=== design 1 ===
Fig. 1: design 1, cells colored by class
Scale: 6 px per um. Fill, decap, tap and diode cells in gray.
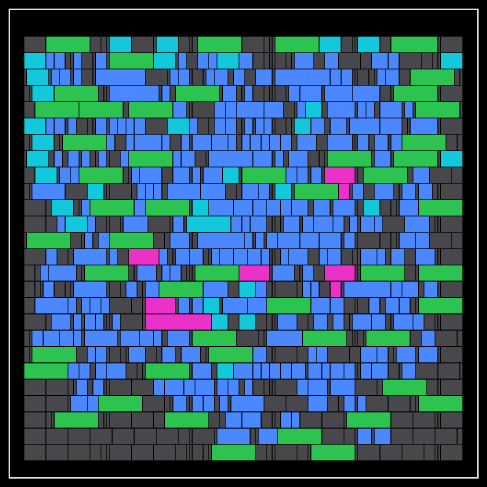

### config.mk
export PLATFORM = sky130hd
export DESIGN_NAME = morse_player_flat
export DESIGN_NICKNAME = d
export VERILOG_FILES = /design/src/rtl/morse_player_if.sv /design/src/rtl/morse_player.sv /design/src/flat_wrapper.sv
export SDC_FILE = /design/constraint.sdc
export NUM_CORES = 1
export LEC_CHECK = 0
export CORE_MARGIN = 2
export CORE_UTILIZATION = 55
export DETAILED_ROUTE_END_ITERATION = 8
export PLACE_DENSITY = 0.75
export SETUP_SLACK_MARGIN = 0.5
export SLEW_MARGIN = 20
export SYNTH_ARGS = -nofsm -noshare
export SYNTH_HDL_FRONTEND = slang
export SYNTH_SLANG_ARGS = --single-unit
### constraint.sdc
create_clock -name clock -period 3.1 [get_ports clock]
set_input_delay 0.465 -clock clock [delete_from_list [all_inputs] [get_ports clock]]
set_output_delay 0.465 -clock clock [all_outputs]
set_load 0.02 [all_outputs]
### src/rtl/morse_player_if.sv
// rtl/morse_player_if.sv - request/slot inputs and key/status outputs of the Morse player
interface morse_player_if;
    logic       start;
    logic [1:0] morse_one;
    logic [1:0] morse_two;
    logic [1:0] morse_three;
    logic [1:0] morse_four;
    logic [1:0] morse_five;
    logic       key_out;
    logic       busy;
    logic [2:0] symbol_index;
    logic       done;

    modport master (
        output start, morse_one, morse_two, morse_three, morse_four, morse_five,
        input  key_out, busy, symbol_index, done
    );

    modport slave (
        input  start, morse_one, morse_two, morse_three, morse_four, morse_five,
        output key_out, busy, symbol_index, done
    );
endinterface

### src/rtl/morse_player.sv
// rtl/morse_player.sv - plays one latched five-slot Morse letter as a timed key waveform
module morse_player #(
    parameter int unsigned UNIT_CYCLES      = 50_000_000,
    parameter int unsigned DASH_UNITS       = 3,
    parameter int unsigned LETTER_GAP_UNITS = 3
) (
    input  logic          clock,
    input  logic          reset,
    morse_player_if.slave bus
);
    localparam logic [31:0] DOT_LEN  = 32'(UNIT_CYCLES);
    localparam logic [31:0] DASH_LEN = 32'(DASH_UNITS * UNIT_CYCLES);
    localparam logic [31:0] GAP_LEN  = 32'(LETTER_GAP_UNITS * UNIT_CYCLES);

    typedef enum logic [1:0] {IDLE, MARK, SPACE, LETTER_GAP} state_t;

    state_t      state;
    logic [31:0] counter;
    logic [1:0]  shadow [5];
    logic [2:0]  next_index;
    logic [1:0]  next_sym;
    logic        next_ok;

    function automatic logic sym_valid(input logic [1:0] s);
        return (s == 2'b01) || (s == 2'b10);
    endfunction

    function automatic logic [31:0] mark_load(input logic [1:0] s);
        return (s == 2'b10) ? DASH_LEN - 32'd1 : DOT_LEN - 32'd1;
    endfunction

    // Slot 5 has no successor, so the lookahead reads as an empty symbol there.
    always_comb begin
        next_index = bus.symbol_index + 3'd1;
        next_sym   = 2'b00;
        if (bus.symbol_index < 3'd4)
            next_sym = shadow[next_index];
        next_ok = sym_valid(next_sym);
    end

    always_ff @(posedge clock) begin
        if (reset) begin
            state            <= IDLE;
            counter          <= 32'd0;
            shadow           <= '{default: 2'b00};
            bus.key_out      <= 1'b0;
            bus.busy         <= 1'b0;
            bus.done         <= 1'b0;
            bus.symbol_index <= 3'd0;
        end else begin
            bus.done <= 1'b0;
            case (state)
                IDLE: begin
                    bus.symbol_index <= 3'd0;
                    if (bus.start) begin
                        shadow <= '{bus.morse_one, bus.morse_two, bus.morse_three,
                                    bus.morse_four, bus.morse_five};
                        if (sym_valid(bus.morse_one)) begin
                            state       <= MARK;
                            bus.key_out <= 1'b1;
                            bus.busy    <= 1'b1;
                            counter     <= mark_load(bus.morse_one);
                        end else begin
                            bus.done <= 1'b1;
                        end
                    end
                end
                MARK: begin
                    if (counter == 32'd0) begin
                        bus.key_out <= 1'b0;
                        if (next_ok) begin
                            state   <= SPACE;
                            counter <= DOT_LEN - 32'd1;
                        end else begin
                            state   <= LETTER_GAP;
                            counter <= GAP_LEN - 32'd1;
                        end
                    end else begin
                        counter <= counter - 32'd1;
                    end
                end
                SPACE: begin
                    if (counter == 32'd0) begin
                        state            <= MARK;
                        bus.key_out      <= 1'b1;
                        bus.symbol_index <= next_index;
                        counter          <= mark_load(next_sym);
                    end else begin
                        counter <= counter - 32'd1;
                    end
                end
                LETTER_GAP: begin
                    if (counter == 32'd0) begin
                        state            <= IDLE;
                        bus.busy         <= 1'b0;
                        bus.done         <= 1'b1;
                        bus.symbol_index <= 3'd0;
                    end else begin
                        counter <= counter - 32'd1;
                    end
                end
                default: state <= IDLE;
            endcase
        end
    end
endmodule

### src/flat_wrapper.sv
// flat-port wrapper written by rule: the top's interface ports become plain ports
module morse_player_flat 
#(
    parameter int unsigned UNIT_CYCLES      = 50_000_000,
    parameter int unsigned DASH_UNITS       = 3,
    parameter int unsigned LETTER_GAP_UNITS = 3
)
  (clock, reset, bus_start, bus_morse_one, bus_morse_two, bus_morse_three, bus_morse_four, bus_morse_five, bus_key_out, bus_busy, bus_symbol_index, bus_done);
  morse_player_if bus_i ();
  input  logic clock;
  input  logic reset;
  input wire logic [$bits(bus_i.start)-1:0] bus_start;
  input wire logic [$bits(bus_i.morse_one)-1:0] bus_morse_one;
  input wire logic [$bits(bus_i.morse_two)-1:0] bus_morse_two;
  input wire logic [$bits(bus_i.morse_three)-1:0] bus_morse_three;
  input wire logic [$bits(bus_i.morse_four)-1:0] bus_morse_four;
  input wire logic [$bits(bus_i.morse_five)-1:0] bus_morse_five;
  output wire logic [$bits(bus_i.key_out)-1:0] bus_key_out;
  output wire logic [$bits(bus_i.busy)-1:0] bus_busy;
  output wire logic [$bits(bus_i.symbol_index)-1:0] bus_symbol_index;
  output wire logic [$bits(bus_i.done)-1:0] bus_done;
  assign bus_i.start = bus_start;
  assign bus_i.morse_one = bus_morse_one;
  assign bus_i.morse_two = bus_morse_two;
  assign bus_i.morse_three = bus_morse_three;
  assign bus_i.morse_four = bus_morse_four;
  assign bus_i.morse_five = bus_morse_five;
  assign bus_key_out = bus_i.key_out;
  assign bus_busy = bus_i.busy;
  assign bus_symbol_index = bus_i.symbol_index;
  assign bus_done = bus_i.done;
  morse_player #(.UNIT_CYCLES(UNIT_CYCLES), .DASH_UNITS(DASH_UNITS), .LETTER_GAP_UNITS(LETTER_GAP_UNITS)) u_core (.clock(clock), .reset(reset), .bus(bus_i));
endmodule
=== design 2 ===
$ cat config.mk
export PLATFORM = sky130hd
export DESIGN_NAME = rx_frame_commit_ctrl
export DESIGN_NICKNAME = d
export VERILOG_FILES = /design/src/rtl/rx_commit_pkg.sv /design/src/rtl/rx_frame_commit_ctrl_sat_counter.sv /design/src/rtl/rx_frame_commit_ctrl.sv
export SDC_FILE = /design/constraint.sdc
export NUM_CORES = 1
export LEC_CHECK = 0
export CELL_PAD_IN_SITES_DETAIL_PLACEMENT = 1
export CELL_PAD_IN_SITES_GLOBAL_PLACEMENT = 2
export CORE_MARGIN = 2
export CORE_UTILIZATION = 31
export DETAILED_ROUTE_END_ITERATION = 12
export PLACE_DENSITY_LB_ADDON = 0.1
export SLEW_MARGIN = 30
export SYNTH_ARGS = -nofsm -noshare
export SYNTH_HDL_FRONTEND = slang
export SYNTH_SLANG_ARGS = --single-unit
$ cat constraint.sdc
create_clock -name clk -period 2.8 [get_ports clk]
set_input_delay 0.42 -clock clk [delete_from_list [all_inputs] [get_ports clk]]
set_output_delay 0.42 -clock clk [all_outputs]
set_load 0.1 [all_outputs]
$ cat src/rtl/rx_commit_pkg.sv
// Shared types and constants for the RX frame commit controller.
package rx_commit_pkg;

    localparam int unsigned CNT_W = 16;

    typedef enum logic [1:0] {
        IDLE,
        RECV,
        CHECK,
        DROP
    } commit_state_t;

    typedef enum logic [1:0] {
        DR_ERROR,
        DR_RUNT,
        DR_OVERSIZE,
        DR_OVERFLOW
    } drop_reason_t;

endpackage

$ cat src/rtl/rx_frame_commit_ctrl_sat_counter.sv
// Saturating event counter with synchronous clear.
module sat_counter #(
    parameter int unsigned WIDTH = 16
) (
    input  logic             clk,
    input  logic             rst_n,
    input  logic             inc_i,
    input  logic             clr_i,
    output logic [WIDTH-1:0] count_o
);

    logic [WIDTH-1:0] count_q;

    // Count up on inc_i, hold at all-ones.
    always_ff @(posedge clk or negedge rst_n) begin
        if (!rst_n) begin
            count_q <= '0;
        end else if (clr_i) begin
            count_q <= '0;
        end else if (inc_i && (count_q != '1)) begin
            count_q <= count_q + WIDTH'(1);
        end
    end

    assign count_o = count_q;

endmodule

$ cat src/rtl/rx_frame_commit_ctrl.sv
// Store-and-forward write controller for the RX MAC frame buffer.
// Bytes are written speculatively; a frame becomes visible to the reader
// only when commit_ptr_o advances past it. Bad frames rewind wr_ptr.
// Optional macro RX_FRAME_STATS_EN adds good/runt/oversize counters and
// an overflow pulse.
module rx_frame_commit_ctrl
    import rx_commit_pkg::*;
#(
    parameter int unsigned ADDR_W    = 11,
    parameter int unsigned MIN_FRAME = 64,
    parameter int unsigned MAX_FRAME = 1518,
    parameter int unsigned CRC_WAIT  = 2
) (
    input  logic              clk,
    input  logic              rst_n,
    input  logic              rx_valid_i,
    input  logic [7:0]        rx_data_i,
    input  logic              error_pulse_i,
    input  logic [ADDR_W:0]   rd_ptr_i,
    output logic              buf_wr_en_o,
    output logic [ADDR_W-1:0] buf_wr_addr_o,
    output logic [7:0]        buf_wr_data_o,
    output logic [ADDR_W:0]   commit_ptr_o,
    output logic [10:0]       frame_len_o,
    output logic              frame_len_valid_o,
    output logic [CNT_W-1:0]  drop_count_o
`ifdef RX_FRAME_STATS_EN
    ,
    output logic [CNT_W-1:0]  good_count_o,
    output logic [CNT_W-1:0]  runt_count_o,
    output logic [CNT_W-1:0]  oversize_count_o,
    output logic              overflow_pulse_o
`endif
);

    localparam logic [10:0]     MIN_LEN    = 11'(MIN_FRAME);
    localparam logic [10:0]     MAX_LEN    = 11'(MAX_FRAME);
    localparam logic [3:0]      TIMER_INIT = 4'(CRC_WAIT - 1);
    localparam logic [ADDR_W:0] FULL_DIST  = {1'b1, {ADDR_W{1'b0}}};
    localparam logic [ADDR_W:0] PTR_ONE    = {{ADDR_W{1'b0}}, 1'b1};

    commit_state_t     state_q, state_d;
    logic [ADDR_W:0]   wr_ptr_q, wr_ptr_d;
    logic [ADDR_W:0]   start_q, start_d;
    logic [10:0]       len_q, len_d;
    logic [3:0]        timer_q, timer_d;
    logic              wr_en_q, wr_en_d;
    logic [ADDR_W-1:0] wr_addr_q, wr_addr_d;
    logic [7:0]        wr_data_q, wr_data_d;
    logic [ADDR_W:0]   commit_q, commit_d;
    logic [10:0]       flen_q, flen_d;
    logic              flv_q, flv_d;

    logic [3:0]        drop_vec;   // one-hot by drop_reason_t
    logic              start_new;
    logic [ADDR_W:0]   base;
    logic              full;

    assign full = ((wr_ptr_q - rd_ptr_i) == FULL_DIST);

    // Next-state: receive, finalise (commit or rewind), and frame start.
    // Finalise in CHECK and the start of the next frame share a cycle, so the
    // start logic runs after the case using the post-finalise base pointer.
    always_comb begin
        state_d   = state_q;
        wr_ptr_d  = wr_ptr_q;
        start_d   = start_q;
        len_d     = len_q;
        timer_d   = timer_q;
        wr_en_d   = 1'b0;
        wr_addr_d = wr_addr_q;
        wr_data_d = wr_data_q;
        commit_d  = commit_q;
        flen_d    = flen_q;
        flv_d     = 1'b0;
        drop_vec  = '0;
        start_new = 1'b0;
        base      = wr_ptr_q;

        case (state_q)
            IDLE: begin
                start_new = rx_valid_i;
            end
            RECV: begin
                if (error_pulse_i || (rx_valid_i && (full || (len_q == MAX_LEN)))) begin
                    if (error_pulse_i)      drop_vec[DR_ERROR]    = 1'b1;
                    else if (full)          drop_vec[DR_OVERFLOW] = 1'b1;
                    else                    drop_vec[DR_OVERSIZE] = 1'b1;
                    wr_ptr_d = start_q;
                    state_d  = DROP;
                end else if (rx_valid_i) begin
                    wr_en_d   = 1'b1;
                    wr_addr_d = wr_ptr_q[ADDR_W-1:0];
                    wr_data_d = rx_data_i;
                    wr_ptr_d  = wr_ptr_q + PTR_ONE;
                    len_d     = (len_q == 11'h7FF) ? len_q : len_q + 11'd1;
                end else begin
                    timer_d = TIMER_INIT;
                    state_d = CHECK;
                end
            end
            CHECK: begin
                if (error_pulse_i || rx_valid_i || (timer_q == '0)) begin
                    state_d = IDLE;
                    if (error_pulse_i || (len_q < MIN_LEN)) begin
                        if (error_pulse_i) drop_vec[DR_ERROR] = 1'b1;
                        else               drop_vec[DR_RUNT]  = 1'b1;
                        wr_ptr_d = start_q;
                        base     = start_q;
                    end else begin
                        commit_d = wr_ptr_q;
                        flen_d   = len_q;
                        flv_d    = 1'b1;
                    end
                    start_new = rx_valid_i;
                end else begin
                    timer_d = timer_q - 4'd1;
                end
            end
            DROP: begin
                if (!rx_valid_i) state_d = IDLE;
            end
            default: state_d = IDLE;
        endcase

        if (start_new) begin
            start_d   = base;
            wr_en_d   = 1'b1;
            wr_addr_d = base[ADDR_W-1:0];
            wr_data_d = rx_data_i;
            wr_ptr_d  = base + PTR_ONE;
            len_d     = 11'd1;
            state_d   = RECV;
        end
    end

    // State, pointers and registered RAM / commit outputs.
    always_ff @(posedge clk or negedge rst_n) begin
        if (!rst_n) begin
            state_q   <= IDLE;
            wr_ptr_q  <= '0;
            start_q   <= '0;
            len_q     <= '0;
            timer_q   <= '0;
            wr_en_q   <= 1'b0;
            wr_addr_q <= '0;
            wr_data_q <= '0;
            commit_q  <= '0;
            flen_q    <= '0;
            flv_q     <= 1'b0;
        end else begin
            state_q   <= state_d;
            wr_ptr_q  <= wr_ptr_d;
            start_q   <= start_d;
            len_q     <= len_d;
            timer_q   <= timer_d;
            wr_en_q   <= wr_en_d;
            wr_addr_q <= wr_addr_d;
            wr_data_q <= wr_data_d;
            commit_q  <= commit_d;
            flen_q    <= flen_d;
            flv_q     <= flv_d;
        end
    end

    assign buf_wr_en_o       = wr_en_q;
    assign buf_wr_addr_o     = wr_addr_q;
    assign buf_wr_data_o     = wr_data_q;
    assign commit_ptr_o      = commit_q;
    assign frame_len_o       = flen_q;
    assign frame_len_valid_o = flv_q;

    sat_counter #(.WIDTH(CNT_W)) u_drop_cnt (
        .clk     (clk),
        .rst_n   (rst_n),
        .inc_i   (|drop_vec),
        .clr_i   (1'b0),
        .count_o (drop_count_o)
    );

`ifdef RX_FRAME_STATS_EN
    logic ovf_q;

    // One-cycle pulse for each full-buffer drop.
    always_ff @(posedge clk or negedge rst_n) begin
        if (!rst_n) ovf_q <= 1'b0;
        else        ovf_q <= drop_vec[DR_OVERFLOW];
    end

    assign overflow_pulse_o = ovf_q;

    sat_counter #(.WIDTH(CNT_W)) u_good_cnt (
        .clk(clk), .rst_n(rst_n), .inc_i(flv_d), .clr_i(1'b0), .count_o(good_count_o)
    );
    sat_counter #(.WIDTH(CNT_W)) u_runt_cnt (
        .clk(clk), .rst_n(rst_n), .inc_i(drop_vec[DR_RUNT]), .clr_i(1'b0), .count_o(runt_count_o)
    );
    sat_counter #(.WIDTH(CNT_W)) u_over_cnt (
        .clk(clk), .rst_n(rst_n), .inc_i(drop_vec[DR_OVERSIZE]), .clr_i(1'b0), .count_o(oversize_count_o)
    );
`endif

endmodule
=== design 3 ===
$ cat config.mk
export PLATFORM = sky130hd
export DESIGN_NAME = bit_serializer
export DESIGN_NICKNAME = d
export VERILOG_FILES = /design/src/rtl/serializer_pkg.sv /design/src/rtl/bit_serializer.sv
export SDC_FILE = /design/constraint.sdc
export NUM_CORES = 1
export LEC_CHECK = 0
export CORE_UTILIZATION = 45
export DETAILED_ROUTE_END_ITERATION = 8
export HOLD_SLACK_MARGIN = 0.12
export PLACE_DENSITY = 0.72
export SETUP_SLACK_MARGIN = 0.2
export SLEW_MARGIN = 10
export SYNTH_ARGS = -nofsm -noshare
export SYNTH_HDL_FRONTEND = slang
export SYNTH_SLANG_ARGS = --single-unit
$ cat constraint.sdc
create_clock -name clk -period 1.72 [get_ports clk]
set_clock_uncertainty 0.2 [all_clocks]
set_input_delay 0.258 -clock clk [delete_from_list [all_inputs] [get_ports clk]]
set_output_delay 0.258 -clock clk [all_outputs]
set_load 0.03 [all_outputs]
$ cat src/rtl/serializer_pkg.sv
// Shared types and constants for the bit serializer.
// Build option: define SERIALIZER_LSB_FIRST_EN to emit words LSB first (default MSB first).
package serializer_pkg;

  typedef enum logic {
    IDLE  = 1'b0,
    SHIFT = 1'b1
  } state_e;

  localparam int unsigned DefaultWidth   = 8;
  localparam logic        DefaultIdleBit = 1'b0;

  // Bit-counter width needed to hold indices 0..w-1.
  function automatic int unsigned cnt_w(input int unsigned w);
    return $clog2(w);
  endfunction

endpackage

$ cat src/rtl/bit_serializer.sv
// Parallel-to-serial front end: accepts WIDTH-bit words over valid/ready and emits one bit
// per clock, back-to-back words with no gap so downstream sequence matching spans words.
// Build option: SERIALIZER_LSB_FIRST_EN selects LSB-first emission (register shifts right);
// without it words go out MSB first (register shifts left).
module bit_serializer
  import serializer_pkg::*;
#(
  parameter int unsigned WIDTH    = DefaultWidth,
  parameter logic        IDLE_BIT = DefaultIdleBit
) (
  input  logic             clk,
  input  logic             rst,
  input  logic             load_valid,
  output logic             load_ready,
  input  logic [WIDTH-1:0] load_data,
  output logic             data_out,
  output logic             data_out_valid,
  output logic             busy,
  output logic             done
);

  localparam int unsigned    CntW = cnt_w(WIDTH);
  localparam logic [CntW-1:0] Last = CntW'(WIDTH - 1);

  state_e           state_q, state_d;
  logic [CntW-1:0]  count_q, count_d;
  logic [WIDTH-1:0] sreg_q, sreg_d;
  logic             dout_q, dout_d;
  logic             valid_q, valid_d;
  logic             busy_q, busy_d;
  logic             done_q, done_d;

  logic             on_last;
  logic             xfer;
  logic             first_bit;
  logic             next_bit;
  logic [WIDTH-1:0] sreg_shifted;

  // Bit-order selection: sreg keeps the currently shown bit at the emitting end.
`ifdef SERIALIZER_LSB_FIRST_EN
  assign first_bit    = load_data[0];
  assign next_bit     = sreg_q[1];
  assign sreg_shifted = sreg_q >> 1;
`else
  assign first_bit    = load_data[WIDTH-1];
  assign next_bit     = sreg_q[WIDTH-2];
  assign sreg_shifted = sreg_q << 1;
`endif

  // Ready while idle or while the last bit of the current word is showing.
  always_comb begin
    on_last    = (state_q == SHIFT) && (count_q == Last);
    load_ready = (state_q == IDLE) || on_last;
    xfer       = load_valid && load_ready;
  end

  // Next-state, counter, shift register and registered-output decode.
  always_comb begin
    state_d = state_q;
    count_d = count_q;
    sreg_d  = sreg_q;
    dout_d  = IDLE_BIT;
    valid_d = 1'b0;
    busy_d  = 1'b0;
    done_d  = 1'b0;

    if (xfer) begin
      // Fresh load, or gapless reload straight off the last bit.
      state_d = SHIFT;
      count_d = '0;
      sreg_d  = load_data;
      dout_d  = first_bit;
      valid_d = 1'b1;
      busy_d  = 1'b1;
    end else if (state_q == SHIFT && !on_last) begin
      state_d = SHIFT;
      count_d = count_q + CntW'(1);
      sreg_d  = sreg_shifted;
      dout_d  = next_bit;
      valid_d = 1'b1;
      busy_d  = 1'b1;
      done_d  = (count_d == Last);
    end else if (on_last) begin
      state_d = IDLE;
      count_d = '0;
    end
  end

  // State register with synchronous active-low reset.
  always_ff @(posedge clk) begin
    if (!rst) begin
      state_q <= IDLE;
      count_q <= '0;
      sreg_q  <= '0;
      dout_q  <= IDLE_BIT;
      valid_q <= 1'b0;
      busy_q  <= 1'b0;
      done_q  <= 1'b0;
    end else begin
      state_q <= state_d;
      count_q <= count_d;
      sreg_q  <= sreg_d;
      dout_q  <= dout_d;
      valid_q <= valid_d;
      busy_q  <= busy_d;
      done_q  <= done_d;
    end
  end

  assign data_out       = dout_q;
  assign data_out_valid = valid_q;
  assign busy           = busy_q;
  assign done           = done_q;

endmodule


==> screenshots <==
Metal layers overlaid.
(a)
Scale: 12 px per um.
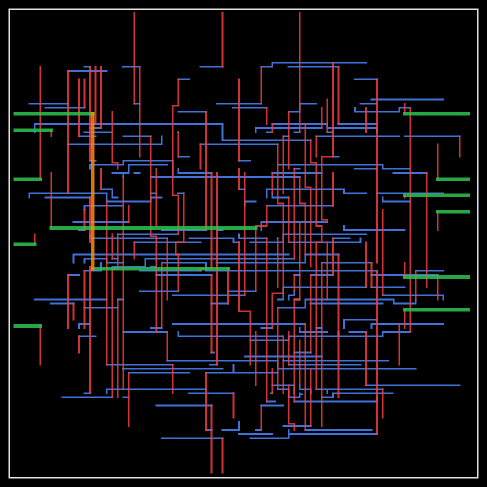
(b)
Scale: 6 px per um.
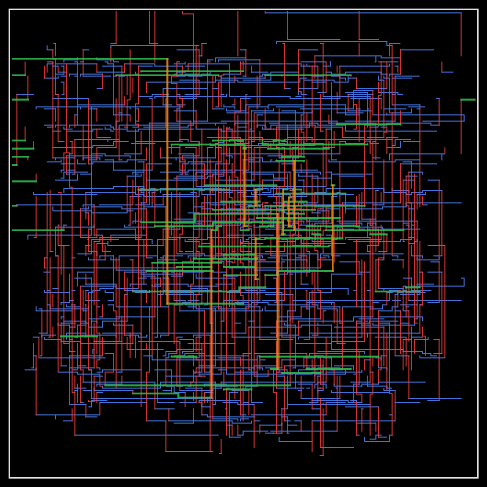
(c)
Scale: 3 px per um.
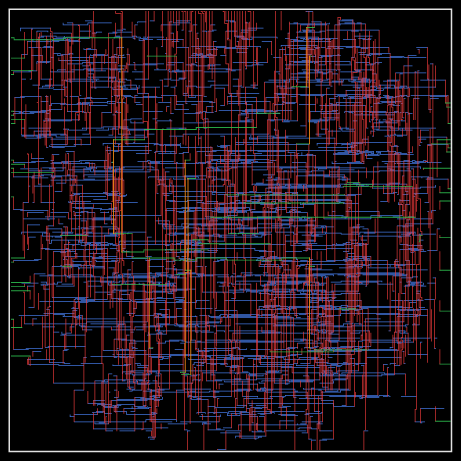
(a) is design 3.
(c) is design 2.
(b) is design 1.

Key to (c):
layer	color	wire length
met3	green	646 um
met4	orange	348 um
met2	red	12100 um
met1	blue	9930 um

Fig. 2: design 1, clock network drawn from the DEF
Scale: 4 px per um.
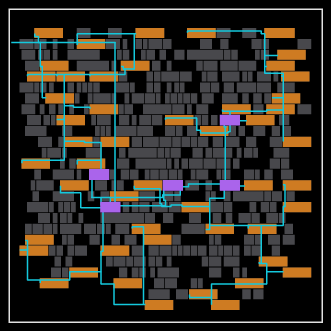
[flip-flops] orange | count: 50
[cells driving clock nets] purple | count: 5
[clock wires] cyan | length: 631 um
flops lie	all over the die
routed clock nets	6
clock skew: 11.4 ps
clk ins delay skew pair: 300 ps
Clock power frac: 14.0%
clock group total power: 462 uW

About Fig. 1:
class	color	cells	share of their area
other buffers and delay cells	cyan	31	8.7%
flops	green	50	30%
all other logic	blue	292	58%
clock drivers and dummy loads	magenta	8	3.3%

==> deck_impl_summary.md, design 1 <==
Implementation Results

Cells and area
  – CLK BUF: 5
  – Register area: 0.00100 sq mm
  – Layout cell share with drive strength beyond 1: 17.3%
  – Antenna cells: 0

Min path
  – Hold worst-path end: u_core.shadow[2]
  – Hold path depth: 2

Yosys
  – Distinct lib cells used: 68
  – Yosys reg bits: 50
  – Gate Count Post-Synth: 361
  – Fraction of registers with async set or reset after synthesis: 0%

Run
  – Max Cap Violations: 0

Critical path
  – Reg2Reg Launch Point: u_core.counter[1]
  – Worst path max stage delay: 540 ps
  – CP Class: flop to flop
  – FF-to-FF End: u_core.counter[11]
  – Register-to-Register Path Depth: 8

Pwr
  – Sequential power share: 29.6%

Clocking
  – # H-tree levels: 2

Outcome
  – Status: finished, final reports clean

Floorplanning
  – I/O pins: 19
[design 1: registers in the layout, indices dropped and copies added, names as in the netlist]
| register | flops |
|---|---|
| u_core.counter | 32 |
| u_core.bus.busy | 1 |
| u_core.bus.symbol_index | 3 |
| u_core.bus.key_out | 1 |
| u_core.bus.done | 1 |
| u_core.shadow | 10 |
| u_core.state | 2 |
[design 1: layer usage]
layer	share of wire (%)	track usage [%]
met1	45	38.2
met2	45	38.9
met3	7.7	4.42
met4	2.0	9.11
met5	0	0
Fig. 3: design 3, congestion heat map
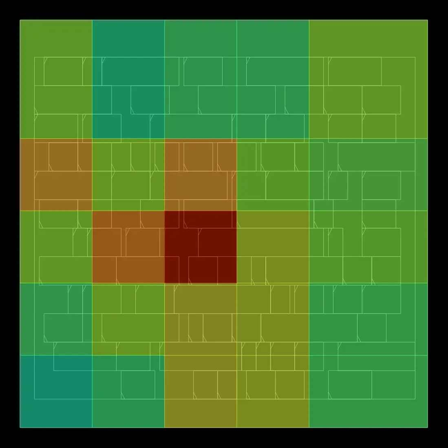
grt met2 use: 34.6%
met1 usage: 28.7%

Fig. 4: design 3, clock network drawn from the DEF
Scale: 10 px per um.
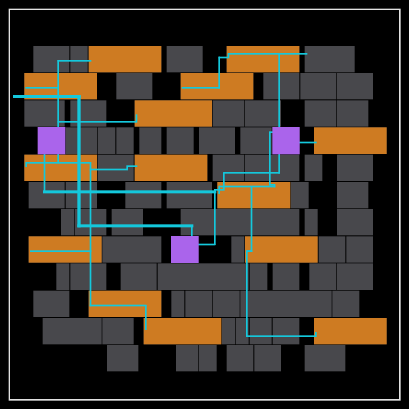
[clock wires] cyan | length: 202 um
[flip-flops] orange | count: 14
[cells driving clock nets] purple | count: 3
routed clock nets	4
flops lie	all over the die

==> deck_impl_summary.md, design 3 <==
Implementation Results

Outcome
  – Failing checks: negative setup slack
  – Status: finished, violations left

Pwr
  – Group drawing the most power: sequential cells
  – P_leak: 0.000397 uW
  – Clock group total power: 242 uW
  – PnR Total Power: 761 uW
  – VDD IR max: 0.575 mV

Min path
  – Hold worst-path end: data_out
  – Hold path depth: 2

Detailed routing
  – Via count: 518
  – WL met3: 69 um

STA
  – Final WS setup: -136 ps
  – RSZ-0062 raised after global routing: true
  – Setup violators final: 9

Cells and area
  – Sequential cell area share: 29.8%
  – Flop count: 14
  – Synth-to-layout area growth: 54.9%
  – # nets final: 100
  – CLK BUF: 4
  – Comb area share: 37.4%
  – Largest Register: sreg_q
  – Largest class: logic gates
  – Largest register FFs: 7

Yosys
  – Fraction of registers with async set or reset after synthesis: 0%
  – Synth top cell by count: dfxtp_1
  – Cell area leaders: dfxtp_1, mux2i_1, ha_1
  – Register area share after synthesis: 45.7%

Clocking
  – CTS sink cnt: 14
  – CTS Hold Bufs: 0
  – CTS tree: built

Critical path
  – Crit path from: count_q[1]
  – Critical Path Start Type: flop

Placed design
  – Port Buf Inserts: 15

Global route
  – GRT Total Usage: 22.6%
  – Largest net degree at the start of global routing: 15
  – Initial antenna violation count: 0
==> design 3: layout by cell type (no fill, tap or decap), types with 2 or more instances in the layout <==
cell             count
a21oi_1              4
a21oi_2              3
buf_4                6
clkbuf_4             3
clkdlybuf4s50_1     10
dfxtp_1             12
dfxtp_2              2
dlygate4sd2_1        4
ha_4                 2
inv_1                2
mux2i_1              7
nand2_1              2
nand3_1              2
nor2_1               3
nor2b_1              2
nor3b_1              2
o21a_1               2
o21ai_2              4
==> design 3: critical path, stage by stage, from the launching register on <==
cell,delay [ps]
dfxtp_2,350
ha_4,160
ha_4,150
and2b_4,280
inv_8,40
buf_6,130
Fig. 5: design 2, clock network drawn from the DEF
Scale: 2 px per um.
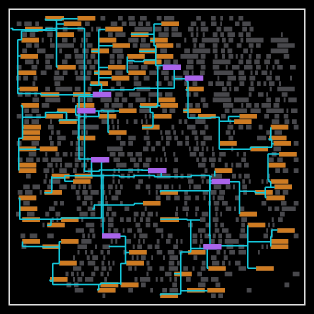
[clock wires] cyan | length: 1580 um
[flip-flops] orange | count: 101
[cells driving clock nets] purple | count: 9
flops lie	all over the die

==> deck_impl_summary.md, design 2 <==
Implementation Results

Min path
  – Hold worst-path end: u_drop_cnt.count_o[6]

Critical path
  – Crit-path leading delay family: AND-OR/OR-AND gates
  – Worst setup path end: wr_ptr_q[11]
  – Crit path from: wr_ptr_q[1]
  – Worst path depth: 12
  – CP Class: flop to flop

Pwr
  – Clock group total power: 1390 uW
  – Pint: 5290 uW
  – P_leak: 0.00422 uW
  – P per Cell Area: 1130 mW/mm^2
  – PnR Total Power: 10500 uW

Yosys
  – Fraction of registers with async set or reset after synthesis: 100%
  – Cell area leaders: dfrtp_1, mux2_2, nand2_1

Floorplanning
  – FP Core Util: 31.4%
  – Chip Area: 0.0216 sq mm
  – Chip width: 147 um

Clocking
  – CTS root buf: clkbuf_16
  – # Post-CTS Setup Buffers: 21

STA
  – RSZ-0062 raised after global routing: true
  – Final WS setup: -208 ps
  – Setup TNS Final: -6870 ps
  – Setup violators final: 58
  – Worst-margin pin slew: 784 ps

Placed design
  – Area of placed instances: 0.00807 sq mm
  – Dpl ws: -840 ps

Outcome
  – Status: finished, violations left
  – Failing checks: negative setup slack

Cells and area
  – Most numerous logic cells after layout: buf_4, dfrtp_1, nand2_1
  – Sequential cell area share: 27.3%
  – Multi-input gates: 524

Detailed routing
  – Number of nets with antenna violations after routing: 0
## design 2: routing by layer
metal	global-route usage, %	up-vias
met2	39.2	93
met5	0	-
met1	27.4	3055
met3	2.76	21
li1	-	2861
met4	5.63	0
## design 2: kinds of logic (layout without fill, tap and decap cells)
kind of cell | after synthesis | after routing | share of synthesized area, %
simple gates | 251 | 251 | 19.8
compound gates | 157 | 157 | 17.0
flops | 101 | 101 | 39.9
buf+inv | 64 | 266 | 4.31
mux | 52 | 52 | 8.93
xor+xnor | 42 | 42 | 5.81
fa+ha+maj | 22 | 22 | 4.35

=== design 4 ===
File: config.mk
export PLATFORM = sky130hd
export DESIGN_NAME = nibble_serial_adder
export DESIGN_NICKNAME = d
export VERILOG_FILES = /design/src/rtl/nibble_serial_adder_pkg.sv /design/src/rtl/bit4_parallel_adder.sv /design/src/rtl/nibble_serial_adder.sv
export SDC_FILE = /design/constraint.sdc
export NUM_CORES = 1
export LEC_CHECK = 0
export CAP_MARGIN = 20
export CORE_MARGIN = 2
export CORE_UTILIZATION = 55
export DETAILED_ROUTE_END_ITERATION = 10
export GPL_ROUTABILITY_DRIVEN = 0
export GPL_TIMING_DRIVEN = 0
export PLACE_DENSITY = 0.84
export SETUP_SLACK_MARGIN = 0.15
export SLEW_MARGIN = 5
export SYNTH_ARGS = -nofsm -noshare
export SYNTH_HDL_FRONTEND = slang
export SYNTH_HIERARCHICAL = 1
export SYNTH_SLANG_ARGS = --single-unit
export TNS_END_PERCENT = 30
File: constraint.sdc
create_clock -name clk -period 4 [get_ports clk]
set_clock_uncertainty 0.1 [all_clocks]
set_input_delay 0.6 -clock clk [delete_from_list [all_inputs] [get_ports clk]]
set_output_delay 0.6 -clock clk [all_outputs]
set_load 0.02 [all_outputs]
File: src/rtl/nibble_serial_adder_pkg.sv
// rtl/nibble_serial_adder_pkg.sv - shared state encoding and nibble width for the serial adder
package nibble_serial_adder_pkg;

  localparam int NIB_W = 4;

  typedef enum logic [1:0] {
    S_IDLE = 2'd0,
    S_RUN  = 2'd1,
    S_DONE = 2'd2
  } state_t;

endpackage

File: src/rtl/bit4_parallel_adder.sv
// rtl/bit4_parallel_adder.sv - combinational 4-bit adder with carry in/out
module bit4_parallel_adder (
  input  logic [3:0] a,
  input  logic [3:0] b,
  input  logic       cin,
  output logic [3:0] sum,
  output logic       carry
);

  assign {carry, sum} = {1'b0, a} + {1'b0, b} + {4'b0000, cin};

endmodule

File: src/rtl/nibble_serial_adder.sv
// rtl/nibble_serial_adder.sv - WIDTH-bit adder that reuses one 4-bit adder over WIDTH/4 cycles
module nibble_serial_adder
  import nibble_serial_adder_pkg::*;
#(
  parameter int WIDTH = 16
) (
  input  logic             clk,
  input  logic             rst_n,
  input  logic             in_valid,
  output logic             in_ready,
  input  logic [WIDTH-1:0] a,
  input  logic [WIDTH-1:0] b,
  input  logic             cin,
  output logic             out_valid,
  input  logic             out_ready,
  output logic [WIDTH-1:0] sum,
  output logic             carry,
  output logic             busy
);

  localparam int NIB   = WIDTH / NIB_W;
  localparam int CNT_W = (NIB > 1) ? $clog2(NIB) : 1;

  state_t           state;
  state_t           state_nx;
  logic [WIDTH-1:0] a_sh;
  logic [WIDTH-1:0] b_sh;
  logic             carry_reg;
  logic [CNT_W-1:0] cnt;
  logic [WIDTH-1:0] sum_q;
  logic             carry_q;
  logic [NIB_W-1:0] nib_sum;
  logic             nib_carry;
  logic [WIDTH-1:0] sum_nx;
  logic             last;

  bit4_parallel_adder u_nib (
    .a     (a_sh[NIB_W-1:0]),
    .b     (b_sh[NIB_W-1:0]),
    .cin   (carry_reg),
    .sum   (nib_sum),
    .carry (nib_carry)
  );

  assign last = (cnt == CNT_W'(NIB - 1));

  // Partial sums enter from the top; after NIB passes nibble 0 has reached bit 0.
  // Only the upper WIDTH-4 bits need storing, since the newest nibble comes straight from the adder.
  generate
    if (NIB == 1) begin : g_single
      assign sum_nx = nib_sum;
    end else begin : g_multi
      logic [WIDTH-NIB_W-1:0] sum_sh;

      always_ff @(posedge clk or negedge rst_n) begin
        if (!rst_n) begin
          sum_sh <= '0;
        end else if (state == S_RUN) begin
          sum_sh <= sum_nx[WIDTH-1:NIB_W];
        end
      end

      assign sum_nx = {nib_sum, sum_sh};
    end
  endgenerate

  always_comb begin
    state_nx = state;
    case (state)
      S_IDLE:  if (in_valid)  state_nx = S_RUN;
      S_RUN:   if (last)      state_nx = S_DONE;
      S_DONE:  if (out_ready) state_nx = S_IDLE;
      default: state_nx = S_IDLE;
    endcase
  end

  always_ff @(posedge clk or negedge rst_n) begin
    if (!rst_n) begin
      state <= S_IDLE;
    end else begin
      state <= state_nx;
    end
  end

  always_ff @(posedge clk or negedge rst_n) begin
    if (!rst_n) begin
      a_sh      <= '0;
      b_sh      <= '0;
      carry_reg <= 1'b0;
      cnt       <= '0;
      sum_q     <= '0;
      carry_q   <= 1'b0;
    end else begin
      case (state)
        S_IDLE: begin
          if (in_valid) begin
            a_sh      <= a;
            b_sh      <= b;
            carry_reg <= cin;
            cnt       <= '0;
          end
        end
        S_RUN: begin
          a_sh      <= a_sh >> NIB_W;
          b_sh      <= b_sh >> NIB_W;
          carry_reg <= nib_carry;
          cnt       <= cnt + CNT_W'(1);
          // The result registers load only here, so consumers never see partial sums.
          if (last) begin
            sum_q   <= sum_nx;
            carry_q <= nib_carry;
          end
        end
        default: ;
      endcase
    end
  end

  assign in_ready  = (state == S_IDLE);
  assign out_valid = (state == S_DONE);
  assign busy      = (state != S_IDLE);
  assign sum       = sum_q;
  assign carry     = carry_q;

endmodule

=== design 5 ===
File: src/rtl/cu_seq.sv
// cu_seq: sequential compute unit with single-cycle ALU ops and an iterative shift-add multiplier behind valid/ready handshakes.
// Optional feature macro CU_MULH_EN: when defined, op 110 executes MULH; otherwise op 110 is treated as reserved.
module cu_seq #(
  parameter int WIDTH    = 16,
  parameter int MUL_STEP = 1
) (
  input  logic             clk,
  input  logic             rst,
  input  logic             in_valid,
  output logic             in_ready,
  input  logic [WIDTH-1:0] op1,
  input  logic [WIDTH-1:0] op2,
  input  logic [2:0]       op,
  output logic             out_valid,
  input  logic             out_ready,
  output logic [WIDTH-1:0] result,
  output logic [3:0]       fls,
  output logic             err
);
  localparam int ITER = WIDTH / MUL_STEP;
  localparam int CW   = $clog2(ITER + 1);
  localparam logic [2:0] OP_ADD = 3'b000;
  localparam logic [2:0] OP_SUB = 3'b001;
  localparam logic [2:0] OP_AND = 3'b010;
  localparam logic [2:0] OP_OR  = 3'b011;
  localparam logic [2:0] OP_XOR = 3'b100;
  localparam logic [2:0] OP_MUL = 3'b101;
`ifdef CU_MULH_EN
  localparam logic [2:0] OP_MULH = 3'b110;
`endif

  typedef enum logic [1:0] {IDLE = 2'd0, MULT = 2'd1, DONE = 2'd2} state_t;

  state_t             state_r, state_nxt_s;
  logic               in_ready_r, out_valid_r, err_r;
  logic [WIDTH-1:0]   result_r, mplier_r;
  logic [3:0]         fls_r;
  logic [2*WIDTH-1:0] mcand_r, acc_r, partial_s, acc_nxt_s;
  logic [CW-1:0]      cnt_r;
`ifdef CU_MULH_EN
  logic               mulh_r;
`endif
  logic               accept_s, is_mul_s, last_s;
  logic [WIDTH:0]     sum_s, diff_s;
  logic [WIDTH-1:0]   alu_res_s, mul_res_s;
  logic [3:0]         alu_fls_s, mul_fls_s;
  logic               alu_err_s;

  function automatic logic [3:0] mk_fls(input logic [WIDTH-1:0] r, input logic c, input logic v);
    return {(r == {WIDTH{1'b0}}), r[WIDTH-1], c, v};
  endfunction

  assign accept_s = in_valid & in_ready_r;
  assign last_s   = (cnt_r == CW'(ITER - 1));
`ifdef CU_MULH_EN
  assign is_mul_s = (op == OP_MUL) || (op == OP_MULH);
`else
  assign is_mul_s = (op == OP_MUL);
`endif

  // Single-cycle ALU result and flags, computed from the operands being accepted
  always_comb begin
    sum_s     = {1'b0, op1} + {1'b0, op2};
    diff_s    = {1'b0, op1} - {1'b0, op2};
    alu_res_s = {WIDTH{1'b0}};
    alu_fls_s = 4'b1000;
    alu_err_s = 1'b0;
    case (op)
      OP_ADD: begin
        alu_res_s = sum_s[WIDTH-1:0];
        alu_fls_s = mk_fls(sum_s[WIDTH-1:0], sum_s[WIDTH],
                           (op1[WIDTH-1] == op2[WIDTH-1]) && (sum_s[WIDTH-1] != op1[WIDTH-1]));
      end
      OP_SUB: begin
        alu_res_s = diff_s[WIDTH-1:0];
        alu_fls_s = mk_fls(diff_s[WIDTH-1:0], diff_s[WIDTH],
                           (op1[WIDTH-1] != op2[WIDTH-1]) && (diff_s[WIDTH-1] != op1[WIDTH-1]));
      end
      OP_AND: begin
        alu_res_s = op1 & op2;
        alu_fls_s = mk_fls(op1 & op2, 1'b0, 1'b0);
      end
      OP_OR: begin
        alu_res_s = op1 | op2;
        alu_fls_s = mk_fls(op1 | op2, 1'b0, 1'b0);
      end
      OP_XOR: begin
        alu_res_s = op1 ^ op2;
        alu_fls_s = mk_fls(op1 ^ op2, 1'b0, 1'b0);
      end
      OP_MUL:  alu_err_s = 1'b0;
`ifdef CU_MULH_EN
      OP_MULH: alu_err_s = 1'b0;
`endif
      default: alu_err_s = 1'b1;
    endcase
  end

  // One multiplier step: add MUL_STEP shifted partial products into the accumulator
  always_comb begin
    partial_s = {(2*WIDTH){1'b0}};
    for (int j = 0; j < MUL_STEP; j++) begin
      if (mplier_r[j]) begin
        partial_s = partial_s + (mcand_r << j);
      end else begin
        partial_s = partial_s;
      end
    end
    acc_nxt_s = acc_r + partial_s;
    mul_res_s = acc_nxt_s[WIDTH-1:0];
    mul_fls_s = mk_fls(acc_nxt_s[WIDTH-1:0], |acc_nxt_s[2*WIDTH-1:WIDTH], |acc_nxt_s[2*WIDTH-1:WIDTH]);
`ifdef CU_MULH_EN
    if (mulh_r) begin
      mul_res_s = acc_nxt_s[2*WIDTH-1:WIDTH];
      mul_fls_s = mk_fls(acc_nxt_s[2*WIDTH-1:WIDTH], 1'b0, 1'b0);
    end else begin
      mul_res_s = acc_nxt_s[WIDTH-1:0];
    end
`endif
  end

  // Next-state logic
  always_comb begin
    state_nxt_s = state_r;
    case (state_r)
      IDLE: begin
        if (accept_s) state_nxt_s = is_mul_s ? MULT : DONE;
        else          state_nxt_s = IDLE;
      end
      MULT: begin
        if (last_s) state_nxt_s = DONE;
        else        state_nxt_s = MULT;
      end
      DONE: begin
        if (out_ready) state_nxt_s = IDLE;
        else           state_nxt_s = DONE;
      end
      default: state_nxt_s = IDLE;
    endcase
  end

  // State register with registered handshake outputs
  always_ff @(posedge clk) begin
    if (rst) begin
      state_r     <= IDLE;
      in_ready_r  <= 1'b1;
      out_valid_r <= 1'b0;
    end else begin
      state_r     <= state_nxt_s;
      in_ready_r  <= (state_nxt_s == IDLE);
      out_valid_r <= (state_nxt_s == DONE);
    end
  end

  // Operand capture, multiplier iteration and result registers (held through DONE)
  always_ff @(posedge clk) begin
    if (rst) begin
      result_r <= {WIDTH{1'b0}};
      fls_r    <= 4'b0000;
      err_r    <= 1'b0;
      mcand_r  <= {(2*WIDTH){1'b0}};
      acc_r    <= {(2*WIDTH){1'b0}};
      mplier_r <= {WIDTH{1'b0}};
      cnt_r    <= {CW{1'b0}};
`ifdef CU_MULH_EN
      mulh_r   <= 1'b0;
`endif
    end else if (accept_s) begin
      mcand_r  <= {{WIDTH{1'b0}}, op1};
      mplier_r <= op2;
      acc_r    <= {(2*WIDTH){1'b0}};
      cnt_r    <= {CW{1'b0}};
`ifdef CU_MULH_EN
      mulh_r   <= (op == OP_MULH);
`endif
      if (!is_mul_s) begin
        result_r <= alu_res_s;
        fls_r    <= alu_fls_s;
        err_r    <= alu_err_s;
      end
    end else if (state_r == MULT) begin
      mcand_r  <= mcand_r << MUL_STEP;
      mplier_r <= mplier_r >> MUL_STEP;
      acc_r    <= acc_nxt_s;
      cnt_r    <= cnt_r + CW'(1);
      if (last_s) begin
        result_r <= mul_res_s;
        fls_r    <= mul_fls_s;
        err_r    <= 1'b0;
      end
    end
  end

  assign in_ready  = in_ready_r;
  assign out_valid = out_valid_r;
  assign result    = result_r;
  assign fls       = fls_r;
  assign err       = err_r;
endmodule
File: config.mk
export PLATFORM = sky130hd
export DESIGN_NAME = cu_seq
export DESIGN_NICKNAME = d
export VERILOG_FILES = /design/src/rtl/cu_seq.sv
export SDC_FILE = /design/constraint.sdc
export NUM_CORES = 1
export LEC_CHECK = 0
export CAP_MARGIN = 10
export CORE_ASPECT_RATIO = 1.1
export CORE_MARGIN = 4
export CORE_UTILIZATION = 35
export DETAILED_ROUTE_END_ITERATION = 8
export GPL_TIMING_DRIVEN = 0
export PLACE_DENSITY = 0.61
export SLEW_MARGIN = 20
export SYNTH_ARGS = -nofsm -noshare
export SYNTH_HDL_FRONTEND = slang
export SYNTH_SLANG_ARGS = --single-unit
File: constraint.sdc
create_clock -name clk -period 7.7 [get_ports clk]
set_input_delay 2.31 -clock clk [delete_from_list [all_inputs] [get_ports clk]]
set_output_delay 2.31 -clock clk [all_outputs]
set_load 0.1 [all_outputs]
=== design 6 ===
==> config.mk <==
export PLATFORM = sky130hd
export DESIGN_NAME = regfile_wr_arbiter_flat
export DESIGN_NICKNAME = d
export VERILOG_FILES = /design/src/rtl/regfile_pkg.sv /design/src/rtl/regfile_wr_arbiter_if.sv /design/src/rtl/rr_pick.sv /design/src/rtl/regfile_wr_arbiter.sv /design/src/flat_wrapper.sv
export SDC_FILE = /design/constraint.sdc
export NUM_CORES = 1
export LEC_CHECK = 0
export CORE_MARGIN = 5
export CORE_UTILIZATION = 49
export CTS_CLUSTER_SIZE = 28
export DETAILED_ROUTE_END_ITERATION = 6
export GPL_TIMING_DRIVEN = 0
export HOLD_SLACK_MARGIN = 0.08
export PLACE_DENSITY = 0.85
export SETUP_SLACK_MARGIN = 0.1
export SLEW_MARGIN = 20
export SYNTH_ARGS = -nofsm -noshare
export SYNTH_HDL_FRONTEND = slang
export SYNTH_SLANG_ARGS = --single-unit
export TNS_END_PERCENT = 100
==> constraint.sdc <==
create_clock -name CLK -period 8.6 [get_ports CLK]
set_clock_uncertainty 0.2 [all_clocks]
set_input_delay 2.15 -clock CLK [delete_from_list [all_inputs] [get_ports CLK]]
set_output_delay 2.15 -clock CLK [all_outputs]
set_load 0.1 [all_outputs]
==> src/rtl/regfile_pkg.sv <==
// Shared constants and state encoding for the register-file write arbiter.
// Width parameters match the 4-entry register file the arbiter feeds.
package regfile_pkg;

  localparam int W    = 4;
  localparam int AW   = 2;
  localparam int NREG = 4;

  typedef enum logic {
    ARB    = 1'b0,
    LOCKED = 1'b1
  } arb_state_e;

endpackage

==> src/rtl/regfile_wr_arbiter_if.sv <==
// Requester-side write bus plus the register-file write port driven by the arbiter.
// The arbiter uses the slave modport; the requesters and register file see the master side.
interface regfile_wr_arbiter_if #(
  parameter int N  = 3,
  parameter int W  = regfile_pkg::W,
  parameter int AW = regfile_pkg::AW
);

  logic [N-1:0]    Req;
  logic [N-1:0]    Lock;
  logic [N*AW-1:0] ReqAdd;
  logic [N*W-1:0]  ReqData;
  logic [N-1:0]    Gnt;
  logic            WEN;
  logic [AW-1:0]   Add2;
  logic [W-1:0]    InA;
  logic [7:0]      WrCnt;

  modport master (
    output Req, Lock, ReqAdd, ReqData,
    input  Gnt, WEN, Add2, InA, WrCnt
  );

  modport slave (
    input  Req, Lock, ReqAdd, ReqData,
    output Gnt, WEN, Add2, InA, WrCnt
  );

endinterface

==> src/rtl/rr_pick.sv <==
// Combinational round-robin picker: first eligible index at or above ptr, else the
// lowest eligible index (the wrap-around part of the scan).
module rr_pick #(
  parameter int N  = 3,
  parameter int PW = (N > 1) ? $clog2(N) : 1
) (
  input  logic [N-1:0]  elig,
  input  logic [PW-1:0] ptr,
  output logic [N-1:0]  grant,
  output logic          valid
);

  logic [N-1:0] upper;
  logic [N-1:0] upperPick;
  logic [N-1:0] lowerPick;
  logic         upperAny;
  logic         lowerAny;

  always_comb begin
    upper     = '0;
    upperPick = '0;
    lowerPick = '0;
    upperAny  = 1'b0;
    lowerAny  = 1'b0;
    for (int i = 0; i < N; i++) begin
      upper[i] = elig[i] && (PW'(i) >= ptr);
    end
    for (int i = 0; i < N; i++) begin
      if (!upperAny && upper[i]) begin
        upperPick[i] = 1'b1;
        upperAny     = 1'b1;
      end
    end
    for (int i = 0; i < N; i++) begin
      if (!lowerAny && elig[i]) begin
        lowerPick[i] = 1'b1;
        lowerAny     = 1'b1;
      end
    end
    grant = upperAny ? upperPick : lowerPick;
    valid = lowerAny;
  end

endmodule

==> src/rtl/regfile_wr_arbiter.sv <==
// Round-robin arbiter for the register file's single write port, with locked bursts
// and a wrapping count of accepted writes.
module regfile_wr_arbiter
  import regfile_pkg::*;
#(
  parameter int N = 3
) (
  input logic                 CLK,
  input logic                 RES,
  regfile_wr_arbiter_if.slave bus
);

  localparam int PW = (N > 1) ? $clog2(N) : 1;
  localparam logic [PW-1:0] LAST = PW'(N - 1);

  arb_state_e    state;
  logic [PW-1:0] ptr;
  logic [N-1:0]  ownerOh;

  logic          ownerReq;
  logic          ownerLock;
  logic          lockDrop;
  logic          holdLock;
  logic [PW-1:0] ownerNext;
  logic [PW-1:0] basePtr;
  logic [N-1:0]  staleMask;
  logic [N-1:0]  elig;

  logic [N-1:0]  winOh;
  logic          winValid;
  logic [PW-1:0] winIdx;
  logic [PW-1:0] winNext;
  logic [AW-1:0] winAdd;
  logic [W-1:0]  winData;
  logic          winLock;

  // A burst ends as soon as the owner lets go of Req or Lock; that same cycle is
  // arbitrated as if unlocked, starting just after the owner.
  always_comb begin
    ownerReq  = |(bus.Req & ownerOh);
    ownerLock = |(bus.Lock & ownerOh);
    lockDrop  = (state == LOCKED) && !(ownerReq && ownerLock);
    holdLock  = (state == LOCKED) && !lockDrop;
    ownerNext = '0;
    for (int i = 0; i < N; i++) begin
      if (ownerOh[i]) begin
        ownerNext = (PW'(i) == LAST) ? '0 : PW'(i + 1);
      end
    end
    basePtr   = lockDrop ? ownerNext : ptr;
    staleMask = bus.Gnt & ~bus.Lock;
    if (lockDrop) begin
      staleMask = staleMask & ~ownerOh;
    end
    elig = holdLock ? ownerOh : (bus.Req & ~staleMask);
  end

  rr_pick #(
    .N  (N),
    .PW (PW)
  ) u_pick (
    .elig  (elig),
    .ptr   (basePtr),
    .grant (winOh),
    .valid (winValid)
  );

  always_comb begin
    winIdx  = '0;
    winAdd  = '0;
    winData = '0;
    winLock = 1'b0;
    for (int i = 0; i < N; i++) begin
      if (winOh[i]) begin
        winIdx  = PW'(i);
        winAdd  = bus.ReqAdd[i*AW +: AW];
        winData = bus.ReqData[i*W +: W];
        winLock = bus.Lock[i];
      end
    end
    winNext = (winIdx == LAST) ? '0 : winIdx + 1'b1;
  end

  // Reset drops any registered-but-unwritten word by clearing WEN immediately.
  always_ff @(posedge CLK or posedge RES) begin
    if (RES) begin
      state     <= ARB;
      ptr       <= '0;
      ownerOh   <= '0;
      bus.Gnt   <= '0;
      bus.WEN   <= 1'b0;
      bus.Add2  <= '0;
      bus.InA   <= '0;
      bus.WrCnt <= '0;
    end else begin
      bus.WEN <= winValid;
      bus.Gnt <= winOh;
      if (winValid) begin
        bus.Add2  <= winAdd;
        bus.InA   <= winData;
        bus.WrCnt <= bus.WrCnt + 8'd1;
      end
      if (!holdLock) begin
        if (winValid) begin
          ptr <= winNext;
          if (winLock) begin
            state   <= LOCKED;
            ownerOh <= winOh;
          end else begin
            state <= ARB;
          end
        end else begin
          state <= ARB;
          ptr   <= basePtr;
        end
      end
    end
  end

endmodule

==> src/flat_wrapper.sv <==
// flat-port wrapper written by rule: the top's interface ports become plain ports
module regfile_wr_arbiter_flat import regfile_pkg::*;
#(
  parameter int N = 3
)
  (CLK, RES, bus_Req, bus_Lock, bus_ReqAdd, bus_ReqData, bus_Gnt, bus_WEN, bus_Add2, bus_InA, bus_WrCnt);
  regfile_wr_arbiter_if #(.N(N), .W(W), .AW(AW)) bus_i ();
  input logic CLK;
  input logic RES;
  input wire logic [$bits(bus_i.Req)-1:0] bus_Req;
  input wire logic [$bits(bus_i.Lock)-1:0] bus_Lock;
  input wire logic [$bits(bus_i.ReqAdd)-1:0] bus_ReqAdd;
  input wire logic [$bits(bus_i.ReqData)-1:0] bus_ReqData;
  output wire logic [$bits(bus_i.Gnt)-1:0] bus_Gnt;
  output wire logic [$bits(bus_i.WEN)-1:0] bus_WEN;
  output wire logic [$bits(bus_i.Add2)-1:0] bus_Add2;
  output wire logic [$bits(bus_i.InA)-1:0] bus_InA;
  output wire logic [$bits(bus_i.WrCnt)-1:0] bus_WrCnt;
  assign bus_i.Req = bus_Req;
  assign bus_i.Lock = bus_Lock;
  assign bus_i.ReqAdd = bus_ReqAdd;
  assign bus_i.ReqData = bus_ReqData;
  assign bus_Gnt = bus_i.Gnt;
  assign bus_WEN = bus_i.WEN;
  assign bus_Add2 = bus_i.Add2;
  assign bus_InA = bus_i.InA;
  assign bus_WrCnt = bus_i.WrCnt;
  regfile_wr_arbiter #(.N(N)) u_core (.CLK(CLK), .RES(RES), .bus(bus_i));
endmodule
=== design 7 ===
==> config.mk <==
export PLATFORM = sky130hd
export DESIGN_NAME = pc_fetch_unit
export DESIGN_NICKNAME = d
export VERILOG_FILES = /design/src/rtl/pc_fetch_unit.sv
export SDC_FILE = /design/constraint.sdc
export NUM_CORES = 1
export LEC_CHECK = 0
export CORE_ASPECT_RATIO = 0.5
export CORE_MARGIN = 2
export CORE_UTILIZATION = 45
export DETAILED_ROUTE_END_ITERATION = 16
export GPL_TIMING_DRIVEN = 1
export PLACE_DENSITY_LB_ADDON = 0.12
export SETUP_SLACK_MARGIN = 0.2
export SLEW_MARGIN = 20
export SYNTH_ARGS = -nofsm -noshare
export SYNTH_HDL_FRONTEND = slang
export SYNTH_SLANG_ARGS = --single-unit
==> constraint.sdc <==
create_clock -name clk -period 3.75 [get_ports clk]
set_input_delay 0.75 -clock clk [delete_from_list [all_inputs] [get_ports clk]]
set_output_delay 0.75 -clock clk [all_outputs]
set_load 0.05 [all_outputs]
==> src/rtl/pc_fetch_unit.sv <==
// Fetch-stage PC generator: sequential/branch/jump/exception targets, SRAM
// request handshake, stall handling and a one-entry buffer for blocked redirects.
module pc_fetch_unit #(
  parameter logic [31:0] RESET_VEC = 32'hbfc00000,
  parameter logic [31:0] EXC_VEC   = 32'hbfc00380,
  parameter int unsigned PC_STEP   = 4
) (
  input  logic        clk,
  input  logic        reset,
  input  logic        ctrl_valid,
  input  logic        is_b,
  input  logic        is_j,
  input  logic        is_jr,
  input  logic [2:0]  b_type,
  input  logic [15:0] b_offset,
  input  logic [25:0] j_index,
  input  logic [31:0] rdata1,
  input  logic [31:0] rdata2,
  input  logic        exc,
  input  logic        eret,
  input  logic [31:0] epc,
  input  logic        stall,
  input  logic        inst_addr_ok,
  output logic        inst_req,
  output logic [31:0] inst_addr,
  output logic [31:0] pc,
  output logic        b_taken,
  output logic        redir_pend
);

  typedef enum logic [1:0] {
    BOOT = 2'd0,
    RUN  = 2'd1,
    HOLD = 2'd2
  } state_t;

  localparam logic [31:0] STEP = PC_STEP[31:0];

  state_t      state;
  state_t      state_next;
  logic [31:0] pend_pc;
  logic [31:0] pc_next;
  logic [31:0] pend_pc_next;
  logic        redir_pend_next;
  logic        inst_req_next;

  logic        cond;
  logic        rs_neg;
  logic        rs_zero;
  logic        take_jr;
  logic        take_j;
  logic        redirect;
  logic        adv;
  logic [31:0] br_target;
  logic [31:0] j_target;
  logic [31:0] seq_target;
  logic [31:0] redir_target;

  assign rs_neg  = rdata1[31];
  assign rs_zero = (rdata1 == 32'd0);

  // Branch condition decode; codes 6-7 are never taken
  always_comb begin
    cond = 1'b0;
    case (b_type)
      3'd0:    cond = (rdata1 != rdata2);
      3'd1:    cond = (rdata1 == rdata2);
      3'd2:    cond = ~rs_neg;
      3'd3:    cond = ~rs_neg & ~rs_zero;
      3'd4:    cond = rs_neg | rs_zero;
      3'd5:    cond = rs_neg;
      default: cond = 1'b0;
    endcase
  end

  assign b_taken    = ctrl_valid & is_b & cond;
  assign take_jr    = ctrl_valid & is_jr;
  assign take_j     = ctrl_valid & is_j;
  assign redirect   = eret | b_taken | take_jr | take_j;
  assign adv        = inst_req & inst_addr_ok & ~stall;

  assign br_target  = pc + {{14{b_offset[15]}}, b_offset, 2'b00};
  assign j_target   = {pc[31:28], j_index, 2'b00};
  assign seq_target = pc + STEP;

  assign inst_addr  = pc;

  // Redirect target mux, highest priority first (exception handled separately)
  always_comb begin
    redir_target = seq_target;
    if (eret) begin
      redir_target = epc;
    end else if (b_taken) begin
      redir_target = br_target;
    end else if (take_jr) begin
      redir_target = rdata1;
    end else if (take_j) begin
      redir_target = j_target;
    end else begin
      redir_target = seq_target;
    end
  end

  // Next PC, pending-redirect buffer and state
  always_comb begin
    state_next      = state;
    pc_next         = pc;
    pend_pc_next    = pend_pc;
    redir_pend_next = redir_pend;
    if (exc) begin
      pc_next         = EXC_VEC;
      pend_pc_next    = 32'd0;
      redir_pend_next = 1'b0;
      state_next      = RUN;
    end else if (redirect) begin
      if (adv) begin
        pc_next         = redir_target;
        pend_pc_next    = 32'd0;
        redir_pend_next = 1'b0;
        state_next      = RUN;
      end else begin
        // Youngest redirect overwrites any older buffered one
        pend_pc_next    = redir_target;
        redir_pend_next = 1'b1;
        state_next      = HOLD;
      end
    end else if (adv) begin
      if (redir_pend) begin
        pc_next = pend_pc;
      end else begin
        pc_next = seq_target;
      end
      pend_pc_next    = 32'd0;
      redir_pend_next = 1'b0;
      state_next      = RUN;
    end else begin
      if (state == BOOT) begin
        state_next = RUN;
      end else begin
        state_next = state;
      end
    end
    inst_req_next = (state_next != BOOT);
  end

  // State and output registers
  always_ff @(posedge clk or posedge reset) begin
    if (reset) begin
      state      <= BOOT;
      pc         <= RESET_VEC;
      pend_pc    <= 32'd0;
      redir_pend <= 1'b0;
      inst_req   <= 1'b0;
    end else begin
      state      <= state_next;
      pc         <= pc_next;
      pend_pc    <= pend_pc_next;
      redir_pend <= redir_pend_next;
      inst_req   <= inst_req_next;
    end
  end

endmodule


==> notes/layouts.md <==
Pictures saved along the way, in no particular order.

Clock network drawn from the DEF.
image #1
Scale: 4 px per um.
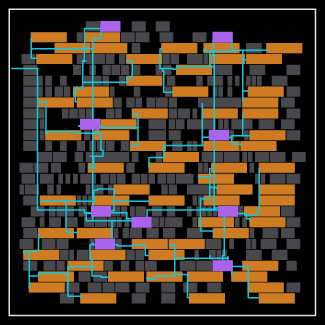
image #2
Scale: 6 px per um.
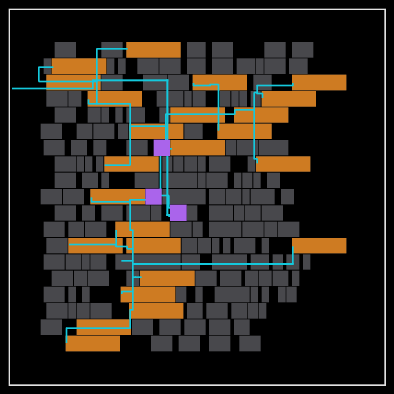
image #3
Scale: 3 px per um.
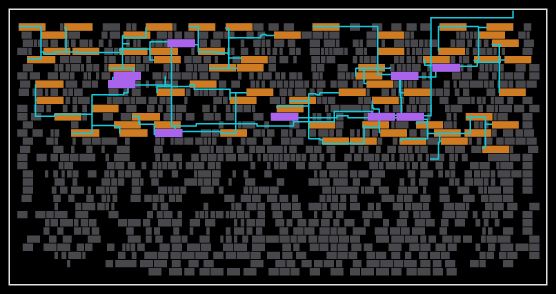
image #4
Scale: 2 px per um.
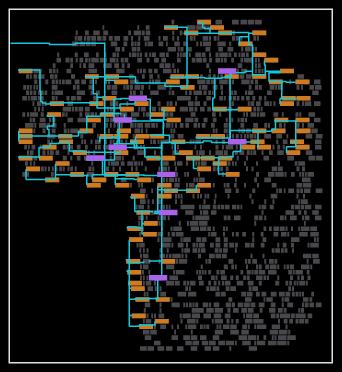
Image #3 comes from design 7.
Image #1 comes from design 4.
Image #4 comes from design 5.
Image #2 comes from design 6.
The one with the largest die is image #4.
The one with the most sequential cells is image #4.

Key to image #4:
[cells driving clock nets] purple | count: 9
[clock wires] cyan | length: 1560 um
[flip-flops] orange | count: 109
routed clock nets	10

Fig. 6: design 7, congestion heat map
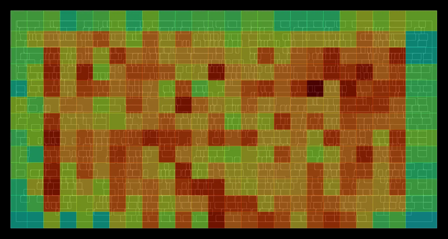
GRT Total Usage: 34.6%
met1 usage: 46.3%

==> deck_impl_summary.md, design 7 <==
Implementation Results

Outcome
  – Status: finished, final reports clean

Critical path
  – Worst path depth: 9
  – Register-to-Register Path Depth: 11
  – WP data arrival: 2720 ps
  – Worst EP required: 3000 ps
  – Worst-path maximum fanout: 16
  – Reg2Reg Launch Point: inst_addr[4]

Clocking
  – Clk ins delay skew pair: 330 ps
  – Clock Pin Slew Worst Setup and Hold Paths: 60 ps
  – Resize count post-CTS: 8

Cells and area
  – Top logic cell by instance count in the layout: clkdlybuf4s50_1
  – Clock-cell share: 2.72%
  – # nets final: 1268
  – Final design area excluding fillers: 0.00975 sq mm
  – Antenna cells: 1
  – Multi-input gates: 709

Global route
  – M3 GR Usage: 6.03%
  – Top Usage Layer GRT: met2
  – Total global routing overflow: 0

Yosys
  – Syn nets: 1055
  – Mean area per synthesized cell: 7.86 sq um
  – Max-area cell share: 20.8%
  – Cell area leaders: dfrtp_1, xnor2_1, ha_1
  – Post-synth top cells: nand2_1, o21ai_0, a21oi_1, nor2_1, dfrtp_1
  – Yosys reg bits: 66

Detailed routing
  – Via count: 7978
  – Routed WL per cell: 22.0 um
  – Max layer used: met4

Floorplanning
  – Rows: 31
  – I/O pins: 218
  – Chip Area: 0.0163 sq mm
  – Num tapcells: 198

STA
  – Max Clk Rate: 0.288 GHz

Placed design
  – DP Wirelength: 22.1 mm

Run
  – Max Cap Violations: 0
[design 7: cell families (layout without fill, tap and decap cells)]
group / count (synthesis) / in the layout / synth area share [%]
compound gates: 298 / 298 / 28.6
xor+xnor: 81 / 81 / 10.3
fa+ha+maj: 31 / 31 / 5.76
buf+inv: 98 / 316 / 7.51
flops: 66 / 66 / 24.2
mux: 24 / 24 / 3.65
other cells: 1 / 2 / 0.0546
simple gates: 274 / 274 / 19.9
[design 7: sequential cells by signal (all words and copies together), names as in the netlist]
register,cells
inst_addr,32
inst_req,1
pend_pc,32
redir_pend,1
Fig. 7: design 5, supply network
Scale: 3 px per um. Pins as bars on the die edge. Tap cells in gray.
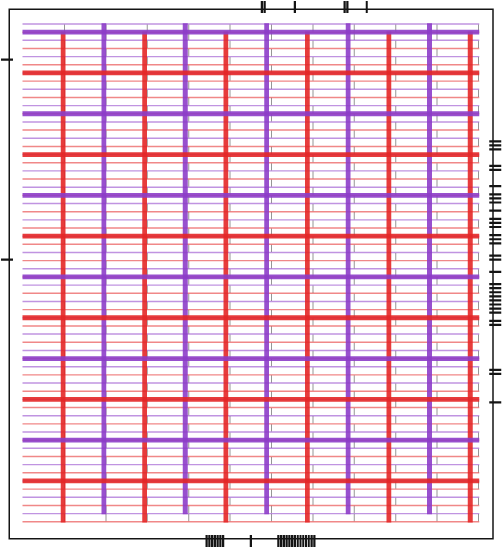
net	color
VSS	red
VDD	purple
signal pins	62
tap cells	346
rows	61
Die Y: 176 um
chip width: 161 um

Fig. 8: design 5, cells colored by class
Scale: 3 px per um. Fill, decap, tap and diode cells in gray.
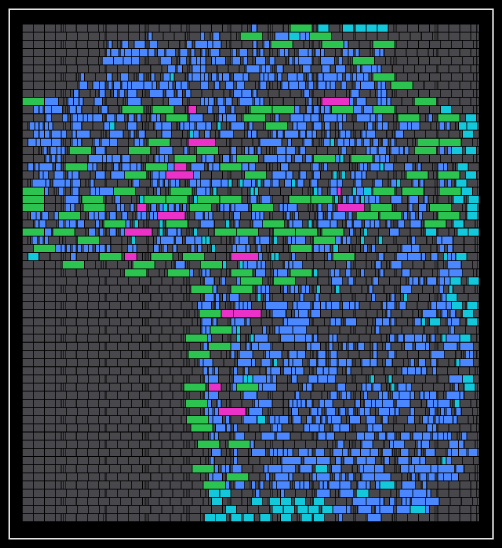
class	color	cells	share of their area
flops	green	109	22%
all other logic	blue	1060	66%
clock drivers and dummy loads	magenta	16	2.9%
other buffers and delay cells	cyan	130	9.2%
Core Box Area: 0.0253 sq mm
Rows: 61

==> deck_impl_summary.md, design 5 <==
Implementation Results

Outcome
  – Status: finished, final reports clean

STA
  – Fin. Hold Viols: 0
  – Slew Viols, Final: 0
  – Clock skew: 21.5 ps
  – Max_slew headroom: 32.6%
  – Final WS setup: 1460 ps
  – Setup TNS Final: 0 ps
  – Setup violators final: 0

Run
  – Max Cap Violations: 0

Yosys
  – EDFF count, synth: 0
  – Distinct lib cells used: 81
  – Fraction of registers with async set or reset after synthesis: 0%
  – Yosys synthesis chip area: 0.00898 sq mm
  – Register area share after synthesis: 24.3%
  – Max-area cell share: 24.3%
  – AND/OR/NAND/NOR Cells, Area Fraction: 25.3%
  – Cell area leaders: dfxtp_1, ha_1, nand2_1
  – Main logic family: AND-OR/OR-AND gates
  – Yosys stat cell total: 1240

Floorplanning
  – FP Core Util: 35.6%
  – I/O pins: 62
  – Chip Area: 0.0283 sq mm

Global route
  – Met1 usage: 28.4%
  – Total global routing overflow: 0

Clocking
  – CTS sink cnt: 109
  – # Post-CTS Setup Buffers: 0

Critical path
  – Worst setup path end: fls[3]
  – Worst-path maximum fanout: 5
  – Flop2flop setup slack: 3520 ps
  – Worst EP required: 7980 ps
  – Worst path depth: 13

Placed design
  – Post-Place Cells: 1645
  – GPL Wtd Cong: 0.965

Cells and area
  – Top logic cell by instance count in the layout: nand2_1
  – Final std cells w/o fill: 1661
  – Largest regs: acc_r (32), mcand_r (32), mplier_r (16)
  – Layout cell share with drive strength beyond 1: 4.18%

Detailed routing
  – WL met3: 1.44 mm
  – Max layer used: met4
-- design 5: area by class of cell --
type	instances	area share (%)
inverter	63	2.43
multi-input combinational	997	60.5
sequential	109	21.2
clock buffer	10	2.22
tap	346	4.20
timing repair buffer	59	5.74
buffer	71	3.09
clock inverter	6	0.595
-- design 5: worst min-delay path, stage by stage, from the launching register on --
cell and delay (ps):
dfxtp_1 320, nand2_1 50, a21oi_1 50
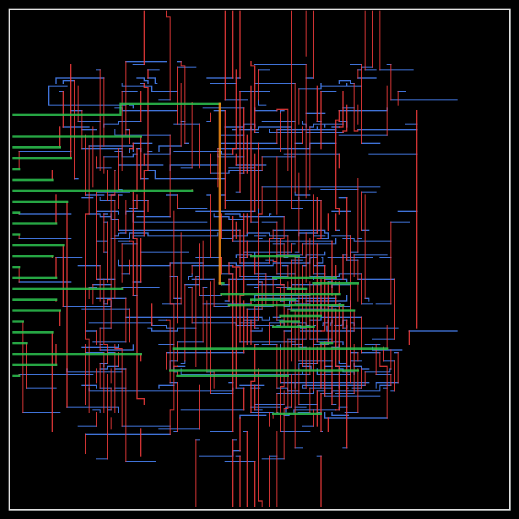
Fig. 9. Metal layers overlaid (design 6).
Scale: 8 px per um.
layer	color	wire length
met3	green	316 um
met2	red	1790 um
met4	orange	22.4 um
met1	blue	1280 um
via count: 1271
Routed WL per cell: 16.2 um
final wirelength: 3.41 mm
GRT Total Usage: 18.1%

==> deck_impl_summary.md, design 6 <==
Implementation Results

Outcome
  – Status: finished, final reports clean

STA
  – Slew Viols, Final: 0
  – RSZ-0062 raised after global routing: false
  – Min Tclk post-route: 5110 ps

Cells and area
  – Synth-to-layout area growth: 38.8%
  – Fillcell total: 209

Yosys
  – Synth mux share: 6.60%
  – Xor/xnor share: 4.56%
  – Fraction of registers with async set or reset after synthesis: 100%

Placed design
  – Dpl ws: 3200 ps

Clocking
  – # H-tree levels: 1
  – CTS sink cnt: 24
  – Resize count post-CTS: 0

Min path
  – Hold path depth: 1

Detailed routing
  – Number of nets with antenna violations after routing: 0

Critical path
  – CP cell instances: clkdlybuf4s50_1, a222oi_1, o21ai_1, mux2i_2, nor2_1, a2111o_1, nand3_2, mux2_2
[design 6: layer usage]
| layer | up-vias | global-route usage [%] | wire (um) |
|---|---|---|---|
| met5 | - | 0 | 0 |
| met4 | 0 | 4.51 | 22 |
| met3 | 2 | 4.32 | 316 |
| met2 | 58 | 32.3 | 1790 |
| met1 | 617 | 21.6 | 1280 |
| li1 | 594 | - | - |
[design 6: final cells by class]
cell class,instances,area share [%]
tap,31,2.08
clock buffer,3,1.21
clock inverter,1,1.61
timing repair buffer,43,23.1
multi-input combinational,100,38.0
sequential,24,32.2
inverter,6,1.21
buffer,3,0.670
Fig. 10: design 4, cells colored by class
Scale: 6 px per um. Fill, decap, tap and diode cells in gray.
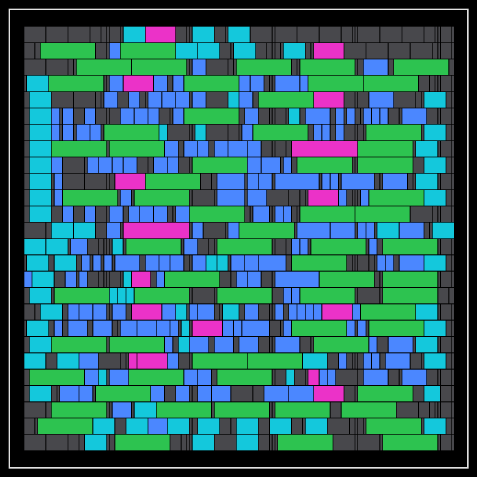
class	color	cells	share of their area
flops	green	66	45%
all other logic	blue	176	31%
other buffers and delay cells	cyan	74	18%
clock drivers and dummy loads	magenta	16	6.3%

==> deck_impl_summary.md, design 4 <==
Implementation Results

Outcome
  – Status: finished, final reports clean

Detailed routing
  – Via count: 2308
  – 1st-pass router iterations: 4

Cells and area
  – CLK BUF: 12
  – Logic area: 0.00109 sq mm
  – Final design area excluding fillers: 0.00374 sq mm
  – Final std cells w/o fill: 402
  – Fillcell total: 381

Critical path
  – Worst EP required: 3300 ps
  – CP cell instances: buf_2, inv_2, clkbuf_1, nor2_1, clkdlybuf4s50_1

Yosys
  – Syn nets: 303
  – Gate Count Post-Synth: 260
  – EDFF count, synth: 0
  – Yosys warnings: 6

Clocking
  – Resize count post-CTS: 0
  – CTS Hold Bufs: 0

STA
  – Period utilization: 68.9%
  – Fin. Hold Viols: 0
  – Max Clk Rate: 0.363 GHz
  – Final WS setup: 1240 ps

Run
  – Max Cap Violations: 0
design 4: synth_stat cells, types with 2 or more instances:
library cell  instances
a21oi_1              18
a22o_1                4
a2bb2oi_1             8
buf_2                 8
clkbuf_1              8
dfrtp_1              66
fa_1                  2
ha_1                  4
inv_1                 7
mux2_2               15
mux2_4                2
nand2_1              41
nand2b_1              5
nor2_1                6
nor2b_1               2
o21ai_0              10
o22ai_1              40
xnor2_1               2

=== design 8 ===
Fig. 11: design 8, clock network drawn from the DEF
Scale: 3 px per um.
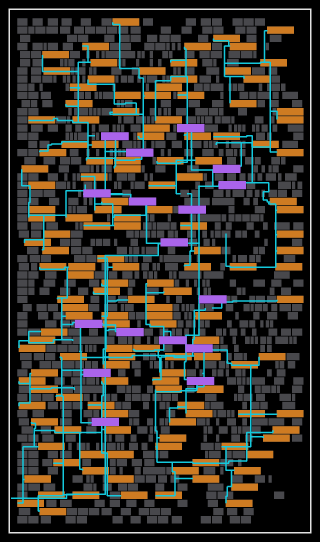

===== src/rtl/tohost_ctrl_pkg.sv =====
// Shared types for the tohost harness controller: state encoding, default tohost address
// and the exit-store predicate.
package harness_pkg;

  localparam logic [31:0] TOHOST_ADDR_DEFAULT = 32'h8000_1000;

  typedef enum logic [2:0] {
    ST_RUN,
    ST_SIG_REQ,
    ST_SIG_WAIT,
    ST_SIG_OUT,
    ST_DONE
  } tohost_state_e;

  // A full-word store to tohost with the LSB set terminates the test.
  function automatic logic is_exit_store(input logic [31:0] addr,
                                         input logic [3:0]  wsel,
                                         input logic [31:0] wdata,
                                         input logic [31:0] tohost_addr);
    return (addr == tohost_addr) && (wsel == 4'b1111) && wdata[0];
  endfunction

endpackage


===== src/rtl/tohost_ctrl_if.sv =====
// Bundle of the controller's snoop, signature-memory, stream and result signals.
// slave = the controller, master = the surrounding harness.
interface tohost_ctrl_if #(
  parameter int SIG_AW = 14
);
  logic [31:0]       dmem_addr_i;
  logic [3:0]        dmem_wsel_byte_i;
  logic [31:0]       dmem_wdata_i;
  logic [31:0]       begin_sig_i;
  logic [31:0]       end_sig_i;
  logic              sig_rd_en_o;
  logic [SIG_AW-1:0] sig_rd_addr_o;
  logic [31:0]       sig_rd_data_i;
  logic              sig_valid_o;
  logic [31:0]       sig_data_o;
  logic              sig_ready_i;
  logic              done_o;
  logic              pass_o;
  logic              timeout_o;
  logic [30:0]       exit_code_o;
  logic [31:0]       tick_count_o;

  modport slave (
    input  dmem_addr_i, dmem_wsel_byte_i, dmem_wdata_i, begin_sig_i, end_sig_i,
           sig_rd_data_i, sig_ready_i,
    output sig_rd_en_o, sig_rd_addr_o, sig_valid_o, sig_data_o,
           done_o, pass_o, timeout_o, exit_code_o, tick_count_o
  );

  modport master (
    output dmem_addr_i, dmem_wsel_byte_i, dmem_wdata_i, begin_sig_i, end_sig_i,
           sig_rd_data_i, sig_ready_i,
    input  sig_rd_en_o, sig_rd_addr_o, sig_valid_o, sig_data_o,
           done_o, pass_o, timeout_o, exit_code_o, tick_count_o
  );
endinterface


===== src/rtl/tohost_ctrl_sig_streamer.sv =====
// Streams signature words [begin, end) from a 1-cycle-latency memory over valid/ready.
// Three cycles per word (REQ, WAIT, OUT); each ready-low cycle in OUT adds one.
module sig_streamer
  import harness_pkg::*;
#(
  parameter int SIG_AW = 14
) (
  input  logic              clk_i,
  input  logic              rst_i,
  input  logic              i_start,
  input  logic [SIG_AW-1:0] i_begin_word,
  input  logic [SIG_AW-1:0] i_end_word,
  output logic              o_empty,
  output logic              o_finished,
  output logic              o_rd_en,
  output logic [SIG_AW-1:0] o_rd_addr,
  input  logic [31:0]       i_rd_data,
  output logic              o_valid,
  output logic [31:0]       o_data,
  input  logic              i_ready
);

  // ST_DONE doubles as the idle state between runs.
  tohost_state_e     r_state;
  logic [SIG_AW-1:0] r_ptr;
  logic [SIG_AW-1:0] r_last;
  logic              r_rd_en;
  logic [SIG_AW-1:0] r_rd_addr;
  logic              r_valid;
  logic [31:0]       r_data;
  logic [SIG_AW-1:0] w_ptr_nxt;

  assign w_ptr_nxt  = r_ptr + SIG_AW'(1);
  assign o_empty    = (i_begin_word >= i_end_word);
  assign o_finished = (r_state == ST_SIG_OUT) && i_ready && (w_ptr_nxt == r_last);
  assign o_rd_en    = r_rd_en;
  assign o_rd_addr  = r_rd_addr;
  assign o_valid    = r_valid;
  assign o_data     = r_data;

  always_ff @(posedge clk_i or posedge rst_i) begin
    if (rst_i) begin
      r_state   <= ST_DONE;
      r_ptr     <= '0;
      r_last    <= '0;
      r_rd_en   <= 1'b0;
      r_rd_addr <= '0;
      r_valid   <= 1'b0;
      r_data    <= '0;
    end else begin
      case (r_state)
        ST_DONE: begin
          if (i_start) begin
            r_ptr     <= i_begin_word;
            r_last    <= i_end_word;
            r_rd_addr <= i_begin_word;
            r_rd_en   <= 1'b1;
            r_state   <= ST_SIG_REQ;
          end
        end
        ST_SIG_REQ: begin
          r_rd_en <= 1'b0;
          r_state <= ST_SIG_WAIT;
        end
        ST_SIG_WAIT: begin
          r_data  <= i_rd_data;
          r_valid <= 1'b1;
          r_state <= ST_SIG_OUT;
        end
        ST_SIG_OUT: begin
          if (i_ready) begin
            r_valid <= 1'b0;
            r_ptr   <= w_ptr_nxt;
            if (w_ptr_nxt == r_last) begin
              r_state <= ST_DONE;
            end else begin
              r_rd_en   <= 1'b1;
              r_rd_addr <= w_ptr_nxt;
              r_state   <= ST_SIG_REQ;
            end
          end
        end
        default: r_state <= ST_DONE;
      endcase
    end
  end

endmodule


===== src/rtl/tohost_ctrl.sv =====
// Test-harness controller: snoops tohost exit stores, enforces a cycle budget, then
// streams the signature region; results freeze in DONE until reset.
module tohost_ctrl
  import harness_pkg::*;
#(
  parameter logic [31:0] TOHOST_ADDR = TOHOST_ADDR_DEFAULT,
  parameter int          MAX_TICKS   = 100000,
  parameter int          SIG_AW      = 14
) (
  input logic          clk_i,
  input logic          rst_i,
  tohost_ctrl_if.slave bus
);

  localparam logic [31:0] LP_LAST_TICK = 32'(MAX_TICKS - 1);

  // Top-level state uses ST_SIG_REQ to mean "signature phase"; the streamer owns the sub-steps.
  tohost_state_e r_state;
  logic [31:0]   r_tick;
  logic          r_pass;
  logic          r_timeout;
  logic [30:0]   r_exit_code;
  logic          r_done;

  logic              w_exit;
  logic              w_timeout;
  logic              w_leave_run;
  logic              w_empty;
  logic              w_start;
  logic              w_finished;
  logic [SIG_AW-1:0] w_begin_word;
  logic [SIG_AW-1:0] w_end_word;
  logic              w_unused_bits;

  assign w_begin_word  = bus.begin_sig_i[SIG_AW+1:2];
  assign w_end_word    = bus.end_sig_i[SIG_AW+1:2];
  assign w_unused_bits = ^{bus.begin_sig_i[31:SIG_AW+2], bus.begin_sig_i[1:0],
                           bus.end_sig_i[31:SIG_AW+2], bus.end_sig_i[1:0]};

  assign w_exit      = is_exit_store(bus.dmem_addr_i, bus.dmem_wsel_byte_i,
                                     bus.dmem_wdata_i, TOHOST_ADDR);
  assign w_timeout   = (r_tick == LP_LAST_TICK);
  assign w_leave_run = (r_state == ST_RUN) && (w_exit || w_timeout);
  assign w_start     = w_leave_run && !w_empty;

  sig_streamer #(
    .SIG_AW(SIG_AW)
  ) u_streamer (
    .clk_i       (clk_i),
    .rst_i       (rst_i),
    .i_start     (w_start),
    .i_begin_word(w_begin_word),
    .i_end_word  (w_end_word),
    .o_empty     (w_empty),
    .o_finished  (w_finished),
    .o_rd_en     (bus.sig_rd_en_o),
    .o_rd_addr   (bus.sig_rd_addr_o),
    .i_rd_data   (bus.sig_rd_data_i),
    .o_valid     (bus.sig_valid_o),
    .o_data      (bus.sig_data_o),
    .i_ready     (bus.sig_ready_i)
  );

  always_ff @(posedge clk_i or posedge rst_i) begin
    if (rst_i) begin
      r_state     <= ST_RUN;
      r_tick      <= '0;
      r_pass      <= 1'b0;
      r_timeout   <= 1'b0;
      r_exit_code <= '0;
      r_done      <= 1'b0;
    end else begin
      case (r_state)
        ST_RUN: begin
          r_tick <= r_tick + 32'd1;
          if (w_exit) begin
            r_exit_code <= bus.dmem_wdata_i[31:1];
            r_pass      <= (bus.dmem_wdata_i == 32'd1);
          end else if (w_timeout) begin
            r_timeout <= 1'b1;
          end
          // An empty signature range skips streaming entirely.
          if (w_leave_run) begin
            r_state <= w_empty ? ST_DONE : ST_SIG_REQ;
            r_done  <= w_empty;
          end
        end
        ST_SIG_REQ: begin
          if (w_finished) begin
            r_state <= ST_DONE;
            r_done  <= 1'b1;
          end
        end
        ST_DONE: r_state <= ST_DONE;
        default: r_state <= ST_RUN;
      endcase
    end
  end

  assign bus.done_o       = r_done;
  assign bus.pass_o       = r_pass;
  assign bus.timeout_o    = r_timeout;
  assign bus.exit_code_o  = r_exit_code;
  assign bus.tick_count_o = r_tick;

endmodule


===== src/flat_wrapper.sv =====
// flat-port wrapper written by rule: the top's interface ports become plain ports
module tohost_ctrl_flat import harness_pkg::*;
#(
  parameter logic [31:0] TOHOST_ADDR = TOHOST_ADDR_DEFAULT,
  parameter int          MAX_TICKS   = 100000,
  parameter int          SIG_AW      = 14
)
  (clk_i, rst_i, bus_dmem_addr_i, bus_dmem_wsel_byte_i, bus_dmem_wdata_i, bus_begin_sig_i, bus_end_sig_i, bus_sig_rd_data_i, bus_sig_ready_i, bus_sig_rd_en_o, bus_sig_rd_addr_o, bus_sig_valid_o, bus_sig_data_o, bus_done_o, bus_pass_o, bus_timeout_o, bus_exit_code_o, bus_tick_count_o);
  tohost_ctrl_if #(.SIG_AW(SIG_AW)) bus_i ();
  input logic clk_i;
  input logic rst_i;
  input wire logic [$bits(bus_i.dmem_addr_i)-1:0] bus_dmem_addr_i;
  input wire logic [$bits(bus_i.dmem_wsel_byte_i)-1:0] bus_dmem_wsel_byte_i;
  input wire logic [$bits(bus_i.dmem_wdata_i)-1:0] bus_dmem_wdata_i;
  input wire logic [$bits(bus_i.begin_sig_i)-1:0] bus_begin_sig_i;
  input wire logic [$bits(bus_i.end_sig_i)-1:0] bus_end_sig_i;
  input wire logic [$bits(bus_i.sig_rd_data_i)-1:0] bus_sig_rd_data_i;
  input wire logic [$bits(bus_i.sig_ready_i)-1:0] bus_sig_ready_i;
  output wire logic [$bits(bus_i.sig_rd_en_o)-1:0] bus_sig_rd_en_o;
  output wire logic [$bits(bus_i.sig_rd_addr_o)-1:0] bus_sig_rd_addr_o;
  output wire logic [$bits(bus_i.sig_valid_o)-1:0] bus_sig_valid_o;
  output wire logic [$bits(bus_i.sig_data_o)-1:0] bus_sig_data_o;
  output wire logic [$bits(bus_i.done_o)-1:0] bus_done_o;
  output wire logic [$bits(bus_i.pass_o)-1:0] bus_pass_o;
  output wire logic [$bits(bus_i.timeout_o)-1:0] bus_timeout_o;
  output wire logic [$bits(bus_i.exit_code_o)-1:0] bus_exit_code_o;
  output wire logic [$bits(bus_i.tick_count_o)-1:0] bus_tick_count_o;
  assign bus_i.dmem_addr_i = bus_dmem_addr_i;
  assign bus_i.dmem_wsel_byte_i = bus_dmem_wsel_byte_i;
  assign bus_i.dmem_wdata_i = bus_dmem_wdata_i;
  assign bus_i.begin_sig_i = bus_begin_sig_i;
  assign bus_i.end_sig_i = bus_end_sig_i;
  assign bus_i.sig_rd_data_i = bus_sig_rd_data_i;
  assign bus_i.sig_ready_i = bus_sig_ready_i;
  assign bus_sig_rd_en_o = bus_i.sig_rd_en_o;
  assign bus_sig_rd_addr_o = bus_i.sig_rd_addr_o;
  assign bus_sig_valid_o = bus_i.sig_valid_o;
  assign bus_sig_data_o = bus_i.sig_data_o;
  assign bus_done_o = bus_i.done_o;
  assign bus_pass_o = bus_i.pass_o;
  assign bus_timeout_o = bus_i.timeout_o;
  assign bus_exit_code_o = bus_i.exit_code_o;
  assign bus_tick_count_o = bus_i.tick_count_o;
  tohost_ctrl #(.TOHOST_ADDR(TOHOST_ADDR), .MAX_TICKS(MAX_TICKS), .SIG_AW(SIG_AW)) u_core (.clk_i(clk_i), .rst_i(rst_i), .bus(bus_i));
endmodule

===== config.mk =====
export PLATFORM = sky130hd
export DESIGN_NAME = tohost_ctrl_flat
export DESIGN_NICKNAME = d
export VERILOG_FILES = /design/src/rtl/tohost_ctrl_pkg.sv /design/src/rtl/tohost_ctrl_if.sv /design/src/rtl/tohost_ctrl_sig_streamer.sv /design/src/rtl/tohost_ctrl.sv /design/src/flat_wrapper.sv
export SDC_FILE = /design/constraint.sdc
export NUM_CORES = 1
export LEC_CHECK = 0
export ABC_CLOCK_PERIOD_IN_PS = 11360
export CORE_AREA = 2 2 98 172
export CTS_CLUSTER_SIZE = 8
export DETAILED_ROUTE_END_ITERATION = 6
export DIE_AREA = 0 0 100 174
export GPL_TIMING_DRIVEN = 0
export PLACE_DENSITY_LB_ADDON = 0.1
export SETUP_SLACK_MARGIN = 0.3
export SLEW_MARGIN = 20
export SYNTH_ARGS = -nofsm -noshare
export SYNTH_HDL_FRONTEND = slang
export SYNTH_SLANG_ARGS = --single-unit
export TNS_END_PERCENT = 10

===== constraint.sdc =====
create_clock -name clk_i -period 11.36 [get_ports clk_i]
set_clock_uncertainty 0.05 [all_clocks]
set_input_delay 1.136 -clock clk_i [delete_from_list [all_inputs] [get_ports clk_i]]
set_output_delay 1.136 -clock clk_i [all_outputs]
set_load 0.005 [all_outputs]

=== design 9 ===
File: src/rtl/dotp_pipe_arbiter.sv
// Round-robin arbiter and issue controller sharing one two-stage dot-product pipeline
// (C = A1*B1 + A2*B2) between two requesters. Results are tagged with the requester ID.
// Latency: grant is zero-cycle; the result is returned LAT cycles after the issue edge.
// Backpressure: ready depends only on valid, en, rst_n and prio. Responses have no backpressure.
//
// Ports:
//   clk, rst_n               clock shared with the pipeline; synchronous active-low reset
//   en                       issue enable; operations already in flight still complete
//   reqN_valid / reqN_ready  per-requester handshake (valid & ready at a rising edge)
//   reqN_a1/a2/b1/b2         per-requester operand set
//   pipe_A1/A2/B1/B2         operands to the shared pipeline (0 when nothing is granted)
//   pipe_C                   result from the shared pipeline
//   rsp_valid/rsp_id/rsp_data  tagged result; data is forced to 0 when not valid
//   idle                     nothing in flight and nothing granted this cycle
module dotp_pipe_arbiter #(
   parameter int WIDTH = 32,
   parameter int LAT   = 2
) (
   input  logic             clk,
   input  logic             rst_n,
   input  logic             en,
   input  logic             req0_valid,
   output logic             req0_ready,
   input  logic [WIDTH-1:0] req0_a1,
   input  logic [WIDTH-1:0] req0_a2,
   input  logic [WIDTH-1:0] req0_b1,
   input  logic [WIDTH-1:0] req0_b2,
   input  logic             req1_valid,
   output logic             req1_ready,
   input  logic [WIDTH-1:0] req1_a1,
   input  logic [WIDTH-1:0] req1_a2,
   input  logic [WIDTH-1:0] req1_b1,
   input  logic [WIDTH-1:0] req1_b2,
   output logic [WIDTH-1:0] pipe_A1,
   output logic [WIDTH-1:0] pipe_A2,
   output logic [WIDTH-1:0] pipe_B1,
   output logic [WIDTH-1:0] pipe_B2,
   input  logic [WIDTH-1:0] pipe_C,
   output logic             rsp_valid,
   output logic             rsp_id,
   output logic [WIDTH-1:0] rsp_data,
   output logic             idle
);

   // Priority: which requester wins when both are valid.
   logic prio_q, prio_d;

   // In-flight tracker: bit i describes the op issued i+1 edges ago.
   logic [LAT-1:0] v_q, v_d;
   logic [LAT-1:0] id_q, id_d;

   // Grant signals.
   logic gnt_ok;
   logic gnt0, gnt1;
   logic issue;
   logic issue_id;

   // Shift staging vectors; the extra LSB carries the new entry in, which keeps the
   // shift well-formed even when LAT is 1.
   logic [LAT:0] v_ext;
   logic [LAT:0] id_ext;

   // ------------------------------------------------------------------
   // Grant logic. Readys are gated by rst_n so nothing can issue during reset.
   // ------------------------------------------------------------------
   always_comb begin
      gnt_ok = en & rst_n;
      gnt0   = 1'b0;
      gnt1   = 1'b0;
      if (gnt_ok) begin
         if (req0_valid && req1_valid) begin
            gnt0 = ~prio_q;
            gnt1 = prio_q;
         end else begin
            gnt0 = req0_valid;
            gnt1 = req1_valid;
         end
      end
   end

   assign req0_ready = gnt0;
   assign req1_ready = gnt1;

   // A grant is only raised toward a valid requester, so any grant is a handshake.
   assign issue    = gnt0 | gnt1;
   assign issue_id = gnt1;

   // ------------------------------------------------------------------
   // Operand mux toward the shared pipeline.
   // ------------------------------------------------------------------
   always_comb begin
      pipe_A1 = '0;
      pipe_A2 = '0;
      pipe_B1 = '0;
      pipe_B2 = '0;
      if (gnt0) begin
         pipe_A1 = req0_a1;
         pipe_A2 = req0_a2;
         pipe_B1 = req0_b1;
         pipe_B2 = req0_b2;
      end else if (gnt1) begin
         pipe_A1 = req1_a1;
         pipe_A2 = req1_a2;
         pipe_B1 = req1_b1;
         pipe_B2 = req1_b2;
      end
   end

   // ------------------------------------------------------------------
   // Next-state logic.
   // ------------------------------------------------------------------
   always_comb begin
      // Strict alternation under contention: the winner hands priority to the other side.
      prio_d = prio_q;
      if (issue) begin
         prio_d = ~issue_id;
      end

      v_ext  = {v_q, issue};
      id_ext = {id_q, issue_id};
      v_d    = v_ext[LAT-1:0];
      id_d   = id_ext[LAT-1:0];
   end

   // Reset clears the tracker, so ops still inside the pipeline registers are never
   // reported even though the pipeline itself is not reset.
   always_ff @(posedge clk) begin
      if (!rst_n) begin
         prio_q <= 1'b0;
         v_q    <= '0;
         id_q   <= '0;
      end else begin
         prio_q <= prio_d;
         v_q    <= v_d;
         id_q   <= id_d;
      end
   end

   // ------------------------------------------------------------------
   // Response and status.
   // ------------------------------------------------------------------
   assign rsp_valid = v_q[LAT-1];
   assign rsp_id    = id_q[LAT-1];
   assign rsp_data  = v_q[LAT-1] ? pipe_C : '0;
   assign idle      = ~(|v_q) & ~issue;

endmodule
File: config.mk
export PLATFORM = sky130hd
export DESIGN_NAME = dotp_pipe_arbiter
export DESIGN_NICKNAME = d
export VERILOG_FILES = /design/src/rtl/dotp_pipe_arbiter.sv
export SDC_FILE = /design/constraint.sdc
export NUM_CORES = 1
export LEC_CHECK = 0
export CORE_AREA = 2 2 176 178
export DETAILED_ROUTE_END_ITERATION = 7
export DIE_AREA = 0 0 178 180
export HOLD_SLACK_MARGIN = 0.06
export PLACE_DENSITY = 0.45
export SLEW_MARGIN = 20
export SYNTH_ARGS = -nofsm -noshare
export SYNTH_HDL_FRONTEND = slang
export SYNTH_SLANG_ARGS = --single-unit
File: constraint.sdc
create_clock -name clk -period 2.6 [get_ports clk]
set_input_delay 0.26 -clock clk [delete_from_list [all_inputs] [get_ports clk]]
set_output_delay 0.26 -clock clk [all_outputs]
set_load 0.01 [all_outputs]
=== design 10 ===
### src/rtl/pe_group_sched.sv
// Row sequencer for a 5-tap PE group: loads weights, streams ifmap reads,
// holds the PE enabled through its drain, and turns write-backs into ofmap writes.
module pe_group_sched #(
   parameter int ADDR_W   = 10,
   parameter int CNT_W    = 8,
   parameter int PIPE_LAT = 3,
   parameter int RD_LAT   = 1
) (
   input  logic              clk,
   input  logic              rst,
   input  logic              start,
   input  logic [CNT_W-1:0]  cfg_len,
   input  logic [ADDR_W-1:0] cfg_if_base,
   input  logic [ADDR_W-1:0] cfg_of_base,
   output logic              weight_ld,
   output logic              if_rd_en,
   output logic [ADDR_W-1:0] if_rd_addr,
   output logic              pe_en,
   input  logic              pe_wb_en,
   output logic              of_wr_en,
   output logic [ADDR_W-1:0] of_wr_addr,
   output logic              busy,
   output logic              done,
   output logic              err,
   output logic [2:0]        dbg_state
);

   // Handshake: start is a one-cycle request honoured only in IDLE; pe_wb_en is a
   // strobe with no back-pressure, each accepted one becomes exactly one of_wr_en.
   typedef enum logic [2:0] {S_IDLE, S_LOAD_W, S_RUN, S_DRAIN, S_DONE} state_t;

   localparam int WD   = PIPE_LAT + RD_LAT + 2;
   localparam int WD_W = $clog2(WD + 1);

   state_t            state_q, state_d;
   logic [CNT_W-1:0]  len_q, len_d;
   logic [CNT_W-1:0]  iss_cnt_q, iss_cnt_d;
   logic [CNT_W-1:0]  wb_cnt_q, wb_cnt_d;
   logic [ADDR_W-1:0] if_base_q, if_base_d;
   logic [ADDR_W-1:0] of_base_q, of_base_d;
   logic [WD_W-1:0]   idle_cnt_q, idle_cnt_d;
   logic [RD_LAT-1:0] rd_pipe_q;
   logic              err_q, err_d;
   logic              start_acc, wd_trip, spurious;

   always_ff @(posedge clk or negedge rst) begin
      if (!rst) begin
         state_q    <= S_IDLE;
         len_q      <= '0;
         iss_cnt_q  <= '0;
         wb_cnt_q   <= '0;
         if_base_q  <= '0;
         of_base_q  <= '0;
         idle_cnt_q <= '0;
         rd_pipe_q  <= '0;
         err_q      <= 1'b0;
      end else begin
         state_q    <= state_d;
         len_q      <= len_d;
         iss_cnt_q  <= iss_cnt_d;
         wb_cnt_q   <= wb_cnt_d;
         if_base_q  <= if_base_d;
         of_base_q  <= of_base_d;
         idle_cnt_q <= idle_cnt_d;
         err_q      <= err_d;
         rd_pipe_q[0] <= if_rd_en;
         for (int i = 1; i < RD_LAT; i++) rd_pipe_q[i] <= rd_pipe_q[i-1];
      end
   end

   always_comb begin
      state_d    = state_q;
      len_d      = len_q;
      iss_cnt_d  = iss_cnt_q;
      if_base_d  = if_base_q;
      of_base_d  = of_base_q;
      idle_cnt_d = idle_cnt_q;
      weight_ld  = 1'b0;
      if_rd_en   = 1'b0;
      busy       = 1'b0;
      done       = 1'b0;
      start_acc  = 1'b0;
      wd_trip    = 1'b0;

      of_wr_en = pe_wb_en && (state_q == S_RUN || state_q == S_DRAIN) && (wb_cnt_q < len_q);
      spurious = pe_wb_en && !of_wr_en;
      wb_cnt_d = wb_cnt_q + CNT_W'(of_wr_en);

      case (state_q)
         S_IDLE: begin
            if (start) begin
               start_acc  = 1'b1;
               len_d      = cfg_len;
               if_base_d  = cfg_if_base;
               of_base_d  = cfg_of_base;
               iss_cnt_d  = '0;
               wb_cnt_d   = '0;
               idle_cnt_d = '0;
               state_d    = (cfg_len == '0) ? S_DONE : S_LOAD_W;
            end
         end
         S_LOAD_W: begin
            weight_ld = 1'b1;
            busy      = 1'b1;
            state_d   = S_RUN;
         end
         S_RUN: begin
            busy      = 1'b1;
            if_rd_en  = 1'b1;
            iss_cnt_d = iss_cnt_q + CNT_W'(1);
            if (iss_cnt_q == len_q - CNT_W'(1)) state_d = S_DRAIN;
         end
         S_DRAIN: begin
            busy = 1'b1;
            // Completion counts the write happening this cycle so done lands right after it.
            if (wb_cnt_d == len_q) begin
               state_d = S_DONE;
            end else if (pe_wb_en) begin
               idle_cnt_d = '0;
            end else if (idle_cnt_q == WD_W'(WD - 1)) begin
               wd_trip = 1'b1;
               state_d = S_DONE;
            end else begin
               idle_cnt_d = idle_cnt_q + WD_W'(1);
            end
         end
         S_DONE: begin
            done    = 1'b1;
            state_d = S_IDLE;
         end
         default: state_d = S_IDLE;
      endcase

      err_d = start_acc ? 1'b0 : err_q;
      if (spurious || wd_trip) err_d = 1'b1;
   end

   assign if_rd_addr = if_rd_en ? (if_base_q + ADDR_W'(iss_cnt_q)) : '0;
   assign of_wr_addr = of_wr_en ? (of_base_q + ADDR_W'(wb_cnt_q)) : '0;
   assign pe_en      = rd_pipe_q[RD_LAT-1] || (state_q == S_DRAIN);
   assign err        = err_q;
   assign dbg_state  = state_q;

endmodule

### config.mk
export PLATFORM = sky130hd
export DESIGN_NAME = pe_group_sched
export DESIGN_NICKNAME = d
export VERILOG_FILES = /design/src/rtl/pe_group_sched.sv
export SDC_FILE = /design/constraint.sdc
export NUM_CORES = 1
export LEC_CHECK = 0
export CAP_MARGIN = 20
export CORE_MARGIN = 2
export CORE_UTILIZATION = 70
export CTS_BUF_LIST = sky130_fd_sc_hd__clkbuf_4
export CTS_CLUSTER_SIZE = 12
export DETAILED_ROUTE_END_ITERATION = 10
export DONT_BUFFER_PORTS = 1
export PLACE_DENSITY_LB_ADDON = 0.15
export SETUP_SLACK_MARGIN = 0.2
export SYNTH_ARGS = -nofsm -noshare
export SYNTH_HDL_FRONTEND = slang
export SYNTH_SLANG_ARGS = --single-unit
### constraint.sdc
create_clock -name clk -period 8.8 [get_ports clk]
set_input_delay 2.2 -clock clk [delete_from_list [all_inputs] [get_ports clk]]
set_output_delay 2.2 -clock clk [all_outputs]
set_load 0.02 [all_outputs]
=== design 11 ===
--- src/rtl/cpu_pkg.sv ---
// Shared CPU datapath definitions: divider FSM states and datapath widths.
package cpu_pkg;

  localparam int unsigned DATA_WIDTH = 16;
  localparam int unsigned HALF_WIDTH = 8;

  typedef enum logic [1:0] {
    IDLE = 2'd0,
    RUN  = 2'd1,
    ZERO = 2'd2,
    DONE = 2'd3
  } div_state_t;

endpackage

--- src/rtl/div_step.sv ---
// One combinational restoring-division iteration on {rem, dividend}.
module div_step #(
  parameter int unsigned WIDTH = 16
) (
  input  logic [WIDTH:0]   rem,
  input  logic [WIDTH-1:0] dividend,
  input  logic [WIDTH-1:0] divisor,
  output logic [WIDTH:0]   rem_next,
  output logic [WIDTH-1:0] dividend_next
);

  logic [WIDTH+1:0] shifted;
  logic [WIDTH:0]   trial;
  logic             q_bit;

  // The new quotient bit enters the dividend LSB as the dividend shifts out.
  always_comb begin
    shifted       = {rem, dividend[WIDTH-1]};
    q_bit         = (shifted >= (WIDTH+2)'(divisor));
    trial         = (WIDTH+1)'(shifted - (WIDTH+2)'(divisor));
    rem_next      = q_bit ? trial : shifted[WIDTH:0];
    dividend_next = {dividend[WIDTH-2:0], q_bit};
  end

endmodule

--- src/rtl/seq_divider.sv ---
// Multi-cycle unsigned restoring divider with byte mode and divide-by-zero flag.
module seq_divider
  import cpu_pkg::*;
#(
  parameter int unsigned WIDTH = DATA_WIDTH
) (
  input  logic             clk,
  input  logic             rst_n,
  input  logic             start,
  input  logic [WIDTH-1:0] a,
  input  logic [WIDTH-1:0] b,
  input  logic             half_mode,
  output logic [WIDTH-1:0] quotient,
  output logic [WIDTH-1:0] remainder,
  output logic             busy,
  output logic             done,
  output logic             div_zero,
  output logic             z
);

  localparam int unsigned CW = $clog2(WIDTH + 1);
  localparam logic [CW-1:0] LAST_FULL = CW'(WIDTH - 1);
  localparam logic [CW-1:0] LAST_HALF = CW'(HALF_WIDTH - 1);

  div_state_t state, state_next;

  logic [CW-1:0]    cnt;
  logic [WIDTH:0]   rem;
  logic [WIDTH-1:0] dvd;
  logic [WIDTH-1:0] dsr;
  logic             half_r;
  logic             dz_r;

  logic [WIDTH-1:0] a_eff_c;
  logic [WIDTH-1:0] b_eff_c;
  logic [WIDTH-1:0] a_top_c;
  logic [WIDTH:0]   rem_step_c;
  logic [WIDTH-1:0] dvd_step_c;
  logic             last_c;

  // Byte mode: dividend is pre-aligned to the top so 8 steps leave the quotient in the low byte.
  always_comb begin
    a_eff_c = half_mode ? WIDTH'(a[HALF_WIDTH-1:0]) : a;
    b_eff_c = half_mode ? WIDTH'(b[HALF_WIDTH-1:0]) : b;
    a_top_c = half_mode ? (WIDTH'(a[HALF_WIDTH-1:0]) << (WIDTH - HALF_WIDTH)) : a;
    last_c  = (cnt == (half_r ? LAST_HALF : LAST_FULL));
  end

  div_step #(.WIDTH(WIDTH)) u_step (
    .rem           (rem),
    .dividend      (dvd),
    .divisor       (dsr),
    .rem_next      (rem_step_c),
    .dividend_next (dvd_step_c)
  );

  always_ff @(posedge clk or negedge rst_n) begin
    if (!rst_n) state <= IDLE;
    else        state <= state_next;
  end

  always_comb begin
    state_next = state;
    case (state)
      IDLE:    if (start) state_next = (b_eff_c == '0) ? ZERO : RUN;
      RUN:     if (last_c) state_next = DONE;
      ZERO:    state_next = DONE;
      DONE:    state_next = IDLE;
      default: state_next = IDLE;
    endcase
  end

  // Working registers; a zero divisor latches its fixed results directly.
  always_ff @(posedge clk or negedge rst_n) begin
    if (!rst_n) begin
      cnt    <= '0;
      rem    <= '0;
      dvd    <= '0;
      dsr    <= '0;
      half_r <= 1'b0;
      dz_r   <= 1'b0;
    end else begin
      case (state)
        IDLE: begin
          if (start) begin
            cnt    <= '0;
            dsr    <= b_eff_c;
            half_r <= half_mode;
            if (b_eff_c == '0) begin
              dvd  <= half_mode ? WIDTH'({HALF_WIDTH{1'b1}}) : '1;
              rem  <= (WIDTH+1)'(a_eff_c);
              dz_r <= 1'b1;
            end else begin
              dvd  <= a_top_c;
              rem  <= '0;
              dz_r <= 1'b0;
            end
          end
        end
        RUN: begin
          rem <= rem_step_c;
          dvd <= dvd_step_c;
          cnt <= cnt + CW'(1);
        end
        default: ;
      endcase
    end
  end

  // Visible outputs only change as the DONE state retires.
  always_ff @(posedge clk or negedge rst_n) begin
    if (!rst_n) begin
      quotient  <= '0;
      remainder <= '0;
      busy      <= 1'b0;
      done      <= 1'b0;
      div_zero  <= 1'b0;
      z         <= 1'b0;
    end else begin
      busy <= (state_next == RUN) || (state_next == ZERO);
      done <= (state == DONE);
      if (state == DONE) begin
        quotient  <= dvd;
        remainder <= rem[WIDTH-1:0];
        div_zero  <= dz_r;
        z         <= half_r ? (dvd[HALF_WIDTH-1:0] == '0) : (dvd == '0);
      end
    end
  end

endmodule

--- config.mk ---
export PLATFORM = sky130hd
export DESIGN_NAME = seq_divider
export DESIGN_NICKNAME = d
export VERILOG_FILES = /design/src/rtl/cpu_pkg.sv /design/src/rtl/div_step.sv /design/src/rtl/seq_divider.sv
export SDC_FILE = /design/constraint.sdc
export NUM_CORES = 1
export LEC_CHECK = 0
export ABC_AREA = 1
export CAP_MARGIN = 5
export CORE_UTILIZATION = 35
export DETAILED_ROUTE_END_ITERATION = 12
export GPL_TIMING_DRIVEN = 0
export PLACE_DENSITY = 0.54
export SLEW_MARGIN = 10
export SYNTH_ARGS = -nofsm -noshare
export SYNTH_HDL_FRONTEND = slang
export SYNTH_SLANG_ARGS = --single-unit
--- constraint.sdc ---
create_clock -name clk -period 3.4 [get_ports clk]
set_input_delay 1.02 -clock clk [delete_from_list [all_inputs] [get_ports clk]]
set_output_delay 1.02 -clock clk [all_outputs]
set_load 0.01 [all_outputs]

==> gallery <==
Cells colored by class.
panel A
Scale: 4 px per um. Fill, decap, tap and diode cells in gray.
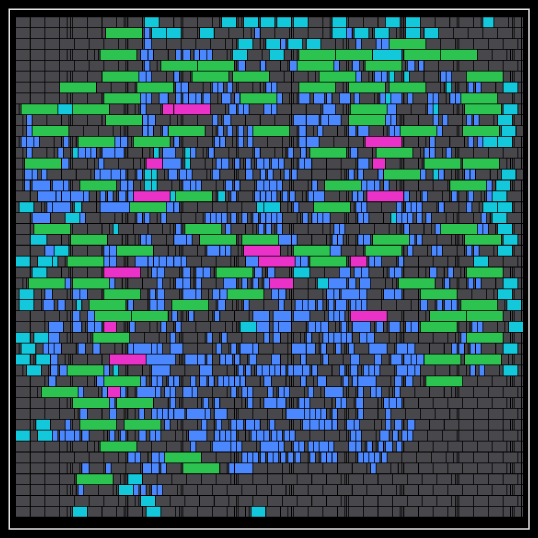
panel B
Scale: 4 px per um. Fill, decap, tap and diode cells in gray.
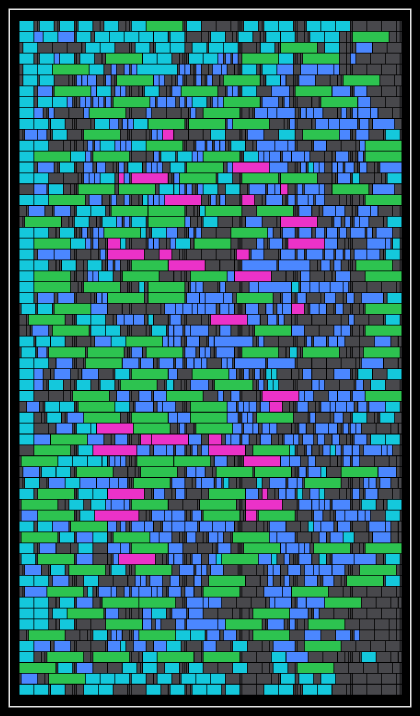
panel C
Scale: 3 px per um. Fill, decap, tap and diode cells in gray.
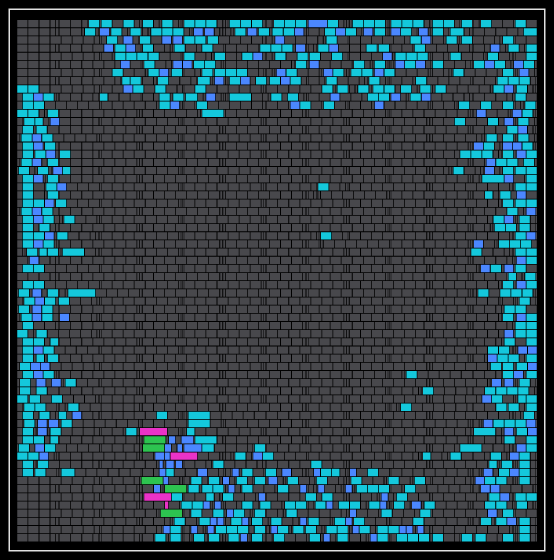
panel D
Scale: 6 px per um. Fill, decap, tap and diode cells in gray.
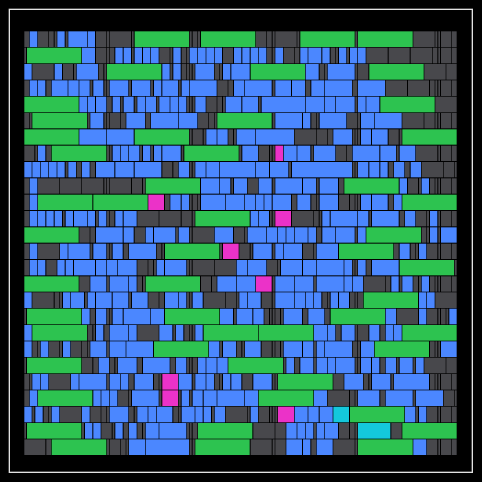
Panel D is design 10.
Panel A is design 11.
Panel B is design 8.
Panel C is design 9.
The one with the fewest cells is panel D.

Key to panel A:
class	color	cells	share of their area
other buffers and delay cells	cyan	99	13%
all other logic	blue	674	48%
flops	green	94	35%
clock drivers and dummy loads	magenta	16	4.4%

Fig. 12: design 11, clock network drawn from the DEF
Scale: 3 px per um.
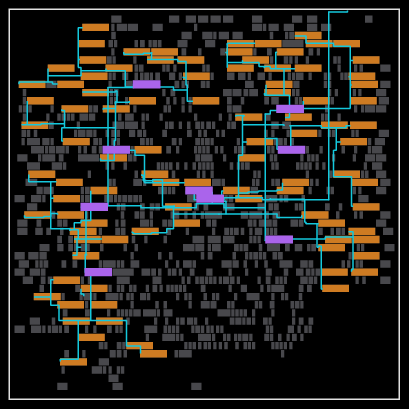
[flip-flops] orange | count: 94
[cells driving clock nets] purple | count: 9
[clock wires] cyan | length: 1260 um
routed clock nets	10
flops lie	all over the die
clk ins delay skew pair: 350 ps
Clock power frac: 12.6%

==> deck_impl_summary.md, design 11 <==
Implementation Results

Critical path
  – Crit path from: start
  – Worst setup path end: dvd[2]

Cells and area
  – Sequential cell area share: 33.7%
  – Largest Register: rem
  – Top logic cell by instance count in the layout: nand2_1

Global route
  – Total global routing overflow: 0

Placed design
  – Dpl ws: 387 ps
  – GPL Wtd Cong: 0.902

Min path
  – Hold worst-path end: remainder[10]

Outcome
  – Status: finished, final reports clean

Clocking
  – CTS root buf: clkbuf_16

Yosys
  – Netlist area before placement: 0.00569 sq mm
  – Cell area leaders: dfrtp_1, nand2_1, inv_1
  – Cell type with the largest total area: dfrtp_1
  – FA/HA/MAJ Cells, Area Fraction: 4.97%
  – Ao+oa area frac: 10.4%

STA
  – RSZ-0062 raised after global routing: false

Detailed routing
  – 1st-pass router iterations: 5

Floorplanning
  – Chip width: 130 um
## design 11: power breakdown
part / internal [uW] / total (uW) / switching, uW
registers: 1670 / 2060 / 395
clock network: 520 / 1020 / 497
logic: 1950 / 4970 / 3020
total: 4140 / 8050 / 3910
## design 11: metal layers
| metal | vias up | global-route usage [%] | routed length (um) |
|---|---|---|---|
| li1 | 2680 | - | - |
| met1 | 2421 | 30.7 | 8110 |
| met2 | 151 | 31.5 | 7210 |
| met3 | 15 | 2.89 | 852 |
| met4 | 0 | 5.13 | 194 |
| met5 | - | 0 | 0 |
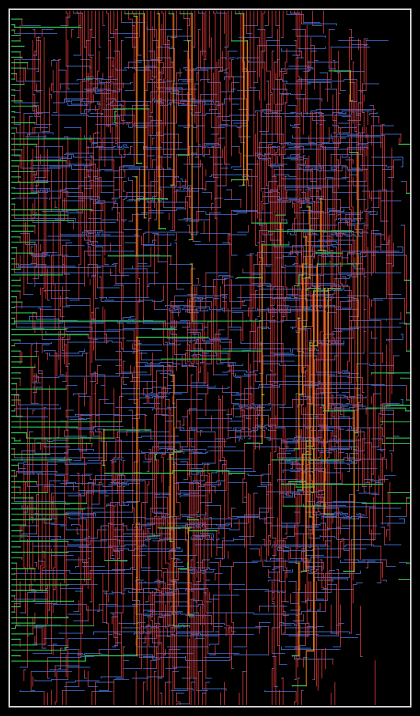
Fig. 13. Metal layers overlaid (design 8).
Scale: 4 px per um.
layer	color	wire length
met3	green	1280 um
met2	red	13200 um
met4	orange	1180 um
met1	blue	7910 um
Routed WL per cell: 19.2 um
final wirelength: 23.6 mm

Notes on Fig. 11 above:
[cells driving clock nets] purple | count: 17
[flip-flops] orange | count: 147
[clock wires] cyan | length: 2000 um
routed clock nets	18

==> deck_impl_summary.md, design 8 <==
Implementation Results

Outcome
  – Status: finished, final reports clean

Placed design
  – GPL Wtd Cong: 0.927

Yosys
  – Yosys reg bits: 147
  – Main logic family: simple AND/OR/NAND/NOR gates
  – Ao+oa area frac: 9.43%
  – Distinct lib cells used: 67

Clocking
  – CTS tree: built

Floorplanning
  – Die Y: 174 um
  – Rows: 62

Global route
  – Total global routing overflow: 0
  – Largest net degree at the start of global routing: 103

Critical path
  – Worst path max stage delay: 630 ps
  – Worst EP required: 11610 ps

Pwr
  – Comb pwr share: 20.3%
  – Clock group total power: 564 uW

Cells and area
  – Signal buf overhead: 23.7%

STA
  – Worst-margin pin slew: 990 ps

Detailed routing
  – Met2 wire len: 13.2 mm
[design 8: layout by cell type, fill, tap and decap left out, types with 13 or more instances in the layout]
master,netlist,final
nor2_1,52,52
nand2_1,132,132
xnor2_1,35,35
nor4_1,22,22
inv_1,29,28
nand3_1,15,15
dfrtp_1,146,146
clkdlybuf4s50_1,0,244
xor2_1,16,16
clkbuf_16,0,17
clkbuf_1,26,28
mux2_2,52,52
nand4_1,21,21
a31oi_1,13,13
ha_1,19,19
a21oi_1,26,26
[design 8: worst min-delay path, cell delays in order (launching register included)]
cell	delay (ps)
dfrtp_1	340
nand2_1	50
nand2_1	40
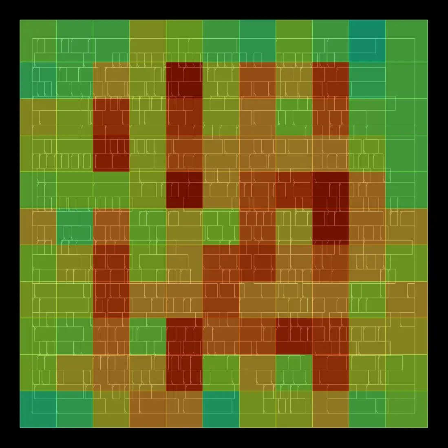
Fig. 14. Congestion heat map (design 10).
met1 usage: 39.5%
grt met2 use: 52.5%
Routed WL per cell: 16.5 um
M3 GR Usage: 5.76%
Top Usage Layer GRT: met2

Fig. 15: design 10, clock network drawn from the DEF
Scale: 4 px per um.
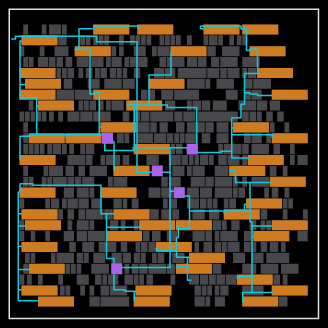
[cells driving clock nets] purple | count: 5
[flip-flops] orange | count: 52
[clock wires] cyan | length: 644 um
routed clock nets	6
flops lie	all over the die

==> deck_impl_summary.md, design 10 <==
Implementation Results

STA
  – Min Tclk post-route: 5250 ps
  – Clock skew: 11.6 ps
  – Max_slew headroom: 58.5%

Pwr
  – Pint: 695 uW
  – Group drawing the most power: combinational logic
  – Sequential power share: 35.1%
  – Clock group total power: 113 uW

Yosys
  – FA/HA/MAJ Cells, Area Fraction: 10.8%
  – Register area share after synthesis: 34.9%
  – Fraction of registers with async set or reset after synthesis: 100%
  – Post-synth top cells: nand2_1, dfrtp_1, nor2_1
  – Distinct lib cells used: 60
  – Cell area leaders: dfrtp_1, nand2_1, ha_1
  – Yosys reg bits: 52
  – Syn nets: 506

Critical path
  – Worst path max stage delay: 550 ps
  – Flop2flop setup slack: 4760 ps
  – Buf+Inv Stages, Crit Path: 0
  – Crit-path slowest cell: a2111oi_0

Clocking
  – CTS tree: built
  – Resize count post-CTS: 0
  – CTS sink cnt: 52

Detailed routing
  – Number of nets with antenna violations after routing: 0
  – 1st-pass router iterations: 5
  – Drt via density: 6.27

Min path
  – Hold path start: if_base_q[3]

Cells and area
  – Layout cell share with drive strength beyond 1: 5.52%
  – Antenna cells: 0

Outcome
  – Status: finished, final reports clean
## design 10: final cells by class
cell class,instances,area [sq um],share of cell area (%)
multi-input combinational,357,2270,59.8
sequential,52,1300,34.3
tap,70,87.6,2.31
inverter,16,60.1,1.58
clock buffer,7,52.6,1.38
timing repair buffer,2,22.5,0.593
clock inverter,1,3.75,0.0989
## design 10: sequential cells by signal, indices dropped and copies added (netlist names)
| name | count |
|---|---|
| if_base_q | 10 |
| of_base_q | 10 |
| iss_cnt_q | 8 |
| len_q | 8 |
| wb_cnt_q | 8 |
| dbg_state | 3 |
| idle_cnt_q | 3 |
| err | 1 |
| rd_pipe_q | 1 |
Fig. 16: design 9, metal layers overlaid
Scale: 3 px per um.
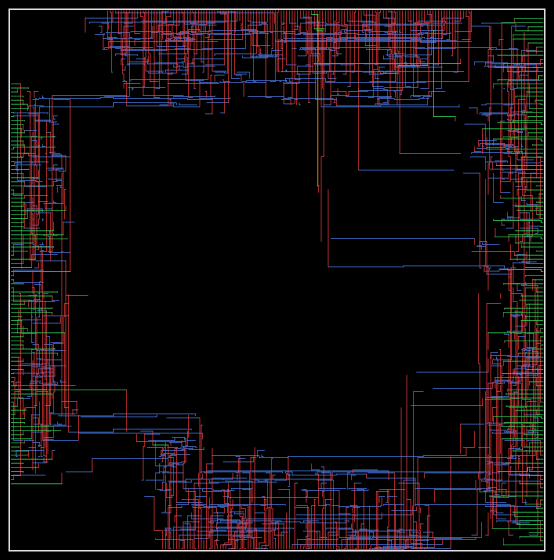
layer	color	wire length
met4	orange	85.7 um
met2	red	8620 um
met1	blue	6260 um
met3	green	1860 um

==> deck_impl_summary.md, design 9 <==
Implementation Results

Outcome
  – Status: finished, final reports clean

Pwr
  – Clock group total power: 252 uW
  – Clock power frac: 20.0%
  – P_leak: 0.00261 uW
  – Switching share of total power: 25.2%
  – P per Cell Area: 178 mW/mm^2

Critical path
  – CP Class: input pin to output port
  – Critical Path Start Type: input pin
  – Worst setup path end: pipe_A2[21]

STA
  – Min Tclk post-route: 2490 ps
  – Max_slew headroom: 71.4%
  – Worst-margin pin slew: 428 ps

Clocking
  – # Post-CTS Setup Buffers: 0
  – # H-tree levels: 1
  – CTS sink cnt: 5

Floorplanning
  – Die Y: 180 um
  – Chip Area: 0.0320 sq mm

Yosys
  – Cell type with the largest total area: a22o_1
  – Post-synth top cells: a22o_1, and2_1, buf_2

Cells and area
  – Multi-input gates: 172

Placed design
  – Dpl ws: 9.78 ps
  – DP Wirelength: 14.7 mm
  – GPL Wtd Cong: 0.806

Global route
  – First-pass GRT wire length: 22.2 mm

Run
  – Max Cap Violations: 0

Detailed routing
  – Met2 wire len: 8.62 mm
==> design 9: registers in the layout (all words and copies together), names as in the netlist <==
signal	flops
v_q	2
prio_q	1
id_q	2
==> design 9: kinds of logic (layout without fill, tap and decap cells) <==
family	Yosys count	after routing	share of synthesized area, %
AND-OR/OR-AND	132	132	65.9
buffers and inverters	32	493	13.9
flip-flops	5	5	5.73
other	0	3	0
AND/OR/NAND/NOR	40	40	14.5
==> design 9: critical path: cells and delay by family <==
kind,cells,cell delay [ps]
AOI/OAI and AO/OA,1,140
buffers and inverters,4,1390
and+or+nand+nor,2,410

=== design 12 ===
Fig. 17: design 12, metal layers overlaid
Scale: 4 px per um.
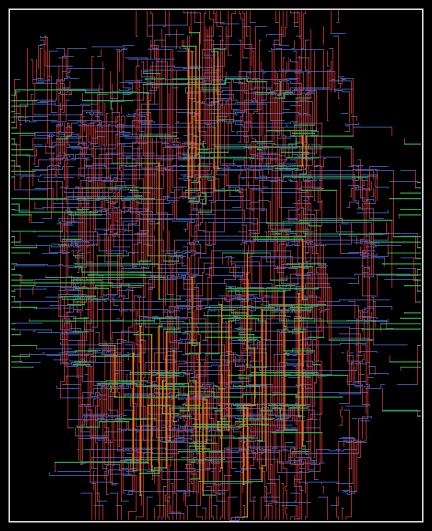

**config.mk**
```make
export PLATFORM = sky130hd
export DESIGN_NAME = stream_xbar_router
export DESIGN_NICKNAME = d
export VERILOG_FILES = /design/src/rtl/stream_xbar_router_pkg.sv /design/src/rtl/stream_xbar_fifo.sv /design/src/rtl/stream_xbar_router.sv
export SDC_FILE = /design/constraint.sdc
export NUM_CORES = 1
export LEC_CHECK = 0
export ABC_AREA = 1
export CAP_MARGIN = 0
export CORE_ASPECT_RATIO = 1.25
export CORE_MARGIN = 2
export CORE_UTILIZATION = 54
export CTS_CLUSTER_DIAMETER = 200
export DETAILED_ROUTE_END_ITERATION = 10
export HOLD_SLACK_MARGIN = 0.06
export PLACE_DENSITY = 0.88
export REMOVE_ABC_BUFFERS = 1
export SLEW_MARGIN = 40
export SYNTH_ARGS = -nofsm -noshare
export SYNTH_HDL_FRONTEND = slang
export SYNTH_SLANG_ARGS = --single-unit
```
**constraint.sdc**
```tcl
create_clock -name clk -period 6.4 [get_ports clk]
set_input_delay 1.92 -clock clk [delete_from_list [all_inputs] [get_ports clk]]
set_output_delay 1.92 -clock clk [all_outputs]
set_load 0.005 [all_outputs]
```
**src/rtl/stream_xbar_router_pkg.sv**
```systemverilog
// Shared widths, cfg packing helpers and FSM encoding for the stream crossbar.
// Pure definitions: no latency, no backpressure.
package stream_xbar_router_pkg;

  function automatic int sel_width(input int n_inputs);
    return (n_inputs > 1) ? $clog2(n_inputs) : 1;
  endfunction

  // Each output's cfg field is {en, sel}, so one bit wider than the select.
  function automatic int cfg_width(input int n_inputs);
    return sel_width(n_inputs) + 1;
  endfunction

  typedef logic state_t;
  localparam state_t RUN   = 1'b0;
  localparam state_t DRAIN = 1'b1;

endpackage

```
**src/rtl/stream_xbar_fifo.sv**
```systemverilog
// Per-output circular buffer; head visible 1 cycle after push.
// Backpressure: full is a pure occupancy flag, push while full is dropped.
module stream_xbar_fifo #(
  parameter int BIT_WIDTH = 32,
  parameter int BUF_DEPTH = 2
) (
  input  logic                 clk,
  input  logic                 reset,
  input  logic                 push,
  input  logic [BIT_WIDTH-1:0] push_dat,
  input  logic                 pop,
  output logic                 full,
  output logic                 empty,
  output logic [BIT_WIDTH-1:0] head
);

  localparam int PTR_W = $clog2(BUF_DEPTH);

  logic [BIT_WIDTH-1:0] mem [BUF_DEPTH];
  logic [PTR_W-1:0]     wr_ptr;
  logic [PTR_W-1:0]     rd_ptr;
  logic [PTR_W:0]       count;
  logic                 do_push;
  logic                 do_pop;

  assign do_push = push && !full;
  assign do_pop  = pop && !empty;
  assign full    = (count == (PTR_W+1)'(BUF_DEPTH));
  assign empty   = (count == '0);
  // Gate the head so stale storage never reaches send_msg.
  assign head    = empty ? '0 : mem[rd_ptr];

  always_ff @(posedge clk or negedge reset) begin
    if (!reset) begin
      wr_ptr <= '0;
      rd_ptr <= '0;
      count  <= '0;
    end else begin
      if (do_push) wr_ptr <= wr_ptr + 1'b1;
      if (do_pop)  rd_ptr <= rd_ptr + 1'b1;
      case ({do_push, do_pop})
        2'b10:   count <= count + 1'b1;
        2'b01:   count <= count - 1'b1;
        default: count <= count;
      endcase
    end
  end

  always_ff @(posedge clk) begin
    if (do_push) mem[wr_ptr] <= push_dat;
  end

endmodule

```
**src/rtl/stream_xbar_router.sv**
```systemverilog
// N x M val/rdy crossbar with per-output FIFOs, multicast and drain-then-apply cfg.
// Latency 1 cycle; an input is ready only when every output it feeds has room.
module stream_xbar_router
  import stream_xbar_router_pkg::*;
#(
  parameter int BIT_WIDTH = 32,
  parameter int N_INPUTS  = 2,
  parameter int N_OUTPUTS = 2,
  parameter int BUF_DEPTH = 2,
  localparam int SEL_W    = sel_width(N_INPUTS),
  localparam int CFG_W    = SEL_W + 1
) (
  input  logic                           clk,
  input  logic                           reset,
  input  logic [N_INPUTS*BIT_WIDTH-1:0]  recv_msg,
  input  logic [N_INPUTS-1:0]            recv_val,
  output logic [N_INPUTS-1:0]            recv_rdy,
  output logic [N_OUTPUTS*BIT_WIDTH-1:0] send_msg,
  output logic [N_OUTPUTS-1:0]           send_val,
  input  logic [N_OUTPUTS-1:0]           send_rdy,
  input  logic [N_OUTPUTS*CFG_W-1:0]     control,
  input  logic                           control_val,
  output logic                           control_rdy,
  output logic [N_OUTPUTS*CFG_W-1:0]     cfg_o,
  output logic                           busy
);

  state_t                             state;
  state_t                             state_nxt;
  logic [N_OUTPUTS*CFG_W-1:0]         cfg;
  logic [N_OUTPUTS*CFG_W-1:0]         pending;
  logic [N_OUTPUTS-1:0]               fifo_full;
  logic [N_OUTPUTS-1:0]               fifo_empty;
  logic [N_OUTPUTS-1:0]               push;
  logic [N_OUTPUTS-1:0][BIT_WIDTH-1:0] push_dat;
  logic [N_OUTPUTS-1:0]               route_en;
  logic [N_OUTPUTS-1:0][SEL_W-1:0]    route_sel;
  logic [N_INPUTS-1:0][N_OUTPUTS-1:0] routed;
  logic                               all_empty;
  logic                               accept;
  logic                               apply;

  // An out-of-range select matches no input, so that output stays idle.
  always_comb begin
    for (int o = 0; o < N_OUTPUTS; o++) begin
      route_en[o]  = cfg[o*CFG_W + SEL_W];
      route_sel[o] = cfg[o*CFG_W +: SEL_W];
    end
    for (int i = 0; i < N_INPUTS; i++) begin
      for (int o = 0; o < N_OUTPUTS; o++) begin
        routed[i][o] = route_en[o] && (route_sel[o] == SEL_W'(i));
      end
    end
  end

  // Fullness only: no combinational path from send_rdy back to recv_rdy.
  always_comb begin
    for (int i = 0; i < N_INPUTS; i++) begin
      recv_rdy[i] = (state == RUN) && (|routed[i]) && ((routed[i] & fifo_full) == '0);
    end
  end

  always_comb begin
    push     = '0;
    push_dat = '0;
    for (int o = 0; o < N_OUTPUTS; o++) begin
      for (int i = 0; i < N_INPUTS; i++) begin
        if (routed[i][o] && recv_val[i] && recv_rdy[i]) begin
          push[o]     = 1'b1;
          push_dat[o] = recv_msg[i*BIT_WIDTH +: BIT_WIDTH];
        end
      end
    end
  end

  for (genvar o = 0; o < N_OUTPUTS; o++) begin : g_out
    stream_xbar_fifo #(
      .BIT_WIDTH (BIT_WIDTH),
      .BUF_DEPTH (BUF_DEPTH)
    ) u_fifo (
      .clk      (clk),
      .reset    (reset),
      .push     (push[o]),
      .push_dat (push_dat[o]),
      .pop      (send_rdy[o]),
      .full     (fifo_full[o]),
      .empty    (fifo_empty[o]),
      .head     (send_msg[o*BIT_WIDTH +: BIT_WIDTH])
    );
    assign send_val[o] = !fifo_empty[o];
  end

  assign all_empty = &fifo_empty;

  always_ff @(posedge clk or negedge reset) begin
    if (!reset) state <= RUN;
    else        state <= state_nxt;
  end

  always_comb begin
    state_nxt = state;
    case (state)
      RUN:     if (control_val) state_nxt = DRAIN;
      DRAIN:   if (all_empty)   state_nxt = RUN;
      default: state_nxt = RUN;
    endcase
  end

  always_comb begin
    control_rdy = (state == RUN);
    busy        = (state == DRAIN);
    accept      = control_rdy && control_val;
    apply       = busy && all_empty;
  end

  always_ff @(posedge clk or negedge reset) begin
    if (!reset) begin
      cfg     <= '0;
      pending <= '0;
    end else begin
      if (accept) pending <= control;
      if (apply)  cfg     <= pending;
    end
  end

  assign cfg_o = cfg;

endmodule

```
=== design 13 ===
**src/rtl/alu_pkg.sv**
```systemverilog
// Shared ALU opcodes, arbiter FSM states and opcode legality check.
package alu_pkg;

  localparam logic [2:0] OP_AND = 3'b000;
  localparam logic [2:0] OP_OR  = 3'b001;
  localparam logic [2:0] OP_ADD = 3'b010;
  localparam logic [2:0] OP_SUB = 3'b110;
  localparam logic [2:0] OP_SLT = 3'b111;

  typedef enum logic [1:0] {IDLE, EXEC, RESP} state_e;

  function automatic logic is_legal_op(input logic [2:0] op);
    return op inside {OP_AND, OP_OR, OP_ADD, OP_SUB, OP_SLT};
  endfunction

endpackage

```
**src/rtl/alu.sv**
```systemverilog
// Combinational 32-bit ALU: AND, OR, ADD, SUB, SLT with zero/overflow/carry flags.
module alu
  import alu_pkg::*;
(
  input  logic [31:0] a,
  input  logic [31:0] b,
  input  logic [2:0]  op,
  output logic [31:0] result,
  output logic        zero,
  output logic        overflow,
  output logic        carry_out
);

  logic        sub;
  logic [31:0] b_eff;
  logic [32:0] sum;
  logic        add_ovf;

  assign sub     = (op == OP_SUB) || (op == OP_SLT);
  assign b_eff   = sub ? ~b : b;
  assign sum     = {1'b0, a} + {1'b0, b_eff} + {32'b0, sub};
  assign add_ovf = (a[31] == b_eff[31]) && (sum[31] != a[31]);

  always_comb begin
    result    = '0;
    overflow  = 1'b0;
    carry_out = 1'b0;
    case (op)
      OP_AND: result = a & b;
      OP_OR:  result = a | b;
      OP_ADD, OP_SUB: begin
        result    = sum[31:0];
        overflow  = add_ovf;
        carry_out = sum[32];
      end
      // Signed less-than: sign of the difference corrected by overflow.
      OP_SLT: result = {31'b0, sum[31] ^ add_ovf};
      default: result = '0;
    endcase
  end

  assign zero = (result == '0);

endmodule

```
**src/rtl/rr_arbiter.sv**
```systemverilog
// Combinational round-robin pick: first set request at or after ptr, wrapping upward.
module rr_arbiter #(
  parameter int unsigned NUM_REQ = 2
) (
  input  logic [NUM_REQ-1:0]         req,
  input  logic [$clog2(NUM_REQ)-1:0] ptr,
  output logic [NUM_REQ-1:0]         grant,
  output logic [$clog2(NUM_REQ)-1:0] idx
);

  localparam int unsigned IdxW = $clog2(NUM_REQ);

  logic found;

  always_comb begin
    grant = '0;
    idx   = '0;
    found = 1'b0;
    for (int unsigned off = 0; off < NUM_REQ; off++) begin
      int unsigned j;
      j = (int'(ptr) + off) % NUM_REQ;
      if (!found && req[j]) begin
        found    = 1'b1;
        grant[j] = 1'b1;
        idx      = IdxW'(j);
      end
    end
  end

endmodule

```
**src/rtl/alu_arbiter.sv**
```systemverilog
// Round-robin sharing of one ALU between NUM_REQ requesters, one transaction in flight.
// Define ALU_ARB_STATS_EN to add saturating per-requester grant counters (grant_cnt).
module alu_arbiter
  import alu_pkg::*;
#(
  parameter int unsigned NUM_REQ = 2
`ifdef ALU_ARB_STATS_EN
  ,
  parameter int unsigned CNT_W = 16
`endif
) (
  input  logic                     clk,
  input  logic                     rst_n,
  input  logic [NUM_REQ-1:0]       req_valid,
  output logic [NUM_REQ-1:0]       req_ready,
  input  logic [32*NUM_REQ-1:0]    req_a,
  input  logic [32*NUM_REQ-1:0]    req_b,
  input  logic [3*NUM_REQ-1:0]     req_op,
  output logic [NUM_REQ-1:0]       rsp_valid,
  input  logic [NUM_REQ-1:0]       rsp_ready,
  output logic [31:0]              rsp_result,
  output logic                     rsp_zero,
  output logic                     rsp_overflow,
  output logic                     rsp_carry,
`ifdef ALU_ARB_STATS_EN
  output logic [CNT_W*NUM_REQ-1:0] grant_cnt,
`endif
  output logic                     rsp_err
);

  localparam int unsigned IdxW = $clog2(NUM_REQ);

  state_e               state_q;
  logic [IdxW-1:0]      idx_q, ptr_q;
  logic [31:0]          a_q, b_q;
  logic [2:0]           op_q;
  logic [NUM_REQ-1:0]   rsp_valid_q;
  logic [31:0]          rsp_result_q;
  logic                 rsp_zero_q, rsp_overflow_q, rsp_carry_q, rsp_err_q;

  logic [NUM_REQ-1:0]   arb_grant;
  logic [IdxW-1:0]      arb_idx;
  logic                 req_hs;
  logic [31:0]          alu_result;
  logic                 alu_zero, alu_overflow, alu_carry;
  logic                 op_legal;
  logic [IdxW-1:0]      ptr_next;

  rr_arbiter #(
    .NUM_REQ (NUM_REQ)
  ) u_rr_arbiter (
    .req   (req_valid),
    .ptr   (ptr_q),
    .grant (arb_grant),
    .idx   (arb_idx)
  );

  alu u_alu (
    .a         (a_q),
    .b         (b_q),
    .op        (op_q),
    .result    (alu_result),
    .zero      (alu_zero),
    .overflow  (alu_overflow),
    .carry_out (alu_carry)
  );

  assign req_ready = (state_q == IDLE) ? arb_grant : '0;
  assign req_hs    = |req_ready;
  assign op_legal  = is_legal_op(op_q);
  assign ptr_next  = (idx_q == IdxW'(NUM_REQ - 1)) ? '0 : idx_q + 1'b1;

  always_ff @(posedge clk or negedge rst_n) begin
    if (!rst_n) begin
      state_q        <= IDLE;
      idx_q          <= '0;
      ptr_q          <= '0;
      a_q            <= '0;
      b_q            <= '0;
      op_q           <= '0;
      rsp_valid_q    <= '0;
      rsp_result_q   <= '0;
      rsp_zero_q     <= 1'b0;
      rsp_overflow_q <= 1'b0;
      rsp_carry_q    <= 1'b0;
      rsp_err_q      <= 1'b0;
    end else begin
      case (state_q)
        IDLE: begin
          if (req_hs) begin
            a_q     <= req_a[32*arb_idx +: 32];
            b_q     <= req_b[32*arb_idx +: 32];
            op_q    <= req_op[3*arb_idx +: 3];
            idx_q   <= arb_idx;
            state_q <= EXEC;
          end
        end
        EXEC: begin
          // Illegal opcodes report zero result and clear flags, only err is raised.
          rsp_result_q   <= op_legal ? alu_result : '0;
          rsp_zero_q     <= op_legal & alu_zero;
          rsp_overflow_q <= op_legal & alu_overflow;
          rsp_carry_q    <= op_legal & alu_carry;
          rsp_err_q      <= ~op_legal;
          rsp_valid_q    <= NUM_REQ'(1) << idx_q;
          ptr_q          <= ptr_next;
          state_q        <= RESP;
        end
        RESP: begin
          if (rsp_ready[idx_q]) begin
            rsp_valid_q <= '0;
            state_q     <= IDLE;
          end
        end
        default: state_q <= IDLE;
      endcase
    end
  end

  assign rsp_valid    = rsp_valid_q;
  assign rsp_result   = rsp_result_q;
  assign rsp_zero     = rsp_zero_q;
  assign rsp_overflow = rsp_overflow_q;
  assign rsp_carry    = rsp_carry_q;
  assign rsp_err      = rsp_err_q;

`ifdef ALU_ARB_STATS_EN
  for (genvar g = 0; g < NUM_REQ; g++) begin : g_cnt
    logic [CNT_W-1:0] cnt_q;
    always_ff @(posedge clk or negedge rst_n) begin
      if (!rst_n) begin
        cnt_q <= '0;
      end else if (req_valid[g] && req_ready[g] && (cnt_q != '1)) begin
        cnt_q <= cnt_q + 1'b1;
      end
    end
    assign grant_cnt[CNT_W*g +: CNT_W] = cnt_q;
  end
`endif

endmodule
```
**config.mk**
```make
export PLATFORM = sky130hd
export DESIGN_NAME = alu_arbiter
export DESIGN_NICKNAME = d
export VERILOG_FILES = /design/src/rtl/alu_pkg.sv /design/src/rtl/alu.sv /design/src/rtl/rr_arbiter.sv /design/src/rtl/alu_arbiter.sv
export SDC_FILE = /design/constraint.sdc
export NUM_CORES = 1
export LEC_CHECK = 0
export CAP_MARGIN = 15
export CORE_MARGIN = 2
export CORE_UTILIZATION = 54
export CTS_BUF_LIST = sky130_fd_sc_hd__clkbuf_8
export DETAILED_ROUTE_END_ITERATION = 8
export PLACE_DENSITY = 0.95
export SKIP_LAST_GASP = 1
export SYNTH_ARGS = -nofsm -noshare
export SYNTH_HDL_FRONTEND = slang
export SYNTH_HIERARCHICAL = 1
export SYNTH_SLANG_ARGS = --single-unit
export TNS_END_PERCENT = 5
```
**constraint.sdc**
```tcl
create_clock -name clk -period 4.1 [get_ports clk]
set_input_delay 0.615 -clock clk [delete_from_list [all_inputs] [get_ports clk]]
set_output_delay 0.615 -clock clk [all_outputs]
set_load 0.005 [all_outputs]
```
=== design 14 ===
`config.mk`:
```
export PLATFORM = sky130hd
export DESIGN_NAME = sram_nr1w
export DESIGN_NICKNAME = d
export VERILOG_FILES = /design/src/rtl/sram_pkg.sv /design/src/rtl/sram_nr1w_array.sv /design/src/rtl/sram_nr1w.sv
export SDC_FILE = /design/constraint.sdc
export NUM_CORES = 2
export LEC_CHECK = 0
export CAP_MARGIN = 20
export CORE_MARGIN = 1.5
export CORE_UTILIZATION = 57
export DETAILED_ROUTE_END_ITERATION = 10
export GPL_ROUTABILITY_DRIVEN = 0
export PLACE_DENSITY = 0.76
export SLEW_MARGIN = 20
export SYNTH_ARGS = -nofsm -noshare
export SYNTH_HDL_FRONTEND = slang
export SYNTH_SLANG_ARGS = --single-unit
```
`constraint.sdc`:
```
create_clock -name clk -period 5.25 [get_ports clk]
set_clock_uncertainty 0.15 [all_clocks]
set_input_delay 1.05 -clock clk [delete_from_list [all_inputs] [get_ports clk]]
set_output_delay 1.05 -clock clk [all_outputs]
set_load 0.05 [all_outputs]
```
`src/rtl/sram_pkg.sv`:
```
// -----------------------------------------------------------------------------
// sram_pkg
// Shared types and helpers for the sram_nr1w N-read / 1-write SRAM.
//   sram_state_t     : controller state (post-reset clear sweep or serving)
//   RDW_NEW_DATA     : same-address read returns the word being written
//   RDW_OLD_DATA     : same-address read returns the word before the write
//   parity_of()      : even parity of a word of up to PARITY_MAX_WIDTH bits
// -----------------------------------------------------------------------------
package sram_pkg;

  typedef enum logic {
    SRAM_CLEAR = 1'b0,
    SRAM_READY = 1'b1
  } sram_state_t;

  // Read-during-write policies, stored as 8-character packed strings so the
  // top-level parameter can be compared without a string type.
  localparam logic [63:0] RDW_NEW_DATA = "NEW_DATA";
  localparam logic [63:0] RDW_OLD_DATA = "OLD_DATA";

  // Callers zero-extend their data to this width; zero padding does not
  // change the parity result.
  localparam int PARITY_MAX_WIDTH = 256;

  function automatic logic parity_of(input logic [PARITY_MAX_WIDTH-1:0] data);
    return ^data;
  endfunction

endpackage

```
`src/rtl/sram_nr1w_array.sv`:
```
// -----------------------------------------------------------------------------
// sram_nr1w_array
// Plain reset-less storage for sram_nr1w. All range checking, collision
// handling and clearing is done by the caller; this block only stores words.
//   clk      : clock, all activity on posedge
//   rd_en    : per-port read strobe, loads that port's data register
//   rd_addr  : packed per-port read address, port i at [i*ADDR_WIDTH +: ADDR_WIDTH]
//   rd_data  : packed per-port registered data, port i at [i*WIDTH +: WIDTH]
//   wr_en    : write strobe
//   wr_addr  : write address (caller guarantees it is below SIZE)
//   wr_data  : write word
// -----------------------------------------------------------------------------
module sram_nr1w_array #(
  parameter int WIDTH          = 32,
  parameter int SIZE           = 128,
  parameter int NUM_READ_PORTS = 2,
  parameter int ADDR_WIDTH     = $clog2(SIZE)
) (
  input  logic                                clk,
  input  logic [NUM_READ_PORTS-1:0]           rd_en,
  input  logic [NUM_READ_PORTS*ADDR_WIDTH-1:0] rd_addr,
  output logic [NUM_READ_PORTS*WIDTH-1:0]     rd_data,
  input  logic                                wr_en,
  input  logic [ADDR_WIDTH-1:0]               wr_addr,
  input  logic [WIDTH-1:0]                    wr_data
);

  logic [WIDTH-1:0] mem [SIZE];

  always_ff @(posedge clk) begin
    if (wr_en) begin
      mem[wr_addr] <= wr_data;
    end
  end

  // Non-blocking semantics mean a read on the same edge as a write to the
  // same word captures the pre-write contents.
  always_ff @(posedge clk) begin
    for (int i = 0; i < NUM_READ_PORTS; i++) begin
      if (rd_en[i]) begin
        rd_data[i*WIDTH +: WIDTH] <= mem[rd_addr[i*ADDR_WIDTH +: ADDR_WIDTH]];
      end
    end
  end

endmodule

```
`src/rtl/sram_nr1w.sv`:
```
// -----------------------------------------------------------------------------
// sram_nr1w
// Parametrised SRAM with NUM_READ_PORTS read ports and one write port.
// After reset it optionally sweeps zeros through every word before raising
// ready. Reads have one cycle of latency and each port holds its last result
// while idle. Same-address read/write collisions follow READ_DURING_WRITE.
// Addresses at or above SIZE drop writes and read as zero.
//
// Optional feature, enabled by defining SRAM_PARITY_EN: every word carries an
// even-parity bit and read_parity_err flags corrupted stored words.
//
// Ports:
//   clk              : clock
//   reset_n          : asynchronous active-low reset
//   read_en          : per-port read strobe
//   read_addr        : packed per-port read address
//   read_data        : packed per-port registered read data
//   write_en         : write strobe
//   write_addr       : write address
//   write_data       : write data
//   ready            : high once the clear sweep is done; traffic accepted only then
//   read_parity_err  : per-port parity error (SRAM_PARITY_EN only)
// -----------------------------------------------------------------------------
module sram_nr1w
  import sram_pkg::*;
#(
  parameter int          DATA_WIDTH        = 32,
  parameter int          SIZE              = 128,
  parameter int          NUM_READ_PORTS    = 2,
  parameter logic [63:0] READ_DURING_WRITE = "NEW_DATA",
  parameter int          CLEAR_ON_RESET    = 1,
  parameter int          ADDR_WIDTH        = $clog2(SIZE)
) (
  input  logic                                 clk,
  input  logic                                 reset_n,
  input  logic [NUM_READ_PORTS-1:0]            read_en,
  input  logic [NUM_READ_PORTS*ADDR_WIDTH-1:0] read_addr,
  output logic [NUM_READ_PORTS*DATA_WIDTH-1:0] read_data,
  input  logic                                 write_en,
  input  logic [ADDR_WIDTH-1:0]                write_addr,
  input  logic [DATA_WIDTH-1:0]                write_data,
  output logic                                 ready
`ifdef SRAM_PARITY_EN
  ,
  output logic [NUM_READ_PORTS-1:0]            read_parity_err
`endif
);

`ifdef SRAM_PARITY_EN
  localparam int PARITY_BITS = 1;
`else
  localparam int PARITY_BITS = 0;
`endif
  localparam int WORD_WIDTH = DATA_WIDTH + PARITY_BITS;

  localparam logic                  NEW_DATA_MODE = (READ_DURING_WRITE == RDW_NEW_DATA);
  localparam logic [ADDR_WIDTH-1:0] LAST_ADDR     = ADDR_WIDTH'(SIZE - 1);
  localparam logic [ADDR_WIDTH:0]   SIZE_LIMIT    = (ADDR_WIDTH + 1)'(SIZE);
  localparam sram_state_t           RESET_STATE   = (CLEAR_ON_RESET != 0) ? SRAM_CLEAR : SRAM_READY;

  sram_state_t               state;
  sram_state_t               state_next;
  logic [ADDR_WIDTH-1:0]     clear_addr;
  logic                      ready_q;
  logic                      clearing;
  logic                      write_in_range;
  logic                      accept_write;
  logic [WORD_WIDTH-1:0]     write_word;

  logic                      arr_wr_en;
  logic [ADDR_WIDTH-1:0]     arr_wr_addr;
  logic [WORD_WIDTH-1:0]     arr_wr_data;
  logic [NUM_READ_PORTS-1:0] arr_rd_en;
  logic [NUM_READ_PORTS*WORD_WIDTH-1:0] arr_rd_data;

  // State register; reset lands in the clear sweep only when it is enabled.
  always_ff @(posedge clk or negedge reset_n) begin
    if (!reset_n) begin
      state <= RESET_STATE;
    end else begin
      state <= state_next;
    end
  end

  // The sweep ends on the cycle it writes the last word.
  always_comb begin
    state_next = state;
    case (state)
      SRAM_CLEAR: if (clear_addr == LAST_ADDR) state_next = SRAM_READY;
      SRAM_READY: state_next = SRAM_READY;
      default:    state_next = RESET_STATE;
    endcase
  end

  // Sweep address counter and the registered ready flag. ready follows the
  // next state so it rises on the same edge that commits the final clear write.
  always_ff @(posedge clk or negedge reset_n) begin
    if (!reset_n) begin
      clear_addr <= '0;
      ready_q    <= 1'b0;
    end else begin
      if (state == SRAM_CLEAR) begin
        clear_addr <= clear_addr + 1'b1;
      end
      ready_q <= (state_next == SRAM_READY);
    end
  end

  assign ready          = ready_q;
  assign clearing       = (state == SRAM_CLEAR);
  assign write_in_range = ({1'b0, write_addr} < SIZE_LIMIT);
  assign accept_write   = ready_q & write_en & write_in_range;

`ifdef SRAM_PARITY_EN
  assign write_word = {parity_of(PARITY_MAX_WIDTH'(write_data)), write_data};
`else
  assign write_word = write_data;
`endif

  // The clear sweep owns the write port; it stores an all-zero word, which
  // also has a consistent parity bit of 0.
  assign arr_wr_en   = clearing | accept_write;
  assign arr_wr_addr = clearing ? clear_addr : write_addr;
  assign arr_wr_data = clearing ? '0 : write_word;

  sram_nr1w_array #(
    .WIDTH          (WORD_WIDTH),
    .SIZE           (SIZE),
    .NUM_READ_PORTS (NUM_READ_PORTS),
    .ADDR_WIDTH     (ADDR_WIDTH)
  ) u_array (
    .clk     (clk),
    .rd_en   (arr_rd_en),
    .rd_addr (read_addr),
    .rd_data (arr_rd_data),
    .wr_en   (arr_wr_en),
    .wr_addr (arr_wr_addr),
    .wr_data (arr_wr_data)
  );

  for (genvar i = 0; i < NUM_READ_PORTS; i++) begin : g_port
    logic [ADDR_WIDTH-1:0] addr;
    logic [WORD_WIDTH-1:0] word;
    logic                  accept;
    logic                  in_range;
    logic                  forward;
    logic                  sel_zero_q;
    logic                  sel_fwd_q;
    logic [DATA_WIDTH-1:0] fwd_data_q;

    assign addr     = read_addr[i*ADDR_WIDTH +: ADDR_WIDTH];
    assign word     = arr_rd_data[i*WORD_WIDTH +: WORD_WIDTH];
    assign accept   = ready_q & read_en[i];
    assign in_range = ({1'b0, addr} < SIZE_LIMIT);
    // Only an accepted write can collide, so dropped out-of-range writes never forward.
    assign forward  = NEW_DATA_MODE & accept_write & in_range & (addr == write_addr);

    // The array register is loaded only for plain in-range reads, so it keeps
    // its value whenever this port's result comes from elsewhere.
    assign arr_rd_en[i] = accept & in_range & ~forward;

    // Per-port source select and forwarded word. Everything updates only on
    // an accepted read, which is what makes the output hold while idle.
    // Reset selects the zero source because the array register is not reset.
    always_ff @(posedge clk or negedge reset_n) begin
      if (!reset_n) begin
        sel_zero_q <= 1'b1;
        sel_fwd_q  <= 1'b0;
        fwd_data_q <= '0;
      end else if (accept) begin
        sel_zero_q <= ~in_range;
        sel_fwd_q  <= forward;
        if (forward) begin
          fwd_data_q <= write_data;
        end
      end
    end

    assign read_data[i*DATA_WIDTH +: DATA_WIDTH] =
      sel_zero_q ? '0 : (sel_fwd_q ? fwd_data_q : word[DATA_WIDTH-1:0]);

`ifdef SRAM_PARITY_EN
    assign read_parity_err[i] = ~sel_zero_q & ~sel_fwd_q &
      (parity_of(PARITY_MAX_WIDTH'(word[DATA_WIDTH-1:0])) != word[DATA_WIDTH]);
`endif
  end

endmodule

```
=== design 15 ===
==> config.mk <==
export PLATFORM = sky130hd
export DESIGN_NAME = symbol_sync_framer
export DESIGN_NICKNAME = d
export VERILOG_FILES = /design/src/rtl/symbol_sync_framer.sv
export SDC_FILE = /design/constraint.sdc
export NUM_CORES = 1
export LEC_CHECK = 0
export ABC_AREA = 1
export CAP_MARGIN = 10
export CORE_MARGIN = 1
export CORE_UTILIZATION = 50
export CTS_BUF_LIST = sky130_fd_sc_hd__clkbuf_4
export DETAILED_ROUTE_END_ITERATION = 12
export GPL_TIMING_DRIVEN = 0
export HOLD_SLACK_MARGIN = 0.1
export PLACE_DENSITY = 0.74
export SLEW_MARGIN = 10
export SYNTH_ARGS = -nofsm -noshare
export SYNTH_HDL_FRONTEND = slang
export SYNTH_SLANG_ARGS = --single-unit
==> constraint.sdc <==
create_clock -name clk -period 4 [get_ports clk]
set_input_delay 0.4 -clock clk [delete_from_list [all_inputs] [get_ports clk]]
set_output_delay 0.4 -clock clk [all_outputs]
set_load 0.005 [all_outputs]
==> src/rtl/symbol_sync_framer.sv <==
// Hunts a 2-bit symbol stream for a 16-symbol sync word, then forwards one fixed-length payload.
// Optional build macro SYNC_ERR_TOL_EN: accept the sync word with at most one wrong symbol.
module symbol_sync_framer #(
  parameter logic [31:0] SYNC_WORD    = 32'hD391_7A5C,
  parameter int unsigned PAYLOAD_SYMS = 64
) (
  input  logic        clk,
  input  logic        reset_n,
  input  logic        rx_enable,
  input  logic [1:0]  demod_symbol,
  input  logic        demod_valid,
  output logic [1:0]  symbol_out,
  output logic        symbol_out_valid,
  output logic        frame_active,
  output logic        frame_done,
  output logic        frame_abort,
  output logic [15:0] frame_count
);

  localparam logic [7:0] LastCount = 8'(PAYLOAD_SYMS - 1);
  localparam logic [4:0] FillMax   = 5'd16;

  typedef enum logic [0:0] {StHunt, StPayload} state_e;

  state_e      state_q, state_d;
  logic [31:0] hist_q, hist_d;
  logic [4:0]  fill_q, fill_d;
  logic [7:0]  count_q, count_d;
  logic [15:0] frame_count_q, frame_count_d;
  logic [1:0]  sym_out_q, sym_out_d;
  logic        valid_q, valid_d;
  logic        done_q, done_d;
  logic        abort_q, abort_d;

  logic        accept;
  logic [31:0] next_hist;
  logic        word_match;
  logic        sync_hit;
  logic        last_sym;

  assign accept    = demod_valid & rx_enable;
  assign next_hist = {hist_q[29:0], demod_symbol};
  assign last_sym  = (count_q == LastCount);

`ifdef SYNC_ERR_TOL_EN
  logic [31:0] bit_diff;
  logic [15:0] pos_diff;

  always_comb begin
    bit_diff = next_hist ^ SYNC_WORD;
    for (int i = 0; i < 16; i++) begin
      pos_diff[i] = bit_diff[2*i] | bit_diff[2*i+1];
    end
  end

  // At most one position differs when clearing the lowest set bit leaves nothing.
  assign word_match = ((pos_diff & (pos_diff - 16'd1)) == 16'd0);
`else
  assign word_match = (next_hist == SYNC_WORD);
`endif

  assign sync_hit = (fill_q >= 5'd15) && word_match;

  // State register
  always_ff @(posedge clk or negedge reset_n) begin
    if (!reset_n) begin
      state_q <= StHunt;
    end else begin
      state_q <= state_d;
    end
  end

  // Next-state logic
  always_comb begin
    state_d = state_q;
    if (!rx_enable) begin
      state_d = StHunt;
    end else if (accept) begin
      unique case (state_q)
        StHunt:    if (sync_hit) state_d = StPayload;
        StPayload: if (last_sym) state_d = StHunt;
        default:   state_d = StHunt;
      endcase
    end
  end

  // Datapath and registered-output next values
  always_comb begin
    hist_d        = hist_q;
    fill_d        = fill_q;
    count_d       = count_q;
    frame_count_d = frame_count_q;
    sym_out_d     = sym_out_q;
    valid_d       = 1'b0;
    done_d        = 1'b0;
    abort_d       = 1'b0;
    if (!rx_enable) begin
      hist_d  = '0;
      fill_d  = '0;
      count_d = '0;
      abort_d = (state_q == StPayload) && (count_q != 8'd0);
    end else if (accept) begin
      unique case (state_q)
        StHunt: begin
          hist_d = next_hist;
          if (fill_q != FillMax) fill_d = fill_q + 5'd1;
          if (sync_hit) begin
            count_d       = '0;
            frame_count_d = frame_count_q + 16'd1;
          end
        end
        StPayload: begin
          sym_out_d = demod_symbol;
          valid_d   = 1'b1;
          count_d   = count_q + 8'd1;
          if (last_sym) begin
            done_d  = 1'b1;
            hist_d  = '0;
            fill_d  = '0;
            count_d = '0;
          end
        end
        default: ;
      endcase
    end
  end

  always_ff @(posedge clk or negedge reset_n) begin
    if (!reset_n) begin
      hist_q        <= '0;
      fill_q        <= '0;
      count_q       <= '0;
      frame_count_q <= '0;
      sym_out_q     <= '0;
      valid_q       <= 1'b0;
      done_q        <= 1'b0;
      abort_q       <= 1'b0;
    end else begin
      hist_q        <= hist_d;
      fill_q        <= fill_d;
      count_q       <= count_d;
      frame_count_q <= frame_count_d;
      sym_out_q     <= sym_out_d;
      valid_q       <= valid_d;
      done_q        <= done_d;
      abort_q       <= abort_d;
    end
  end

  // Outputs
  always_comb begin
    frame_active     = (state_q == StPayload);
    symbol_out       = sym_out_q;
    symbol_out_valid = valid_q;
    frame_done       = done_q;
    frame_abort      = abort_q;
    frame_count      = frame_count_q;
  end

endmodule

Fig. 18: design 13, metal layers overlaid
Scale: 4 px per um.
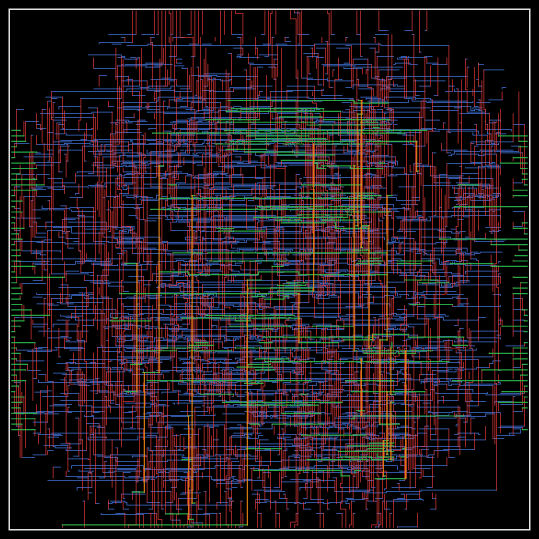
layer	color	wire length
met1	blue	10800 um
met2	red	11600 um
met4	orange	630 um
met3	green	2170 um

Fig. 19: design 13, clock network drawn from the DEF
Scale: 3 px per um.
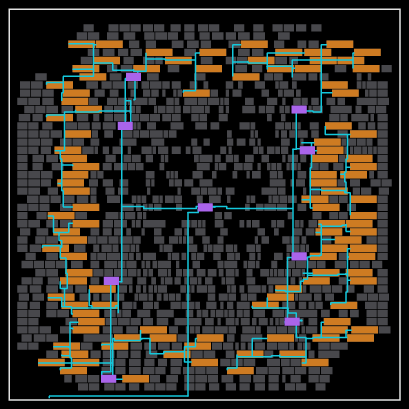
[flip-flops] orange | count: 109
[cells driving clock nets] purple | count: 9
[clock wires] cyan | length: 1240 um
routed clock nets	10
clock skew: 8.11 ps
clk ins delay skew pair: 390 ps

==> deck_impl_summary.md, design 13 <==
Implementation Results

Yosys
  – Cell type with the largest total area: dfrtp_1
  – Yosys stat cell total: 843
  – Netlist area before placement: 0.00854 sq mm
  – Gate Count Post-Synth: 843
  – Cell area leaders: dfrtp_1, mux2_2, ha_1
  – Max-area cell share: 32.0%

Critical path
  – Worst setup path end: rsp_zero
  – Worst EP required: 4420 ps
  – Worst-path maximum fanout: 29
  – Buf+Inv Stages, Crit Path: 1
  – Worst path max stage delay: 440 ps
  – CP Class: flop to flop
  – CP cell instances: nand2_1, buf_12, xnor2_1, ha_1, a21oi_1, o221ai_1, nor3b_1, nor3_2, o21ai_0, a221oi_1, mux2i_1, nand4b_1, nor2_1, a22o_1

Clocking
  – # H-tree levels: 3
  – CTS root buf: clkbuf_8

Detailed routing
  – Final wirelength: 25.2 mm
  – WL met3: 2.17 mm
  – DRC: 0
  – Initial drt markers: 693

Cells and area
  – Most numerous logic cells after layout: clkdlybuf4s50_1, mux2_2, dfrtp_1
  – Antenna cells: 0
  – Final std cells w/o fill: 1212
  – Core Util, Final: 69.4%

Outcome
  – Status: finished, final reports clean

STA
  – Min Tclk post-route: 3770 ps
  – Max_slew headroom: 48.3%
  – Fin. Hold Viols: 0

Min path
  – Hold Crit Class: input pin to asynchronous set/reset pin

Floorplanning
  – Chip Area: 0.0168 sq mm
  – FP Core Util: 55.7%

Global route
  – Initial antenna violation count: 0
  – Total global routing overflow: 0
  – Number of global-route vias before repair: 7568
  – M3 GR Usage: 5.66%
  – First-pass GRT wire length: 40.4 mm
  – Largest net degree at the start of global routing: 90

Placed design
  – GPL Wtd Cong: 1.06
  – DP Wirelength: 19.4 mm

Run
  – Max Cap Violations: 0
design 13: layout make-up:
| cell class | count | area [sq um] |
|---|---|---|
| clock inverters | 5 | 51.3 |
| flip-flops and latches | 109 | 2730 |
| well taps | 211 | 264 |
| fillers | 1202 | 4690 |
| clock buffers | 11 | 151 |
| inverters | 9 | 33.8 |
| repair buffers | 199 | 2000 |
| multi-input cells | 668 | 5400 |
Fig. 20: design 14, congestion heat map
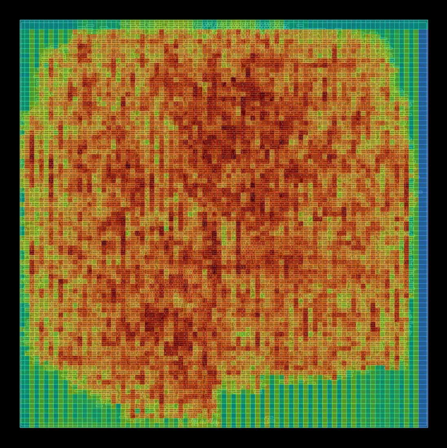
Routed WL per cell: 46.7 um
Core Util, Final: 65.3%
M3 GR Usage: 11.1%

==> deck_impl_summary.md, design 14 <==
Implementation Results

Yosys
  – EDFF count, synth: 4160
  – Syn nets: 8158
  – Main logic family: multiplexers
  – Yosys reg bits: 4236
  – AND/OR/NAND/NOR Cells, Area Fraction: 0.628%
  – FA/HA/MAJ Cells, Area Fraction: 0.00646%
  – Yosys stat cell total: 8099

Placed design
  – Dpl ws: 629 ps
  – Port Buf Inserts: 122

STA
  – RSZ-0062 raised after global routing: false
  – Fin. Hold Viols: 0

Outcome
  – Status: finished, final reports clean

Cells and area
  – Comb area share: 29.6%
  – Layout cell share with drive strength beyond 1: 46.9%
  – Plain + repair buffers: 663
  – Multi-input gates: 3207
  – Clock-cell share: 6.34%
  – Signal buf overhead: 3.86%

Floorplanning
  – I/O pins: 123
  – Die Y: 586 um
  – Core Box Area: 0.337 sq mm

Critical path
  – Worst setup path end: read_data[54]
  – Critical Path Start Type: flop
  – Worst EP required: 4050 ps
  – Worst path max stage delay: 850 ps

Clocking
  – Clk ins delay skew pair: 1020 ps
  – TritonCTS Buffers: 429
  – CTS tree: built

Detailed routing
  – Final wirelength: 627 mm
  – Via count: 107000
  – Max layer used: met5

Min path
  – Hold worst-path end: g_port[1].fwd_data_q[0]

Global route
  – GRT Total Usage: 36.8%
  – Number of global-route vias before repair: 107000
==> design 14: registers in the layout, indices dropped and copies added (netlist names) <==
signal / flops
g_port.sel_zero_q: 2
u_array.rd_data: 64
ready: 1
g_port.sel_fwd_q: 2
u_array.mem: 4096
g_port.fwd_data_q: 64
clear_addr: 7
==> design 14: what timing repair did <==
action / CTS / global route
endpoints found under the hold margin: 44 / 0
setup buffers: 0 / 0
endpoints found under the setup margin: 0 / 0
hold buffers: 1 / 0
Fig. 21: design 15, congestion heat map
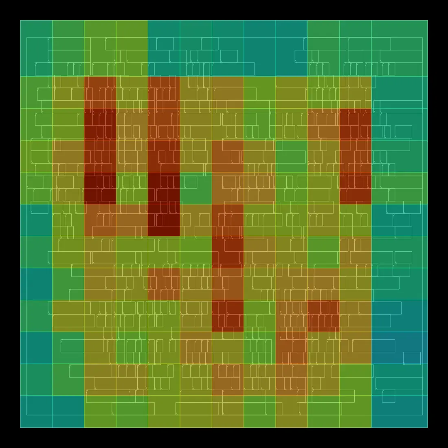
Core Util, Final: 60.7%
Top Usage Layer GRT: met2
GRT Total Usage: 23.1%
met1 usage: 32.4%
M3 GR Usage: 5.28%

Fig. 22: design 15, cells colored by class
Scale: 6 px per um. Fill, decap, tap and diode cells in gray.
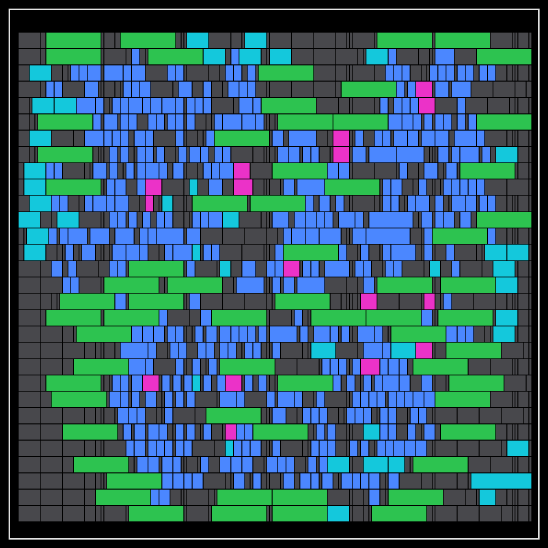
class	color	cells	share of their area
flops	green	65	39%
other buffers and delay cells	cyan	42	9.5%
clock drivers and dummy loads	magenta	16	2.8%
all other logic	blue	421	48%
Core Box Area: 0.00698 sq mm
sequential cell area share: 38.4%
final design area excluding fillers: 0.00424 sq mm
Rows: 30

==> deck_impl_summary.md, design 15 <==
Implementation Results

Outcome
  – Status: finished, final reports clean

Global route
  – First-pass GRT wire length: 13.8 mm
  – Largest net degree at the start of global routing: 66

Yosys
  – Main logic family: simple AND/OR/NAND/NOR gates
  – Yosys stat cell total: 499
  – Max-area cell share: 44.0%
  – Yosys reg bits: 65
  – Distinct lib cells used: 37
  – Cell type with the largest total area: dfrtp_1

STA
  – Period utilization: 47.7%
  – Worst hold slack: 499 ps
  – Max_slew headroom: 67.7%
  – Setup violators final: 0
  – Setup TNS Final: 0 ps
  – RSZ-0062 raised after global routing: false
  – Clock skew: 11.1 ps

Detailed routing
  – Routed WL per cell: 12.4 um
  – Max layer used: met4
  – Initial drt markers: 168
  – Final wirelength: 7.93 mm
  – Via count: 3364
  – Drt via density: 5.26

Placed design
  – Area of placed instances: 0.00412 sq mm
  – Port Buf Inserts: 27
  – DP Wirelength: 5.60 mm
  – Dpl ws: 1840 ps
  – GPL Wtd Cong: 0.886

Clocking
  – # H-tree levels: 3
  – Resize count post-CTS: 0
  – CTS sink cnt: 65
  – CTS tree: built

Cells and area
  – Largest Register: hist_q
  – # nets final: 551
  – Register area: 0.00163 sq mm
  – Largest register FFs: 30
  – Synth-to-layout area growth: 14.6%

Critical path
  – Flop2flop setup slack: 2090 ps
  – FF-to-FF End: count_q[5]
  – Worst path max stage delay: 430 ps
  – Reg2Reg Launch Point: fill_q[0]

Min path
  – Hold Crit Class: flop to flop
[design 15: synth_stat cells (3+ instances only)]
cell,n
buf_2,3
buf_4,3
buf_6,3
dfrtp_1,65
ha_1,6
inv_1,54
inv_2,3
nand2_1,154
nand3_1,41
nand4_1,27
nor2_1,67
o21ai_0,7
o21ai_1,24
o31ai_1,6
xnor2_1,5
xor2_1,5
Fig. 23: design 12, cells colored by class
Scale: 4 px per um. Fill, decap, tap and diode cells in gray.
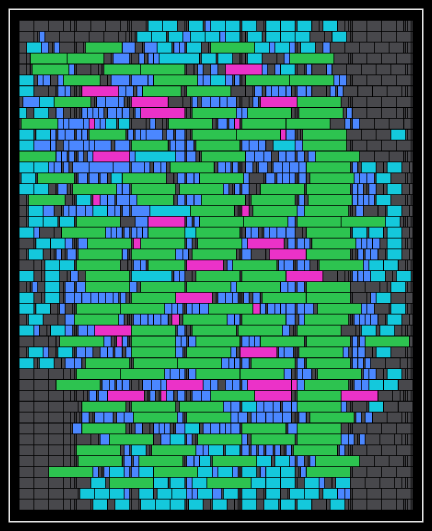
class	color	cells	share of their area
other buffers and delay cells	cyan	158	19%
all other logic	blue	445	25%
flops	green	145	50%
clock drivers and dummy loads	magenta	30	6.2%
Rows: 45
Core Box Area: 0.0120 sq mm

Fig. 24: design 12, clock network drawn from the DEF
Scale: 3 px per um.
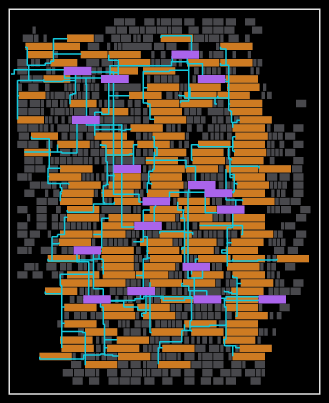
[cells driving clock nets] purple | count: 17
[clock wires] cyan | length: 1540 um
[flip-flops] orange | count: 145
routed clock nets	18

## Picture notes: Fig. 17
layer	color	wire length
met4	orange	984 um
met2	red	9540 um
met1	blue	6370 um
met3	green	1860 um

==> deck_impl_summary.md, design 12 <==
Implementation Results

Run
  – Log Warnings: 25

Critical path
  – CP Class: flop to output port
  – Worst-path maximum fanout: 34
  – Worst setup path end: send_msg[14]

Yosys
  – Register area share after synthesis: 64.5%
  – Ao+oa area frac: 10.7%
  – Post-synth top cells: nand2_1, edfxtp_1, a21oi_1
  – Xor/xnor share: 0.795%
  – EDFF count, synth: 128

STA
  – Setup violators final: 0
  – Clock skew: 7.97 ps
  – Setup TNS Final: 0 ps
  – Max_slew headroom: 44.9%
  – Period utilization: 72.7%

Outcome
  – Status: finished, final reports clean

Detailed routing
  – Initial drt markers: 827
  – Number of nets with antenna violations after routing: 0

Global route
  – Top Usage Layer GRT: met2

Placed design
  – Area of placed instances: 0.00821 sq mm
  – Dpl ws: 1490 ps
  – Port Buf Inserts: 148

Min path
  – Hold Crit Class: flop to flop

Floorplanning
  – Die Y: 128 um

Clocking
  – Clock Pin Slew Worst Setup and Hold Paths: 60 ps
design 12: cell type report:
type | instances | area [sq um] | area share [%]
multi-input combinational | 390 | 1960 | 22.2
inverter | 55 | 206 | 2.34
sequential | 145 | 4270 | 48.5
tap | 164 | 205 | 2.33
clock buffer | 21 | 440 | 5.00
timing repair buffer | 158 | 1640 | 18.6
clock inverter | 9 | 92.6 | 1.05
design 12: sequential cells by signal, indices dropped and copies added (netlist names):
register,flops
g_out.u_fifo.mem,128
cfg_o,4
g_out.u_fifo.count,4
pending,4
g_out.u_fifo.rd_ptr,2
g_out.u_fifo.wr_ptr,2
busy,1


==> layout pictures side by side <==
Congestion heat map.
picture 1
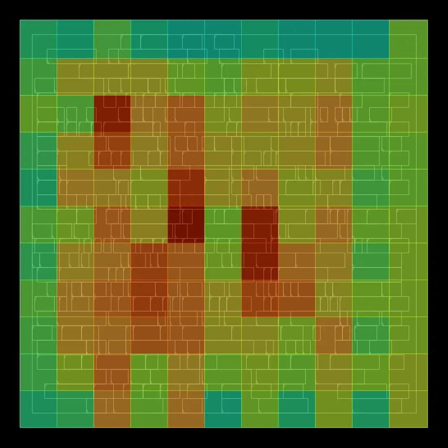
picture 2
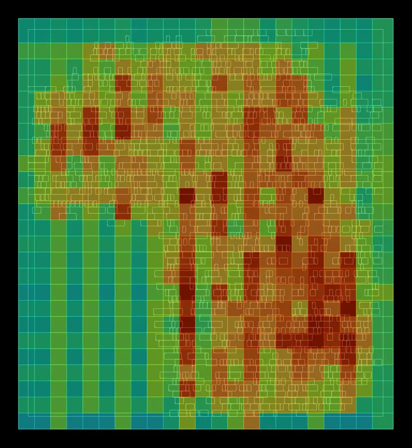
picture 3
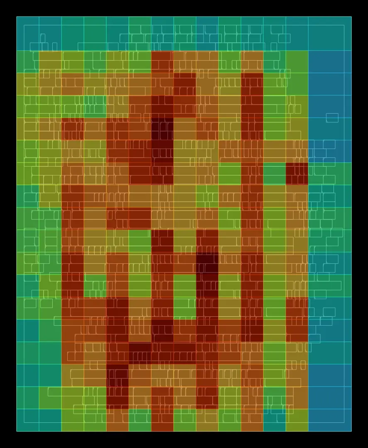
picture 4
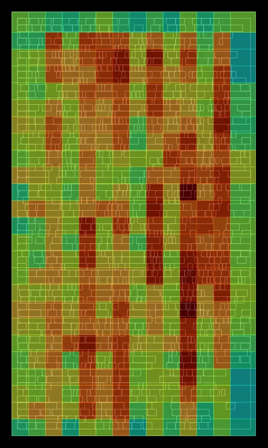
picture 5
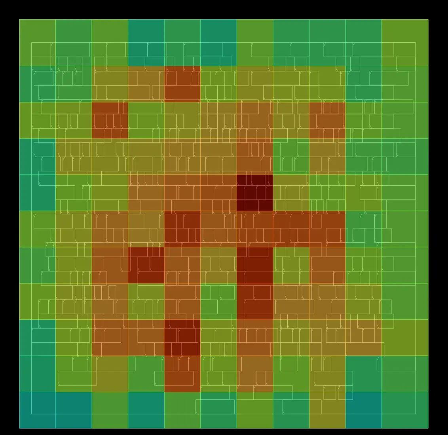
picture 6
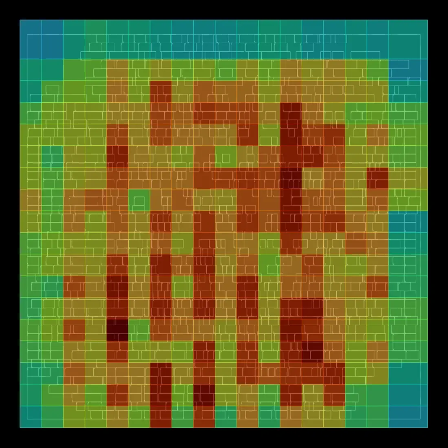
| from | picture |
|---|---|
| design 5 | picture 2 |
| design 13 | picture 6 |
| design 8 | picture 4 |
| design 1 | picture 5 |
| design 4 | picture 1 |
| design 12 | picture 3 |
- lowest utilization: picture 2


==> gallery <==
Metal layers overlaid.
Plate I
Scale: 4 px per um.
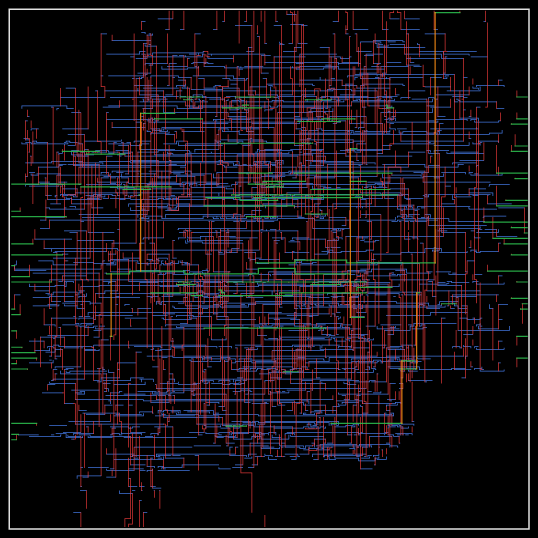
Plate II
Scale: 6 px per um.
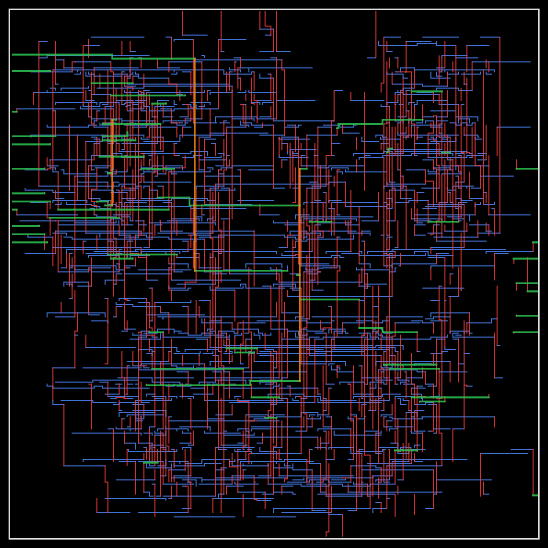
Plate III
Scale: 6 px per um.
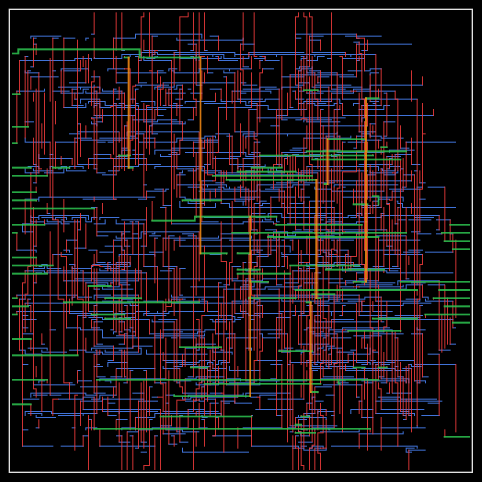
Plate IV
Scale: 3 px per um.
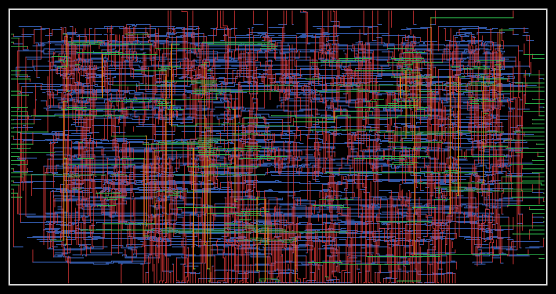
Plate V
Scale: 6 px per um.
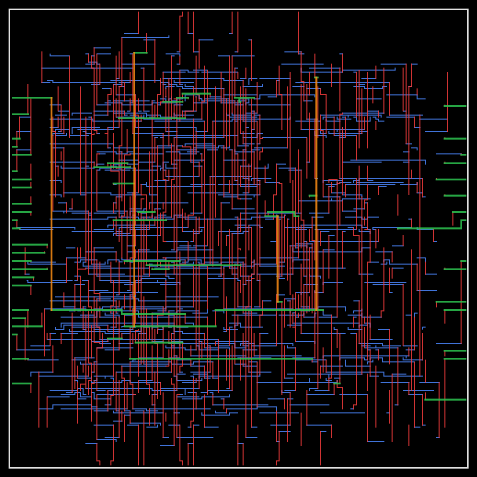
Plate VI
Scale: 1 px per um.
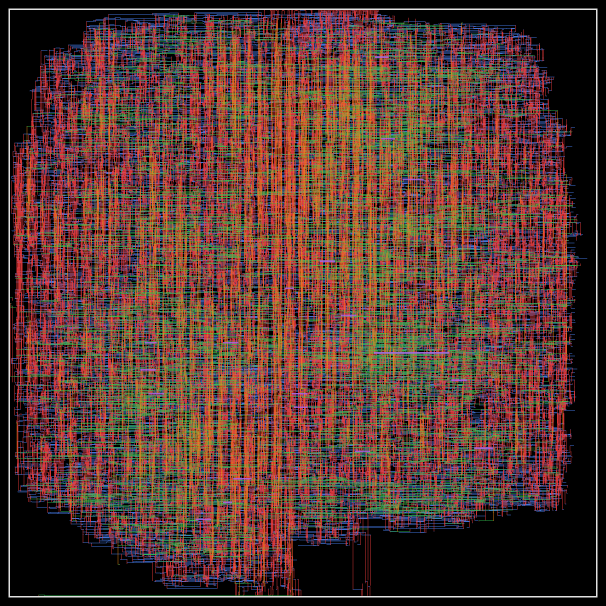
- design 4 = Plate V
- design 10 = Plate III
- design 15 = Plate II
- design 11 = Plate I
- design 14 = Plate VI
- design 7 = Plate IV
- least wire: Plate V

Key to Plate I:
layer	color	wire length
met4	orange	195 um
met3	green	852 um
met2	red	7210 um
met1	blue	8110 um

Power figures rest on the tool's default switching activity, not on a simulated workload.
